==================== dmem_arbiter
==> dmem_arbiter/ff_map.png <==
The bar under the picture is 50 um long. Other sequential cells in the stronger gray, the rest of the logic in the fainter gray.
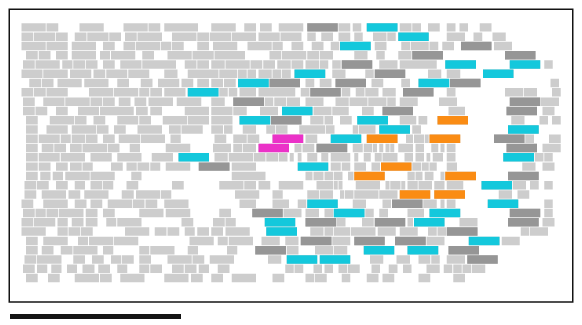

File: src/rtl/dmem_arb_pkg.sv
// dmem_arb_pkg
//   Shared definitions for the data-memory arbiter: lock FSM states, port
//   indices and the GPIO addresses that data memory decodes.
//   No ports.
package dmem_arb_pkg;

  typedef enum logic [1:0] {
    ARB   = 2'd0,
    LOCK0 = 2'd1,
    LOCK1 = 2'd2
  } arb_state_t;

  localparam int P_CPU = 0;
  localparam int P_DBG = 1;

  localparam logic [31:0] GPIO_IN_ADDR  = 32'hFFFF_FFF8;
  localparam logic [31:0] GPIO_OUT_ADDR = 32'hFFFF_FFFC;

endpackage

File: src/rtl/dmem_arb_pick.sv
// dmem_arb_pick
//   Combinational 2-way picker. Returns a one-hot grant.
//   i_req      [1:0]  request per port (bit 0 = CPU, bit 1 = debug/DMA)
//   i_last_gnt        port granted most recently (round-robin tie break)
//   i_rr_mode         1 = round-robin, 0 = fixed priority to port 0
//   i_force1          fixed-priority starvation override, grants port 1 on a tie
//   o_gnt      [1:0]  one-hot grant, zero when nothing requests
module dmem_arb_pick
  import dmem_arb_pkg::*;
(
  input  logic       i_req_0,
  input  logic       i_req_1,
  input  logic       i_last_gnt,
  input  logic       i_rr_mode,
  input  logic       i_force1,
  output logic [1:0] o_gnt
);

  always_comb begin
    o_gnt = '0;
    if (i_req_0 && i_req_1) begin
      if (i_rr_mode) begin
        // Tie goes to the port that did not win last time.
        o_gnt[P_CPU] = i_last_gnt;
        o_gnt[P_DBG] = ~i_last_gnt;
      end else if (i_force1) begin
        o_gnt[P_DBG] = 1'b1;
      end else begin
        o_gnt[P_CPU] = 1'b1;
      end
    end else if (i_req_0) begin
      o_gnt[P_CPU] = 1'b1;
    end else if (i_req_1) begin
      o_gnt[P_DBG] = 1'b1;
    end
  end

endmodule

File: src/rtl/dmem_arbiter.sv
// dmem_arbiter
//   Shares the single-port data memory between the core LSU (port 0) and the
//   debug/DMA loader (port 1). One transaction per cycle, combinational grant,
//   registered read return one cycle later, lock for atomic sequences and a
//   starvation guard for port 1 in fixed-priority mode.
//   clk, rst_n                       clock, async active-low reset
//   m*_req/we/lock/addr/wdata        requester inputs, held until granted
//   m*_gnt                           grant, transaction completes this cycle
//   m*_rvalid/rdata                  registered read return
//   mem_we/re/addr/wdata, mem_rdata  data memory interface
//
// state | meaning
// ARB   | arbitrate between both ports each cycle
// LOCK0 | port 0 owns the memory, port 1 is ignored
// LOCK1 | port 1 owns the memory, port 0 is ignored
module dmem_arbiter
  import dmem_arb_pkg::*;
#(
  parameter int DATA_W       = 32,
  parameter int RR_MODE      = 0,
  parameter int STARVE_LIMIT = 8
) (
  input  logic              clk,
  input  logic              rst_n,
  input  logic              m0_req,
  input  logic              m0_we,
  input  logic              m0_lock,
  input  logic [DATA_W-1:0] m0_addr,
  input  logic [DATA_W-1:0] m0_wdata,
  output logic              m0_gnt,
  output logic              m0_rvalid,
  output logic [DATA_W-1:0] m0_rdata,
  input  logic              m1_req,
  input  logic              m1_we,
  input  logic              m1_lock,
  input  logic [DATA_W-1:0] m1_addr,
  input  logic [DATA_W-1:0] m1_wdata,
  output logic              m1_gnt,
  output logic              m1_rvalid,
  output logic [DATA_W-1:0] m1_rdata,
  output logic              mem_we,
  output logic              mem_re,
  output logic [DATA_W-1:0] mem_addr,
  output logic [DATA_W-1:0] mem_wdata,
  input  logic [DATA_W-1:0] mem_rdata
);

  localparam logic [7:0] LP_STARVE_LIMIT = 8'(STARVE_LIMIT);
  localparam logic       LP_RR           = (RR_MODE != 0);

  arb_state_t        r_state;
  logic              r_last_gnt;
  logic [7:0]        r_starve_cnt;
  logic              r_rvalid0;
  logic              r_rvalid1;
  logic [DATA_W-1:0] r_rdata0;
  logic [DATA_W-1:0] r_rdata1;

  logic [1:0] w_pick;
  logic [1:0] w_gnt;
  logic       w_force1;

  assign w_force1 = !LP_RR && (r_starve_cnt == LP_STARVE_LIMIT);

  dmem_arb_pick u_pick (
    .i_req_0    (m0_req),
    .i_req_1    (m1_req),
    .i_last_gnt (r_last_gnt),
    .i_rr_mode  (LP_RR),
    .i_force1   (w_force1),
    .o_gnt      (w_pick)
  );

  // Grant is gated by rst_n so nothing reaches memory in a reset cycle.
  always_comb begin
    w_gnt = '0;
    if (rst_n) begin
      case (r_state)
        ARB:     w_gnt = w_pick;
        LOCK0:   w_gnt[P_CPU] = m0_req;
        LOCK1:   w_gnt[P_DBG] = m1_req;
        default: w_gnt = '0;
      endcase
    end
  end

  assign m0_gnt = w_gnt[P_CPU];
  assign m1_gnt = w_gnt[P_DBG];

  always_comb begin
    mem_we    = 1'b0;
    mem_re    = 1'b0;
    mem_addr  = '0;
    mem_wdata = '0;
    if (w_gnt[P_DBG]) begin
      mem_we    = m1_we;
      mem_re    = ~m1_we;
      mem_addr  = m1_addr;
      mem_wdata = m1_wdata;
    end else if (w_gnt[P_CPU]) begin
      mem_we    = m0_we;
      mem_re    = ~m0_we;
      mem_addr  = m0_addr;
      mem_wdata = m0_wdata;
    end
  end

  // Lock release is evaluated every cycle, even without a grant.
  always_ff @(posedge clk or negedge rst_n) begin
    if (!rst_n) begin
      r_state <= ARB;
    end else begin
      case (r_state)
        ARB: begin
          if (w_gnt[P_CPU] && m0_lock)      r_state <= LOCK0;
          else if (w_gnt[P_DBG] && m1_lock) r_state <= LOCK1;
        end
        LOCK0:   if (!m0_lock) r_state <= ARB;
        LOCK1:   if (!m1_lock) r_state <= ARB;
        default: r_state <= ARB;
      endcase
    end
  end

  always_ff @(posedge clk or negedge rst_n) begin
    if (!rst_n) begin
      r_last_gnt   <= 1'b1;
      r_starve_cnt <= '0;
    end else begin
      if (w_gnt[P_DBG])      r_last_gnt <= 1'b1;
      else if (w_gnt[P_CPU]) r_last_gnt <= 1'b0;

      // Port 0 holding a lock takes precedence over the starvation guard.
      if (r_state != LOCK0) begin
        if (w_gnt[P_DBG] || !m1_req)
          r_starve_cnt <= '0;
        else if (w_gnt[P_CPU] && (r_starve_cnt != LP_STARVE_LIMIT))
          r_starve_cnt <= r_starve_cnt + 8'd1;
      end
    end
  end

  always_ff @(posedge clk or negedge rst_n) begin
    if (!rst_n) begin
      r_rvalid0 <= 1'b0;
      r_rvalid1 <= 1'b0;
      r_rdata0  <= '0;
      r_rdata1  <= '0;
    end else begin
      r_rvalid0 <= w_gnt[P_CPU] && !m0_we;
      r_rvalid1 <= w_gnt[P_DBG] && !m1_we;
      if (w_gnt[P_CPU] && !m0_we) r_rdata0 <= mem_rdata;
      if (w_gnt[P_DBG] && !m1_we) r_rdata1 <= mem_rdata;
    end
  end

  assign m0_rvalid = r_rvalid0;
  assign m1_rvalid = r_rvalid1;
  assign m0_rdata  = r_rdata0;
  assign m1_rdata  = r_rdata1;

endmodule

File: config.mk
export PLATFORM = sky130hd
export DESIGN_NAME = dmem_arbiter
export DESIGN_NICKNAME = d
export VERILOG_FILES = /design/src/rtl/dmem_arb_pkg.sv /design/src/rtl/dmem_arb_pick.sv /design/src/rtl/dmem_arbiter.sv
export SDC_FILE = /design/constraint.sdc
export NUM_CORES = 1
export LEC_CHECK = 0
export CORE_ASPECT_RATIO = 0.5
export CORE_MARGIN = 3
export CORE_UTILIZATION = 30
export CTS_BUF_LIST = sky130_fd_sc_hd__clkbuf_8
export DETAILED_ROUTE_END_ITERATION = 10
export PLACE_DENSITY_LB_ADDON = 0.25
export REMOVE_ABC_BUFFERS = 1
export SYNTH_ARGS = -nofsm -noshare
export SYNTH_HDL_FRONTEND = slang
export SYNTH_SLANG_ARGS = --single-unit
export TNS_END_PERCENT = 5
File: constraint.sdc
create_clock -name clk -period 2.3 [get_ports clk]
set_input_delay 0.23 -clock clk [delete_from_list [all_inputs] [get_ports clk]]
set_output_delay 0.23 -clock clk [all_outputs]
set_load 0.1 [all_outputs]
==================== sram_access_ctrl
## src/rtl/sram_ctrl_pkg.sv

```systemverilog
// Shared types and constants for the SRAM access controller.
package sram_ctrl_pkg;

  typedef enum logic [1:0] {
    S_IDLE = 2'd0,
    S_LOW  = 2'd1,
    S_HIGH = 2'd2,
    S_DONE = 2'd3
  } sram_state_e;

  localparam int SRAM_DW             = 16;
  localparam int DEFAULT_ADDR_OFFSET = 1024;

endpackage

```

## src/rtl/sram_wait_counter.sv

```systemverilog
// 4-bit loadable down-counter with a zero flag; times one half-word phase.
module sram_wait_counter (
  input  logic       clk,
  input  logic       rst,
  input  logic       load_i,
  input  logic       en_i,
  input  logic [3:0] load_val_i,
  output logic       zero_o
);

  logic [3:0] count_q, count_d;

  always_comb begin
    count_d = count_q;
    if (load_i) begin
      count_d = load_val_i;
    end else if (en_i && (count_q != 4'd0)) begin
      count_d = count_q - 4'd1;
    end
  end

  always_ff @(posedge clk) begin
    if (!rst) begin
      count_q <= 4'd0;
    end else begin
      count_q <= count_d;
    end
  end

  assign zero_o = (count_q == 4'd0);

endmodule

```

## src/rtl/sram_access_ctrl.sv

```systemverilog
// Splits 32-bit MEM-stage accesses into two timed 16-bit SRAM phases.
// Define SRAM_CTRL_STATS_EN to add the stall_cycles / access_count outputs.
module sram_access_ctrl
  import sram_ctrl_pkg::*;
#(
  parameter int WAIT_CYCLES = 2,
  parameter int ADDR_OFFSET = DEFAULT_ADDR_OFFSET,
  parameter int SRAM_AW     = 18
) (
  input  logic               clk,
  input  logic               rst,
  input  logic               mem_r_en,
  input  logic               mem_w_en,
  input  logic [31:0]        address,
  input  logic [31:0]        wdata,
  output logic [31:0]        rdata,
  output logic               ready,
  output logic [SRAM_AW-1:0] sram_addr,
  output logic [SRAM_DW-1:0] sram_wdata,
  input  logic [SRAM_DW-1:0] sram_rdata,
  output logic               sram_we_n,
  output logic               sram_oe_n
`ifdef SRAM_CTRL_STATS_EN
  ,
  output logic [31:0]        stall_cycles,
  output logic [15:0]        access_count
`endif
);

  localparam logic [3:0] WAIT_LOAD = 4'(WAIT_CYCLES - 1);

  sram_state_e          state_q, state_d;
  logic [SRAM_AW-2:0]   word_q;
  logic [31:0]          wdata_q;
  logic                 is_wr_q;
  logic [31:0]          rdata_q;

  logic                 req;
  logic                 cnt_load, cnt_en, cnt_zero;
  logic                 latch, cap_lo, cap_hi;
  logic [31:0]          offs;
  logic [SRAM_AW-2:0]   word_idx;
  logic                 unused_offs;

  assign req = mem_r_en | mem_w_en;

  // Upper address bits beyond the SRAM range wrap silently.
  assign offs        = address - 32'(ADDR_OFFSET);
  assign word_idx    = offs[SRAM_AW:2];
  assign unused_offs = ^offs;

  sram_wait_counter u_wait (
    .clk        (clk),
    .rst        (rst),
    .load_i     (cnt_load),
    .en_i       (cnt_en),
    .load_val_i (WAIT_LOAD),
    .zero_o     (cnt_zero)
  );

  always_comb begin
    state_d  = state_q;
    cnt_load = 1'b0;
    cnt_en   = 1'b0;
    latch    = 1'b0;
    cap_lo   = 1'b0;
    cap_hi   = 1'b0;
    case (state_q)
      S_IDLE: begin
        if (req) begin
          state_d  = S_LOW;
          cnt_load = 1'b1;
          latch    = 1'b1;
        end
      end
      S_LOW: begin
        if (cnt_zero) begin
          state_d  = S_HIGH;
          cnt_load = 1'b1;
          cap_lo   = !is_wr_q;
        end else begin
          cnt_en = 1'b1;
        end
      end
      S_HIGH: begin
        if (cnt_zero) begin
          state_d = S_DONE;
          cap_hi  = !is_wr_q;
        end else begin
          cnt_en = 1'b1;
        end
      end
      S_DONE:  state_d = S_IDLE;
      default: state_d = S_IDLE;
    endcase
  end

  always_ff @(posedge clk) begin
    if (!rst) begin
      state_q <= S_IDLE;
      word_q  <= '0;
      wdata_q <= '0;
      is_wr_q <= 1'b0;
      rdata_q <= '0;
    end else begin
      state_q <= state_d;
      if (latch) begin
        word_q  <= word_idx;
        wdata_q <= wdata;
        is_wr_q <= mem_w_en;
      end
      if (cap_lo) rdata_q[15:0]  <= sram_rdata;
      if (cap_hi) rdata_q[31:16] <= sram_rdata;
    end
  end

  // Bus is decoded from state so a reset edge returns it idle immediately.
  always_comb begin
    sram_addr  = '0;
    sram_wdata = '0;
    sram_we_n  = 1'b1;
    sram_oe_n  = 1'b1;
    case (state_q)
      S_LOW: begin
        sram_addr = {word_q, 1'b0};
        if (is_wr_q) begin
          sram_we_n  = 1'b0;
          sram_wdata = wdata_q[15:0];
        end else begin
          sram_oe_n = 1'b0;
        end
      end
      S_HIGH: begin
        sram_addr = {word_q, 1'b1};
        if (is_wr_q) begin
          sram_we_n  = 1'b0;
          sram_wdata = wdata_q[31:16];
        end else begin
          sram_oe_n = 1'b0;
        end
      end
      default: ;
    endcase
  end

  assign ready = ((state_q == S_IDLE) && !req) || (state_q == S_DONE);
  assign rdata = rdata_q;

`ifdef SRAM_CTRL_STATS_EN
  logic [31:0] stall_q;
  logic [15:0] acc_q;

  always_ff @(posedge clk) begin
    if (!rst) begin
      stall_q <= '0;
      acc_q   <= '0;
    end else begin
      if (!ready && (stall_q != 32'hFFFF_FFFF)) stall_q <= stall_q + 32'd1;
      if (state_q == S_DONE) acc_q <= acc_q + 16'd1;
    end
  end

  assign stall_cycles = stall_q;
  assign access_count = acc_q;
`endif

endmodule

```

## config.mk

```make
export PLATFORM = sky130hd
export DESIGN_NAME = sram_access_ctrl
export DESIGN_NICKNAME = d
export VERILOG_FILES = /design/src/rtl/sram_ctrl_pkg.sv /design/src/rtl/sram_wait_counter.sv /design/src/rtl/sram_access_ctrl.sv
export SDC_FILE = /design/constraint.sdc
export NUM_CORES = 1
export LEC_CHECK = 0
export ABC_AREA = 1
export CAP_MARGIN = 15
export CORE_MARGIN = 1
export CORE_UTILIZATION = 40
export CTS_CLUSTER_SIZE = 28
export DETAILED_ROUTE_END_ITERATION = 8
export GPL_TIMING_DRIVEN = 0
export PLACE_DENSITY = 0.77
export SYNTH_ARGS = -nofsm -noshare
export SYNTH_HDL_FRONTEND = slang
export SYNTH_HIERARCHICAL = 1
export SYNTH_SLANG_ARGS = --single-unit
```

## constraint.sdc

```tcl
create_clock -name clk -period 1.9 [get_ports clk]
set_clock_uncertainty 0.1 [all_clocks]
set_input_delay 0.57 -clock clk [delete_from_list [all_inputs] [get_ports clk]]
set_output_delay 0.57 -clock clk [all_outputs]
set_load 0.01 [all_outputs]
```

==================== sine_phase_reader
### src/rtl/sine_phase_reader.sv
`default_nettype none
// ============================================================================
//  Module   : sine_phase_reader
//  Purpose  : Phase-accumulator sine sample reader. An N-bit phase is folded
//             onto an external quarter-wave magnitude ROM. Odd quadrants
//             mirror the address and the upper two quadrants negate the
//             magnitude. One signed sample comes out per generate_next
//             request, fully pipelined with one request per cycle.
//  Revision : 1.0  - first parametrised release
// ----------------------------------------------------------------------------
//  Ports
//    clk           in   1          clock
//    reset         in   1          synchronous, active-high reset
//    step_size     in   PHASE_W    phase increment per sample (unsigned)
//    generate_next in   1          request one sample (may be held high)
//    phase_clr     in   1          restart the phase at 0
//    amp           in   8          output gain, only with SINE_READER_AMP_EN
//    rom_addr      out  ADDR_W     registered quarter-wave ROM address
//    rom_data      in   SAMPLE_W-1 ROM magnitude, one cycle after rom_addr
//    sample        out  SAMPLE_W   signed sample, held between updates
//    sample_ready  out  1          one-cycle pulse when sample updates
//
//  Build option
//    SINE_READER_AMP_EN : adds the amp input and one gain stage. Latency
//                         from request to sample_ready grows from 3 to 4.
// ============================================================================
module sine_phase_reader #(
    parameter int PHASE_W  = 22,
    parameter int ADDR_W   = 10,
    parameter int SAMPLE_W = 16
) (
    input  logic                       clk,
    input  logic                       reset,
    input  logic [PHASE_W-1:0]         step_size,
    input  logic                       generate_next,
    input  logic                       phase_clr,
`ifdef SINE_READER_AMP_EN
    input  logic [7:0]                 amp,
`endif
    output logic [ADDR_W-1:0]          rom_addr,
    input  logic [SAMPLE_W-2:0]        rom_data,
    output logic signed [SAMPLE_W-1:0] sample,
    output logic                       sample_ready
);

    // ------------------------------------------------------------------------
    // Pipeline registers
    //   stage 0 : phase, rom_addr, s1/v1 (request accepted)
    //   stage 1 : s2/v2 (ROM is reading its data during this stage)
    //   stage 2 : signed sample (or signed value before gain)
    //   stage 3 : gained sample (gain build only)
    // ------------------------------------------------------------------------
    logic [PHASE_W-1:0]  phase_q,        phase_d;
    logic [ADDR_W-1:0]   rom_addr_q,     rom_addr_d;
    logic                s1_q,           s1_d;
    logic                v1_q,           v1_d;
    logic                s2_q,           s2_d;
    logic                v2_q,           v2_d;
    logic [SAMPLE_W-1:0] sample_q,       sample_d;
    logic                sample_ready_q, sample_ready_d;

`ifdef SINE_READER_AMP_EN
    logic [SAMPLE_W-1:0] val3_q,         val3_d;
    logic                v3_q,           v3_d;
    // Product of the sign-extended value and the zero-extended gain. The
    // true product always fits this width, so the low bits of an unsigned
    // multiply of the extended operands are the exact signed product.
    logic [SAMPLE_W+8:0] w_prod;
    logic [SAMPLE_W+8:0] w_val_ext;
    logic [SAMPLE_W+8:0] w_amp_ext;
    logic                w_unused_prod;
`endif

    // ------------------------------------------------------------------------
    // Stage 0 decode
    // ------------------------------------------------------------------------
    logic [PHASE_W-1:0]  w_phase_eff;
    logic [1:0]          w_quad;
    logic [ADDR_W-1:0]   w_index;
    logic [ADDR_W-1:0]   w_fold_addr;
    logic                w_neg;

    // Stage 2 sign application
    logic [SAMPLE_W-1:0] w_mag_ext;
    logic [SAMPLE_W-1:0] w_signed_val;

    always_comb begin
        // A restart applies to the request issued in the same cycle, so
        // the decode works from the cleared phase rather than phase_q.
        w_phase_eff = phase_clr ? '0 : phase_q;
        w_quad      = w_phase_eff[PHASE_W-1 -: 2];
        w_index     = w_phase_eff[PHASE_W-3 -: ADDR_W];
        // Quadrants 1 and 3 run the quarter wave backwards.
        w_fold_addr = w_quad[0] ? ~w_index : w_index;
        // Quadrants 2 and 3 are the negative half-cycle.
        w_neg       = w_quad[1];
    end

    always_comb begin
        // Magnitude is strictly below 2^(SAMPLE_W-1), so negation of the
        // zero-extended value never overflows and -0 stays 0.
        w_mag_ext    = {1'b0, rom_data};
        w_signed_val = s2_q ? (~w_mag_ext + 1'b1) : w_mag_ext;
    end

`ifdef SINE_READER_AMP_EN
    always_comb begin
        w_val_ext     = {{9{val3_q[SAMPLE_W-1]}}, val3_q};
        w_amp_ext     = {{(SAMPLE_W+1){1'b0}}, amp};
        w_prod        = w_val_ext * w_amp_ext;
        // Bits below the shift point and the duplicate sign bit are not
        // part of the gained result.
        w_unused_prod = ^{w_prod[7:0], w_prod[SAMPLE_W+8]};
    end
`endif

    // ------------------------------------------------------------------------
    // Next-state logic
    // ------------------------------------------------------------------------
    always_comb begin
        phase_d        = phase_q;
        rom_addr_d     = rom_addr_q;
        s1_d           = s1_q;
        v1_d           = generate_next;
        s2_d           = s1_q;
        v2_d           = v1_q;
        sample_d       = sample_q;
        sample_ready_d = 1'b0;

        // Stage 0: accept a request, or service a standalone restart.
        // Phase wraps modulo 2^PHASE_W by construction of the adder width.
        if (generate_next) begin
            rom_addr_d = w_fold_addr;
            s1_d       = w_neg;
            phase_d    = w_phase_eff + step_size;
        end else if (phase_clr) begin
            phase_d    = '0;
        end

`ifdef SINE_READER_AMP_EN
        val3_d = val3_q;
        v3_d   = v2_q;
        if (v2_q) begin
            val3_d = w_signed_val;
        end
        // Arithmetic shift by 8 of the product: floor(value * amp / 256).
        if (v3_q) begin
            sample_d = w_prod[SAMPLE_W+7:8];
        end
        sample_ready_d = v3_q;
`else
        if (v2_q) begin
            sample_d = w_signed_val;
        end
        sample_ready_d = v2_q;
`endif
    end

    // ------------------------------------------------------------------------
    // State registers. Reset drops every in-flight request by clearing all
    // valid bits, so no sample_ready can follow a reset.
    // ------------------------------------------------------------------------
    always_ff @(posedge clk) begin
        if (reset) begin
            phase_q        <= '0;
            rom_addr_q     <= '0;
            s1_q           <= 1'b0;
            v1_q           <= 1'b0;
            s2_q           <= 1'b0;
            v2_q           <= 1'b0;
            sample_q       <= '0;
            sample_ready_q <= 1'b0;
        end else begin
            phase_q        <= phase_d;
            rom_addr_q     <= rom_addr_d;
            s1_q           <= s1_d;
            v1_q           <= v1_d;
            s2_q           <= s2_d;
            v2_q           <= v2_d;
            sample_q       <= sample_d;
            sample_ready_q <= sample_ready_d;
        end
    end

`ifdef SINE_READER_AMP_EN
    always_ff @(posedge clk) begin
        if (reset) begin
            val3_q <= '0;
            v3_q   <= 1'b0;
        end else begin
            val3_q <= val3_d;
            v3_q   <= v3_d;
        end
    end
`endif

    // ------------------------------------------------------------------------
    // Outputs
    // ------------------------------------------------------------------------
    assign rom_addr     = rom_addr_q;
    assign sample       = sample_q;
    assign sample_ready = sample_ready_q;

endmodule

`default_nettype wire

### config.mk
export PLATFORM = sky130hd
export DESIGN_NAME = sine_phase_reader
export DESIGN_NICKNAME = d
export VERILOG_FILES = /design/src/rtl/sine_phase_reader.sv
export SDC_FILE = /design/constraint.sdc
export NUM_CORES = 1
export LEC_CHECK = 0
export CAP_MARGIN = 15
export CORE_MARGIN = 2
export CORE_UTILIZATION = 50
export CTS_BUF_LIST = sky130_fd_sc_hd__clkbuf_4 sky130_fd_sc_hd__clkbuf_8
export DETAILED_ROUTE_END_ITERATION = 8
export PLACE_DENSITY = 0.88
export SLEW_MARGIN = 20
export SYNTH_ARGS = -nofsm -noshare
export SYNTH_HDL_FRONTEND = slang
export SYNTH_SLANG_ARGS = --single-unit
### constraint.sdc
create_clock -name clk -period 4.1 [get_ports clk]
set_clock_uncertainty 0.2 [all_clocks]
set_input_delay 0.82 -clock clk [delete_from_list [all_inputs] [get_ports clk]]
set_output_delay 0.82 -clock clk [all_outputs]
set_load 0.02 [all_outputs]
==> dmem_arbiter/route_heat.png <==
The bar under the picture is 50 um long. The die is cut into 33 by 17 equal tiles; dark blue is low, red is high, scaled to the fullest tile. Values are wire area over tile area, all layers added.
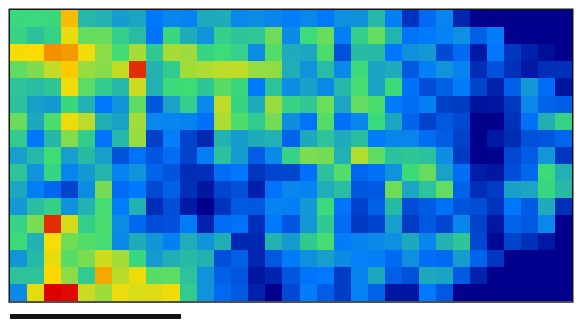
nearly empty tiles: 6.6%
tiles over half the peak: 18%
fullest tile: 0.58

About dmem_arbiter/ff_map.png:
| signal | color | sequential cells |
|---|---|---|
| `r_state` | magenta | 2 |
| `r_starve_cnt` | orange | 8 |
| `m1_rdata` | cyan | 32 |
fraction of the core area covered by cells at the end of the flow: 0.6939
power of the sequential group: 1.77 mW

==> qor_table.md, dmem_arbiter <==
| Result | This run |
| --- | --- |
| Clock root buffer | sky130_fd_sc_hd__clkbuf_8 |
| Leakage power total | 3.739 nW |
| Non-Filler Instances | 774 |
| Busiest grt layer | met2 |
| Most instantiated cells after synthesis | 76 x sky130_fd_sc_hd__dfrtp_1, 66 x sky130_fd_sc_hd__a22o_1, 36 x sky130_fd_sc_hd__mux2_2 |
| IO Count | 302 |
| Initial DRC Count | 95 |
| Final cell area excluding filler cells | 8363 sq um |
| Placeable core region | 12050 sq um |
| Worst reg-to-reg path cell count | 6 |
| Detailed-placement wirelength estimate | 11.74 mm |
| Reg-to-reg setup timing slack | 0 ps |
| Data required time at the worst endpoint | 2070 ps |
| Number of antenna violations at the first check in global routing | 2 |
| Outcome | finished, violations left |
| Failing checks | setup timing |
| Average wire per cell in the routed design | 20.57 um |
| Die Width | 164.7 um |
| Port bufs | 301 |
| Synth unique cells | 30 |
| Critical path startpoint | r_starve_cnt[6]$_DFFE_PN0P_ |
| Wire length of the first global-routing pass | 22.44 mm |
| Min-Delay Path Class | in2async |
| Worst reg2reg endpoint | m0_rdata[14]$_DFFE_PN0P_ |
| PnR worst setup slack | -399.3 ps |
| Setup slack after placement | -107.3 ps |
| Routed Wire Length | 15.92 mm |
| Height of the die | 85.33 um |
| Cts repair resizes | 19 |
| Slew of the pin with the lowest slew margin | 863.7 ps |
| Clock insertion delay at the later pin of the skew report | 340 ps |
| Post-Place Cells | 739 |
| Setup violation total in the final timing report | 70 |
| Yosys chip area | 3776 sq um |
| Max-Cap Viols | 0 |
-- dmem_arbiter: worst max-delay path, stage by stage (launching register included) --
cell and delay (ps):
sky130_fd_sc_hd__dfrtp_1 400, sky130_fd_sc_hd__or4_4 540, sky130_fd_sc_hd__or2_4 260, sky130_fd_sc_hd__a21oi_4 180
sky130_fd_sc_hd__buf_6 140, sky130_fd_sc_hd__buf_12 100, sky130_fd_sc_hd__buf_16 130, sky130_fd_sc_hd__a22o_1 180
sky130_fd_sc_hd__buf_12 180
-- dmem_arbiter: kinds of logic (layout without fill, tap and decap cells) --
family	Yosys count	after routing	share of synthesized area
and+or+nand+nor	32	32	0.04738
buffers and inverters	26	355	0.03876
AOI/OAI and AO/OA	73	73	0.1710
xor gates and xnor gates	6	6	0.01392
adders and majority gates	2	2	0.006626
DFF	76	76	0.5036
muxes	64	64	0.2187
other	0	1	0
-- dmem_arbiter: final cells by class --
type                    instances  area share
inverters                       4    0.001795
diodes                          1   0.0002992
clock buffers                   9     0.01481
multi-input cells             177      0.2400
clock inverters                 6     0.01077
flip-flops and latches         76      0.2274
repair buffers                336      0.4803
well taps                     165     0.02469
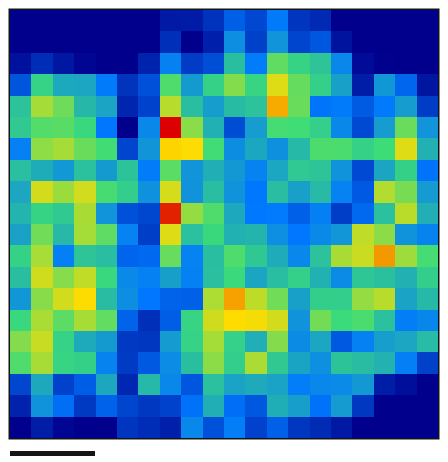
(sram_access_ctrl/route_heat.png)
The bar under the picture is 20 um long. The die is cut into 20 by 20 equal tiles; dark blue is low, red is high, scaled to the fullest tile. Values are wire area over tile area, all layers added.
nearly empty tiles: 11%
fullest tile: 0.55
mean over tiles: 0.19
tiles over half the peak: 21%

==> qor_table.md, sram_access_ctrl <==
| Result | This run |
| --- | --- |
| Number of nets still failing antenna checks after routing | 0 |
| Leftover overflow at the end of global routing | 0 |
| PnR worst setup slack | -424.9 ps |
| CTS tree | yes |
| Yosys chip area | 3940 sq um |
| Busiest grt layer | met2 |
| Clock tree buffer depth | 2 |
| Top post-synthesis cells by area | sky130_fd_sc_hd__dfxtp_1 45%, sky130_fd_sc_hd__nor2_1 12%, sky130_fd_sc_hd__a21oi_1 5.8% |
| Number of nets in the layout | 808 |
| Initial DRC Count | 126 |
| Outcome | finished, violations left |
| Wire length of the first global-routing pass | 18.59 mm |
| Fraction of the core area covered by cells at the end of the flow | 0.6258 |
| Failing checks | setup timing |
| Overall Global Routing Usage | 0.2331 |
| Number of synthesized flops with an enable pin | 0 |
| Top cell family by delay on the critical path | buffers and inverters |
| Placeable core region | 9371 sq um |
| Setup violation total in the final timing report | 37 |
| Top Consumer | combinational cells |
| Clock insertion delay at the later pin of the skew report | 360 ps |
| Simple-Gate Fraction of Synth Area | 0.2226 |
| Global-route track usage on met3 | 0.08144 |
[sram_access_ctrl: registers in the layout, indices dropped and copies added (netlist names)]
register        cells
is_wr_q             1
rdata              32
state_q             2
u_wait/count_q      4
wdata_q            32
word_q             17
[sram_access_ctrl: through the flow]
step,std cells,setup slack (ps)
2_1_floorplan,550,6.208
3_3_place_gp,816,-682.6
3_5_place_dp,816,-686.5
4_1_cts,848,-424.3
5_1_grt,852,-496.8
6_report,852,-424.9
[sram_access_ctrl: routing by layer]
metal	vias to the layer above	wire length [um]
met4	0	170
met1	1891	4755
met5	-	0
met3	19	999
li1	2065	-
met2	144	5637
[sram_access_ctrl: worst paths after layout]
kind	startpoint	end	depth (start not counted)
setup / recovery	state_q[1]$_SDFFE_PN0P_	sram_addr[3]	7
hold / removal	rdata[16]$_SDFFE_PN0P_	rdata[16]$_SDFFE_PN0P_	2
setup reg to reg	u_wait/count_q[0]$_SDFFE_PN0P_	u_wait/count_q[2]$_SDFFE_PN0P_	12
hold reg to reg	rdata[16]$_SDFFE_PN0P_	rdata[16]$_SDFFE_PN0P_	2
==> sine_phase_reader/route_heat.png <==
The bar under the picture is 20 um long. The die is cut into 18 by 18 equal tiles; dark blue is low, red is high, scaled to the fullest tile. Values are wire area over tile area, all layers added.
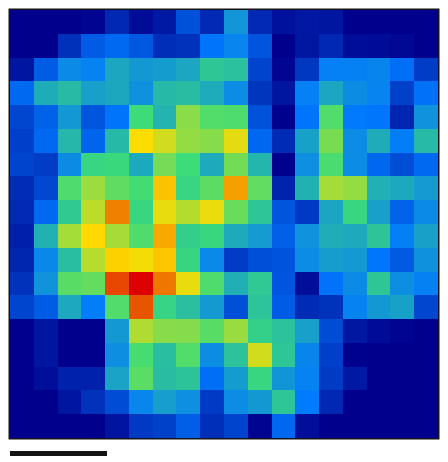
emptiest ninth of the die: lower right
fullest tile: 0.65
nearly empty tiles: 15%
tiles over half the peak: 18%

==> qor_table.md, sine_phase_reader <==
| Result | This run |
| --- | --- |
| Setup total negative slack | 0 ps |
| Num sequential | 53 |
| Leakage power total | 1.737 nW |
| Startpoint of the worst hold path | v1_q$_SDFF_PP0_ |
| Maximum number of pins on one net before global-route repair | 33 |
| Multi-input gate share of total cell area | 0.5334 |
| Number of tap instances | 96 |
| Dominant comb cell | simple AND/OR/NAND/NOR gates |
| Global-route track usage on met3 | 0.03770 |
| Overall Global Routing Usage | 0.2355 |
| Wire length of the first global-routing pass | 14.61 mm |
| Clock insertion delay at the later pin of the skew report | 310 ps |
| Sequential share of the synthesized area | 0.3016 |
| Arithmetic-cell share of the synthesized area counting full adders, half adders and majority gates | 0.08393 |
| Cts repair resizes | 0 |
| Clock tree buffer depth | 2 |
| DIE AREA | 7724 sq um |
| Setup slack after placement | 323.6 ps |
| Unrepaired setup endpoints after global routing | no |
| Leftover overflow at the end of global routing | 0 |
| Inverters | 10 |
| Cell type with the largest total area | sky130_fd_sc_hd__dfxtp_1 |
| IO Count | 68 |
| Kind of end point of the critical path | flop |
| Synthesized area per cell | 7.996 sq um |
| Number of buffers inserted by post-CTS setup repair | 0 |
| Quantity of hold-fixing buffers added after cts | 0 |
| Area of placed instances | 4250 sq um |
| Outcome | complete, no violations |
| Slew of the pin with the lowest slew margin | 985.4 ps |
| Routed via count | 3391 |
| Simple-Gate Fraction of Synth Area | 0.2425 |
| Top Consumer | sequential cells |
| Max-Cap Viols | 0 |
| Sum of internal, switching and leakage power | 1.254 mW |
| Share of final-layout standard cells stronger than drive strength 1 | 0.04049 |
| Number of max-slew violations in the final report | 0 |
| Die Width | 87.89 um |
| Fraction of area in registers | 0.2428 |
| Power of the sequential group | 0.568 mW |
| Number of diodes | 0 |
| Combinational share of power | 0.246 |
| Slew Limit Headroom | 0.3421 |
==> sine_phase_reader: critical path: stages <==
cell                              delay, ps
sky130_fd_sc_hd__clkdlybuf4s50_1        580
sky130_fd_sc_hd__buf_4                  320
sky130_fd_sc_hd__nor2b_1                 90
sky130_fd_sc_hd__ha_1                   450
sky130_fd_sc_hd__nand2_1                170
sky130_fd_sc_hd__nor4_1                 500
sky130_fd_sc_hd__a22o_1                 230
sky130_fd_sc_hd__a21o_1                 130
sky130_fd_sc_hd__mux2i_1                200
sky130_fd_sc_hd__nand3_1                 80
==> sine_phase_reader: state kept, by name, indices dropped and copies added, names as in the netlist <==
name / cells
sample: 16
v1_q: 1
s1_q: 1
sample_ready_d: 1
phase_q: 22
sample_ready: 1
rom_addr: 10
s2_q: 1
==> sine_phase_reader: worst paths after layout <==
kind                               end  slack [ps]
max reg2reg     phase_q[13]$_SDFF_PP0_        1400
min reg2reg  sample_ready_d$_SDFF_PP0_         240
min          sample_ready_d$_SDFF_PP0_         240
max             phase_q[21]$_SDFF_PP0_         520

==================== lift_scan_ctrl_flat
==> lift_scan_ctrl_flat/ff_map.png <==
The bar under the picture is 20 um long. Other sequential cells in the stronger gray, the rest of the logic in the fainter gray.
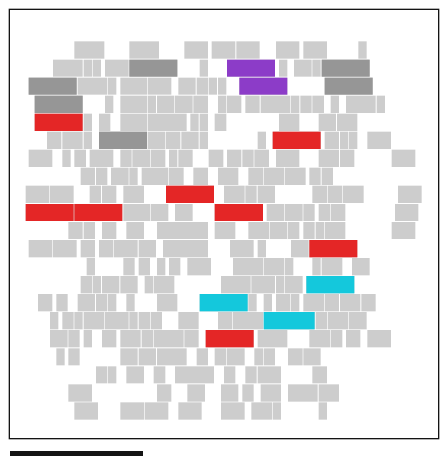

$ cat src/rtl/lift_scan_if.sv
// Request and status bundle between the request decoder, the SCAN controller and
// the motor/door drivers.
interface lift_scan_if #(
   parameter int FLOORS = 8
) ();
   localparam int FLOOR_W = $clog2(FLOORS);

   logic               req_valid;
   logic [FLOOR_W-1:0] req_floor;
   logic               emergency_stop;
   logic               req_reject;
   logic [FLOORS-1:0]  pending;
   logic [FLOOR_W-1:0] current_floor;
   logic               dir_up;
   logic               dir_down;
   logic               moving;
   logic               door_open;
   logic               idle;
   logic               estop_active;

   modport master (
      output req_valid, req_floor, emergency_stop,
      input  req_reject, pending, current_floor, dir_up, dir_down,
             moving, door_open, idle, estop_active
   );

   modport slave (
      input  req_valid, req_floor, emergency_stop,
      output req_reject, pending, current_floor, dir_up, dir_down,
             moving, door_open, idle, estop_active
   );
endinterface

$ cat src/rtl/lift_scan_ctrl.sv
// Single-car SCAN elevator controller: pending-request bitmap, travel/door timers, e-stop.
// Optional idle parking to PARK_FLOOR when LIFT_PARKING_EN is defined.
module lift_scan_ctrl #(
   parameter int FLOORS        = 8,
   parameter int TRAVEL_CYCLES = 2,
   parameter int DOOR_CYCLES   = 3,
   parameter int PARK_FLOOR    = 0,
   parameter int PARK_CYCLES   = 16
) (
   input logic       clk,
   input logic       reset,
   lift_scan_if.slave bus
);
   localparam int FLOOR_W = $clog2(FLOORS);
   localparam int TW      = $clog2(TRAVEL_CYCLES + 1);
   localparam int DW      = $clog2(DOOR_CYCLES + 1);

   typedef enum logic [1:0] {S_IDLE, S_MOVE, S_DOOR, S_ESTOP} state_t;

   state_t             state, state_n;
   logic [FLOORS-1:0]  pending, pending_n, set_mask, clr_mask;
   logic [FLOORS-1:0]  above, below, beyond;
   logic [FLOOR_W-1:0] cur, cur_n, nf;
   logic               up, up_n, dn, dn_n;
   logic [TW-1:0]      tcnt, tcnt_n;
   logic [DW-1:0]      dcnt, dcnt_n;
   logic               reject, reject_n;
   logic               parking, parking_n, park_go;
   logic               any_above, any_below, at_end, reload;
   logic               travel_done, door_done;

   assign travel_done = (tcnt == TW'(TRAVEL_CYCLES - 1));
   assign door_done   = (dcnt == DW'(DOOR_CYCLES - 1));
   assign any_above   = |(pending & above);
   assign any_below   = |(pending & below);
   assign nf          = up ? cur + FLOOR_W'(1) : cur - FLOOR_W'(1);
   assign at_end      = up ? (cur == FLOOR_W'(FLOORS - 1)) : (cur == '0);
   // A repeat call for the floor whose door is open extends the dwell instead of re-latching.
   assign reload      = bus.req_valid && (state == S_DOOR) && (bus.req_floor == cur) &&
                        !bus.emergency_stop;

`ifdef LIFT_PARKING_EN
   localparam int IW = $clog2(PARK_CYCLES + 1);
   logic [IW-1:0] idle_cnt;
   logic          idle_full;

   assign idle_full = (idle_cnt == IW'(PARK_CYCLES - 1));
   assign park_go   = idle_full && (pending == '0) && (cur != FLOOR_W'(PARK_FLOOR));

   always_ff @(posedge clk) begin
      if (reset || state != S_IDLE || pending != '0 || bus.emergency_stop)
         idle_cnt <= '0;
      else if (!idle_full)
         idle_cnt <= idle_cnt + IW'(1);
   end
`else
   // Parking disabled: the car never leaves IDLE unprompted.
   assign park_go = 1'b0 & (PARK_CYCLES > 0);
`endif

   always_comb begin
      above    = '0;
      below    = '0;
      beyond   = '0;
      set_mask = '0;
      for (int i = 0; i < FLOORS; i++) begin
         above[i]    = (i > int'(cur));
         below[i]    = (i < int'(cur));
         beyond[i]   = up ? (i > int'(nf)) : (i < int'(nf));
         set_mask[i] = bus.req_valid && (int'(bus.req_floor) == i);
      end
   end

   always_comb begin
      state_n   = state;
      cur_n     = cur;
      up_n      = up;
      dn_n      = dn;
      tcnt_n    = '0;
      dcnt_n    = '0;
      clr_mask  = '0;
      parking_n = parking;
      reject_n  = bus.req_valid && (int'(bus.req_floor) >= FLOORS);

      case (state)
         S_IDLE: begin
            parking_n = 1'b0;
            if (pending[cur]) begin
               state_n  = S_DOOR;
               clr_mask = FLOORS'(1) << cur;
            end else if (any_above) begin
               state_n = S_MOVE;
               up_n    = 1'b1;
               dn_n    = 1'b0;
            end else if (any_below) begin
               state_n = S_MOVE;
               up_n    = 1'b0;
               dn_n    = 1'b1;
            end else begin
               up_n = 1'b0;
               dn_n = 1'b0;
               if (park_go) begin
                  state_n   = S_MOVE;
                  parking_n = 1'b1;
                  up_n      = (FLOOR_W'(PARK_FLOOR) > cur);
                  dn_n      = (FLOOR_W'(PARK_FLOOR) < cur);
               end
            end
         end
         S_MOVE: begin
            tcnt_n = tcnt + TW'(1);
            if ((!up && !dn) || at_end) begin
               state_n   = S_IDLE;
               up_n      = 1'b0;
               dn_n      = 1'b0;
               parking_n = 1'b0;
               tcnt_n    = '0;
            end else if (travel_done) begin
               tcnt_n = '0;
               cur_n  = nf;
               if (pending[nf]) begin
                  state_n   = S_DOOR;
                  clr_mask  = FLOORS'(1) << nf;
                  parking_n = 1'b0;
               end else if (!(|(pending & beyond)) &&
                            !(parking && nf != FLOOR_W'(PARK_FLOOR))) begin
                  state_n   = S_IDLE;
                  up_n      = 1'b0;
                  dn_n      = 1'b0;
                  parking_n = 1'b0;
               end
            end
         end
         S_DOOR: begin
            parking_n = 1'b0;
            if (reload)
               dcnt_n = '0;
            else if (!door_done)
               dcnt_n = dcnt + DW'(1);
            else if (dn ? any_below : any_above) begin
               state_n = S_MOVE;
               up_n    = !dn;
               dn_n    = dn;
            end else if (dn ? any_above : any_below) begin
               state_n = S_MOVE;
               up_n    = dn;
               dn_n    = !dn;
            end else begin
               state_n = S_IDLE;
               up_n    = 1'b0;
               dn_n    = 1'b0;
            end
         end
         S_ESTOP: begin
            if (!bus.emergency_stop)
               state_n = S_IDLE;
         end
         default: state_n = S_IDLE;
      endcase

      // E-stop freezes position and direction; only the request latch keeps running.
      if (bus.emergency_stop) begin
         state_n   = S_ESTOP;
         cur_n     = cur;
         up_n      = up;
         dn_n      = dn;
         tcnt_n    = '0;
         dcnt_n    = '0;
         clr_mask  = '0;
         parking_n = 1'b0;
      end

      pending_n = (pending | (reload ? '0 : set_mask)) & ~clr_mask;
   end

   always_ff @(posedge clk) begin
      if (reset) begin
         state   <= S_IDLE;
         cur     <= '0;
         pending <= '0;
         up      <= 1'b0;
         dn      <= 1'b0;
         tcnt    <= '0;
         dcnt    <= '0;
         reject  <= 1'b0;
         parking <= 1'b0;
      end else begin
         state   <= state_n;
         cur     <= cur_n;
         pending <= pending_n;
         up      <= up_n;
         dn      <= dn_n;
         tcnt    <= tcnt_n;
         dcnt    <= dcnt_n;
         reject  <= reject_n;
         parking <= parking_n;
      end
   end

   assign bus.req_reject    = reject;
   assign bus.pending       = pending;
   assign bus.current_floor = cur;
   assign bus.dir_up        = up;
   assign bus.dir_down      = dn;
   assign bus.moving        = (state == S_MOVE);
   assign bus.door_open     = (state == S_DOOR);
   assign bus.idle          = (state == S_IDLE);
   assign bus.estop_active  = (state == S_ESTOP);
endmodule

$ cat src/flat_wrapper.sv
// flat-port wrapper written by rule: the top's interface ports become plain ports
module lift_scan_ctrl_flat 
#(
   parameter int FLOORS        = 8,
   parameter int TRAVEL_CYCLES = 2,
   parameter int DOOR_CYCLES   = 3,
   parameter int PARK_FLOOR    = 0,
   parameter int PARK_CYCLES   = 16
)
  (clk, reset, bus_req_valid, bus_req_floor, bus_emergency_stop, bus_req_reject, bus_pending, bus_current_floor, bus_dir_up, bus_dir_down, bus_moving, bus_door_open, bus_idle, bus_estop_active);
  lift_scan_if #(.FLOORS(FLOORS)) bus_i ();
  input logic clk;
  input logic reset;
  input wire logic [$bits(bus_i.req_valid)-1:0] bus_req_valid;
  input wire logic [$bits(bus_i.req_floor)-1:0] bus_req_floor;
  input wire logic [$bits(bus_i.emergency_stop)-1:0] bus_emergency_stop;
  output wire logic [$bits(bus_i.req_reject)-1:0] bus_req_reject;
  output wire logic [$bits(bus_i.pending)-1:0] bus_pending;
  output wire logic [$bits(bus_i.current_floor)-1:0] bus_current_floor;
  output wire logic [$bits(bus_i.dir_up)-1:0] bus_dir_up;
  output wire logic [$bits(bus_i.dir_down)-1:0] bus_dir_down;
  output wire logic [$bits(bus_i.moving)-1:0] bus_moving;
  output wire logic [$bits(bus_i.door_open)-1:0] bus_door_open;
  output wire logic [$bits(bus_i.idle)-1:0] bus_idle;
  output wire logic [$bits(bus_i.estop_active)-1:0] bus_estop_active;
  assign bus_i.req_valid = bus_req_valid;
  assign bus_i.req_floor = bus_req_floor;
  assign bus_i.emergency_stop = bus_emergency_stop;
  assign bus_req_reject = bus_i.req_reject;
  assign bus_pending = bus_i.pending;
  assign bus_current_floor = bus_i.current_floor;
  assign bus_dir_up = bus_i.dir_up;
  assign bus_dir_down = bus_i.dir_down;
  assign bus_moving = bus_i.moving;
  assign bus_door_open = bus_i.door_open;
  assign bus_idle = bus_i.idle;
  assign bus_estop_active = bus_i.estop_active;
  lift_scan_ctrl #(.FLOORS(FLOORS), .TRAVEL_CYCLES(TRAVEL_CYCLES), .DOOR_CYCLES(DOOR_CYCLES), .PARK_FLOOR(PARK_FLOOR), .PARK_CYCLES(PARK_CYCLES)) u_core (.clk(clk), .reset(reset), .bus(bus_i));
endmodule
$ cat config.mk
export PLATFORM = sky130hd
export DESIGN_NAME = lift_scan_ctrl_flat
export DESIGN_NICKNAME = d
export VERILOG_FILES = /design/src/rtl/lift_scan_if.sv /design/src/rtl/lift_scan_ctrl.sv /design/src/flat_wrapper.sv
export SDC_FILE = /design/constraint.sdc
export NUM_CORES = 1
export LEC_CHECK = 0
export CORE_MARGIN = 2
export CORE_UTILIZATION = 50
export CTS_CLUSTER_DIAMETER = 150
export DETAILED_ROUTE_END_ITERATION = 10
export PLACE_DENSITY = 0.77
export SLEW_MARGIN = 20
export SYNTH_ARGS = -nofsm -noshare
export SYNTH_HDL_FRONTEND = slang
export SYNTH_SLANG_ARGS = --single-unit
$ cat constraint.sdc
create_clock -name clk -period 2.92 [get_ports clk]
set_input_delay 0.584 -clock clk [delete_from_list [all_inputs] [get_ports clk]]
set_output_delay 0.584 -clock clk [all_outputs]
set_load 0.02 [all_outputs]
==================== mem_lsu
<file path="src/rtl/mem_lsu.sv">
// rtl/mem_lsu.sv - load/store unit: byte-addressed requests to word memory via RMW (optional MEM_LSU_MISALIGNED_EN)
module mem_lsu #(
    parameter int RAM_SIZE_LOG = 8
) (
    input  logic                    clk,
    input  logic                    reset,
    input  logic                    req_valid,
    output logic                    req_ready,
    input  logic                    req_we,
    input  logic [2:0]              req_mode,
    input  logic [31:0]             req_addr,
    input  logic [31:0]             req_wdata,
    output logic                    resp_valid,
    output logic [31:0]             resp_rdata,
    output logic                    resp_err,
    output logic [RAM_SIZE_LOG-1:0] mem_addr,
    input  logic [31:0]             mem_rdata,
    output logic                    mem_we,
    output logic [31:0]             mem_wdata
);

    typedef enum logic [2:0] {
        S_IDLE,
        S_RD0,
        S_RD1,
        S_WR0,
        S_WR1,
        S_RESP
    } state_t;

    localparam logic [2:0] MODE_BYTE  = 3'b000;
    localparam logic [2:0] MODE_HALF  = 3'b001;
    localparam logic [2:0] MODE_WORD  = 3'b010;
    localparam logic [2:0] MODE_UBYTE = 3'b100;
    localparam logic [2:0] MODE_UHALF = 3'b101;

    state_t                  state_q, state_d;
    logic                    we_q, we_d;
    logic [2:0]              mode_q, mode_d;
    logic [1:0]              off_q, off_d;
    logic [RAM_SIZE_LOG-1:0] w0_q, w0_d;
    logic [31:0]             wdata_q, wdata_d;
    logic [31:0]             lo_q, lo_d;
    logic [31:0]             hi_q, hi_d;
    logic                    err_q, err_d;
    logic                    two_q, two_d;

    // Address bits above the word index alias and are deliberately dropped.
    logic unused_addr_bits;
    assign unused_addr_bits = ^req_addr[31:RAM_SIZE_LOG+2];

    logic [2:0] req_size;
    logic       req_illegal;
    logic       req_misal;
    logic       req_two;
    logic       req_err;
    logic       req_store_word;

    // Decode the incoming request: access size, legality, alignment and span.
    always_comb begin
        case (req_mode[1:0])
            2'b00:   req_size = 3'd1;
            2'b01:   req_size = 3'd2;
            default: req_size = 3'd4;
        endcase
        req_illegal    = (req_mode == 3'b011) || (req_mode[2:1] == 2'b11);
        req_misal      = ((req_mode[1:0] == 2'b01) && req_addr[0]) ||
                         ((req_mode[1:0] == 2'b10) && (req_addr[1:0] != 2'b00));
        req_two        = (({1'b0, req_addr[1:0]} + req_size) > 3'd4);
`ifdef MEM_LSU_MISALIGNED_EN
        req_err        = req_illegal || (req_we && req_mode[2]);
`else
        req_err        = req_illegal || (req_we && req_mode[2]) || req_misal;
`endif
        req_store_word = req_we && (req_mode == MODE_WORD) && (req_addr[1:0] == 2'b00);
    end

    logic [RAM_SIZE_LOG-1:0] w1;
    logic [5:0]              shamt;
    logic [31:0]             mask32;
    logic [63:0]             mask64;
    logic [63:0]             data64;
    logic [63:0]             merged;
    logic [63:0]             shifted;
    logic [31:0]             load_val;

    // Lane handling over the {hi,lo} window: store merge and load extraction.
    always_comb begin
        w1     = w0_q + {{(RAM_SIZE_LOG-1){1'b0}}, 1'b1};
        shamt  = {1'b0, off_q, 3'b000};
        case (mode_q[1:0])
            2'b00:   mask32 = 32'h0000_00FF;
            2'b01:   mask32 = 32'h0000_FFFF;
            default: mask32 = 32'hFFFF_FFFF;
        endcase
        mask64  = {32'h0, mask32} << shamt;
        data64  = {32'h0, wdata_q} << shamt;
        merged  = ({hi_q, lo_q} & ~mask64) | (data64 & mask64);
        shifted = {hi_q, lo_q} >> shamt;
        case (mode_q)
            MODE_BYTE:  load_val = {{24{shifted[7]}}, shifted[7:0]};
            MODE_HALF:  load_val = {{16{shifted[15]}}, shifted[15:0]};
            MODE_WORD:  load_val = shifted[31:0];
            MODE_UBYTE: load_val = {24'h0, shifted[7:0]};
            MODE_UHALF: load_val = {16'h0, shifted[15:0]};
            default:    load_val = 32'h0;
        endcase
    end

    // State and request registers; reset abandons any request in flight.
    always_ff @(posedge clk) begin
        if (reset) begin
            state_q <= S_IDLE;
            we_q    <= 1'b0;
            mode_q  <= 3'b000;
            off_q   <= 2'b00;
            w0_q    <= '0;
            wdata_q <= 32'h0;
            lo_q    <= 32'h0;
            hi_q    <= 32'h0;
            err_q   <= 1'b0;
            two_q   <= 1'b0;
        end else begin
            state_q <= state_d;
            we_q    <= we_d;
            mode_q  <= mode_d;
            off_q   <= off_d;
            w0_q    <= w0_d;
            wdata_q <= wdata_d;
            lo_q    <= lo_d;
            hi_q    <= hi_d;
            err_q   <= err_d;
            two_q   <= two_d;
        end
    end

    // Next-state and output logic; outputs are forced quiet while reset is high.
    always_comb begin
        state_d    = state_q;
        we_d       = we_q;
        mode_d     = mode_q;
        off_d      = off_q;
        w0_d       = w0_q;
        wdata_d    = wdata_q;
        lo_d       = lo_q;
        hi_d       = hi_q;
        err_d      = err_q;
        two_d      = two_q;
        req_ready  = 1'b0;
        resp_valid = 1'b0;
        resp_rdata = 32'h0;
        resp_err   = 1'b0;
        mem_addr   = '0;
        mem_we     = 1'b0;
        mem_wdata  = 32'h0;

        case (state_q)
            S_IDLE: begin
                req_ready = 1'b1;
                if (req_valid) begin
                    we_d    = req_we;
                    mode_d  = req_mode;
                    off_d   = req_addr[1:0];
                    w0_d    = req_addr[RAM_SIZE_LOG+1:2];
                    wdata_d = req_wdata;
                    lo_d    = 32'h0;
                    hi_d    = 32'h0;
                    err_d   = req_err;
`ifdef MEM_LSU_MISALIGNED_EN
                    two_d   = req_two && !req_err;
`else
                    two_d   = 1'b0;
`endif
                    if (req_err)             state_d = S_RESP;
                    else if (req_store_word) state_d = S_WR0;
                    else                     state_d = S_RD0;
                end
            end
            S_RD0: begin
                mem_addr = w0_q;
                lo_d     = mem_rdata;
                if (two_q)     state_d = S_RD1;
                else if (we_q) state_d = S_WR0;
                else           state_d = S_RESP;
            end
            S_RD1: begin
                mem_addr = w1;
                hi_d     = mem_rdata;
                state_d  = we_q ? S_WR0 : S_RESP;
            end
            S_WR0: begin
                mem_we    = 1'b1;
                mem_addr  = w0_q;
                mem_wdata = merged[31:0];
                state_d   = two_q ? S_WR1 : S_RESP;
            end
            S_WR1: begin
                mem_we    = 1'b1;
                mem_addr  = w1;
                mem_wdata = merged[63:32];
                state_d   = S_RESP;
            end
            S_RESP: begin
                resp_valid = 1'b1;
                resp_err   = err_q;
                resp_rdata = (we_q || err_q) ? 32'h0 : load_val;
                state_d    = S_IDLE;
            end
            default: state_d = S_IDLE;
        endcase

        if (reset) begin
            req_ready  = 1'b0;
            resp_valid = 1'b0;
            resp_rdata = 32'h0;
            resp_err   = 1'b0;
            mem_addr   = '0;
            mem_we     = 1'b0;
            mem_wdata  = 32'h0;
        end
    end

    // The request decode also computes a span that only matters with the split feature.
    logic unused_two;
    assign unused_two = req_two;

endmodule

</file>
<file path="config.mk">
export PLATFORM = sky130hd
export DESIGN_NAME = mem_lsu
export DESIGN_NICKNAME = d
export VERILOG_FILES = /design/src/rtl/mem_lsu.sv
export SDC_FILE = /design/constraint.sdc
export NUM_CORES = 1
export LEC_CHECK = 0
export ABC_AREA = 1
export CAP_MARGIN = 20
export CELL_PAD_IN_SITES_DETAIL_PLACEMENT = 1
export CELL_PAD_IN_SITES_GLOBAL_PLACEMENT = 1
export CORE_MARGIN = 2
export CORE_UTILIZATION = 30
export DETAILED_ROUTE_END_ITERATION = 7
export PLACE_DENSITY = 0.73
export SETUP_SLACK_MARGIN = 0.05
export SLEW_MARGIN = 20
export SYNTH_ARGS = -nofsm -noshare
export SYNTH_HDL_FRONTEND = slang
export SYNTH_SLANG_ARGS = --single-unit
</file>
<file path="constraint.sdc">
create_clock -name clk -period 1.6 [get_ports clk]
set_input_delay 0.32 -clock clk [delete_from_list [all_inputs] [get_ports clk]]
set_output_delay 0.32 -clock clk [all_outputs]
set_load 0.005 [all_outputs]
</file>
==================== ysyx_25030085_mem_arbiter
### src/rtl/ysyx_25030085_mem_arbiter.sv
// Round-robin arbiter sharing one memory port between instruction fetch and load/store.
// One transaction in flight at a time; a stalled response is answered with an error pulse.
//
// state  | meaning
// S_IDLE | no transaction in flight, grant offered to requesters
// S_REQ  | latched request presented downstream, waiting for mem_req_ready
// S_RESP | waiting for mem_rsp_valid, timer counting toward TIMEOUT
module ysyx_25030085_mem_arbiter #(
   parameter int ADDR_W  = 32,
   parameter int DATA_W  = 32,
   parameter int TIMEOUT = 255
) (
   input  logic                clk,
   input  logic                rst,
   input  logic                ifu_req_valid,
   output logic                ifu_req_ready,
   input  logic [ADDR_W-1:0]   ifu_addr,
   output logic                ifu_rsp_valid,
   output logic [DATA_W-1:0]   ifu_rdata,
   output logic                ifu_rsp_err,
   input  logic                lsu_req_valid,
   output logic                lsu_req_ready,
   input  logic [ADDR_W-1:0]   lsu_addr,
   input  logic                lsu_wen,
   input  logic [DATA_W-1:0]   lsu_wdata,
   input  logic [DATA_W/8-1:0] lsu_wmask,
   output logic                lsu_rsp_valid,
   output logic [DATA_W-1:0]   lsu_rdata,
   output logic                lsu_rsp_err,
   output logic                mem_req_valid,
   input  logic                mem_req_ready,
   output logic [ADDR_W-1:0]   mem_addr,
   output logic                mem_wen,
   output logic [DATA_W-1:0]   mem_wdata,
   output logic [DATA_W/8-1:0] mem_wmask,
   input  logic                mem_rsp_valid,
   input  logic [DATA_W-1:0]   mem_rdata
);

   localparam int MW = DATA_W / 8;
   localparam int TW = $clog2(TIMEOUT + 1);

   typedef enum logic [1:0] {S_IDLE, S_REQ, S_RESP} state_t;

   state_t          r_state;
   state_t          w_state_nxt;
   logic            r_last_lsu;
   logic            r_owner_lsu;
   logic [TW-1:0]   r_timer;
   logic            w_grant_lsu;
   logic            w_accept;
   logic            w_rsp_ok;
   logic            w_rsp_to;

   // LSU wins a tie unless it was the previous grant
   assign w_grant_lsu = lsu_req_valid & (~ifu_req_valid | ~r_last_lsu);

   always_ff @(posedge clk) begin
      if (rst) r_state <= S_IDLE;
      else     r_state <= w_state_nxt;
   end

   always_comb begin
      w_state_nxt   = r_state;
      ifu_req_ready = 1'b0;
      lsu_req_ready = 1'b0;
      mem_req_valid = 1'b0;
      w_accept      = 1'b0;
      w_rsp_ok      = 1'b0;
      w_rsp_to      = 1'b0;
      case (r_state)
         S_IDLE: begin
            if (!rst) begin
               ifu_req_ready = ifu_req_valid & ~w_grant_lsu;
               lsu_req_ready = w_grant_lsu;
               w_accept      = ifu_req_valid | lsu_req_valid;
            end
            if (w_accept) w_state_nxt = S_REQ;
         end
         S_REQ: begin
            mem_req_valid = 1'b1;
            if (mem_req_ready) w_state_nxt = S_RESP;
         end
         S_RESP: begin
            if (mem_rsp_valid) begin
               w_rsp_ok    = 1'b1;
               w_state_nxt = S_IDLE;
            end else if (r_timer == TW'(TIMEOUT - 1)) begin
               w_rsp_to    = 1'b1;
               w_state_nxt = S_IDLE;
            end
         end
         default: w_state_nxt = S_IDLE;
      endcase
   end

   always_ff @(posedge clk) begin
      if (rst) begin
         r_last_lsu  <= 1'b0;
         r_owner_lsu <= 1'b0;
         mem_addr    <= '0;
         mem_wen     <= 1'b0;
         mem_wdata   <= '0;
         mem_wmask   <= '0;
      end else if (w_accept) begin
         r_owner_lsu <= w_grant_lsu;
         r_last_lsu  <= w_grant_lsu;
         if (w_grant_lsu) begin
            mem_addr  <= lsu_addr;
            mem_wen   <= lsu_wen;
            mem_wdata <= lsu_wen ? lsu_wdata : '0;
            mem_wmask <= lsu_wen ? lsu_wmask : MW'(0);
         end else begin
            mem_addr  <= ifu_addr;
            mem_wen   <= 1'b0;
            mem_wdata <= '0;
            mem_wmask <= '0;
         end
      end
   end

   always_ff @(posedge clk) begin
      if (rst)                    r_timer <= '0;
      else if (r_state == S_REQ)  r_timer <= '0;
      else if (r_state == S_RESP) r_timer <= r_timer + TW'(1);
   end

   // Response pulses last one cycle; read data holds until that port's next response
   always_ff @(posedge clk) begin
      if (rst) begin
         ifu_rsp_valid <= 1'b0;
         ifu_rsp_err   <= 1'b0;
         ifu_rdata     <= '0;
         lsu_rsp_valid <= 1'b0;
         lsu_rsp_err   <= 1'b0;
         lsu_rdata     <= '0;
      end else begin
         ifu_rsp_valid <= 1'b0;
         ifu_rsp_err   <= 1'b0;
         lsu_rsp_valid <= 1'b0;
         lsu_rsp_err   <= 1'b0;
         if (w_rsp_ok | w_rsp_to) begin
            if (r_owner_lsu) begin
               lsu_rsp_valid <= 1'b1;
               lsu_rsp_err   <= w_rsp_to;
               lsu_rdata     <= (w_rsp_ok & ~mem_wen) ? mem_rdata : '0;
            end else begin
               ifu_rsp_valid <= 1'b1;
               ifu_rsp_err   <= w_rsp_to;
               ifu_rdata     <= w_rsp_ok ? mem_rdata : '0;
            end
         end
      end
   end

endmodule
### config.mk
export PLATFORM = sky130hd
export DESIGN_NAME = ysyx_25030085_mem_arbiter
export DESIGN_NICKNAME = d
export VERILOG_FILES = /design/src/rtl/ysyx_25030085_mem_arbiter.sv
export SDC_FILE = /design/constraint.sdc
export NUM_CORES = 1
export LEC_CHECK = 0
export CORE_MARGIN = 5
export CORE_UTILIZATION = 43
export CTS_CLUSTER_DIAMETER = 40
export DETAILED_ROUTE_END_ITERATION = 7
export PLACE_DENSITY = 0.81
export SLEW_MARGIN = 10
export SYNTH_ARGS = -nofsm -noshare
export SYNTH_HDL_FRONTEND = slang
export SYNTH_SLANG_ARGS = --single-unit
### constraint.sdc
create_clock -name clk -period 2 [get_ports clk]
set_input_delay 0.4 -clock clk [delete_from_list [all_inputs] [get_ports clk]]
set_output_delay 0.4 -clock clk [all_outputs]
set_load 0.005 [all_outputs]
==================== anim_phase_ctrl
===== src/rtl/anim_phase_ctrl_pkg.sv =====
// Shared constants and speed-level encoding for the ring animation path.
// Used by the phase controller and by the ring renderer.
package anim_phase_ctrl_pkg;

    typedef enum logic [1:0] {
        SPD_1X = 2'd0,
        SPD_2X = 2'd1,
        SPD_4X = 2'd2,
        SPD_8X = 2'd3
    } speed_e;

    localparam int unsigned DEBOUNCE_CYCLES_DEF = 250000;
    localparam int unsigned PHASE_W_DEF         = 8;

    // Steps 1x -> 2x -> 4x -> 8x and wraps back to 1x.
    function automatic speed_e next_speed(input speed_e s);
        logic [1:0] w_lvl;
        w_lvl = s;
        w_lvl = w_lvl + 2'd1;
        return speed_e'(w_lvl);
    endfunction

endpackage


===== src/rtl/anim_phase_ctrl_debounce_sync.sv =====
// Two-flop synchronizer followed by a counting debouncer for one raw input.
// The output flips only after DEBOUNCE_CYCLES consecutive samples that disagree with it.
module debounce_sync
    import anim_phase_ctrl_pkg::*;
#(
    parameter int unsigned DEBOUNCE_CYCLES = DEBOUNCE_CYCLES_DEF
) (
    input  logic clk,
    input  logic rst_n,
    input  logic i_raw,
    output logic o_deb
);

    localparam int unsigned CNT_W = (DEBOUNCE_CYCLES > 1) ? $clog2(DEBOUNCE_CYCLES) : 1;
    localparam logic [CNT_W-1:0] CNT_MAX = CNT_W'(DEBOUNCE_CYCLES - 1);

    logic             r_sync1;
    logic             r_sync2;
    logic             r_deb;
    logic [CNT_W-1:0] r_cnt;

    always_ff @(posedge clk or negedge rst_n) begin
        if (!rst_n) begin
            r_sync1 <= 1'b0;
            r_sync2 <= 1'b0;
            r_deb   <= 1'b0;
            r_cnt   <= '0;
        end else begin
            r_sync1 <= i_raw;
            r_sync2 <= r_sync1;
            // Any sample agreeing with the current value restarts the run.
            if (r_sync2 != r_deb) begin
                if (r_cnt == CNT_MAX) begin
                    r_deb <= r_sync2;
                    r_cnt <= '0;
                end else begin
                    r_cnt <= r_cnt + CNT_W'(1);
                end
            end else begin
                r_cnt <= '0;
            end
        end
    end

    assign o_deb = r_deb;

endmodule


===== src/rtl/anim_phase_ctrl.sv =====
// Animation phase controller: debounced speed/pause/direction controls, committed
// once per frame, drive a phase accumulator stepped by 2^speed on each frame start.
module anim_phase_ctrl
    import anim_phase_ctrl_pkg::*;
#(
    parameter int unsigned DEBOUNCE_CYCLES = DEBOUNCE_CYCLES_DEF,
    parameter int unsigned PHASE_W         = PHASE_W_DEF
) (
    input  logic               clk,
    input  logic               rst_n,
    input  logic               frame_start,
    input  logic               speed_btn,
    input  logic               pause_btn,
    input  logic               dir_sw,
    output logic [PHASE_W-1:0] anim_offset,
    output logic               direction,
    output logic [1:0]         speed_level,
    output logic               paused
);

    logic w_spd_deb;
    logic w_pause_deb;
    logic w_dir_deb;

    debounce_sync #(.DEBOUNCE_CYCLES(DEBOUNCE_CYCLES)) u_spd_db (
        .clk   (clk),
        .rst_n (rst_n),
        .i_raw (speed_btn),
        .o_deb (w_spd_deb)
    );

    debounce_sync #(.DEBOUNCE_CYCLES(DEBOUNCE_CYCLES)) u_pause_db (
        .clk   (clk),
        .rst_n (rst_n),
        .i_raw (pause_btn),
        .o_deb (w_pause_deb)
    );

    debounce_sync #(.DEBOUNCE_CYCLES(DEBOUNCE_CYCLES)) u_dir_db (
        .clk   (clk),
        .rst_n (rst_n),
        .i_raw (dir_sw),
        .o_deb (w_dir_deb)
    );

    logic               r_spd_prev;
    logic               r_pause_prev;
    logic               r_fs_prev;
    speed_e             r_pend_spd;
    logic               r_pend_pause;
    speed_e             r_com_spd;
    logic               r_com_pause;
    logic               r_com_dir;
    logic [PHASE_W-1:0] r_phase;

    logic               w_spd_evt;
    logic               w_pause_evt;
    logic               w_fs;
    logic [PHASE_W-1:0] w_step;

    assign w_spd_evt   = w_spd_deb & ~r_spd_prev;
    assign w_pause_evt = w_pause_deb & ~r_pause_prev;
    assign w_fs        = frame_start & ~r_fs_prev;
    assign w_step      = PHASE_W'(1) << r_com_spd;

    // Commit and phase update read the register values from before this edge, so an
    // event landing on a frame start is only picked up by the next frame start.
    always_ff @(posedge clk or negedge rst_n) begin
        if (!rst_n) begin
            r_spd_prev   <= 1'b0;
            r_pause_prev <= 1'b0;
            r_fs_prev    <= 1'b0;
            r_pend_spd   <= SPD_1X;
            r_pend_pause <= 1'b0;
            r_com_spd    <= SPD_1X;
            r_com_pause  <= 1'b0;
            r_com_dir    <= 1'b0;
            r_phase      <= '0;
        end else begin
            r_spd_prev   <= w_spd_deb;
            r_pause_prev <= w_pause_deb;
            r_fs_prev    <= frame_start;
            if (w_spd_evt) begin
                r_pend_spd <= next_speed(r_pend_spd);
            end
            if (w_pause_evt) begin
                r_pend_pause <= ~r_pend_pause;
            end
            if (w_fs) begin
                r_com_spd   <= r_pend_spd;
                r_com_pause <= r_pend_pause;
                r_com_dir   <= w_dir_deb;
                if (!r_com_pause) begin
                    r_phase <= r_com_dir ? (r_phase - w_step) : (r_phase + w_step);
                end
            end
        end
    end

    assign anim_offset = r_phase;
    assign direction   = r_com_dir;
    assign speed_level = r_com_spd;
    assign paused      = r_com_pause;

endmodule


===== config.mk =====
export PLATFORM = sky130hd
export DESIGN_NAME = anim_phase_ctrl
export DESIGN_NICKNAME = d
export VERILOG_FILES = /design/src/rtl/anim_phase_ctrl_pkg.sv /design/src/rtl/anim_phase_ctrl_debounce_sync.sv /design/src/rtl/anim_phase_ctrl.sv
export SDC_FILE = /design/constraint.sdc
export NUM_CORES = 1
export LEC_CHECK = 0
export CORE_MARGIN = 10
export CORE_UTILIZATION = 55
export CTS_BUF_LIST = sky130_fd_sc_hd__clkbuf_8
export DETAILED_ROUTE_END_ITERATION = 16
export PLACE_DENSITY = 0.76
export SLEW_MARGIN = 20
export SYNTH_ARGS = -nofsm -noshare
export SYNTH_HDL_FRONTEND = slang
export SYNTH_SLANG_ARGS = --single-unit

===== constraint.sdc =====
create_clock -name clk -period 2.6 [get_ports clk]
set_input_delay 0.39 -clock clk [delete_from_list [all_inputs] [get_ports clk]]
set_output_delay 0.39 -clock clk [all_outputs]
set_load 0.02 [all_outputs]


==> layout pictures side by side <==
Cell classes on the final placement.
picture 1
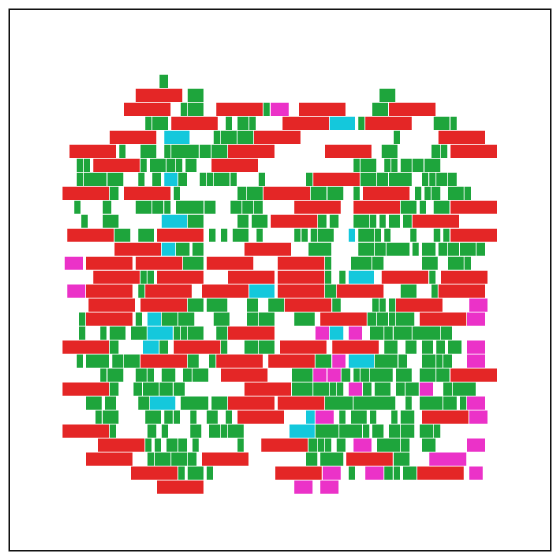
picture 2
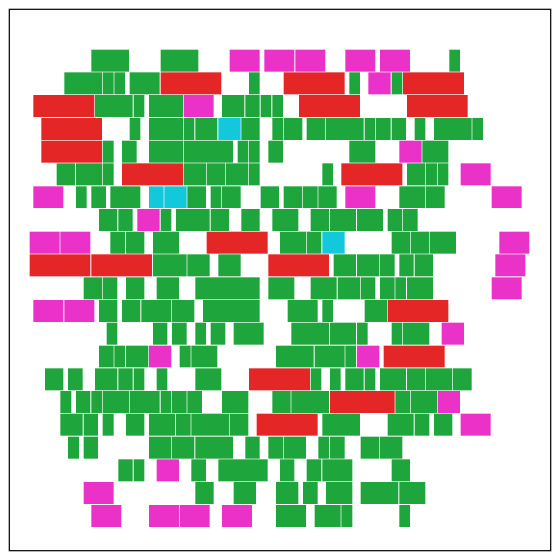
picture 3
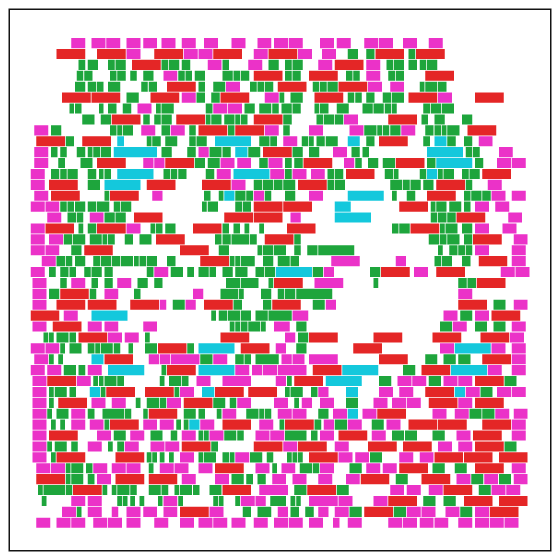
picture 4
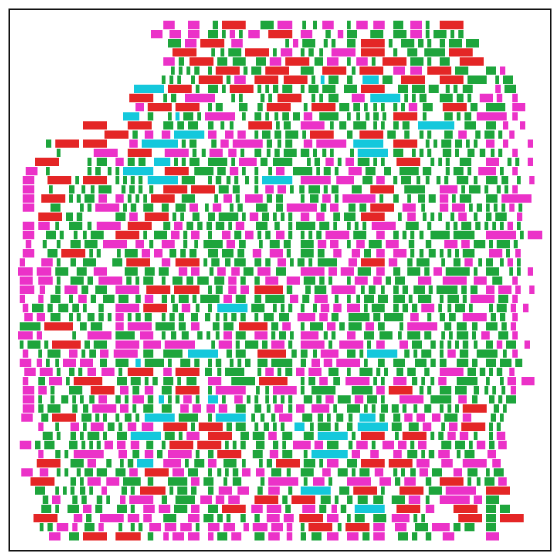
Picture 1 is anim_phase_ctrl.
Picture 2 is lift_scan_ctrl_flat.
Picture 3 is ysyx_25030085_mem_arbiter.
Picture 4 is mem_lsu.
The one with the most sequential cells is picture 3.

Key to picture 2:
| class | color | cells | share of their area |
|---|---|---|---|
| remaining logic cells | green | 202 | 66% |
| clock drivers and dummy loads | cyan | 4 | 1.3% |
| sequential cells | red | 19 | 18% |
| remaining buffers and delay cells | magenta | 31 | 14% |

==> lift_scan_ctrl_flat/congestion_map.png <==
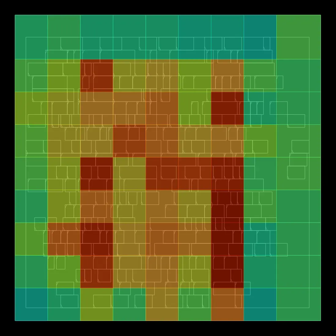
Overall Global Routing Usage: 0.2622
average wire per cell in the routed design: 17.44 um

==> lift_scan_ctrl_flat/layers.png <==
The bar under the picture is 20 um long.
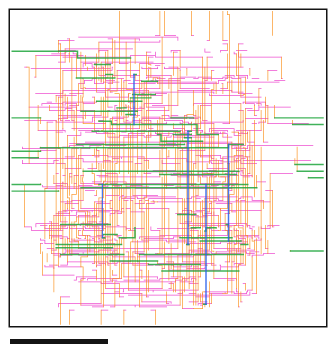
| layer | color | wire length |
|---|---|---|
| M1 | magenta | 2210 um |
| M4 | blue | 88.4 um |
| M2 | orange | 2440 um |
| M3 | green | 530 um |

## Picture notes: lift_scan_ctrl_flat/ff_map.png
| signal | color | sequential cells |
|---|---|---|
| `u_core.tcnt` | purple | 2 |
| `u_core.bus.pending` | red | 8 |
| `u_core.bus.current_floor` | cyan | 3 |
not colored: 6
fraction of the core area covered by cells at the end of the flow: 0.6238
Sequential Area: 381.6 sq um
fraction of area in registers: 0.1791
power of the sequential group: 0.298 mW

==> qor_table.md, lift_scan_ctrl_flat <==
| Result | This run |
| --- | --- |
| Outcome | complete, no violations |
| Number of synthesized flops with an enable pin | 0 |
| Post-Syn Nets | 257 |
| Worst hold stages | 1 |
| Reg-to-reg setup timing slack | 110 ps |
| Share of final-layout standard cells stronger than drive strength 1 | 0.1094 |
| Count leader, synth | sky130_fd_sc_hd__a21oi_1 |
| Initial DRC Count | 150 |
| Met1 Wirelength | 2.209 mm |
| Routed wl met3 | 529 um |
| Detailed-placement wirelength estimate | 3.924 mm |
| Critical path's slowest cell | sky130_fd_sc_hd__or4_4 |
| Sequential share of the synthesized area | 0.2077 |
| Highest routed metal layer | met4 |
| Worst reg2reg endpoint | u_core.bus.dir_up$_SDFFE_PP0P_ |
| Number of tap instances | 46 |
| Maximum number of pins on one net before global-route repair | 25 |
| Cell type with the largest total area | sky130_fd_sc_hd__dfxtp_1 |
| Clock distribution power | 0.142 mW |
| Combinational share of power | 0.389 |
| Die Width | 64.53 um |
| Clock tree skew after final layout | 13.56 ps |
| Area of placed instances | 2103 sq um |
| Number of diodes | 0 |
lift_scan_ctrl_flat: logic make-up after synthesis:
| group | after synthesis | share of synthesized area |
|---|---|---|
| and+or+nand+nor | 81 | 0.2514 |
| AOI/OAI and AO/OA | 79 | 0.3060 |
| buffers and inverters | 31 | 0.07308 |
| DFF | 19 | 0.2076 |
| adders and majority gates | 13 | 0.08880 |
| xor gates and xnor gates | 7 | 0.03757 |
| muxes | 6 | 0.03347 |
| other | 1 | 0.002047 |
lift_scan_ctrl_flat: worst max path at each step:
stage,depth (start not counted),end
6_report,9,u_core.bus.dir_up$_SDFFE_PP0P_
5_1_grt,9,u_core.bus.dir_up$_SDFFE_PP0P_
4_1_cts,9,u_core.bus.dir_up$_SDFFE_PP0P_
3_5_place_dp,9,u_core.bus.dir_up$_SDFFE_PP0P_
3_3_place_gp,9,u_core.bus.dir_up$_SDFFE_PP0P_
2_1_floorplan,11,u_core.bus.dir_up$_SDFFE_PP0P_
lift_scan_ctrl_flat: layer usage:
layer / track usage / vias up
met5: 0 / -
met4: 0.06117 / 0
met3: 0.06076 / 11
met2: 0.4310 / 100
met1: 0.3491 / 839
li1: - / 912
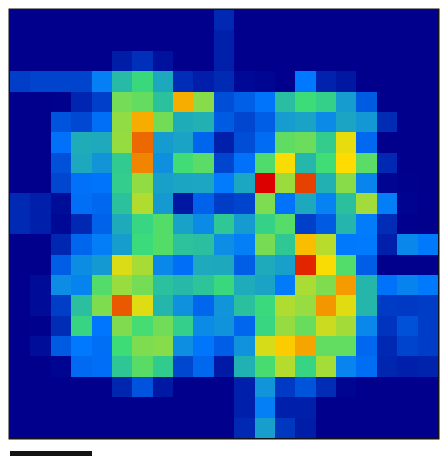
(anim_phase_ctrl/route_heat.png)
The bar under the picture is 20 um long. The die is cut into 21 by 21 equal tiles; dark blue is low, red is high, scaled to the fullest tile. Values are wire area over tile area, all layers added.
emptiest ninth of the die: upper right
densest ninth of the die: center
fullest tile: 0.43
average wire per cell in the routed design: 13.45 um
Overall Global Routing Usage: 0.1323
routed via count: 2717

==> anim_phase_ctrl/ff_map.png <==
The bar under the picture is 20 um long. Other sequential cells in the stronger gray, the rest of the logic in the fainter gray.
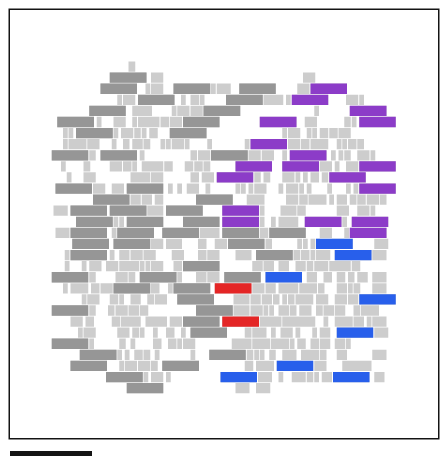
| signal | color | sequential cells |
|---|---|---|
| `speed_level` | red | 2 |
| `u_dir_db.r_cnt` | purple | 18 |
| `anim_offset` | blue | 8 |
not colored: 53

==> qor_table.md, anim_phase_ctrl <==
| Result | This run |
| --- | --- |
| # H-tree levels | 3 |
| Cells in synth_stat.txt | 383 |
| Kind of end point of the critical path | flop |
| Post-Syn Nets | 401 |
| Combinational share of power | 0.159 |
| Worst reg-to-reg path cell count | 9 |
| Slew Limit Headroom | 0.5629 |
| Capturing instance or port of the critical path | anim_offset[6]$_DFFE_PN0P_ |
| Weighted congestion at the end of routability-driven global placement | 0.8766 |
| DIE AREA | 11030 sq um |
| Reg-to-reg setup timing slack | 130 ps |
| Number of clock sinks | 81 |
| Outcome | complete, no violations |
| Signed area change from the synthesized netlist to the final layout | 11.96% |
| Final cell area excluding filler cells | 4449 sq um |
| Arithmetic-cell share of the synthesized area counting full adders, half adders and majority gates | 0.03967 |
| Critical path startpoint | speed_level[1]$_DFFE_PN0P_ |
| Routed wl met3 | 205 um |
anim_phase_ctrl: flip-flops by register name, summed over array words and instances, names as in the netlist, 2 cells and up:
signal and flops:
r_pend_spd 2, anim_offset 8, u_spd_db.r_cnt 18, u_dir_db.r_cnt 18, speed_level 2, u_pause_db.r_cnt 18
anim_phase_ctrl: worst max-delay path, cell delays in order, from the launching register on:
cell and delay [ps]:
sky130_fd_sc_hd__dfrtp_1 420, sky130_fd_sc_hd__or2_4 260, sky130_fd_sc_hd__ha_1 280, sky130_fd_sc_hd__mux2_4 290, sky130_fd_sc_hd__fa_2 400, sky130_fd_sc_hd__nor2b_2 130, sky130_fd_sc_hd__o31a_1 180, sky130_fd_sc_hd__o21ai_2 70
sky130_fd_sc_hd__or3_1 310, sky130_fd_sc_hd__nand3_1 90
anim_phase_ctrl: power by group through the flow:
| stage | clock, mW | sequential (mW) | combinational [mW] |
|---|---|---|---|
| global route | 0.882 | 1.39 | 0.459 |
| finish | 0.812 | 1.38 | 0.415 |
| detailed placement | 0 | 1.40 | 0.405 |
| global placement | 0 | 1.40 | 0.391 |
| CTS | 0.839 | 1.38 | 0.410 |
| floorplan | 0 | 1.45 | 0.182 |
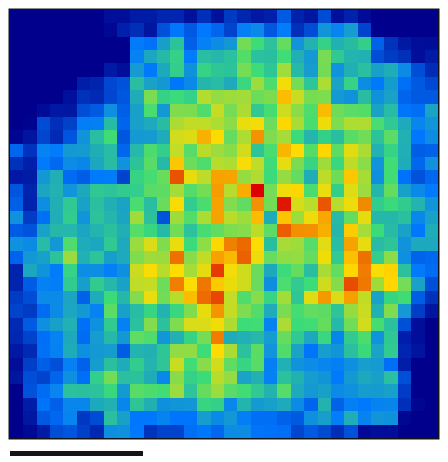
(mem_lsu/route_heat.png)
The bar under the picture is 50 um long. The die is cut into 32 by 32 equal tiles; dark blue is low, red is high, scaled to the fullest tile. Values are wire area over tile area, all layers added.
densest ninth of the die: center
emptiest ninth of the die: upper left
nearly empty tiles: 8.4%
fullest tile: 0.95
mean over tiles: 0.36
tiles over half the peak: 32%

==> qor_table.md, mem_lsu <==
| Result | This run |
| --- | --- |
| IO Count | 179 |
| Period utilization | 1.730 |
| Overall Global Routing Usage | 0.2856 |
| Final cell area excluding filler cells | 14470 sq um |
| Clock insertion delay at the later pin of the skew report | 440 ps |
| Total power divided by cell area | 1030 nW/um^2 |
| PnR worst setup slack | -1168 ps |
| Setup violation total in the final timing report | 184 |
| Clock tree buffer depth | 2 |
| OpenROAD warnings | 51 |
| Count of standard-cell rows | 57 |
| # H-tree levels | 4 |
| Wire length of the first global-routing pass | 57.54 mm |
| Share of final-layout standard cells stronger than drive strength 1 | 0.4749 |
| Number of nets in the layout | 1761 |
| Capturing instance or port of the critical path | mem_wdata[19] |
| Leakage power total | 6.468 nW |
| Initial DRC Count | 1137 |
| Non-Filler Instances | 1995 |
| DRT Pass-1 Iters | 5 |
| Top post-synthesis cells by area | sky130_fd_sc_hd__dfxtp_1 31%, sky130_fd_sc_hd__nand2_1 25%, sky130_fd_sc_hd__a21oi_1 12% |
| Most used cells in the layout excluding fill and tap cells | 349 x sky130_fd_sc_hd__nand2_1, 173 x sky130_fd_sc_hd__buf_4, 110 x sky130_fd_sc_hd__a21oi_2 |
| Number of diodes | 1 |
| Slew of the pin with the lowest slew margin | 732.2 ps |
| Min-Delay Path Class | in2reg |
| Cts repair resizes | 251 |
| Number of instances in the synthesized netlist | 1280 |
| Unrepaired setup endpoints after global routing | yes |
| Portion of synthesized cell area occupied by the leading cell type | 0.3092 |
| Failing checks | setup timing |
| Data required time at the worst endpoint | 1280 ps |
| Largest vdd supply drop | 0.8469 mV |
| Outcome | finished, violations left |
| Clock distribution power | 4.34 mW |
-- mem_lsu: flip-flops by register name, summed over array words and instances, names as in the netlist --
register / flops
state_q: 3
we_q: 1
mode_q: 3
err_q: 1
w0_q: 8
lo_q: 32
off_q: 2
wdata_q: 32
hi_q: 32
-- mem_lsu: critical path: stages, from the launching register on --
cell and delay, ps:
sky130_fd_sc_hd__dfxtp_4 470, sky130_fd_sc_hd__buf_4 180, sky130_fd_sc_hd__buf_12 140, sky130_fd_sc_hd__nand2_1 110, sky130_fd_sc_hd__nand3_1 120, sky130_fd_sc_hd__nand2_1 220, sky130_fd_sc_hd__nand2_1 140, sky130_fd_sc_hd__nand3_1 120
sky130_fd_sc_hd__a21oi_2 220, sky130_fd_sc_hd__buf_4 150, sky130_fd_sc_hd__dlymetal6s2s_1 130
-- mem_lsu: metal layers --
layer | GRT usage | share of wire | up-vias
met2 | 0.5127 | 0.47 | 814
met5 | 0 | 0 | -
met4 | 0.07549 | 0.075 | 0
met1 | 0.3590 | 0.37 | 5827
li1 | - | - | 4911
met3 | 0.03796 | 0.083 | 317
==> ysyx_25030085_mem_arbiter/ff_map.png <==
The bar under the picture is 50 um long. Other sequential cells in the stronger gray, the rest of the logic in the fainter gray.
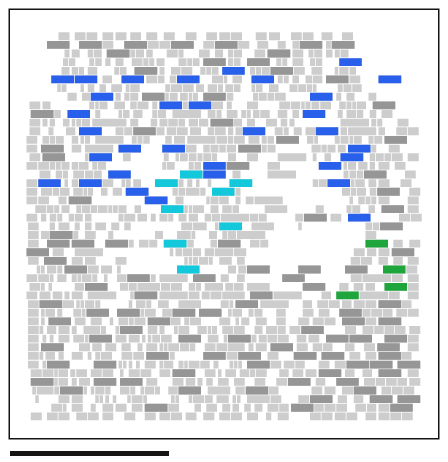
| signal | color | sequential cells |
|---|---|---|
| `r_timer` | cyan | 8 |
| `lsu_rdata` | blue | 32 |
| `mem_wmask` | green | 4 |
fraction of the core area covered by cells at the end of the flow: 0.6715
power of the sequential group: 3.19 mW

==> qor_table.md, ysyx_25030085_mem_arbiter <==
| Result | This run |
| --- | --- |
| Number of buffers inserted by post-CTS setup repair | 0 |
| Count leader, synth | sky130_fd_sc_hd__dfxtp_1 |
| Outcome | complete, no violations |
| Top Consumer | sequential cells |
| Sequential Area | 2963 sq um |
| Capturing instance or port of the critical path | mem_req_valid |
| Commonest flop | sky130_fd_sc_hd__dfxtp_1 |
| Cell type with the largest total area | sky130_fd_sc_hd__dfxtp_1 |
| Sequential share of the synthesized area | 0.4428 |
| Slew of the pin with the lowest slew margin | 920.3 ps |
| Kind of end point of the critical path | output pin |
| Setup total negative slack | 0 ps |
| Average wire per cell in the routed design | 18.30 um |
| Cts repair resizes | 5 |
| Routed Wire Length | 22.45 mm |
| DRT Pass-1 Iters | 5 |
| Number of synthesized flops with an enable pin | 0 |
| Fillers | 1248 |
| Tmin final | 1901 ps |
## ysyx_25030085_mem_arbiter: critical path, stage by stage (launching register included)
cell and delay [ps]:
sky130_fd_sc_hd__dfxtp_1 380, sky130_fd_sc_hd__buf_6 180, sky130_fd_sc_hd__nand2b_2 190, sky130_fd_sc_hd__inv_1 50
sky130_fd_sc_hd__dlygate4sd2_1 290
## ysyx_25030085_mem_arbiter: cells by family after synthesis
group / Yosys count / share of synthesized area
fa+ha+maj: 2 / 0.003739
compound gates: 284 / 0.2919
xor+xnor: 1 / 0.001309
buf+inv: 89 / 0.07087
simple gates: 231 / 0.1894
flops: 148 / 0.4428
## ysyx_25030085_mem_arbiter: metal layers
metal,vias to the layer above,part of all wire,global-route usage
met5,-,0.00031,0
met4,2,0.029,0.08428
met3,44,0.067,0.06446
met2,263,0.49,0.3810
met1,3271,0.41,0.3062
li1,3267,-,-
## ysyx_25030085_mem_arbiter: metrics by stage
stage | total power, mW | instance area (sq um) | cells
after CTS | 7.601 | 10230 | 1225
after detailed placement | 4.515 | 9663 | 1193
after global routing | 7.852 | 10250 | 1227
after global placement | 4.498 | 9663 | 1193
after floorplan | 3.763 | 6691 | 755
final | 7.546 | 10250 | 1227

==================== spi_slave_phy
==> spi_slave_phy/route_heat.png <==
The bar under the picture is 20 um long. The die is cut into 14 by 14 equal tiles; dark blue is low, red is high, scaled to the fullest tile. Values are wire area over tile area, all layers added.
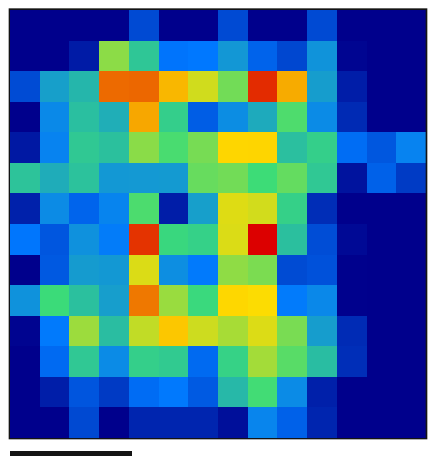

File: config.mk
export PLATFORM = sky130hd
export DESIGN_NAME = spi_slave_phy
export DESIGN_NICKNAME = d
export VERILOG_FILES = /design/src/rtl/spi_slave_phy.sv
export SDC_FILE = /design/constraint.sdc
export NUM_CORES = 1
export LEC_CHECK = 0
export ABC_CLOCK_PERIOD_IN_PS = 1500
export CORE_AREA = 3 3 65 67
export CTS_BUF_LIST = sky130_fd_sc_hd__clkbuf_8
export DETAILED_ROUTE_END_ITERATION = 7
export DIE_AREA = 0 0 68 70
export PLACE_DENSITY = 0.75
export SLEW_MARGIN = 20
export SYNTH_ARGS = -nofsm -noshare
export SYNTH_HDL_FRONTEND = slang
export SYNTH_SLANG_ARGS = --single-unit
File: constraint.sdc
create_clock -name clk -period 1.5 [get_ports clk]
set_input_delay 0.15 -clock clk [delete_from_list [all_inputs] [get_ports clk]]
set_output_delay 0.15 -clock clk [all_outputs]
set_load 0.005 [all_outputs]
File: src/rtl/spi_slave_phy.sv
// SPI mode-0 slave PHY, fully in the clk domain: the pad signals are synchronized
// and edge-detected, then they feed the RX shifter with a 1-deep output register and the TX holding buffer.
module spi_slave_phy #(
   parameter int SYNC_STAGES = 2
) (
   input  logic       clk,
   input  logic       rstn,
   input  logic       spi_clk,
   input  logic       spi_mosi,
   input  logic       spi_ss,
   output logic       spi_miso,
   output logic [7:0] rx_data,
   output logic       rx_valid,
   input  logic       rx_ready,
   input  logic [7:0] tx_data,
   input  logic       tx_valid,
   output logic       tx_ready,
   output logic       rx_overflow,
   output logic       busy
);

   logic [SYNC_STAGES-1:0] sck_sync, mosi_sync, ss_sync;
   logic       sck_d, ss_d;
   logic       sck_s, mosi_s, ss_s, ss_act;
   logic       sck_rise, sck_fall, ss_fall, ss_rise;
   logic [6:0] rx_shift;
   logic [2:0] bit_cnt;
   logic       byte_done;
   logic [7:0] rx_byte;
   logic [7:0] tx_buf, tx_shift;
   logic       tx_full, load_pend, load_ev;

   // All three inputs use the same depth, so MOSI stays aligned with its SCK edge
   always_ff @(posedge clk or negedge rstn) begin
      if (!rstn) begin
         sck_sync  <= '0;
         mosi_sync <= '0;
         ss_sync   <= '1;
         sck_d     <= 1'b0;
         ss_d      <= 1'b1;
      end else begin
         sck_sync  <= {sck_sync[SYNC_STAGES-2:0], spi_clk};
         mosi_sync <= {mosi_sync[SYNC_STAGES-2:0], spi_mosi};
         ss_sync   <= {ss_sync[SYNC_STAGES-2:0], spi_ss};
         sck_d     <= sck_s;
         ss_d      <= ss_s;
      end
   end

   assign sck_s    = sck_sync[SYNC_STAGES-1];
   assign mosi_s   = mosi_sync[SYNC_STAGES-1];
   assign ss_s     = ss_sync[SYNC_STAGES-1];
   assign ss_act   = ~ss_s;
   assign sck_rise = sck_s & ~sck_d;
   assign sck_fall = ~sck_s & sck_d;
   assign ss_fall  = ~ss_s & ss_d;
   assign ss_rise  = ss_s & ~ss_d;

   assign byte_done = sck_rise & ss_act & (bit_cnt == 3'd7);
   assign rx_byte   = {rx_shift, mosi_s};

   always_ff @(posedge clk or negedge rstn) begin
      if (!rstn) begin
         rx_shift    <= '0;
         bit_cnt     <= '0;
         rx_data     <= '0;
         rx_valid    <= 1'b0;
         rx_overflow <= 1'b0;
      end else begin
         if (ss_rise) begin
            rx_shift <= '0;
            bit_cnt  <= '0;
         end else if (sck_rise && ss_act) begin
            rx_shift <= {rx_shift[5:0], mosi_s};
            bit_cnt  <= bit_cnt + 3'd1;
         end
         // A consumer handshake in the completion cycle frees the slot for the new byte
         if (byte_done) begin
            if (!rx_valid || rx_ready) begin
               rx_data  <= rx_byte;
               rx_valid <= 1'b1;
            end else begin
               rx_overflow <= 1'b1;
            end
         end else if (rx_valid && rx_ready) begin
            rx_valid <= 1'b0;
         end
      end
   end

   // Next byte is loaded at SS fall, or on the first SCK fall following a completed byte
   assign load_ev = ss_fall | (sck_fall & ss_act & load_pend);

   always_ff @(posedge clk or negedge rstn) begin
      if (!rstn) begin
         tx_buf    <= '0;
         tx_full   <= 1'b0;
         tx_shift  <= 8'hFF;
         load_pend <= 1'b0;
      end else begin
         if (ss_rise) begin
            tx_shift  <= 8'hFF;
            load_pend <= 1'b0;
         end else if (load_ev) begin
            tx_shift  <= tx_full ? tx_buf : 8'hFF;
            load_pend <= 1'b0;
         end else begin
            if (sck_fall && ss_act) tx_shift <= {tx_shift[6:0], 1'b1};
            if (byte_done) load_pend <= 1'b1;
         end
         // A write can only land in an empty buffer, so a coincident load sees the old (empty) state
         if (tx_valid && !tx_full) begin
            tx_buf  <= tx_data;
            tx_full <= 1'b1;
         end else if (load_ev) begin
            tx_full <= 1'b0;
         end
      end
   end

   assign tx_ready = ~tx_full;
   assign busy     = ss_act;
   assign spi_miso = ss_act ? tx_shift[7] : 1'b1;

endmodule

==================== filter_stream_gen_flat
### src/rtl/filter_stream_gen_if.sv
`default_nettype none
// ============================================================================
//  Module   : filter_stream_gen_if
//  Purpose  : Bus bundle for filter_stream_gen. It groups the weight-RAM read
//             port and the tap stream handshake.
//  Signals  : mem_rd/mem_addr  -> RAM read strobe and address (master drives)
//             mem_rdata        <- RAM read data, valid 1 cycle after mem_rd
//             fil_out/fil_valid/fil_last -> tap stream (master drives)
//             fil_ready        <- consumer accepts the current tap
//  Modports : master = filter_stream_gen side, slave = RAM + MAC array side
//  Revision : 1.0  initial release
// ============================================================================
interface filter_stream_gen_if #(
  parameter int DW = 8,
  parameter int AW = 8
);
  logic          mem_rd;
  logic [AW-1:0] mem_addr;
  logic [DW-1:0] mem_rdata;
  logic [DW-1:0] fil_out;
  logic          fil_valid;
  logic          fil_ready;
  logic          fil_last;

  modport master (
    output mem_rd, mem_addr, fil_out, fil_valid, fil_last,
    input  mem_rdata, fil_ready
  );

  modport slave (
    input  mem_rd, mem_addr, fil_out, fil_valid, fil_last,
    output mem_rdata, fil_ready
  );
endinterface
`default_nettype wire

### src/rtl/filter_stream_gen.sv
`default_nettype none
// ============================================================================
//  Module   : filter_stream_gen
//  Purpose  : Loads one KxK kernel from a synchronous weight RAM into a local
//             tap buffer, then streams the taps in raster order repeat_cnt
//             times over a valid/ready handshake (one pass per output pixel).
//  Ports    : clk, rst (sync, active low)
//             start/base_addr/repeat_cnt/flip : job request, sampled in IDLE
//             bus (filter_stream_gen_if.master) : RAM read port + tap stream
//             busy, done (1-cycle pulse), state (debug FSM code)
//  Config   : FILTER_STREAM_FLIP_EN defined -> flip=1 emits taps in 180-degree
//             rotated order. Undefined -> flip is ignored, raster order only.
//  Revision : 1.0  initial release
// ============================================================================
module filter_stream_gen #(
  parameter int DW  = 8,
  parameter int K   = 3,
  parameter int AW  = 8,
  parameter int RCW = 16
) (
  input  wire logic           clk,
  input  wire logic           rst,
  input  wire logic           start,
  input  wire logic [AW-1:0]  base_addr,
  input  wire logic [RCW-1:0] repeat_cnt,
  input  wire logic           flip,
  filter_stream_gen_if.master bus,
  output logic                busy,
  output logic                done,
  output logic [1:0]          state
);

  localparam int N  = K * K;
  localparam int TW = (N > 1) ? $clog2(N) : 1;
  localparam int LW = $clog2(N + 1);

  localparam logic [TW-1:0] c_last_tap = TW'(N - 1);
  localparam logic [LW-1:0] c_load_end = LW'(N);
  localparam logic [LW-1:0] c_load_rd_last = LW'(N - 1);

`ifdef FILTER_STREAM_FLIP_EN
  localparam logic c_flip_en = 1'b1;
`else
  localparam logic c_flip_en = 1'b0;
`endif

  typedef enum logic [1:0] {
    S_IDLE   = 2'd0,
    S_LOAD   = 2'd1,
    S_STREAM = 2'd2,
    S_DONE   = 2'd3
  } state_t;

  state_t          r_state;
  logic [DW-1:0]   r_buf [N];
  logic [TW-1:0]   r_tap;
  logic [RCW-1:0]  r_pass;
  logic [RCW-1:0]  r_rep;
  logic            r_flip;
  logic [LW-1:0]   r_load_cnt;
  logic            r_mem_rd;
  logic [AW-1:0]   r_mem_addr;
  logic [DW-1:0]   r_fil_out;
  logic            r_fil_valid;
  logic            r_fil_last;
  logic            r_busy;
  logic            r_done;

  // Map a raster tap index to the buffer slot actually emitted.
  function automatic logic [TW-1:0] f_emit(input logic [TW-1:0] t, input logic fl);
    return fl ? (c_last_tap - t) : t;
  endfunction

  logic          w_flip;
  logic [TW-1:0] w_wr_idx;
  logic [TW-1:0] w_e0;
  logic [DW-1:0] w_first;
  logic [TW-1:0] w_tap_nx;

  assign w_flip   = r_flip & c_flip_en;
  assign w_wr_idx = TW'(r_load_cnt - LW'(1));
  assign w_e0     = f_emit('0, w_flip);
  // The last buffer slot is written on the same edge that enters STREAM, so
  // the first emitted tap is forwarded straight from the RAM when it lands there.
  assign w_first  = (w_e0 == c_last_tap) ? bus.mem_rdata : r_buf[w_e0];
  assign w_tap_nx = (r_tap == c_last_tap) ? '0 : r_tap + TW'(1);

  always_ff @(posedge clk) begin
    if (!rst) begin
      r_state     <= S_IDLE;
      for (int i = 0; i < N; i++) r_buf[i] <= '0;
      r_tap       <= '0;
      r_pass      <= '0;
      r_rep       <= '0;
      r_flip      <= 1'b0;
      r_load_cnt  <= '0;
      r_mem_rd    <= 1'b0;
      r_mem_addr  <= '0;
      r_fil_out   <= '0;
      r_fil_valid <= 1'b0;
      r_fil_last  <= 1'b0;
      r_busy      <= 1'b0;
      r_done      <= 1'b0;
    end else begin
      case (r_state)
        S_IDLE: begin
          if (start) begin
            r_rep      <= repeat_cnt;
            r_flip     <= flip;
            r_load_cnt <= '0;
            r_mem_rd   <= 1'b1;
            r_mem_addr <= base_addr;
            r_busy     <= 1'b1;
            r_state    <= S_LOAD;
          end
        end

        S_LOAD: begin
          // Read data lags the strobe by one cycle, hence the index offset.
          if (r_load_cnt != '0) r_buf[w_wr_idx] <= bus.mem_rdata;
          if (r_load_cnt == c_load_end) begin
            r_mem_addr <= '0;
            r_tap      <= '0;
            r_pass     <= '0;
            if (r_rep != '0) begin
              r_fil_valid <= 1'b1;
              r_fil_out   <= w_first;
              r_fil_last  <= (N == 1);
              r_state     <= S_STREAM;
            end else begin
              r_done  <= 1'b1;
              r_state <= S_DONE;
            end
          end else begin
            r_load_cnt <= r_load_cnt + LW'(1);
            r_mem_rd   <= (r_load_cnt != c_load_rd_last);
            r_mem_addr <= (r_load_cnt == c_load_rd_last) ? '0 : r_mem_addr + AW'(1);
          end
        end

        S_STREAM: begin
          if (bus.fil_ready) begin
            if (r_tap == c_last_tap && r_pass == r_rep - RCW'(1)) begin
              r_fil_valid <= 1'b0;
              r_fil_out   <= '0;
              r_fil_last  <= 1'b0;
              r_tap       <= '0;
              r_pass      <= '0;
              r_done      <= 1'b1;
              r_state     <= S_DONE;
            end else begin
              if (r_tap == c_last_tap) r_pass <= r_pass + RCW'(1);
              r_tap      <= w_tap_nx;
              r_fil_out  <= r_buf[f_emit(w_tap_nx, w_flip)];
              r_fil_last <= (w_tap_nx == c_last_tap);
            end
          end
        end

        S_DONE: begin
          r_done  <= 1'b0;
          r_busy  <= 1'b0;
          r_state <= S_IDLE;
        end

        default: r_state <= S_IDLE;
      endcase
    end
  end

  assign bus.mem_rd    = r_mem_rd;
  assign bus.mem_addr  = r_mem_addr;
  assign bus.fil_out   = r_fil_out;
  assign bus.fil_valid = r_fil_valid;
  assign bus.fil_last  = r_fil_last;
  assign busy          = r_busy;
  assign done          = r_done;
  assign state         = r_state;

endmodule
`default_nettype wire

### src/flat_wrapper.sv
// flat-port wrapper written by rule: the top's interface ports become plain ports
module filter_stream_gen_flat 
#(
  parameter int DW  = 8,
  parameter int K   = 3,
  parameter int AW  = 8,
  parameter int RCW = 16
)
  (clk, rst, start, base_addr, repeat_cnt, flip, busy, done, state, bus_mem_rd, bus_mem_addr, bus_fil_out, bus_fil_valid, bus_fil_last, bus_mem_rdata, bus_fil_ready);
  filter_stream_gen_if #(.DW(DW), .AW(AW)) bus_i ();
  input  wire logic clk;
  input  wire logic rst;
  input  wire logic start;
  input  wire logic [AW-1:0] base_addr;
  input  wire logic [RCW-1:0] repeat_cnt;
  input  wire logic flip;
  output logic busy;
  output logic done;
  output logic [1:0] state;
  output wire logic [$bits(bus_i.mem_rd)-1:0] bus_mem_rd;
  output wire logic [$bits(bus_i.mem_addr)-1:0] bus_mem_addr;
  output wire logic [$bits(bus_i.fil_out)-1:0] bus_fil_out;
  output wire logic [$bits(bus_i.fil_valid)-1:0] bus_fil_valid;
  output wire logic [$bits(bus_i.fil_last)-1:0] bus_fil_last;
  input wire logic [$bits(bus_i.mem_rdata)-1:0] bus_mem_rdata;
  input wire logic [$bits(bus_i.fil_ready)-1:0] bus_fil_ready;
  assign bus_mem_rd = bus_i.mem_rd;
  assign bus_mem_addr = bus_i.mem_addr;
  assign bus_fil_out = bus_i.fil_out;
  assign bus_fil_valid = bus_i.fil_valid;
  assign bus_fil_last = bus_i.fil_last;
  assign bus_i.mem_rdata = bus_mem_rdata;
  assign bus_i.fil_ready = bus_fil_ready;
  filter_stream_gen #(.DW(DW), .K(K), .AW(AW), .RCW(RCW)) u_core (.clk(clk), .rst(rst), .start(start), .base_addr(base_addr), .repeat_cnt(repeat_cnt), .flip(flip), .bus(bus_i), .busy(busy), .done(done), .state(state));
endmodule
### config.mk
export PLATFORM = sky130hd
export DESIGN_NAME = filter_stream_gen_flat
export DESIGN_NICKNAME = d
export VERILOG_FILES = /design/src/rtl/filter_stream_gen_if.sv /design/src/rtl/filter_stream_gen.sv /design/src/flat_wrapper.sv
export SDC_FILE = /design/constraint.sdc
export NUM_CORES = 1
export LEC_CHECK = 0
export ABC_AREA = 1
export CAP_MARGIN = 15
export CORE_ASPECT_RATIO = 0.75
export CORE_MARGIN = 2
export CORE_UTILIZATION = 58
export DETAILED_ROUTE_END_ITERATION = 10
export GPL_TIMING_DRIVEN = 0
export PLACE_DENSITY = 0.81
export SYNTH_ARGS = -nofsm -noshare
export SYNTH_HDL_FRONTEND = slang
export SYNTH_SLANG_ARGS = --single-unit
### constraint.sdc
create_clock -name clk -period 2.21 [get_ports clk]
set_clock_uncertainty 0.1 [all_clocks]
set_input_delay 0.3315 -clock clk [delete_from_list [all_inputs] [get_ports clk]]
set_output_delay 0.3315 -clock clk [all_outputs]
set_load 0.02 [all_outputs]
==================== alu_sr_seq
$ cat config.mk
export PLATFORM = sky130hd
export DESIGN_NAME = alu_sr_seq
export DESIGN_NICKNAME = d
export VERILOG_FILES = /design/src/rtl/alu_sr_seq.sv
export SDC_FILE = /design/constraint.sdc
export NUM_CORES = 1
export LEC_CHECK = 0
export ABC_AREA = 1
export CAP_MARGIN = 20
export CORE_UTILIZATION = 55
export DETAILED_ROUTE_END_ITERATION = 6
export GPL_TIMING_DRIVEN = 0
export PLACE_DENSITY = 0.8
export SLEW_MARGIN = 5
export SYNTH_ARGS = -nofsm -noshare
export SYNTH_HDL_FRONTEND = slang
export SYNTH_SLANG_ARGS = --single-unit
$ cat constraint.sdc
create_clock -name clock -period 3.78 [get_ports clock]
set_input_delay 0.756 -clock clock [delete_from_list [all_inputs] [get_ports clock]]
set_output_delay 0.756 -clock clock [all_outputs]
set_load 0.02 [all_outputs]
$ cat src/rtl/alu_sr_seq.sv
// Multi-cycle right shifter (SRL/SRA): one log2 stage (1,2,4,8,16) per clock, valid/ready handshake.
// Optional rotate-right mode enabled by defining ALU_SR_ROTATE_EN (adds ctrl_rotate).
module alu_sr_seq #(
  parameter int unsigned DATA_WIDTH  = 32,
  parameter int unsigned SHAMT_WIDTH = 5
) (
  input  logic                   clock,
  input  logic                   reset,
  input  logic                   in_valid,
  output logic                   in_ready,
  input  logic [DATA_WIDTH-1:0]  data_operandA,
  input  logic [SHAMT_WIDTH-1:0] ctrl_shiftamt,
  input  logic                   ctrl_arith,
`ifdef ALU_SR_ROTATE_EN
  input  logic                   ctrl_rotate,
`endif
  output logic                   out_valid,
  input  logic                   out_ready,
  output logic [DATA_WIDTH-1:0]  result_sr,
  output logic                   busy
);

  localparam int unsigned CW = (SHAMT_WIDTH > 1) ? $clog2(SHAMT_WIDTH) : 1;
  localparam int unsigned SW = SHAMT_WIDTH + 1;

  typedef enum logic [1:0] {IDLE, SHIFT, DONE} state_t;

  state_t                 state_q, state_d;
  logic [CW-1:0]          cnt_q, cnt_d;
  logic [DATA_WIDTH-1:0]  work_q, work_d;
  logic [DATA_WIDTH-1:0]  res_q, res_d;
  logic [SHAMT_WIDTH-1:0] amt_q, amt_d;
  logic                   fill_q, fill_d;
  logic                   rot_q, rot_d;

  logic [SW-1:0]          sh;
  logic [DATA_WIDTH-1:0]  ones;
  logic [DATA_WIDTH-1:0]  stage_v;
  logic [DATA_WIDTH-1:0]  next_work;

  // Current stage: shift by 2**cnt_q with fill (sign/zero) or wrap-around (rotate).
  always_comb begin
    ones    = '1;
    sh      = SW'(1) << cnt_q;
    stage_v = work_q >> sh;
    if (rot_q) begin
      stage_v = stage_v | (work_q << (SW'(DATA_WIDTH) - sh));
    end else if (fill_q) begin
      stage_v = stage_v | ~(ones >> sh);
    end
    next_work = amt_q[cnt_q] ? stage_v : work_q;
  end

  always_comb begin
    state_d = state_q;
    cnt_d   = cnt_q;
    work_d  = work_q;
    res_d   = res_q;
    amt_d   = amt_q;
    fill_d  = fill_q;
    rot_d   = rot_q;
    unique case (state_q)
      IDLE: begin
        if (in_valid) begin
          work_d  = data_operandA;
          amt_d   = ctrl_shiftamt;
          fill_d  = ctrl_arith & data_operandA[DATA_WIDTH-1];
`ifdef ALU_SR_ROTATE_EN
          rot_d   = ctrl_rotate;
`else
          rot_d   = 1'b0;
`endif
          cnt_d   = '0;
          state_d = SHIFT;
        end
      end
      SHIFT: begin
        work_d = next_work;
        cnt_d  = cnt_q + CW'(1);
        if (cnt_q == CW'(SHAMT_WIDTH - 1)) begin
          // Result register is loaded alongside the last stage so it holds after DONE.
          res_d   = next_work;
          cnt_d   = '0;
          state_d = DONE;
        end
      end
      DONE: begin
        if (out_ready) state_d = IDLE;
      end
      default: state_d = IDLE;
    endcase
  end

  always_ff @(posedge clock) begin
    if (reset) begin
      state_q <= IDLE;
      cnt_q   <= '0;
      work_q  <= '0;
      res_q   <= '0;
      amt_q   <= '0;
      fill_q  <= 1'b0;
      rot_q   <= 1'b0;
    end else begin
      state_q <= state_d;
      cnt_q   <= cnt_d;
      work_q  <= work_d;
      res_q   <= res_d;
      amt_q   <= amt_d;
      fill_q  <= fill_d;
      rot_q   <= rot_d;
    end
  end

  assign in_ready  = (state_q == IDLE);
  assign out_valid = (state_q == DONE);
  assign busy      = (state_q != IDLE);
  assign result_sr = res_q;

endmodule

==================== ahb_input_stage_s0
File: src/rtl/ahb_input_stage_s0.sv
// AHB bus-matrix input stage for slave port S0: forwards the master's address phase, holds it
// while the addressed output stage is busy, and returns the data-phase ready/response.
module ahb_input_stage_s0 #(
    parameter int unsigned ADDR_W = 32
) (
    input  logic              HCLK,
    input  logic              HRESETn,
    input  logic              HSELS,
    input  logic [ADDR_W-1:0] HADDRS,
    input  logic [1:0]        HTRANSS,
    input  logic              HWRITES,
    input  logic [2:0]        HSIZES,
    input  logic [2:0]        HBURSTS,
    input  logic [3:0]        HPROTS,
    input  logic              HMASTLOCKS,
    input  logic              HREADYS,
    input  logic              active_dec,
    input  logic              readyout_dec,
    input  logic [1:0]        resp_dec,
    output logic              sel_in,
    output logic [ADDR_W-1:0] addr_in,
    output logic [1:0]        trans_in,
    output logic              write_in,
    output logic [2:0]        size_in,
    output logic [2:0]        burst_in,
    output logic [3:0]        prot_in,
    output logic              mastlock_in,
    output logic              ready_in,
    output logic              held_tran,
    output logic              HREADYOUTS,
    output logic [1:0]        HRESPS
);

    logic              w_new_req;
    logic              r_pend;
    logic              r_data;
    logic [ADDR_W-1:0] r_addr;
    logic [1:0]        r_trans;
    logic              r_write;
    logic [2:0]        r_size;
    logic [2:0]        r_burst;
    logic [3:0]        r_prot;
    logic              r_mastlock;

    assign w_new_req = HSELS & HREADYS & HTRANSS[1];

    always_ff @(posedge HCLK or negedge HRESETn) begin
        if (!HRESETn) begin
            r_pend     <= 1'b0;
            r_data     <= 1'b0;
            r_addr     <= '0;
            r_trans    <= 2'b00;
            r_write    <= 1'b0;
            r_size     <= 3'b000;
            r_burst    <= 3'b000;
            r_prot     <= 4'b0000;
            r_mastlock <= 1'b0;
        end else if (!r_pend) begin
            if (w_new_req && !active_dec) begin
                // Output stage busy: park the address phase and stall the master.
                r_pend     <= 1'b1;
                r_data     <= 1'b0;
                r_addr     <= HADDRS;
                r_trans    <= HTRANSS;
                r_write    <= HWRITES;
                r_size     <= HSIZES;
                r_burst    <= HBURSTS;
                r_prot     <= HPROTS;
                r_mastlock <= HMASTLOCKS;
            end else if (w_new_req) begin
                r_data <= 1'b1;
            end else if (HREADYS) begin
                r_data <= 1'b0;
            end
        end else if (active_dec && readyout_dec) begin
            // Held address phase is accepted on this edge.
            r_pend <= 1'b0;
            r_data <= 1'b1;
        end
    end

    always_comb begin
        if (r_pend) begin
            sel_in      = 1'b1;
            addr_in     = r_addr;
            trans_in    = r_trans;
            write_in    = r_write;
            size_in     = r_size;
            burst_in    = r_burst;
            prot_in     = r_prot;
            mastlock_in = r_mastlock;
            ready_in    = readyout_dec;
        end else begin
            sel_in      = HSELS;
            addr_in     = HADDRS;
            trans_in    = HTRANSS;
            write_in    = HWRITES;
            size_in     = HSIZES;
            burst_in    = HBURSTS;
            prot_in     = HPROTS;
            mastlock_in = HMASTLOCKS;
            ready_in    = HREADYS;
        end
    end

    assign held_tran  = r_pend;
    assign HREADYOUTS = r_pend ? 1'b0 : (r_data ? readyout_dec : 1'b1);
    assign HRESPS     = (!r_pend && r_data) ? resp_dec : 2'b00;

endmodule

File: config.mk
export PLATFORM = sky130hd
export DESIGN_NAME = ahb_input_stage_s0
export DESIGN_NICKNAME = d
export VERILOG_FILES = /design/src/rtl/ahb_input_stage_s0.sv
export SDC_FILE = /design/constraint.sdc
export NUM_CORES = 1
export LEC_CHECK = 0
export CAP_MARGIN = 15
export CORE_ASPECT_RATIO = 1.1
export CORE_UTILIZATION = 47
export CTS_CLUSTER_DIAMETER = 120
export CTS_CLUSTER_SIZE = 14
export DETAILED_ROUTE_END_ITERATION = 8
export GPL_TIMING_DRIVEN = 0
export PLACE_DENSITY = 0.86
export SETUP_SLACK_MARGIN = 0.5
export SYNTH_ARGS = -nofsm -noshare
export SYNTH_HDL_FRONTEND = slang
export SYNTH_SLANG_ARGS = --single-unit
File: constraint.sdc
create_clock -name HCLK -period 4.1 [get_ports HCLK]
set_input_delay 0.82 -clock HCLK [delete_from_list [all_inputs] [get_ports HCLK]]
set_output_delay 0.82 -clock HCLK [all_outputs]
set_load 0.02 [all_outputs]

==> screenshots <==
Cell classes on the final placement.
(a)
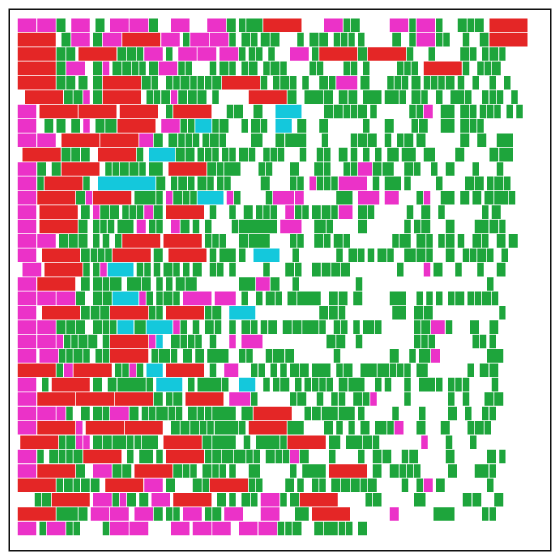
(b)
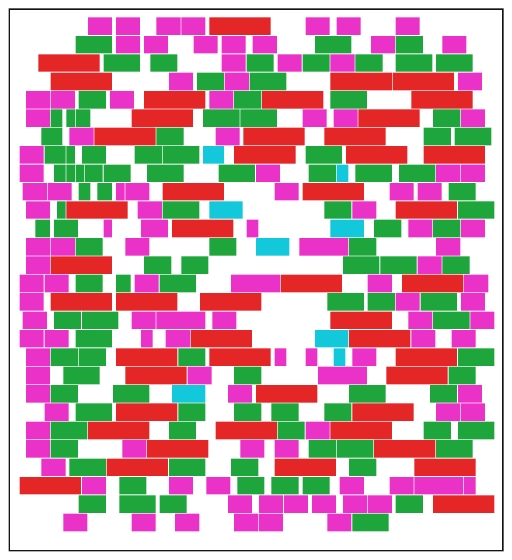
(c)
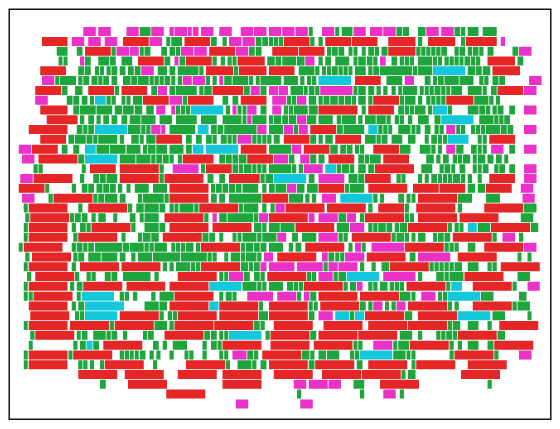
(d)
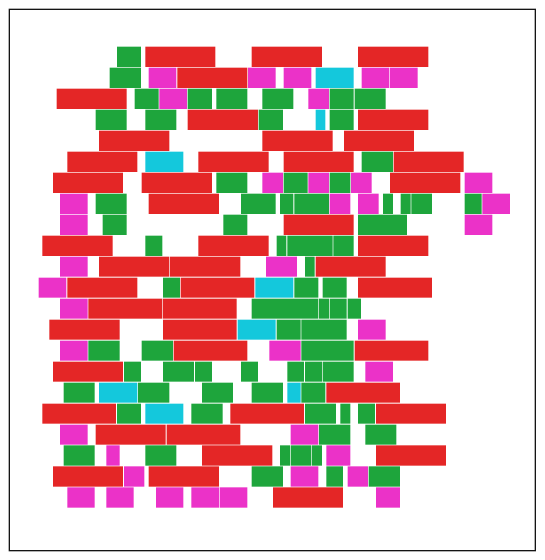
(b): ahb_input_stage_s0
(c): filter_stream_gen_flat
(d): spi_slave_phy
(a): alu_sr_seq
The one with the most cells is (c).

==> filter_stream_gen_flat/layers.png <==
The bar under the picture is 50 um long.
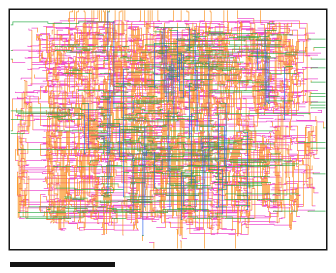
| layer | color | wire length |
|---|---|---|
| M2 | orange | 13300 um |
| M4 | blue | 1260 um |
| M1 | magenta | 11200 um |
| M3 | green | 3720 um |
Routed Wire Length: 29.47 mm
average wire per cell in the routed design: 20.68 um

==> filter_stream_gen_flat/congestion_map.png <==
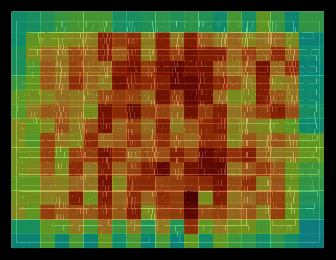
busiest grt layer: met2
global-route track usage on met3: 0.07160
fraction of the core area covered by cells at the end of the flow: 0.7807

==> qor_table.md, filter_stream_gen_flat <==
| Result | This run |
| --- | --- |
| Initial DRC Count | 1185 |
| Failing checks | setup timing |
| Post-synth regs | 191 |
| Number of nets still failing antenna checks after routing | 0 |
| Setup violation total in the final timing report | 36 |
| Height of the die | 113.4 um |
| Data required time at the worst endpoint | 2490 ps |
| Cells in synth_stat.txt | 1094 |
| PnR worst setup slack | -195.9 ps |
| Outcome | finished, violations left |
| Worst hold stages | 3 |
| Number of synthesized flops with an enable pin | 128 |
| Clock root buffer | sky130_fd_sc_hd__clkbuf_16 |
| Buffer and inverter count on the worst path | 4 |
| DRT Pass-1 Iters | 6 |
| Biggest registers after layout | u_core.r_buf (128), u_core.r_pass (16), u_core.r_rep (16) |
filter_stream_gen_flat: layer usage:
metal / wire (um) / vias up / global-route usage / share of wire
met4: 1255 / 0 / 0.1063 / 0.043
met2: 13310 / 690 / 0.4630 / 0.45
met3: 3720 / 127 / 0.07160 / 0.13
met5: 0 / - / 0 / 0
met1: 11180 / 4096 / 0.4609 / 0.38
li1: - / 3877 / - / -
filter_stream_gen_flat: path summary, 6_finish.rpt:
path,startpoint,end
setup / recovery,u_core.r_tap[1]$_SDFFE_PN0P_,u_core.bus.fil_out[6]$_SDFFE_PN0P_
hold / removal,rst,u_core.bus.mem_rd$_SDFFE_PN0P_
setup reg to reg,u_core.r_tap[1]$_SDFFE_PN0P_,u_core.bus.fil_out[6]$_SDFFE_PN0P_
hold reg to reg,u_core.bus.mem_addr[7]$_SDFFE_PN0P_,u_core.bus.mem_addr[7]$_SDFFE_PN0P_
filter_stream_gen_flat: metrics by stage:
step / TNS [ps] / cells / utilization
after floorplan: 0 / 1094 / -
after CTS: -204.8 / 1397 / 0.7234
after global routing: -7482 / 1425 / 0.7807
after detailed placement: -38940 / 1356 / 0.6543
after global placement: -33930 / 1356 / 0.6543
final: -1294 / 1425 / 0.7807
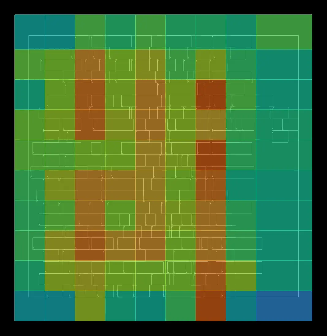
(spi_slave_phy/congestion_map.png)
busiest grt layer: met2
fraction of the core area covered by cells at the end of the flow: 0.6323
global-route track usage on met3: 0.04341
met2 track demand over resource: 0.2366
met1 global-route usage: 0.2079

Notes on spi_slave_phy/route_heat.png above:
emptiest ninth of the die: lower right
tiles over half the peak: 21%
mean over tiles: 0.10
nearly empty tiles: 26%
routed via count: 1117
average wire per cell in the routed design: 15.08 um

==> qor_table.md, spi_slave_phy <==
| Result | This run |
| --- | --- |
| Outcome | complete, no violations |
| Reg-to-reg setup timing slack | 10 ps |
| Setup violation total in the final timing report | 0 |
| Buffer and inverter count on the worst path | 1 |
| Routed Wire Length | 3.182 mm |
| Clock tree skew after final layout | 5.536 ps |
| Cell type with the largest total area | sky130_fd_sc_hd__dfrtp_1 |
| Power of the sequential group | 1.45 mW |
| Met1 Wirelength | 1.434 mm |
| Final hold vios | 0 |
| Startpoint of the lowest-slack register-to-register path | bit_cnt[0]$_DFFE_PN0P_ |
| Detailed-placement wirelength estimate | 2.212 mm |
| Signed area change from the synthesized netlist to the final layout | 28.20% |
| Number of synthesized flops with an enable pin | 0 |
| Sequential Area | 1165 sq um |
| Count of standard-cell rows | 22 |
| Total internal power | 1.921 mW |
| IO Count | 28 |
| Overall Global Routing Usage | 0.1563 |
| Setup slack after placement | -33.87 ps |
| Sequential group share of total power | 0.581 |
| Max Clock Freq | 672.9 MHz |
| Synthesized area per cell | 14.91 sq um |
## spi_slave_phy: sequential cells by signal (all words and copies together), names as in the netlist
| register | cells |
|---|---|
| sck_d | 1 |
| ss_sync | 2 |
| tx_shift | 8 |
| bit_cnt | 3 |
| rx_valid | 1 |
| tx_buf | 8 |
| load_pend | 1 |
| mosi_sync | 2 |
| ss_d | 1 |
| rx_overflow | 1 |
| rx_shift | 7 |
| sck_sync | 2 |
| rx_data | 8 |
| tx_full | 1 |
## spi_slave_phy: cell families after synthesis
| family | after synthesis | synth area share |
|---|---|---|
| AOI/OAI and AO/OA | 25 | 0.1259 |
| DFF | 46 | 0.6403 |
| muxes | 17 | 0.1052 |
| and+or+nand+nor | 23 | 0.09354 |
| buffers and inverters | 9 | 0.02131 |
| adders and majority gates | 2 | 0.01375 |
## spi_slave_phy: worst reg2reg max path, cell delays in order (launching register included)
cell and delay [ps]:
sky130_fd_sc_hd__dfrtp_1 380, sky130_fd_sc_hd__ha_1 200, sky130_fd_sc_hd__ha_1 180, sky130_fd_sc_hd__buf_4 140
sky130_fd_sc_hd__nand3_4 110, sky130_fd_sc_hd__mux2_2 360
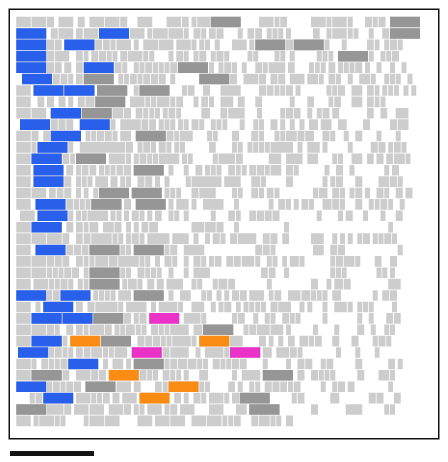
(alu_sr_seq/ff_map.png)
The bar under the picture is 20 um long. Other sequential cells in the stronger gray, the rest of the logic in the fainter gray.
| signal | color | sequential cells |
|---|---|---|
| `amt_q` | orange | 5 |
| `result_sr` | blue | 32 |
| `cnt_q` | magenta | 3 |
not colored: 35

==> alu_sr_seq/layers.png <==
The bar under the picture is 20 um long.
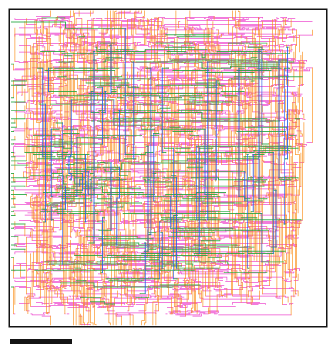
| layer | color | wire length |
|---|---|---|
| M3 | green | 2790 um |
| M4 | blue | 1310 um |
| M2 | orange | 9850 um |
| M1 | magenta | 8790 um |

==> qor_table.md, alu_sr_seq <==
| Result | This run |
| --- | --- |
| Most prevalent standard cell on the critical path | sky130_fd_sc_hd__nand2_1 |
| Worst hold stages | 2 |
| Maximum number of pins on one net before global-route repair | 15 |
| Wire length of the first global-routing pass | 34.45 mm |
| Synthesized area per cell | 5.998 sq um |
| Arithmetic-cell share of the synthesized area counting full adders, half adders and majority gates | 0.01134 |
| Number of max-slew violations in the final report | 0 |
| Outcome | complete, no violations |
| Leakage power total | 2.933 nW |
| Post-Place Cells | 1129 |
| Min Hold Slack | 467.8 ps |
| Most instantiated cells after synthesis | 296 x sky130_fd_sc_hd__nand2_1, 95 x sky130_fd_sc_hd__nand3_1, 84 x sky130_fd_sc_hd__o21ai_0 |
| Mux share of post-synthesis cell area | 0.001814 |
| IO Count | 77 |
| CP max stage delay | 430 ps |
| Clock root buffer | sky130_fd_sc_hd__clkbuf_8 |
| Total of warnings raised by yosys | 0 |
| Period utilization | 0.8399 |
| Min-Delay Path Class | reg2reg |
| Share of final-layout standard cells stronger than drive strength 1 | 0.09585 |
| Post-synth regs | 75 |
| Sequential share of the synthesized area | 0.2721 |
| Kind of start point of the critical path | flop |
| Count leader, synth | sky130_fd_sc_hd__nand2_1 |
| Number of nets in the layout | 1054 |
| Non-Filler Instances | 1145 |
| Signed area change from the synthesized netlist to the final layout | 20.45% |
| Synth unique cells | 40 |
| Number of buffers inserted by post-CTS setup repair | 0 |
| Clock insertion delay at the later pin of the skew report | 360 ps |
[alu_sr_seq: logic make-up (layout without fill, tap and decap cells)]
family                     count (synthesis)  count (layout)
DFF                                       75              75
muxes                                      1               1
AOI/OAI and AO/OA                        231             231
adders and majority gates                  5               5
buffers and inverters                    143             235
and+or+nand+nor                          465             465
[alu_sr_seq: where the power goes]
group | internal [mW] | switching (mW) | total (mW)
Combinational | 0.327 | 0.715 | 1.04
Sequential | 0.834 | 0.0367 | 0.871
Clock | 0.314 | 0.349 | 0.663
[alu_sr_seq: area by class of cell]
cell class,instances,area share
tap,133,0.02504
timing repair buffer,76,0.1145
buffer,53,0.04763
sequential,75,0.2259
clock inverter,6,0.01111
clock buffer,10,0.01920
inverter,90,0.05196
multi-input combinational,702,0.5047
[alu_sr_seq: flip-flops by register name (all words and copies together) (netlist names)]
name	count
result_sr	32
work_q	32
amt_q	5
cnt_q	3
state_q	2
fill_q	1
[alu_sr_seq: layer usage]
metal,GRT usage,vias up,part of all wire
li1,-,3198,-
met2,0.6928,557,0.43
met5,0,-,0
met4,0.2604,0,0.058
met3,0.1204,123,0.12
met1,0.5557,3161,0.39
==> ahb_input_stage_s0/route_heat.png <==
The bar under the picture is 20 um long. The die is cut into 15 by 16 equal tiles; dark blue is low, red is high, scaled to the fullest tile. Values are wire area over tile area, all layers added.
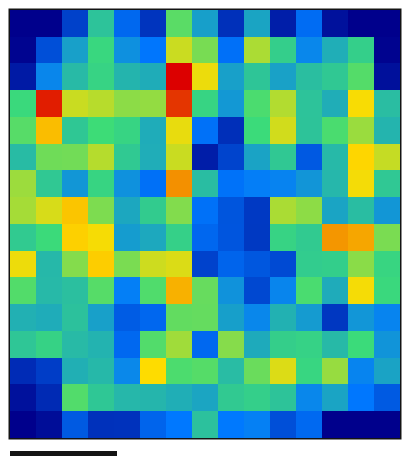
fullest tile: 0.37
densest ninth of the die: middle left
nearly empty tiles: 4.2%
tiles over half the peak: 29%
mean over tiles: 0.15

==> qor_table.md, ahb_input_stage_s0 <==
| Result | This run |
| --- | --- |
| Outcome | complete, no violations |
| Port bufs | 105 |
| Number of buffers inserted by post-CTS setup repair | 0 |
| End point of the worst hold path | r_trans[1]$_DFFE_PN0P_ |
| Mux share of post-synthesis cell area | 0.4513 |
| Sequential group share of total power | 0.431 |
| Cts repair resizes | 0 |
| Signed area change from the synthesized netlist to the final layout | 48.07% |
| CP max stage delay | 540 ps |
| Kind of end point of the critical path | output pin |
| Power of the sequential group | 0.629 mW |
| Combinational share of power | 0.378 |
| Total clock buffers created by CTS | 5 |
| Series of cell instances along the critical path | clkbuf_1, clkbuf_1, mux2_2, clkdlybuf4s50_1 |
| OpenROAD warnings | 26 |
| Biggest registers after layout | r_addr (32), r_prot (4) |
| Fraction of the core area covered by cells at the end of the flow | 0.7169 |
| Height of the die | 79.93 um |
| Maximum number of pins on one net before global-route repair | 26 |
| Number of diodes | 0 |
| Critical path startpoint | held_tran$_DFF_PN0_ |
| Dominant comb cell | multiplexers |
| Detailed-placement wirelength estimate | 4.091 mm |
| Total of warnings raised by yosys | 0 |
| Slew Limit Headroom | 0.6229 |
| Xor/xnor cell area share of the yosys netlist | 0 |
| Share of final-layout standard cells stronger than drive strength 1 | 0.3986 |
| Number of max-slew violations in the final report | 0 |
| Kind of start point of the critical path | flop |
| DRT Pass-1 Iters | 4 |
| Overall Global Routing Usage | 0.1971 |
| Count of standard-cell rows | 28 |
| Max Clock Freq | 316.7 MHz |
## ahb_input_stage_s0: worst max-delay path, delay by kind of cell, from the launching register on
kind | cells | cell delay [ps]
flip-flops | 1 | 370
multiplexers | 1 | 390
buffers and inverters | 3 | 1290
## ahb_input_stage_s0: placed cells by master, fill, tap and decap left out, drive strengths merged
cell type	count
nor3b	1
inv	2
o21ai	2
nand2	3
a21oi	1
or3	1
dfrtp	48
buf	11
nand3	1
a221o	1
or2	1
mux2	91
clkbuf	7
clkdlybuf4s50	104
nand2b	2
and3b	2
clkinv	3
## ahb_input_stage_s0: cell type report
type | instances | area (sq um) | share of cell area
plain buffers | 11 | 118.9 | 0.03093
clock buffers | 5 | 68.82 | 0.01791
clock inverters | 3 | 18.77 | 0.004884
inverters | 2 | 7.507 | 0.001954
multi-input cells | 106 | 1267 | 0.3299
flip-flops and latches | 48 | 1201 | 0.3126
well taps | 75 | 93.84 | 0.02442
repair buffers | 106 | 1066 | 0.2774
## ahb_input_stage_s0: per-layer routing
metal | track usage | wire length [um]
met1 | 0.2352 | 2394
met2 | 0.3449 | 2765
met3 | 0.06313 | 402
met4 | 0.04118 | 15
met5 | 0 | 0

==================== aes_inv_keyexpand128
==> aes_inv_keyexpand128/route_heat.png <==
The bar under the picture is 50 um long. The die is cut into 23 by 23 equal tiles; dark blue is low, red is high, scaled to the fullest tile. Values are wire area over tile area, all layers added.
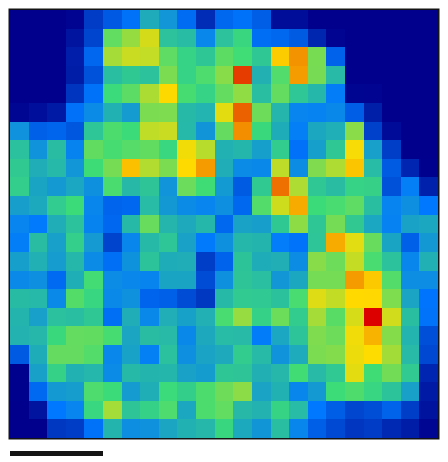

### src/rtl/aes_pkg.sv
// rtl/aes_pkg.sv - shared AES constants, round-constant table and key-schedule FSM states
// Contents:
//   NR          number of AES-128 rounds
//   rcon(idx)   round constant byte for idx 0..9 (returns 0 outside that range)
//   kx_state_e  state encoding for the key-schedule sequencers
package aes_pkg;

    localparam int NR = 10;

    typedef enum logic [1:0] {
        ST_IDLE  = 2'd0,
        ST_READY = 2'd1,
        ST_BUSY  = 2'd2
    } kx_state_e;

    function automatic logic [7:0] rcon(input logic [3:0] idx);
        logic [7:0] r;
        case (idx)
            4'd0:    r = 8'h01;
            4'd1:    r = 8'h02;
            4'd2:    r = 8'h04;
            4'd3:    r = 8'h08;
            4'd4:    r = 8'h10;
            4'd5:    r = 8'h20;
            4'd6:    r = 8'h40;
            4'd7:    r = 8'h80;
            4'd8:    r = 8'h1b;
            4'd9:    r = 8'h36;
            default: r = 8'h00;
        endcase
        return r;
    endfunction

endpackage

### src/rtl/aes_sbox.sv
// rtl/aes_sbox.sv - combinational AES forward S-box
// Ports:
//   a  input byte
//   d  substituted byte: affine transform of the GF(2^8) multiplicative inverse of a
module aes_sbox (
    input  logic [7:0] a,
    output logic [7:0] d
);

    // Multiplication in GF(2^8) modulo x^8 + x^4 + x^3 + x + 1.
    function automatic logic [7:0] gf_mul(input logic [7:0] x, input logic [7:0] y);
        logic [7:0] p;
        logic [7:0] s;
        p = 8'h00;
        s = x;
        for (int i = 0; i < 8; i++) begin
            if (y[i]) begin
                p = p ^ s;
            end
            s = {s[6:0], 1'b0} ^ (s[7] ? 8'h1b : 8'h00);
        end
        return p;
    endfunction

    // Inverse as x^254 (254 = 2+4+...+128); maps 0 to 0 as the S-box requires.
    function automatic logic [7:0] gf_inv(input logic [7:0] x);
        logic [7:0] p;
        logic [7:0] r;
        p = gf_mul(x, x);
        r = p;
        for (int i = 2; i < 8; i++) begin
            p = gf_mul(p, p);
            r = gf_mul(r, p);
        end
        return r;
    endfunction

    logic [7:0] inv;

    always_comb begin
        inv = gf_inv(a);
        d   = inv
            ^ {inv[6:0], inv[7]}
            ^ {inv[5:0], inv[7:6]}
            ^ {inv[4:0], inv[7:5]}
            ^ {inv[3:0], inv[7:4]}
            ^ 8'h63;
    end

endmodule

### src/rtl/aes_inv_keyexpand128.sv
// rtl/aes_inv_keyexpand128.sv - AES-128 inverse key schedule, one S-box shared over 4 cycles per step
// Ports:
//   CLK, RSTn         clock, asynchronous active-low reset
//   ld, KEY           load KEY (round-10 key, word 0 in [127:96]) as the current key
//   step              regenerate the previous round key (accepted only when READY and round > 0)
//   Wk0..Wk3          current round-key words (register outputs)
//   round             round index of the current key, 10 down to 0
//   valid             key and round are stable
//   busy              a backward step is in progress
module aes_inv_keyexpand128
    import aes_pkg::*;
(
    input  logic         CLK,
    input  logic         RSTn,
    input  logic         ld,
    input  logic [127:0] KEY,
    input  logic         step,
    output logic [31:0]  Wk0,
    output logic [31:0]  Wk1,
    output logic [31:0]  Wk2,
    output logic [31:0]  Wk3,
    output logic [3:0]   round,
    output logic         valid,
    output logic         busy
);

    kx_state_e   state_q, state_d;
    logic [31:0] w0_q, w0_d;
    logic [31:0] w1_q, w1_d;
    logic [31:0] w2_q, w2_d;
    logic [31:0] w3_q, w3_d;
    logic [3:0]  round_q, round_d;
    logic [1:0]  bcnt_q, bcnt_d;
    logic [31:0] subrot_q, subrot_d;

    logic [31:0] w3p;
    logic [7:0]  sbox_a;
    logic [7:0]  sbox_d;
    logic [31:0] subrot_full;
    logic [31:0] rcon_word;

    // Previous-round W3 depends only on the current (held) words, so it stays
    // stable across all four BUSY cycles.
    assign w3p = w3_q ^ w2_q;

    always_comb begin
        case (bcnt_q)
            2'd0:    sbox_a = w3p[7:0];
            2'd1:    sbox_a = w3p[15:8];
            2'd2:    sbox_a = w3p[23:16];
            default: sbox_a = w3p[31:24];
        endcase
    end

    aes_sbox u_sbox (
        .a (sbox_a),
        .d (sbox_d)
    );

    // Final byte comes straight from the S-box on the last BUSY cycle; it lands
    // in [7:0] because RotWord moves W3p byte 3 to the bottom.
    assign subrot_full = {subrot_q[31:8], sbox_d};
    assign rcon_word   = {rcon(round_q - 4'd1), 24'h000000};

    always_comb begin
        state_d  = state_q;
        w0_d     = w0_q;
        w1_d     = w1_q;
        w2_d     = w2_q;
        w3_d     = w3_q;
        round_d  = round_q;
        bcnt_d   = bcnt_q;
        subrot_d = subrot_q;

        case (state_q)
            ST_IDLE: begin
            end
            ST_READY: begin
                if (step && (round_q != 4'd0)) begin
                    state_d = ST_BUSY;
                    bcnt_d  = 2'd0;
                end
            end
            ST_BUSY: begin
                bcnt_d = bcnt_q + 2'd1;
                case (bcnt_q)
                    2'd0: subrot_d[15:8]  = sbox_d;
                    2'd1: subrot_d[23:16] = sbox_d;
                    2'd2: subrot_d[31:24] = sbox_d;
                    default: begin
                        subrot_d[7:0] = sbox_d;
                        w3_d    = w3p;
                        w2_d    = w2_q ^ w1_q;
                        w1_d    = w1_q ^ w0_q;
                        w0_d    = w0_q ^ subrot_full ^ rcon_word;
                        round_d = round_q - 4'd1;
                        state_d = ST_READY;
                    end
                endcase
            end
            default: begin
                state_d = ST_IDLE;
            end
        endcase

        // A load wins over everything, including a half-finished step.
        if (ld) begin
            w0_d    = KEY[127:96];
            w1_d    = KEY[95:64];
            w2_d    = KEY[63:32];
            w3_d    = KEY[31:0];
            round_d = 4'(NR);
            bcnt_d  = 2'd0;
            state_d = ST_READY;
        end
    end

    always_ff @(posedge CLK or negedge RSTn) begin
        if (!RSTn) begin
            state_q  <= ST_IDLE;
            w0_q     <= '0;
            w1_q     <= '0;
            w2_q     <= '0;
            w3_q     <= '0;
            round_q  <= '0;
            bcnt_q   <= '0;
            subrot_q <= '0;
        end else begin
            state_q  <= state_d;
            w0_q     <= w0_d;
            w1_q     <= w1_d;
            w2_q     <= w2_d;
            w3_q     <= w3_d;
            round_q  <= round_d;
            bcnt_q   <= bcnt_d;
            subrot_q <= subrot_d;
        end
    end

    assign Wk0   = w0_q;
    assign Wk1   = w1_q;
    assign Wk2   = w2_q;
    assign Wk3   = w3_q;
    assign round = round_q;
    assign valid = (state_q == ST_READY);
    assign busy  = (state_q == ST_BUSY);

endmodule

### config.mk
export PLATFORM = sky130hd
export DESIGN_NAME = aes_inv_keyexpand128
export DESIGN_NICKNAME = d
export VERILOG_FILES = /design/src/rtl/aes_pkg.sv /design/src/rtl/aes_sbox.sv /design/src/rtl/aes_inv_keyexpand128.sv
export SDC_FILE = /design/constraint.sdc
export NUM_CORES = 1
export LEC_CHECK = 0
export ABC_AREA = 0
export CAP_MARGIN = 10
export CORE_UTILIZATION = 45
export DETAILED_ROUTE_END_ITERATION = 10
export HOLD_SLACK_MARGIN = 0.02
export PLACE_DENSITY = 0.66
export RECOVER_POWER = 25
export SLEW_MARGIN = 20
export SYNTH_ARGS = -nofsm -noshare
export SYNTH_HDL_FRONTEND = slang
export SYNTH_HIERARCHICAL = 1
export SYNTH_SLANG_ARGS = --single-unit
### constraint.sdc
create_clock -name CLK -period 46.9 [get_ports CLK]
set_input_delay 4.69 -clock CLK [delete_from_list [all_inputs] [get_ports CLK]]
set_output_delay 4.69 -clock CLK [all_outputs]
set_load 0.01 [all_outputs]
==================== reg_group_seq
`config.mk`:
```
export PLATFORM = sky130hd
export DESIGN_NAME = reg_group_seq
export DESIGN_NICKNAME = d
export VERILOG_FILES = /design/src/rtl/reg_group_seq.sv
export SDC_FILE = /design/constraint.sdc
export NUM_CORES = 1
export LEC_CHECK = 0
export ABC_AREA = 1
export CORE_AREA = 2 2 59 117
export CTS_CLUSTER_DIAMETER = 30
export DETAILED_ROUTE_END_ITERATION = 10
export DIE_AREA = 0 0 61 119
export SKIP_LAST_GASP = 1
export SLEW_MARGIN = 40
export SYNTH_ARGS = -nofsm -noshare
export SYNTH_HDL_FRONTEND = slang
export SYNTH_SLANG_ARGS = --single-unit
```
`constraint.sdc`:
```
create_clock -name clk -period 4.4 [get_ports clk]
set_clock_uncertainty 0.1 [all_clocks]
set_input_delay 1.32 -clock clk [delete_from_list [all_inputs] [get_ports clk]]
set_output_delay 1.32 -clock clk [all_outputs]
set_load 0.01 [all_outputs]
```
`src/rtl/reg_group_seq.sv`:
```
// Instruction sequencer for the 4x8-bit register group: fetches bytes over valid/ready,
// reads operands, runs an 8-bit ALU and writes the result back with one reg_we pulse.
module reg_group_seq (
  input  logic       clk,
  input  logic       rst,
  input  logic       instr_valid,
  input  logic [7:0] instr,
  output logic       instr_ready,
  output logic [1:0] reg_sr,
  output logic [1:0] reg_dr,
  output logic       reg_we,
  output logic [7:0] reg_i,
  input  logic [7:0] reg_s,
  input  logic [7:0] reg_d,
  output logic       flag_z,
  output logic       flag_c,
  output logic       busy,
  output logic       halted
);

  typedef enum logic [2:0] {IDLE, IMM, EXEC, WB, HALT} state_t;

  localparam logic [3:0] OP_MOV  = 4'h0;
  localparam logic [3:0] OP_ADD  = 4'h1;
  localparam logic [3:0] OP_SUB  = 4'h2;
  localparam logic [3:0] OP_AND  = 4'h3;
  localparam logic [3:0] OP_OR   = 4'h4;
  localparam logic [3:0] OP_NOT  = 4'h5;
  localparam logic [3:0] OP_INC  = 4'h6;
  localparam logic [3:0] OP_LDI  = 4'h7;
  localparam logic [3:0] OP_CMP  = 4'h8;
  localparam logic [3:0] OP_HALT = 4'hF;

  typedef struct packed {
    logic       wr;
    logic       upd_z;
    logic       upd_c;
    logic       c;
    logic [7:0] res;
  } alu_t;

  state_t     state, state_nxt;
  logic [7:0] ir;
  logic [7:0] res;
  alu_t       alu_out;

  // A is the destination register (reg_d), B the source (reg_s); 9-bit ops expose carry/borrow.
  function automatic alu_t alu(input logic [3:0] op, input logic [7:0] a, input logic [7:0] b);
    alu_t       r;
    logic [8:0] t;
    r = '0;
    t = '0;
    case (op)
      OP_MOV: begin r.wr = 1'b1; r.res = b; end
      OP_ADD: begin
        t = {1'b0, a} + {1'b0, b};
        r.wr = 1'b1; r.upd_z = 1'b1; r.upd_c = 1'b1; r.c = t[8]; r.res = t[7:0];
      end
      OP_SUB, OP_CMP: begin
        t = {1'b0, a} - {1'b0, b};
        r.wr = (op == OP_SUB); r.upd_z = 1'b1; r.upd_c = 1'b1; r.c = t[8]; r.res = t[7:0];
      end
      OP_AND: begin r.wr = 1'b1; r.upd_z = 1'b1; r.upd_c = 1'b1; r.res = a & b; end
      OP_OR:  begin r.wr = 1'b1; r.upd_z = 1'b1; r.upd_c = 1'b1; r.res = a | b; end
      OP_NOT: begin r.wr = 1'b1; r.upd_z = 1'b1; r.upd_c = 1'b1; r.res = ~b; end
      OP_INC: begin
        t = {1'b0, b} + 9'd1;
        r.wr = 1'b1; r.upd_z = 1'b1; r.upd_c = 1'b1; r.c = t[8]; r.res = t[7:0];
      end
      default: r = '0;
    endcase
    return r;
  endfunction

  assign alu_out = alu(ir[7:4], reg_d, reg_s);

  always_ff @(posedge clk) begin
    if (rst) state <= IDLE;
    else     state <= state_nxt;
  end

  always_comb begin
    state_nxt = state;
    case (state)
      IDLE: if (instr_valid) begin
        if (instr[7:4] == OP_LDI)       state_nxt = IMM;
        else if (instr[7:4] == OP_HALT) state_nxt = HALT;
        else                            state_nxt = EXEC;
      end
      IMM:     if (instr_valid) state_nxt = WB;
      EXEC:    state_nxt = alu_out.wr ? WB : IDLE;
      WB:      state_nxt = IDLE;
      HALT:    state_nxt = HALT;
      default: state_nxt = IDLE;
    endcase
  end

  always_comb begin
    instr_ready = (state == IDLE) || (state == IMM);
    busy        = (state != IDLE) && (state != HALT);
    halted      = (state == HALT);
    reg_we      = (state == WB) && !rst;
  end

  // IR/RES are reset too so the register-group selects come up as r0 with a zero write value.
  always_ff @(posedge clk) begin
    if (rst) begin
      ir     <= '0;
      res    <= '0;
      flag_z <= 1'b0;
      flag_c <= 1'b0;
    end else begin
      case (state)
        IDLE: if (instr_valid) ir <= instr;
        IMM:  if (instr_valid) res <= instr;
        EXEC: begin
          if (alu_out.wr)    res    <= alu_out.res;
          if (alu_out.upd_z) flag_z <= (alu_out.res == 8'h00);
          if (alu_out.upd_c) flag_c <= alu_out.c;
        end
        default: ;
      endcase
    end
  end

  assign reg_sr = ir[1:0];
  assign reg_dr = ir[3:2];
  assign reg_i  = res;

endmodule

```
==================== spike_classifier_flat
## src/rtl/spike_classifier_pkg.sv

```systemverilog
// Shared definitions for the spike classifier: FSM state encoding and a
// constant function used to size the window counter and scan index.
package spike_classifier_pkg;

    typedef enum logic [1:0] {
        IDLE,
        RUN,
        SCAN,
        DONE
    } state_t;

    // Bits needed to hold 0..value-1; never less than 1 so that
    // WINDOW=1 still yields a legal vector.
    function automatic int unsigned clog2(input int unsigned value);
        int unsigned width;
        width = 1;
        while ((64'd1 << width) < 64'(value)) begin
            width++;
        end
        return width;
    endfunction

endpackage

```

## src/rtl/spike_classifier_if.sv

```systemverilog
// Handshake/result bundle between the classifier and its controller.
//   start, spike_in          : controller -> classifier
//   layer_clear, busy, done,
//   class_valid, class_out,
//   max_count, no_spike      : classifier -> controller
interface spike_classifier_if #(
    parameter int unsigned NUM_OUTPUTS = 10,
    parameter int unsigned CNT_WIDTH   = 8,
    parameter int unsigned CLASS_WIDTH = 4
);
    logic                   start;
    logic [NUM_OUTPUTS-1:0] spike_in;
    logic                   layer_clear;
    logic                   busy;
    logic                   done;
    logic                   class_valid;
    logic [CLASS_WIDTH-1:0] class_out;
    logic [CNT_WIDTH-1:0]   max_count;
    logic                   no_spike;

    modport master (
        output start, spike_in,
        input  layer_clear, busy, done, class_valid, class_out, max_count, no_spike
    );

    modport slave (
        input  start, spike_in,
        output layer_clear, busy, done, class_valid, class_out, max_count, no_spike
    );
endinterface

```

## src/rtl/spike_classifier_counter.sv

```systemverilog
// spike_counter: one saturating per-neuron spike counter.
//   clk, rst : clock, asynchronous active-low reset
//   clr      : synchronous clear (takes priority over en)
//   en       : count one spike this cycle
//   cnt      : current count, sticks at all-ones
module spike_counter #(
    parameter int unsigned CNT_WIDTH = 8
) (
    input  logic                 clk,
    input  logic                 rst,
    input  logic                 clr,
    input  logic                 en,
    output logic [CNT_WIDTH-1:0] cnt
);

    always_ff @(posedge clk or negedge rst) begin
        if (!rst) begin
            cnt <= '0;
        end else if (clr) begin
            cnt <= '0;
        end else if (en && (cnt != '1)) begin
            cnt <= cnt + 1'b1;
        end
    end

endmodule

```

## src/rtl/spike_classifier.sv

```systemverilog
// spike_classifier: counts output-layer spikes over a WINDOW-cycle inference,
// then scans the counters one per cycle for the argmax (ties -> lowest index).
//   clk, rst : clock, asynchronous active-low reset
//   bus      : slave side of spike_classifier_if (start/spike_in in;
//              layer_clear, busy, done, class_valid, class_out,
//              max_count, no_spike out)
module spike_classifier
    import spike_classifier_pkg::*;
#(
    parameter int unsigned NUM_OUTPUTS = 10,
    parameter int unsigned WINDOW      = 100,
    parameter int unsigned CNT_WIDTH   = 8,
    parameter int unsigned CLASS_WIDTH = 4
) (
    input  logic              clk,
    input  logic              rst,
    spike_classifier_if.slave bus
);

    localparam int unsigned WIN_W = clog2(WINDOW);
    localparam int unsigned IDX_W = clog2(NUM_OUTPUTS);

    state_t               state;
    logic [WIN_W-1:0]     window_cnt;
    logic [IDX_W-1:0]     scan_idx;
    logic [IDX_W-1:0]     best_idx;
    logic [CNT_WIDTH-1:0] best_cnt;
    logic [CNT_WIDTH-1:0] cnt [NUM_OUTPUTS];

    logic                 accept;
    logic                 count_en;
    logic [CNT_WIDTH-1:0] scan_cnt;
    logic [IDX_W-1:0]     next_idx;
    logic [CNT_WIDTH-1:0] next_cnt;

    // Gated by rst so the upstream clear never fires while held in reset.
    assign accept          = rst && (state == IDLE) && bus.start;
    assign bus.layer_clear = accept;
    assign count_en        = (state == RUN);

    for (genvar g = 0; g < NUM_OUTPUTS; g++) begin : g_cnt
        spike_counter #(
            .CNT_WIDTH(CNT_WIDTH)
        ) u_counter (
            .clk (clk),
            .rst (rst),
            .clr (accept),
            .en  (count_en && bus.spike_in[g]),
            .cnt (cnt[g])
        );
    end

    // Running argmax including the neuron under scan, so the last scan
    // cycle can publish the final result directly into DONE.
    always_comb begin
        scan_cnt = cnt[scan_idx];
        next_idx = best_idx;
        next_cnt = best_cnt;
        if (scan_cnt > best_cnt) begin
            next_idx = scan_idx;
            next_cnt = scan_cnt;
        end
    end

    always_ff @(posedge clk or negedge rst) begin
        if (!rst) begin
            state           <= IDLE;
            window_cnt      <= '0;
            scan_idx        <= '0;
            best_idx        <= '0;
            best_cnt        <= '0;
            bus.busy        <= 1'b0;
            bus.done        <= 1'b0;
            bus.class_valid <= 1'b0;
            bus.class_out   <= '0;
            bus.max_count   <= '0;
            bus.no_spike    <= 1'b0;
        end else begin
            bus.done <= 1'b0;
            unique case (state)
                IDLE: begin
                    if (bus.start) begin
                        window_cnt      <= '0;
                        bus.class_valid <= 1'b0;
                        bus.busy        <= 1'b1;
                        state           <= RUN;
                    end
                end
                RUN: begin
                    window_cnt <= window_cnt + 1'b1;
                    if (window_cnt == WIN_W'(WINDOW - 1)) begin
                        scan_idx <= '0;
                        best_idx <= '0;
                        best_cnt <= '0;
                        state    <= SCAN;
                    end
                end
                SCAN: begin
                    best_idx <= next_idx;
                    best_cnt <= next_cnt;
                    scan_idx <= scan_idx + 1'b1;
                    if (scan_idx == IDX_W'(NUM_OUTPUTS - 1)) begin
                        bus.class_out   <= CLASS_WIDTH'(next_idx);
                        bus.max_count   <= next_cnt;
                        bus.no_spike    <= (next_cnt == '0);
                        bus.class_valid <= 1'b1;
                        bus.done        <= 1'b1;
                        state           <= DONE;
                    end
                end
                DONE: begin
                    bus.busy <= 1'b0;
                    state    <= IDLE;
                end
            endcase
        end
    end

endmodule

```

## src/flat_wrapper.sv

```systemverilog
// flat-port wrapper written by rule: the top's interface ports become plain ports
module spike_classifier_flat import spike_classifier_pkg::*;
#(
    parameter int unsigned NUM_OUTPUTS = 10,
    parameter int unsigned WINDOW      = 100,
    parameter int unsigned CNT_WIDTH   = 8,
    parameter int unsigned CLASS_WIDTH = 4
)
  (clk, rst, bus_start, bus_spike_in, bus_layer_clear, bus_busy, bus_done, bus_class_valid, bus_class_out, bus_max_count, bus_no_spike);
  spike_classifier_if #(.NUM_OUTPUTS(NUM_OUTPUTS), .CNT_WIDTH(CNT_WIDTH), .CLASS_WIDTH(CLASS_WIDTH)) bus_i ();
  input  logic clk;
  input  logic rst;
  input wire logic [$bits(bus_i.start)-1:0] bus_start;
  input wire logic [$bits(bus_i.spike_in)-1:0] bus_spike_in;
  output wire logic [$bits(bus_i.layer_clear)-1:0] bus_layer_clear;
  output wire logic [$bits(bus_i.busy)-1:0] bus_busy;
  output wire logic [$bits(bus_i.done)-1:0] bus_done;
  output wire logic [$bits(bus_i.class_valid)-1:0] bus_class_valid;
  output wire logic [$bits(bus_i.class_out)-1:0] bus_class_out;
  output wire logic [$bits(bus_i.max_count)-1:0] bus_max_count;
  output wire logic [$bits(bus_i.no_spike)-1:0] bus_no_spike;
  assign bus_i.start = bus_start;
  assign bus_i.spike_in = bus_spike_in;
  assign bus_layer_clear = bus_i.layer_clear;
  assign bus_busy = bus_i.busy;
  assign bus_done = bus_i.done;
  assign bus_class_valid = bus_i.class_valid;
  assign bus_class_out = bus_i.class_out;
  assign bus_max_count = bus_i.max_count;
  assign bus_no_spike = bus_i.no_spike;
  spike_classifier #(.NUM_OUTPUTS(NUM_OUTPUTS), .WINDOW(WINDOW), .CNT_WIDTH(CNT_WIDTH), .CLASS_WIDTH(CLASS_WIDTH)) u_core (.clk(clk), .rst(rst), .bus(bus_i));
endmodule
```

## config.mk

```make
export PLATFORM = sky130hd
export DESIGN_NAME = spike_classifier_flat
export DESIGN_NICKNAME = d
export VERILOG_FILES = /design/src/rtl/spike_classifier_pkg.sv /design/src/rtl/spike_classifier_if.sv /design/src/rtl/spike_classifier_counter.sv /design/src/rtl/spike_classifier.sv /design/src/flat_wrapper.sv
export SDC_FILE = /design/constraint.sdc
export NUM_CORES = 1
export LEC_CHECK = 0
export CORE_MARGIN = 2
export CORE_UTILIZATION = 45
export CTS_BUF_LIST = sky130_fd_sc_hd__clkbuf_16
export CTS_CLUSTER_DIAMETER = 40
export DETAILED_ROUTE_END_ITERATION = 8
export HOLD_SLACK_MARGIN = 0.03
export MAX_ROUTING_LAYER = met4
export SETUP_SLACK_MARGIN = 0.05
export SKIP_LAST_GASP = 1
export SLEW_MARGIN = 20
export SYNTH_ARGS = -nofsm -noshare
export SYNTH_HDL_FRONTEND = slang
export SYNTH_SLANG_ARGS = --single-unit
```

## constraint.sdc

```tcl
create_clock -name clk -period 4.8 [get_ports clk]
set_clock_uncertainty 0.15 [all_clocks]
set_input_delay 0.96 -clock clk [delete_from_list [all_inputs] [get_ports clk]]
set_output_delay 0.96 -clock clk [all_outputs]
set_load 0.05 [all_outputs]
```

==================== fetch_flat
--- config.mk ---
export PLATFORM = sky130hd
export DESIGN_NAME = fetch_flat
export DESIGN_NICKNAME = d
export VERILOG_FILES = /design/src/rtl/fetch_pkg.sv /design/src/rtl/fetch_if.sv /design/src/rtl/fetch.sv /design/src/flat_wrapper.sv
export SDC_FILE = /design/constraint.sdc
export NUM_CORES = 1
export LEC_CHECK = 0
export CAP_MARGIN = 20
export CORE_AREA = 2 2 123 101
export DETAILED_ROUTE_END_ITERATION = 8
export DIE_AREA = 0 0 125 103
export HOLD_SLACK_MARGIN = 0.05
export PLACE_DENSITY_LB_ADDON = 0.3
export SKIP_CTS_REPAIR_TIMING = 1
export SLEW_MARGIN = 10
export SYNTH_ARGS = -nofsm -noshare
export SYNTH_HDL_FRONTEND = slang
export SYNTH_SLANG_ARGS = --single-unit
export TNS_END_PERCENT = 20
--- constraint.sdc ---
create_clock -name clk -period 3 [get_ports clk]
set_input_delay 0.45 -clock clk [delete_from_list [all_inputs] [get_ports clk]]
set_output_delay 0.45 -clock clk [all_outputs]
set_load 0.005 [all_outputs]
--- src/rtl/fetch_pkg.sv ---
// Shared LC-3b types for the fetch stage: word type, fetch FSM states, PC step helper.
package fetch_pkg;

    typedef logic [15:0] lc3b_word;

    typedef enum logic [1:0] {
        IDLE  = 2'd0,
        BUSY  = 2'd1,
        WAIT  = 2'd2,
        FLUSH = 2'd3
    } lc3b_fetch_state;

    localparam lc3b_word INSTR_BYTES = 16'd2;

    // Modulo-2^16 advance; 16'hFFFE wraps to 16'h0000.
    function automatic lc3b_word next_word(input lc3b_word a);
        return a + INSTR_BYTES;
    endfunction

endpackage

--- src/rtl/fetch_if.sv ---
// Fetch-stage bus: instruction-memory read handshake, decode slot, and redirect input.
interface fetch_if;
    import fetch_pkg::*;

    logic     imem_read;
    lc3b_word imem_address;
    lc3b_word imem_rdata;
    logic     imem_resp;
    logic     stall;
    logic     redirect;
    lc3b_word redirect_pc;
    lc3b_word npc;
    lc3b_word ir;
    logic     valid;

    modport master (
        output imem_read, imem_address, npc, ir, valid,
        input  imem_rdata, imem_resp, stall, redirect, redirect_pc
    );

    modport slave (
        input  imem_read, imem_address, npc, ir, valid,
        output imem_rdata, imem_resp, stall, redirect, redirect_pc
    );

endinterface

--- src/rtl/fetch.sv ---
// LC-3b instruction fetch: PC, imem read handshake, npc/ir/valid slot toward decode.
// Latency: ir/valid load on the edge sampling imem_resp; one instr/cycle with a same-cycle memory.
// Backpressure: one-entry skid absorbs a response landing under stall, then reads pause until stall drops.
module fetch
    import fetch_pkg::*;
#(
    parameter lc3b_word RESET_PC = 16'h0000
) (
    input  logic     clk,
    input  logic     reset_n,
    fetch_if.master  bus
);

    lc3b_fetch_state state_q, state_d;
    lc3b_word        pc_q, pc_d;
    lc3b_word        addr_q, addr_d;
    lc3b_word        ir_q, ir_d;
    lc3b_word        npc_q, npc_d;
    logic            valid_q, valid_d;
    lc3b_word        sk_ir_q, sk_ir_d;
    lc3b_word        sk_npc_q, sk_npc_d;
    logic            sk_valid_q, sk_valid_d;

    lc3b_word addr_inc;
    logic     consume;
    logic     slot_free;

    assign addr_inc  = next_word(addr_q);
    assign consume   = valid_q && !bus.stall;
    assign slot_free = !valid_q || consume;

    always_ff @(posedge clk or negedge reset_n) begin
        if (!reset_n) begin
            state_q    <= IDLE;
            pc_q       <= RESET_PC;
            addr_q     <= RESET_PC;
            ir_q       <= '0;
            npc_q      <= '0;
            valid_q    <= 1'b0;
            sk_ir_q    <= '0;
            sk_npc_q   <= '0;
            sk_valid_q <= 1'b0;
        end else begin
            state_q    <= state_d;
            pc_q       <= pc_d;
            addr_q     <= addr_d;
            ir_q       <= ir_d;
            npc_q      <= npc_d;
            valid_q    <= valid_d;
            sk_ir_q    <= sk_ir_d;
            sk_npc_q   <= sk_npc_d;
            sk_valid_q <= sk_valid_d;
        end
    end

    always_comb begin
        state_d    = state_q;
        pc_d       = pc_q;
        addr_d     = addr_q;
        ir_d       = ir_q;
        npc_d      = npc_q;
        valid_d    = valid_q;
        sk_ir_d    = sk_ir_q;
        sk_npc_d   = sk_npc_q;
        sk_valid_d = sk_valid_q;

        if (bus.redirect) begin
            // Older-stage redirect overrides everything, including a concurrent stall.
            valid_d    = 1'b0;
            sk_valid_d = 1'b0;
            pc_d       = bus.redirect_pc;
            unique case (state_q)
                BUSY: begin
                    if (bus.imem_resp) begin
                        addr_d  = bus.redirect_pc;
                        state_d = BUSY;
                    end else begin
                        // The read in flight must still complete before the new target is requested.
                        state_d = FLUSH;
                    end
                end
                WAIT, IDLE: begin
                    addr_d  = bus.redirect_pc;
                    state_d = BUSY;
                end
                FLUSH: state_d = FLUSH;
                default: state_d = IDLE;
            endcase
        end else begin
            if (consume) begin
                valid_d = 1'b0;
            end
            unique case (state_q)
                IDLE: begin
                    addr_d  = pc_q;
                    state_d = BUSY;
                end
                BUSY: begin
                    if (bus.imem_resp) begin
                        if (slot_free) begin
                            ir_d    = bus.imem_rdata;
                            npc_d   = addr_inc;
                            valid_d = 1'b1;
                            pc_d    = addr_inc;
                            addr_d  = addr_inc;
                        end else begin
                            sk_ir_d    = bus.imem_rdata;
                            sk_npc_d   = addr_inc;
                            sk_valid_d = 1'b1;
                            pc_d       = addr_inc;
                            state_d    = WAIT;
                        end
                    end
                end
                WAIT: begin
                    if (!bus.stall) begin
                        ir_d       = sk_ir_q;
                        npc_d      = sk_npc_q;
                        valid_d    = sk_valid_q;
                        sk_valid_d = 1'b0;
                        addr_d     = pc_q;
                        state_d    = BUSY;
                    end
                end
                FLUSH: begin
                    if (bus.imem_resp) begin
                        addr_d  = pc_q;
                        state_d = BUSY;
                    end
                end
                default: state_d = IDLE;
            endcase
        end
    end

    assign bus.imem_read    = (state_q == BUSY) || (state_q == FLUSH);
    assign bus.imem_address = addr_q;
    assign bus.ir           = ir_q;
    assign bus.npc          = npc_q;
    assign bus.valid        = valid_q;

endmodule
--- src/flat_wrapper.sv ---
// flat-port wrapper written by rule: the top's interface ports become plain ports
module fetch_flat import fetch_pkg::*;
#(
    parameter lc3b_word RESET_PC = 16'h0000
)
  (clk, reset_n, bus_imem_read, bus_imem_address, bus_npc, bus_ir, bus_valid, bus_imem_rdata, bus_imem_resp, bus_stall, bus_redirect, bus_redirect_pc);
  fetch_if bus_i ();
  input  logic clk;
  input  logic reset_n;
  output wire logic [$bits(bus_i.imem_read)-1:0] bus_imem_read;
  output wire logic [$bits(bus_i.imem_address)-1:0] bus_imem_address;
  output wire logic [$bits(bus_i.npc)-1:0] bus_npc;
  output wire logic [$bits(bus_i.ir)-1:0] bus_ir;
  output wire logic [$bits(bus_i.valid)-1:0] bus_valid;
  input wire logic [$bits(bus_i.imem_rdata)-1:0] bus_imem_rdata;
  input wire logic [$bits(bus_i.imem_resp)-1:0] bus_imem_resp;
  input wire logic [$bits(bus_i.stall)-1:0] bus_stall;
  input wire logic [$bits(bus_i.redirect)-1:0] bus_redirect;
  input wire logic [$bits(bus_i.redirect_pc)-1:0] bus_redirect_pc;
  assign bus_imem_read = bus_i.imem_read;
  assign bus_imem_address = bus_i.imem_address;
  assign bus_npc = bus_i.npc;
  assign bus_ir = bus_i.ir;
  assign bus_valid = bus_i.valid;
  assign bus_i.imem_rdata = bus_imem_rdata;
  assign bus_i.imem_resp = bus_imem_resp;
  assign bus_i.stall = bus_stall;
  assign bus_i.redirect = bus_redirect;
  assign bus_i.redirect_pc = bus_redirect_pc;
  fetch #(.RESET_PC(RESET_PC)) u_core (.clk(clk), .reset_n(reset_n), .bus(bus_i));
endmodule
==> fetch_flat/layers.png <==
The bar under the picture is 50 um long.
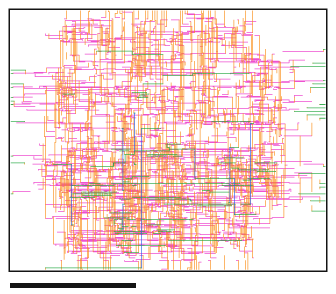
| layer | color | wire length |
|---|---|---|
| M4 | blue | 208 um |
| M3 | green | 864 um |
| M2 | orange | 6840 um |
| M1 | magenta | 6370 um |

==> qor_table.md, fetch_flat <==
| Result | This run |
| --- | --- |
| Clock tree buffer count of the final layout | 9 |
| Fraction of area in registers | 0.3854 |
| Max-Cap Viols | 0 |
| Number of antenna violations at the first check in global routing | 0 |
| Kind of start point of the critical path | flop |
| Inverters | 9 |
| Async set-reset flop share out of synthesis | 1.000 |
| Fraction of the mapped netlist area in compound gates | 0.2130 |
| Cell type with the largest total area | sky130_fd_sc_hd__dfrtp_1 |
| Arrival time at the worst endpoint | 1990 ps |
| Worst reg-to-reg path cell count | 5 |
| Most frequent logic cell in the layout | sky130_fd_sc_hd__dfrtp_1 |
| Fraction of area in non-clock buffers | 0.1549 |
| Number of diodes | 0 |
| Critical path's slowest cell | sky130_fd_sc_hd__clkdlybuf4s50_1 |
| Height of the die | 103 um |
| Area of combinational cells with multiple inputs | 2447 sq um |
| Num sequential | 100 |
| Count of standard-cell rows | 36 |
| Leftover overflow at the end of global routing | 0 |
| Outcome | complete, no violations |
==> fetch_flat: routing by layer <==
metal / global-route usage / vias up / routed length (um) / part of all wire
met5: 0 / - / 0 / 0
met4: 0.08120 / 0 / 208 / 0.015
met3: 0.05241 / 18 / 864 / 0.061
met2: 0.3499 / 180 / 6839 / 0.48
met1: 0.3074 / 2246 / 6369 / 0.45
li1: - / 2084 / - / -
==> fetch_flat: critical path, delay by kind of cell, from the launching register on <==
family	cells	cell delay (ps)
adders and majority gates	1	320
and+or+nand+nor	1	370
DFF	1	400
buffers and inverters	2	540
==> fetch_flat: flip-flops by register name (all words and copies together), names as in the netlist <==
register / count
u_core.bus.imem_address: 16
u_core.bus.ir: 16
u_core.bus.npc: 16
u_core.bus.valid: 1
u_core.pc_q: 16
u_core.sk_ir_q: 16
u_core.sk_npc_q: 16
u_core.sk_valid_q: 1
u_core.state_q: 2
==> fetch_flat: metrics by stage <==
stage,std cells,hold slack [ps]
finish,752,109.1
global route,752,150.0
CTS,752,125.9
detailed placement,737,496.2
global placement,737,484.8
floorplan,528,154.4
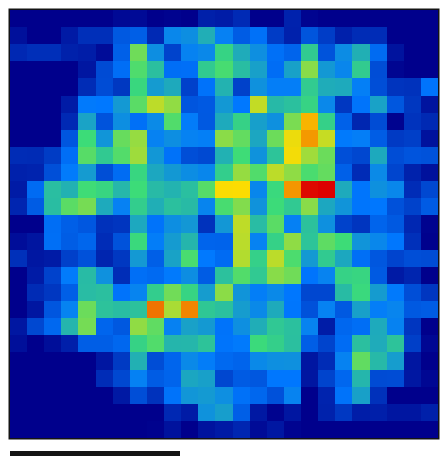
(spike_classifier_flat/route_heat.png)
The bar under the picture is 50 um long. The die is cut into 25 by 25 equal tiles; dark blue is low, red is high, scaled to the fullest tile. Values are wire area over tile area, all layers added.
emptiest ninth of the die: lower left
nearly empty tiles: 18%
tiles over half the peak: 11%
densest ninth of the die: center
fullest tile: 0.61
mean over tiles: 0.15

==> spike_classifier_flat/layers.png <==
The bar under the picture is 50 um long.
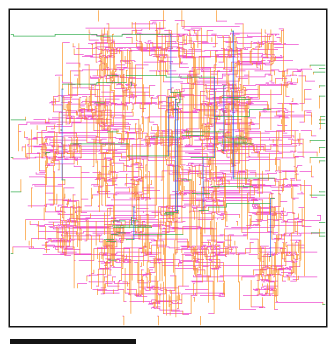
| layer | color | wire length |
|---|---|---|
| M3 | green | 548 um |
| M1 | magenta | 7060 um |
| M2 | orange | 6750 um |
| M4 | blue | 341 um |
routed via count: 4988
Routed Wire Length: 14.69 mm
Overall Global Routing Usage: 0.2027
average wire per cell in the routed design: 16.44 um

==> qor_table.md, spike_classifier_flat <==
| Result | This run |
| --- | --- |
| Outcome | complete, no violations |
| Number of nets in the layout | 735 |
| Fraction of the mapped netlist area in compound gates | 0.09748 |
| Kind of start point of the critical path | flop |
| Buffer and inverter count on the worst path | 1 |
| Total clock buffers created by CTS | 17 |
| Xor/xnor cell area share of the yosys netlist | 0.08941 |
| Number of max-slew violations in the final report | 0 |
| Min-Delay Path Class | reg2reg |
| CP max stage delay | 860 ps |
| Most frequent logic cell in the layout | sky130_fd_sc_hd__dfrtp_1 |
| Worst reg-to-reg path cell count | 10 |
| Tmin final | 4193 ps |
| Number of synthesized flops with an enable pin | 0 |
| WP depth | 10 |
| Kind of end point of the critical path | flop |
| Share of final-layout standard cells stronger than drive strength 1 | 0.07746 |
| Post-synth regs | 121 |
| CTS tree | yes |
| Number of nets still failing antenna checks after routing | 0 |
| Port bufs | 29 |
| Wire length of the first global-routing pass | 24.61 mm |
spike_classifier_flat: metal layers:
layer	wire (um)	share of wire	GRT usage	up-vias
li1	-	-	-	2415
met1	7057	0.48	0.2743	2436
met2	6747	0.46	0.2986	111
met3	548	0.037	0.04545	26
met4	340	0.023	0.07908	0
met5	0	0	-	-
spike_classifier_flat: final cells by class:
type                    instances  share of cell area
clock inverters                15             0.01564
well taps                     184             0.03029
multi-input cells             498              0.4440
repair buffers                 34             0.04330
clock buffers                  17             0.05598
flip-flops and latches        121              0.3984
inverters                      25             0.01235
spike_classifier_flat: synthesized netlist by cell type, drive strengths merged (3+ instances only):
cell,n,area (sq um)
o311a,5,50.05
ha,25,312.8
inv,25,93.84
clkbuf,16,70.06
mux4,6,142.6
a31o,7,61.31
mux2,7,78.83
nand4,14,87.58
a22oi,4,30.03
o22ai,17,125.1
mux2i,47,470.5
buf,12,96.34
and3,12,75.07
nor3,12,60.06
a21oi,15,75.07
nand3,38,190.2
nand2,47,176.4
or3,6,37.54
nor2,106,397.9
o31ai,3,22.52
and2,3,18.77
o21ai,26,130.1
xor2,29,254.0
a22o,5,43.79
xnor2,39,341.6
o211ai,8,60.06
dfrtp,121,3028
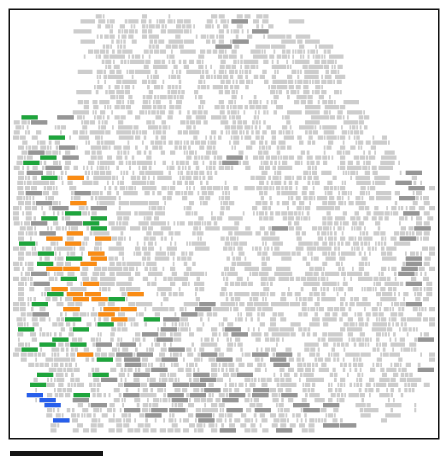
(aes_inv_keyexpand128/ff_map.png)
The bar under the picture is 50 um long. Other sequential cells in the stronger gray, the rest of the logic in the fainter gray.
| signal | color | sequential cells |
|---|---|---|
| `subrot_q` | orange | 24 |
| `round` | blue | 4 |
| `Wk0` | green | 32 |
not colored: 100

## Picture notes: aes_inv_keyexpand128/route_heat.png
fullest tile: 0.66
densest ninth of the die: top center
tiles over half the peak: 24%
mean over tiles: 0.24
average wire per cell in the routed design: 21.00 um
Routed Wire Length: 77.60 mm
routed via count: 21360
Overall Global Routing Usage: 0.2911

==> qor_table.md, aes_inv_keyexpand128 <==
| Result | This run |
| --- | --- |
| Die Width | 230.5 um |
| Highest routed metal layer | met4 |
| Number of antenna violations at the first check in global routing | 2 |
| Fillers | 4822 |
| Data required time at the worst endpoint | 47240 ps |
| Slew Limit Headroom | -3.065 |
| Slew of the pin with the lowest slew margin | 6098 ps |
| Multi-input combinational cell count | 2460 |
| Outcome | finished, violations left |
| Number of nets in the layout | 3148 |
| DRT Pass-1 Iters | 5 |
| Portion of synthesized cell area occupied by the leading cell type | 0.1704 |
| Max-Cap Viols | 2 |
| Number of clock sinks | 160 |
| Number of max-slew violations in the final report | 190 |
| Met2 track demand over resource | 0.4755 |
| Number of nets still failing antenna checks after routing | 0 |
| Synth unique cells | 116 |
| Clock tree buffer count of the final layout | 19 |
| Failing checks | capacitance limit, slew limit |
| Mux share of post-synthesis cell area | 0.04568 |
-- aes_inv_keyexpand128: metrics by stage --
stage               std cells  hold slack [ps]  instance area (sq um)  utilization
floorplan                2836            479.3                  23500            -
global placement         3661            490.3                  26720       0.5198
detailed placement       3661            497.3                  26720       0.5198
CTS                      3693            513.5                  27280       0.5306
global route             3695            520.1                  27260       0.5304
finish                   3695            509.7                  27260       0.5304
-- aes_inv_keyexpand128: path summary, 6_finish.rpt --
kind	from	end
setup / recovery	bcnt_q[0]$_DFFE_PN0P_	Wk0[1]$_DFFE_PN0P_
hold / removal	subrot_q[19]$_DFFE_PN0P_	subrot_q[19]$_DFFE_PN0P_
setup reg to reg	bcnt_q[0]$_DFFE_PN0P_	Wk0[1]$_DFFE_PN0P_
hold reg to reg	subrot_q[19]$_DFFE_PN0P_	subrot_q[19]$_DFFE_PN0P_
max in group asynchronous	RSTn	Wk2[19]$_DFFE_PN0P_
min in group asynchronous	RSTn	Wk0[29]$_DFFE_PN0P_
==> reg_group_seq/route_heat.png <==
The bar under the picture is 20 um long. The die is cut into 12 by 24 equal tiles; dark blue is low, red is high, scaled to the fullest tile. Values are wire area over tile area, all layers added.
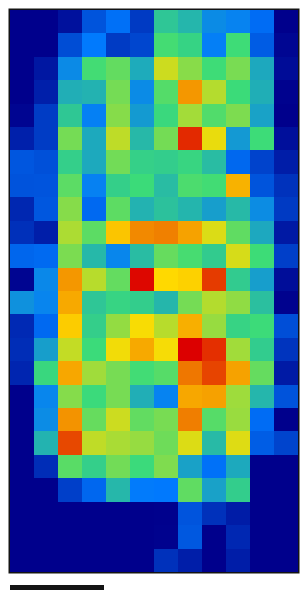
densest ninth of the die: center
nearly empty tiles: 18%
tiles over half the peak: 34%
mean over tiles: 0.16
fullest tile: 0.44

==> qor_table.md, reg_group_seq <==
| Result | This run |
| --- | --- |
| Outcome | complete, no violations |
| Netlist area before placement | 2472 sq um |
| DRT Pass-1 Iters | 4 |
| Most frequent logic cell in the layout | sky130_fd_sc_hd__nand2_1 |
| Fraction of the core area covered by cells at the end of the flow | 0.4717 |
| Worst reg2reg endpoint | flag_z$_SDFFE_PP0P_ |
| Busiest grt layer | met2 |
| Max-Cap Viols | 0 |
| IO Count | 45 |
| Number of max-slew violations in the final report | 0 |
| Met1 global-route usage | 0.3106 |
| Routed via count | 2717 |
| Most used cells in the layout excluding fill and tap cells | 100 x sky130_fd_sc_hd__nand2_1, 68 x sky130_fd_sc_hd__inv_1, 62 x sky130_fd_sc_hd__nand3_1 |
| Final hold vios | 0 |
| Average wire per cell in the routed design | 13.48 um |
| Critical path's slowest cell | sky130_fd_sc_hd__clkdlybuf4s50_1 |
| Total clock buffers created by CTS | 3 |
| Setup slack after placement | 335.0 ps |
| Slew Limit Headroom | 0.5895 |
| PnR worst setup slack | 346.7 ps |
| Post-Place Cells | 547 |
| Worst reg-to-reg path cell count | 10 |
| Weighted congestion at the end of routability-driven global placement | 0.8918 |
| Setup CP Type | in2out |
| WP depth | 3 |
| Number of diodes | 0 |
| Leftover overflow at the end of global routing | 0 |
| Data required time at the worst endpoint | 2980 ps |
| Mux share of post-synthesis cell area | 0 |
| Placeable core region | 6464 sq um |
| Multi-input gate share of total cell area | 0.5671 |
| Highest routed metal layer | met4 |
| Startpoint of the worst hold path | ir[3]$_SDFFE_PP0P_ |
-- reg_group_seq: cell usage after synthesis, types with 3 or more instances --
library cell                 n  area, sq um
sky130_fd_sc_hd__nor3_1      3        15.01
sky130_fd_sc_hd__nand3b_1    5        37.54
sky130_fd_sc_hd__nor2_2      3        18.77
sky130_fd_sc_hd__inv_1      68        255.2
sky130_fd_sc_hd__nand2_1   100        375.4
sky130_fd_sc_hd__ha_1       26        325.3
sky130_fd_sc_hd__buf_4       4        30.03
sky130_fd_sc_hd__dfxtp_1    21        420.4
sky130_fd_sc_hd__nand3_1    62        310.3
sky130_fd_sc_hd__nor4_1      3        18.77
sky130_fd_sc_hd__a21oi_1    38        190.2
sky130_fd_sc_hd__o21ai_0    27        135.1
sky130_fd_sc_hd__nand4_1     6        37.54
sky130_fd_sc_hd__nor2_1     38        142.6
sky130_fd_sc_hd__clkbuf_1    3        11.26
-- reg_group_seq: worst min-delay path: cells and delay by family, from the launching register on --
kind | cells | cell delay, ps
AOI/OAI and AO/OA | 1 | 50
DFF | 1 | 300
and+or+nand+nor | 1 | 60
-- reg_group_seq: sequential cells by signal (all words and copies together), names as in the netlist --
register	cells
reg_i	8
flag_c	1
ir	8
flag_z	1
state	3

==> notes/layouts.md <==
Pictures saved along the way, in no particular order.

Track usage over the die.
panel A
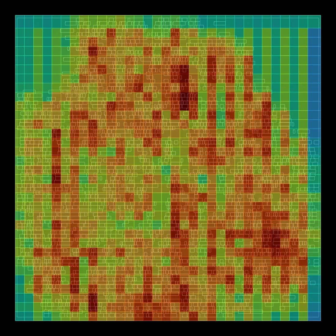
panel B
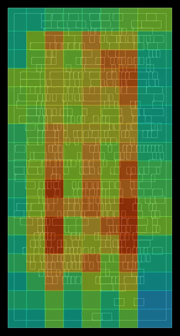
panel C
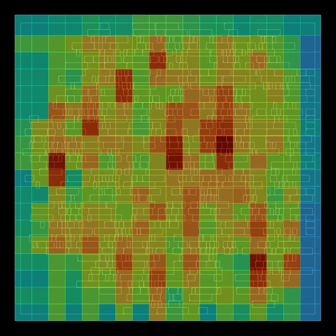
panel D
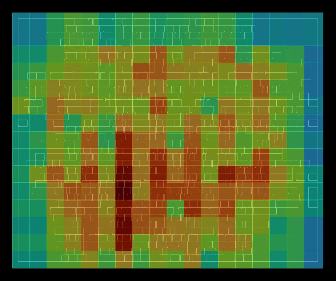
For aes_inv_keyexpand128, see panel A.
For spike_classifier_flat, see panel C.
For reg_group_seq, see panel B.
For fetch_flat, see panel D.



## Gallery

Metal layers overlaid.
image #1
The bar under the picture is 20 um long.
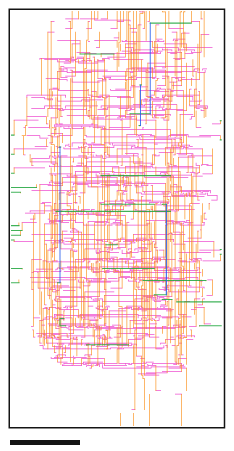
image #2
The bar under the picture is 20 um long.
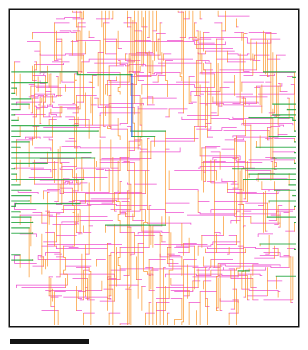
image #3
The bar under the picture is 20 um long.
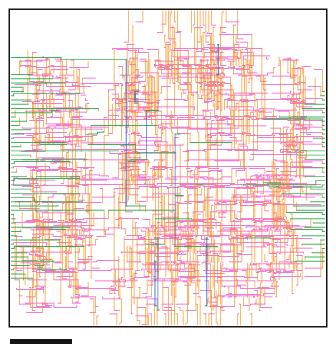
image #4
The bar under the picture is 50 um long.
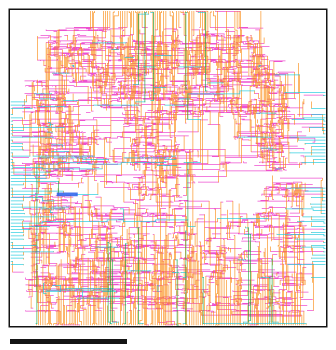
image #5
The bar under the picture is 50 um long.
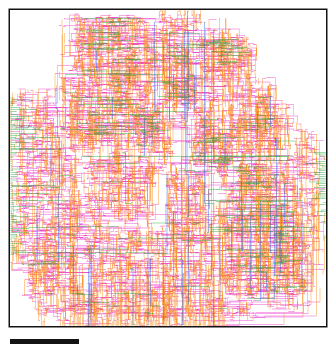
image #6
The bar under the picture is 50 um long.
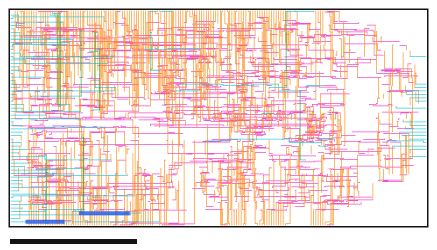
- largest die: image #5
- least wire: image #2
Image #3 comes from sram_access_ctrl.
Image #6 comes from dmem_arbiter.
Image #1 comes from reg_group_seq.
Image #2 comes from ahb_input_stage_s0.
Image #4 comes from ysyx_25030085_mem_arbiter.
Image #5 comes from aes_inv_keyexpand128.

Key to image #1:
| layer | color | wire length |
|---|---|---|
| M2 | orange | 3760 um |
| M4 | blue | 102 um |
| M1 | magenta | 3360 um |
| M3 | green | 201 um |


==> screenshots <==
Cell classes on the final placement.
shot_01.png
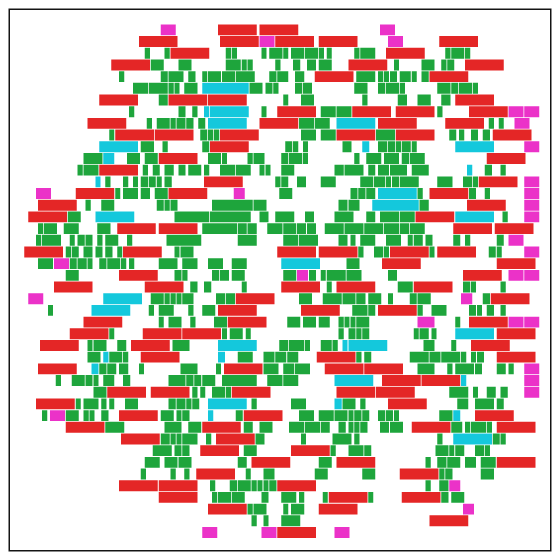
shot_02.png
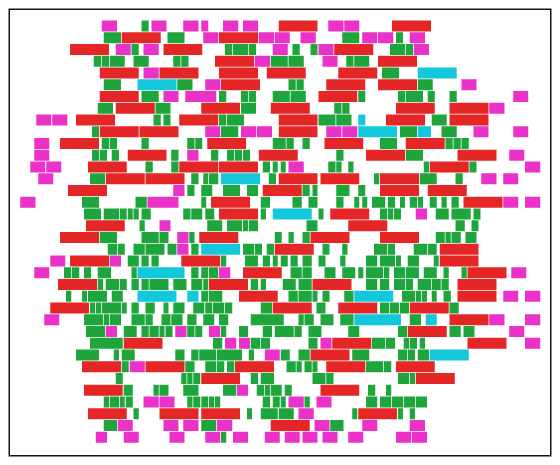
shot_03.png
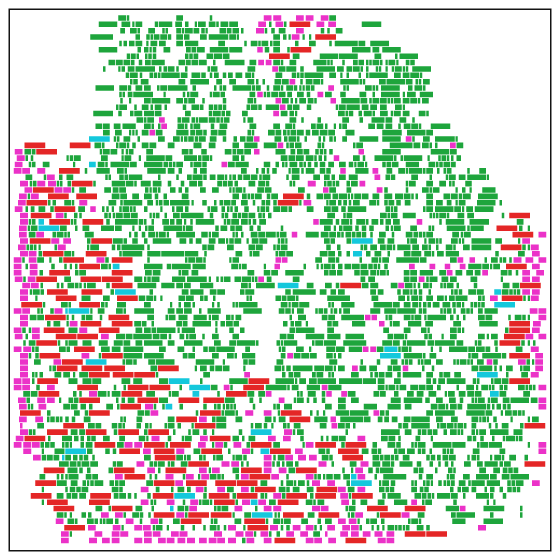
shot_04.png
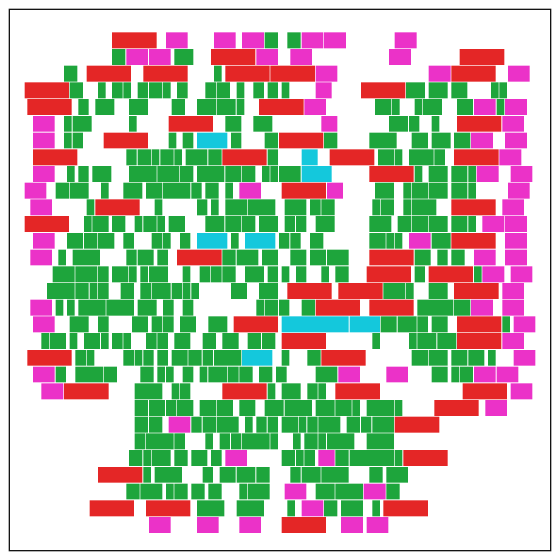
shot_05.png
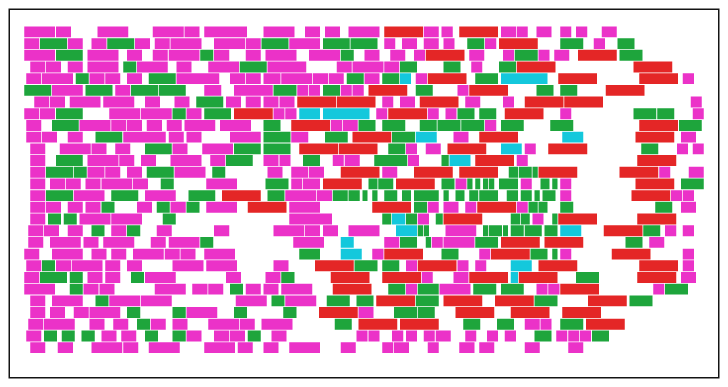
shot_06.png
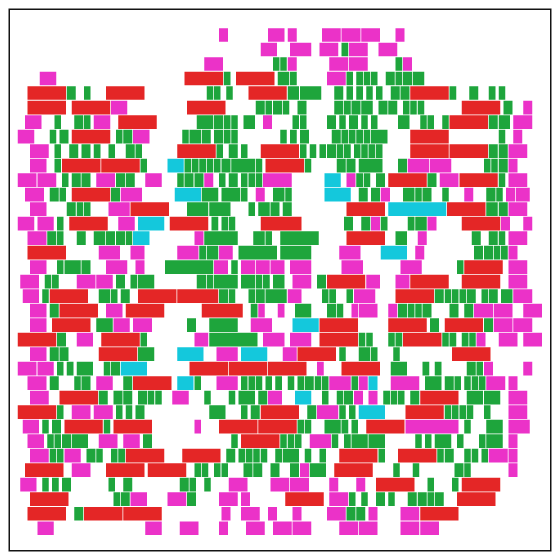
- shot_02.png = fetch_flat
- shot_03.png = aes_inv_keyexpand128
- shot_01.png = spike_classifier_flat
- shot_06.png = sram_access_ctrl
- shot_04.png = sine_phase_reader
- shot_05.png = dmem_arbiter
The one with the fewest cells is shot_04.png.
The one with the most sequential cells is shot_03.png.

No activity file was given, so power comes from the tool's default toggle rates.
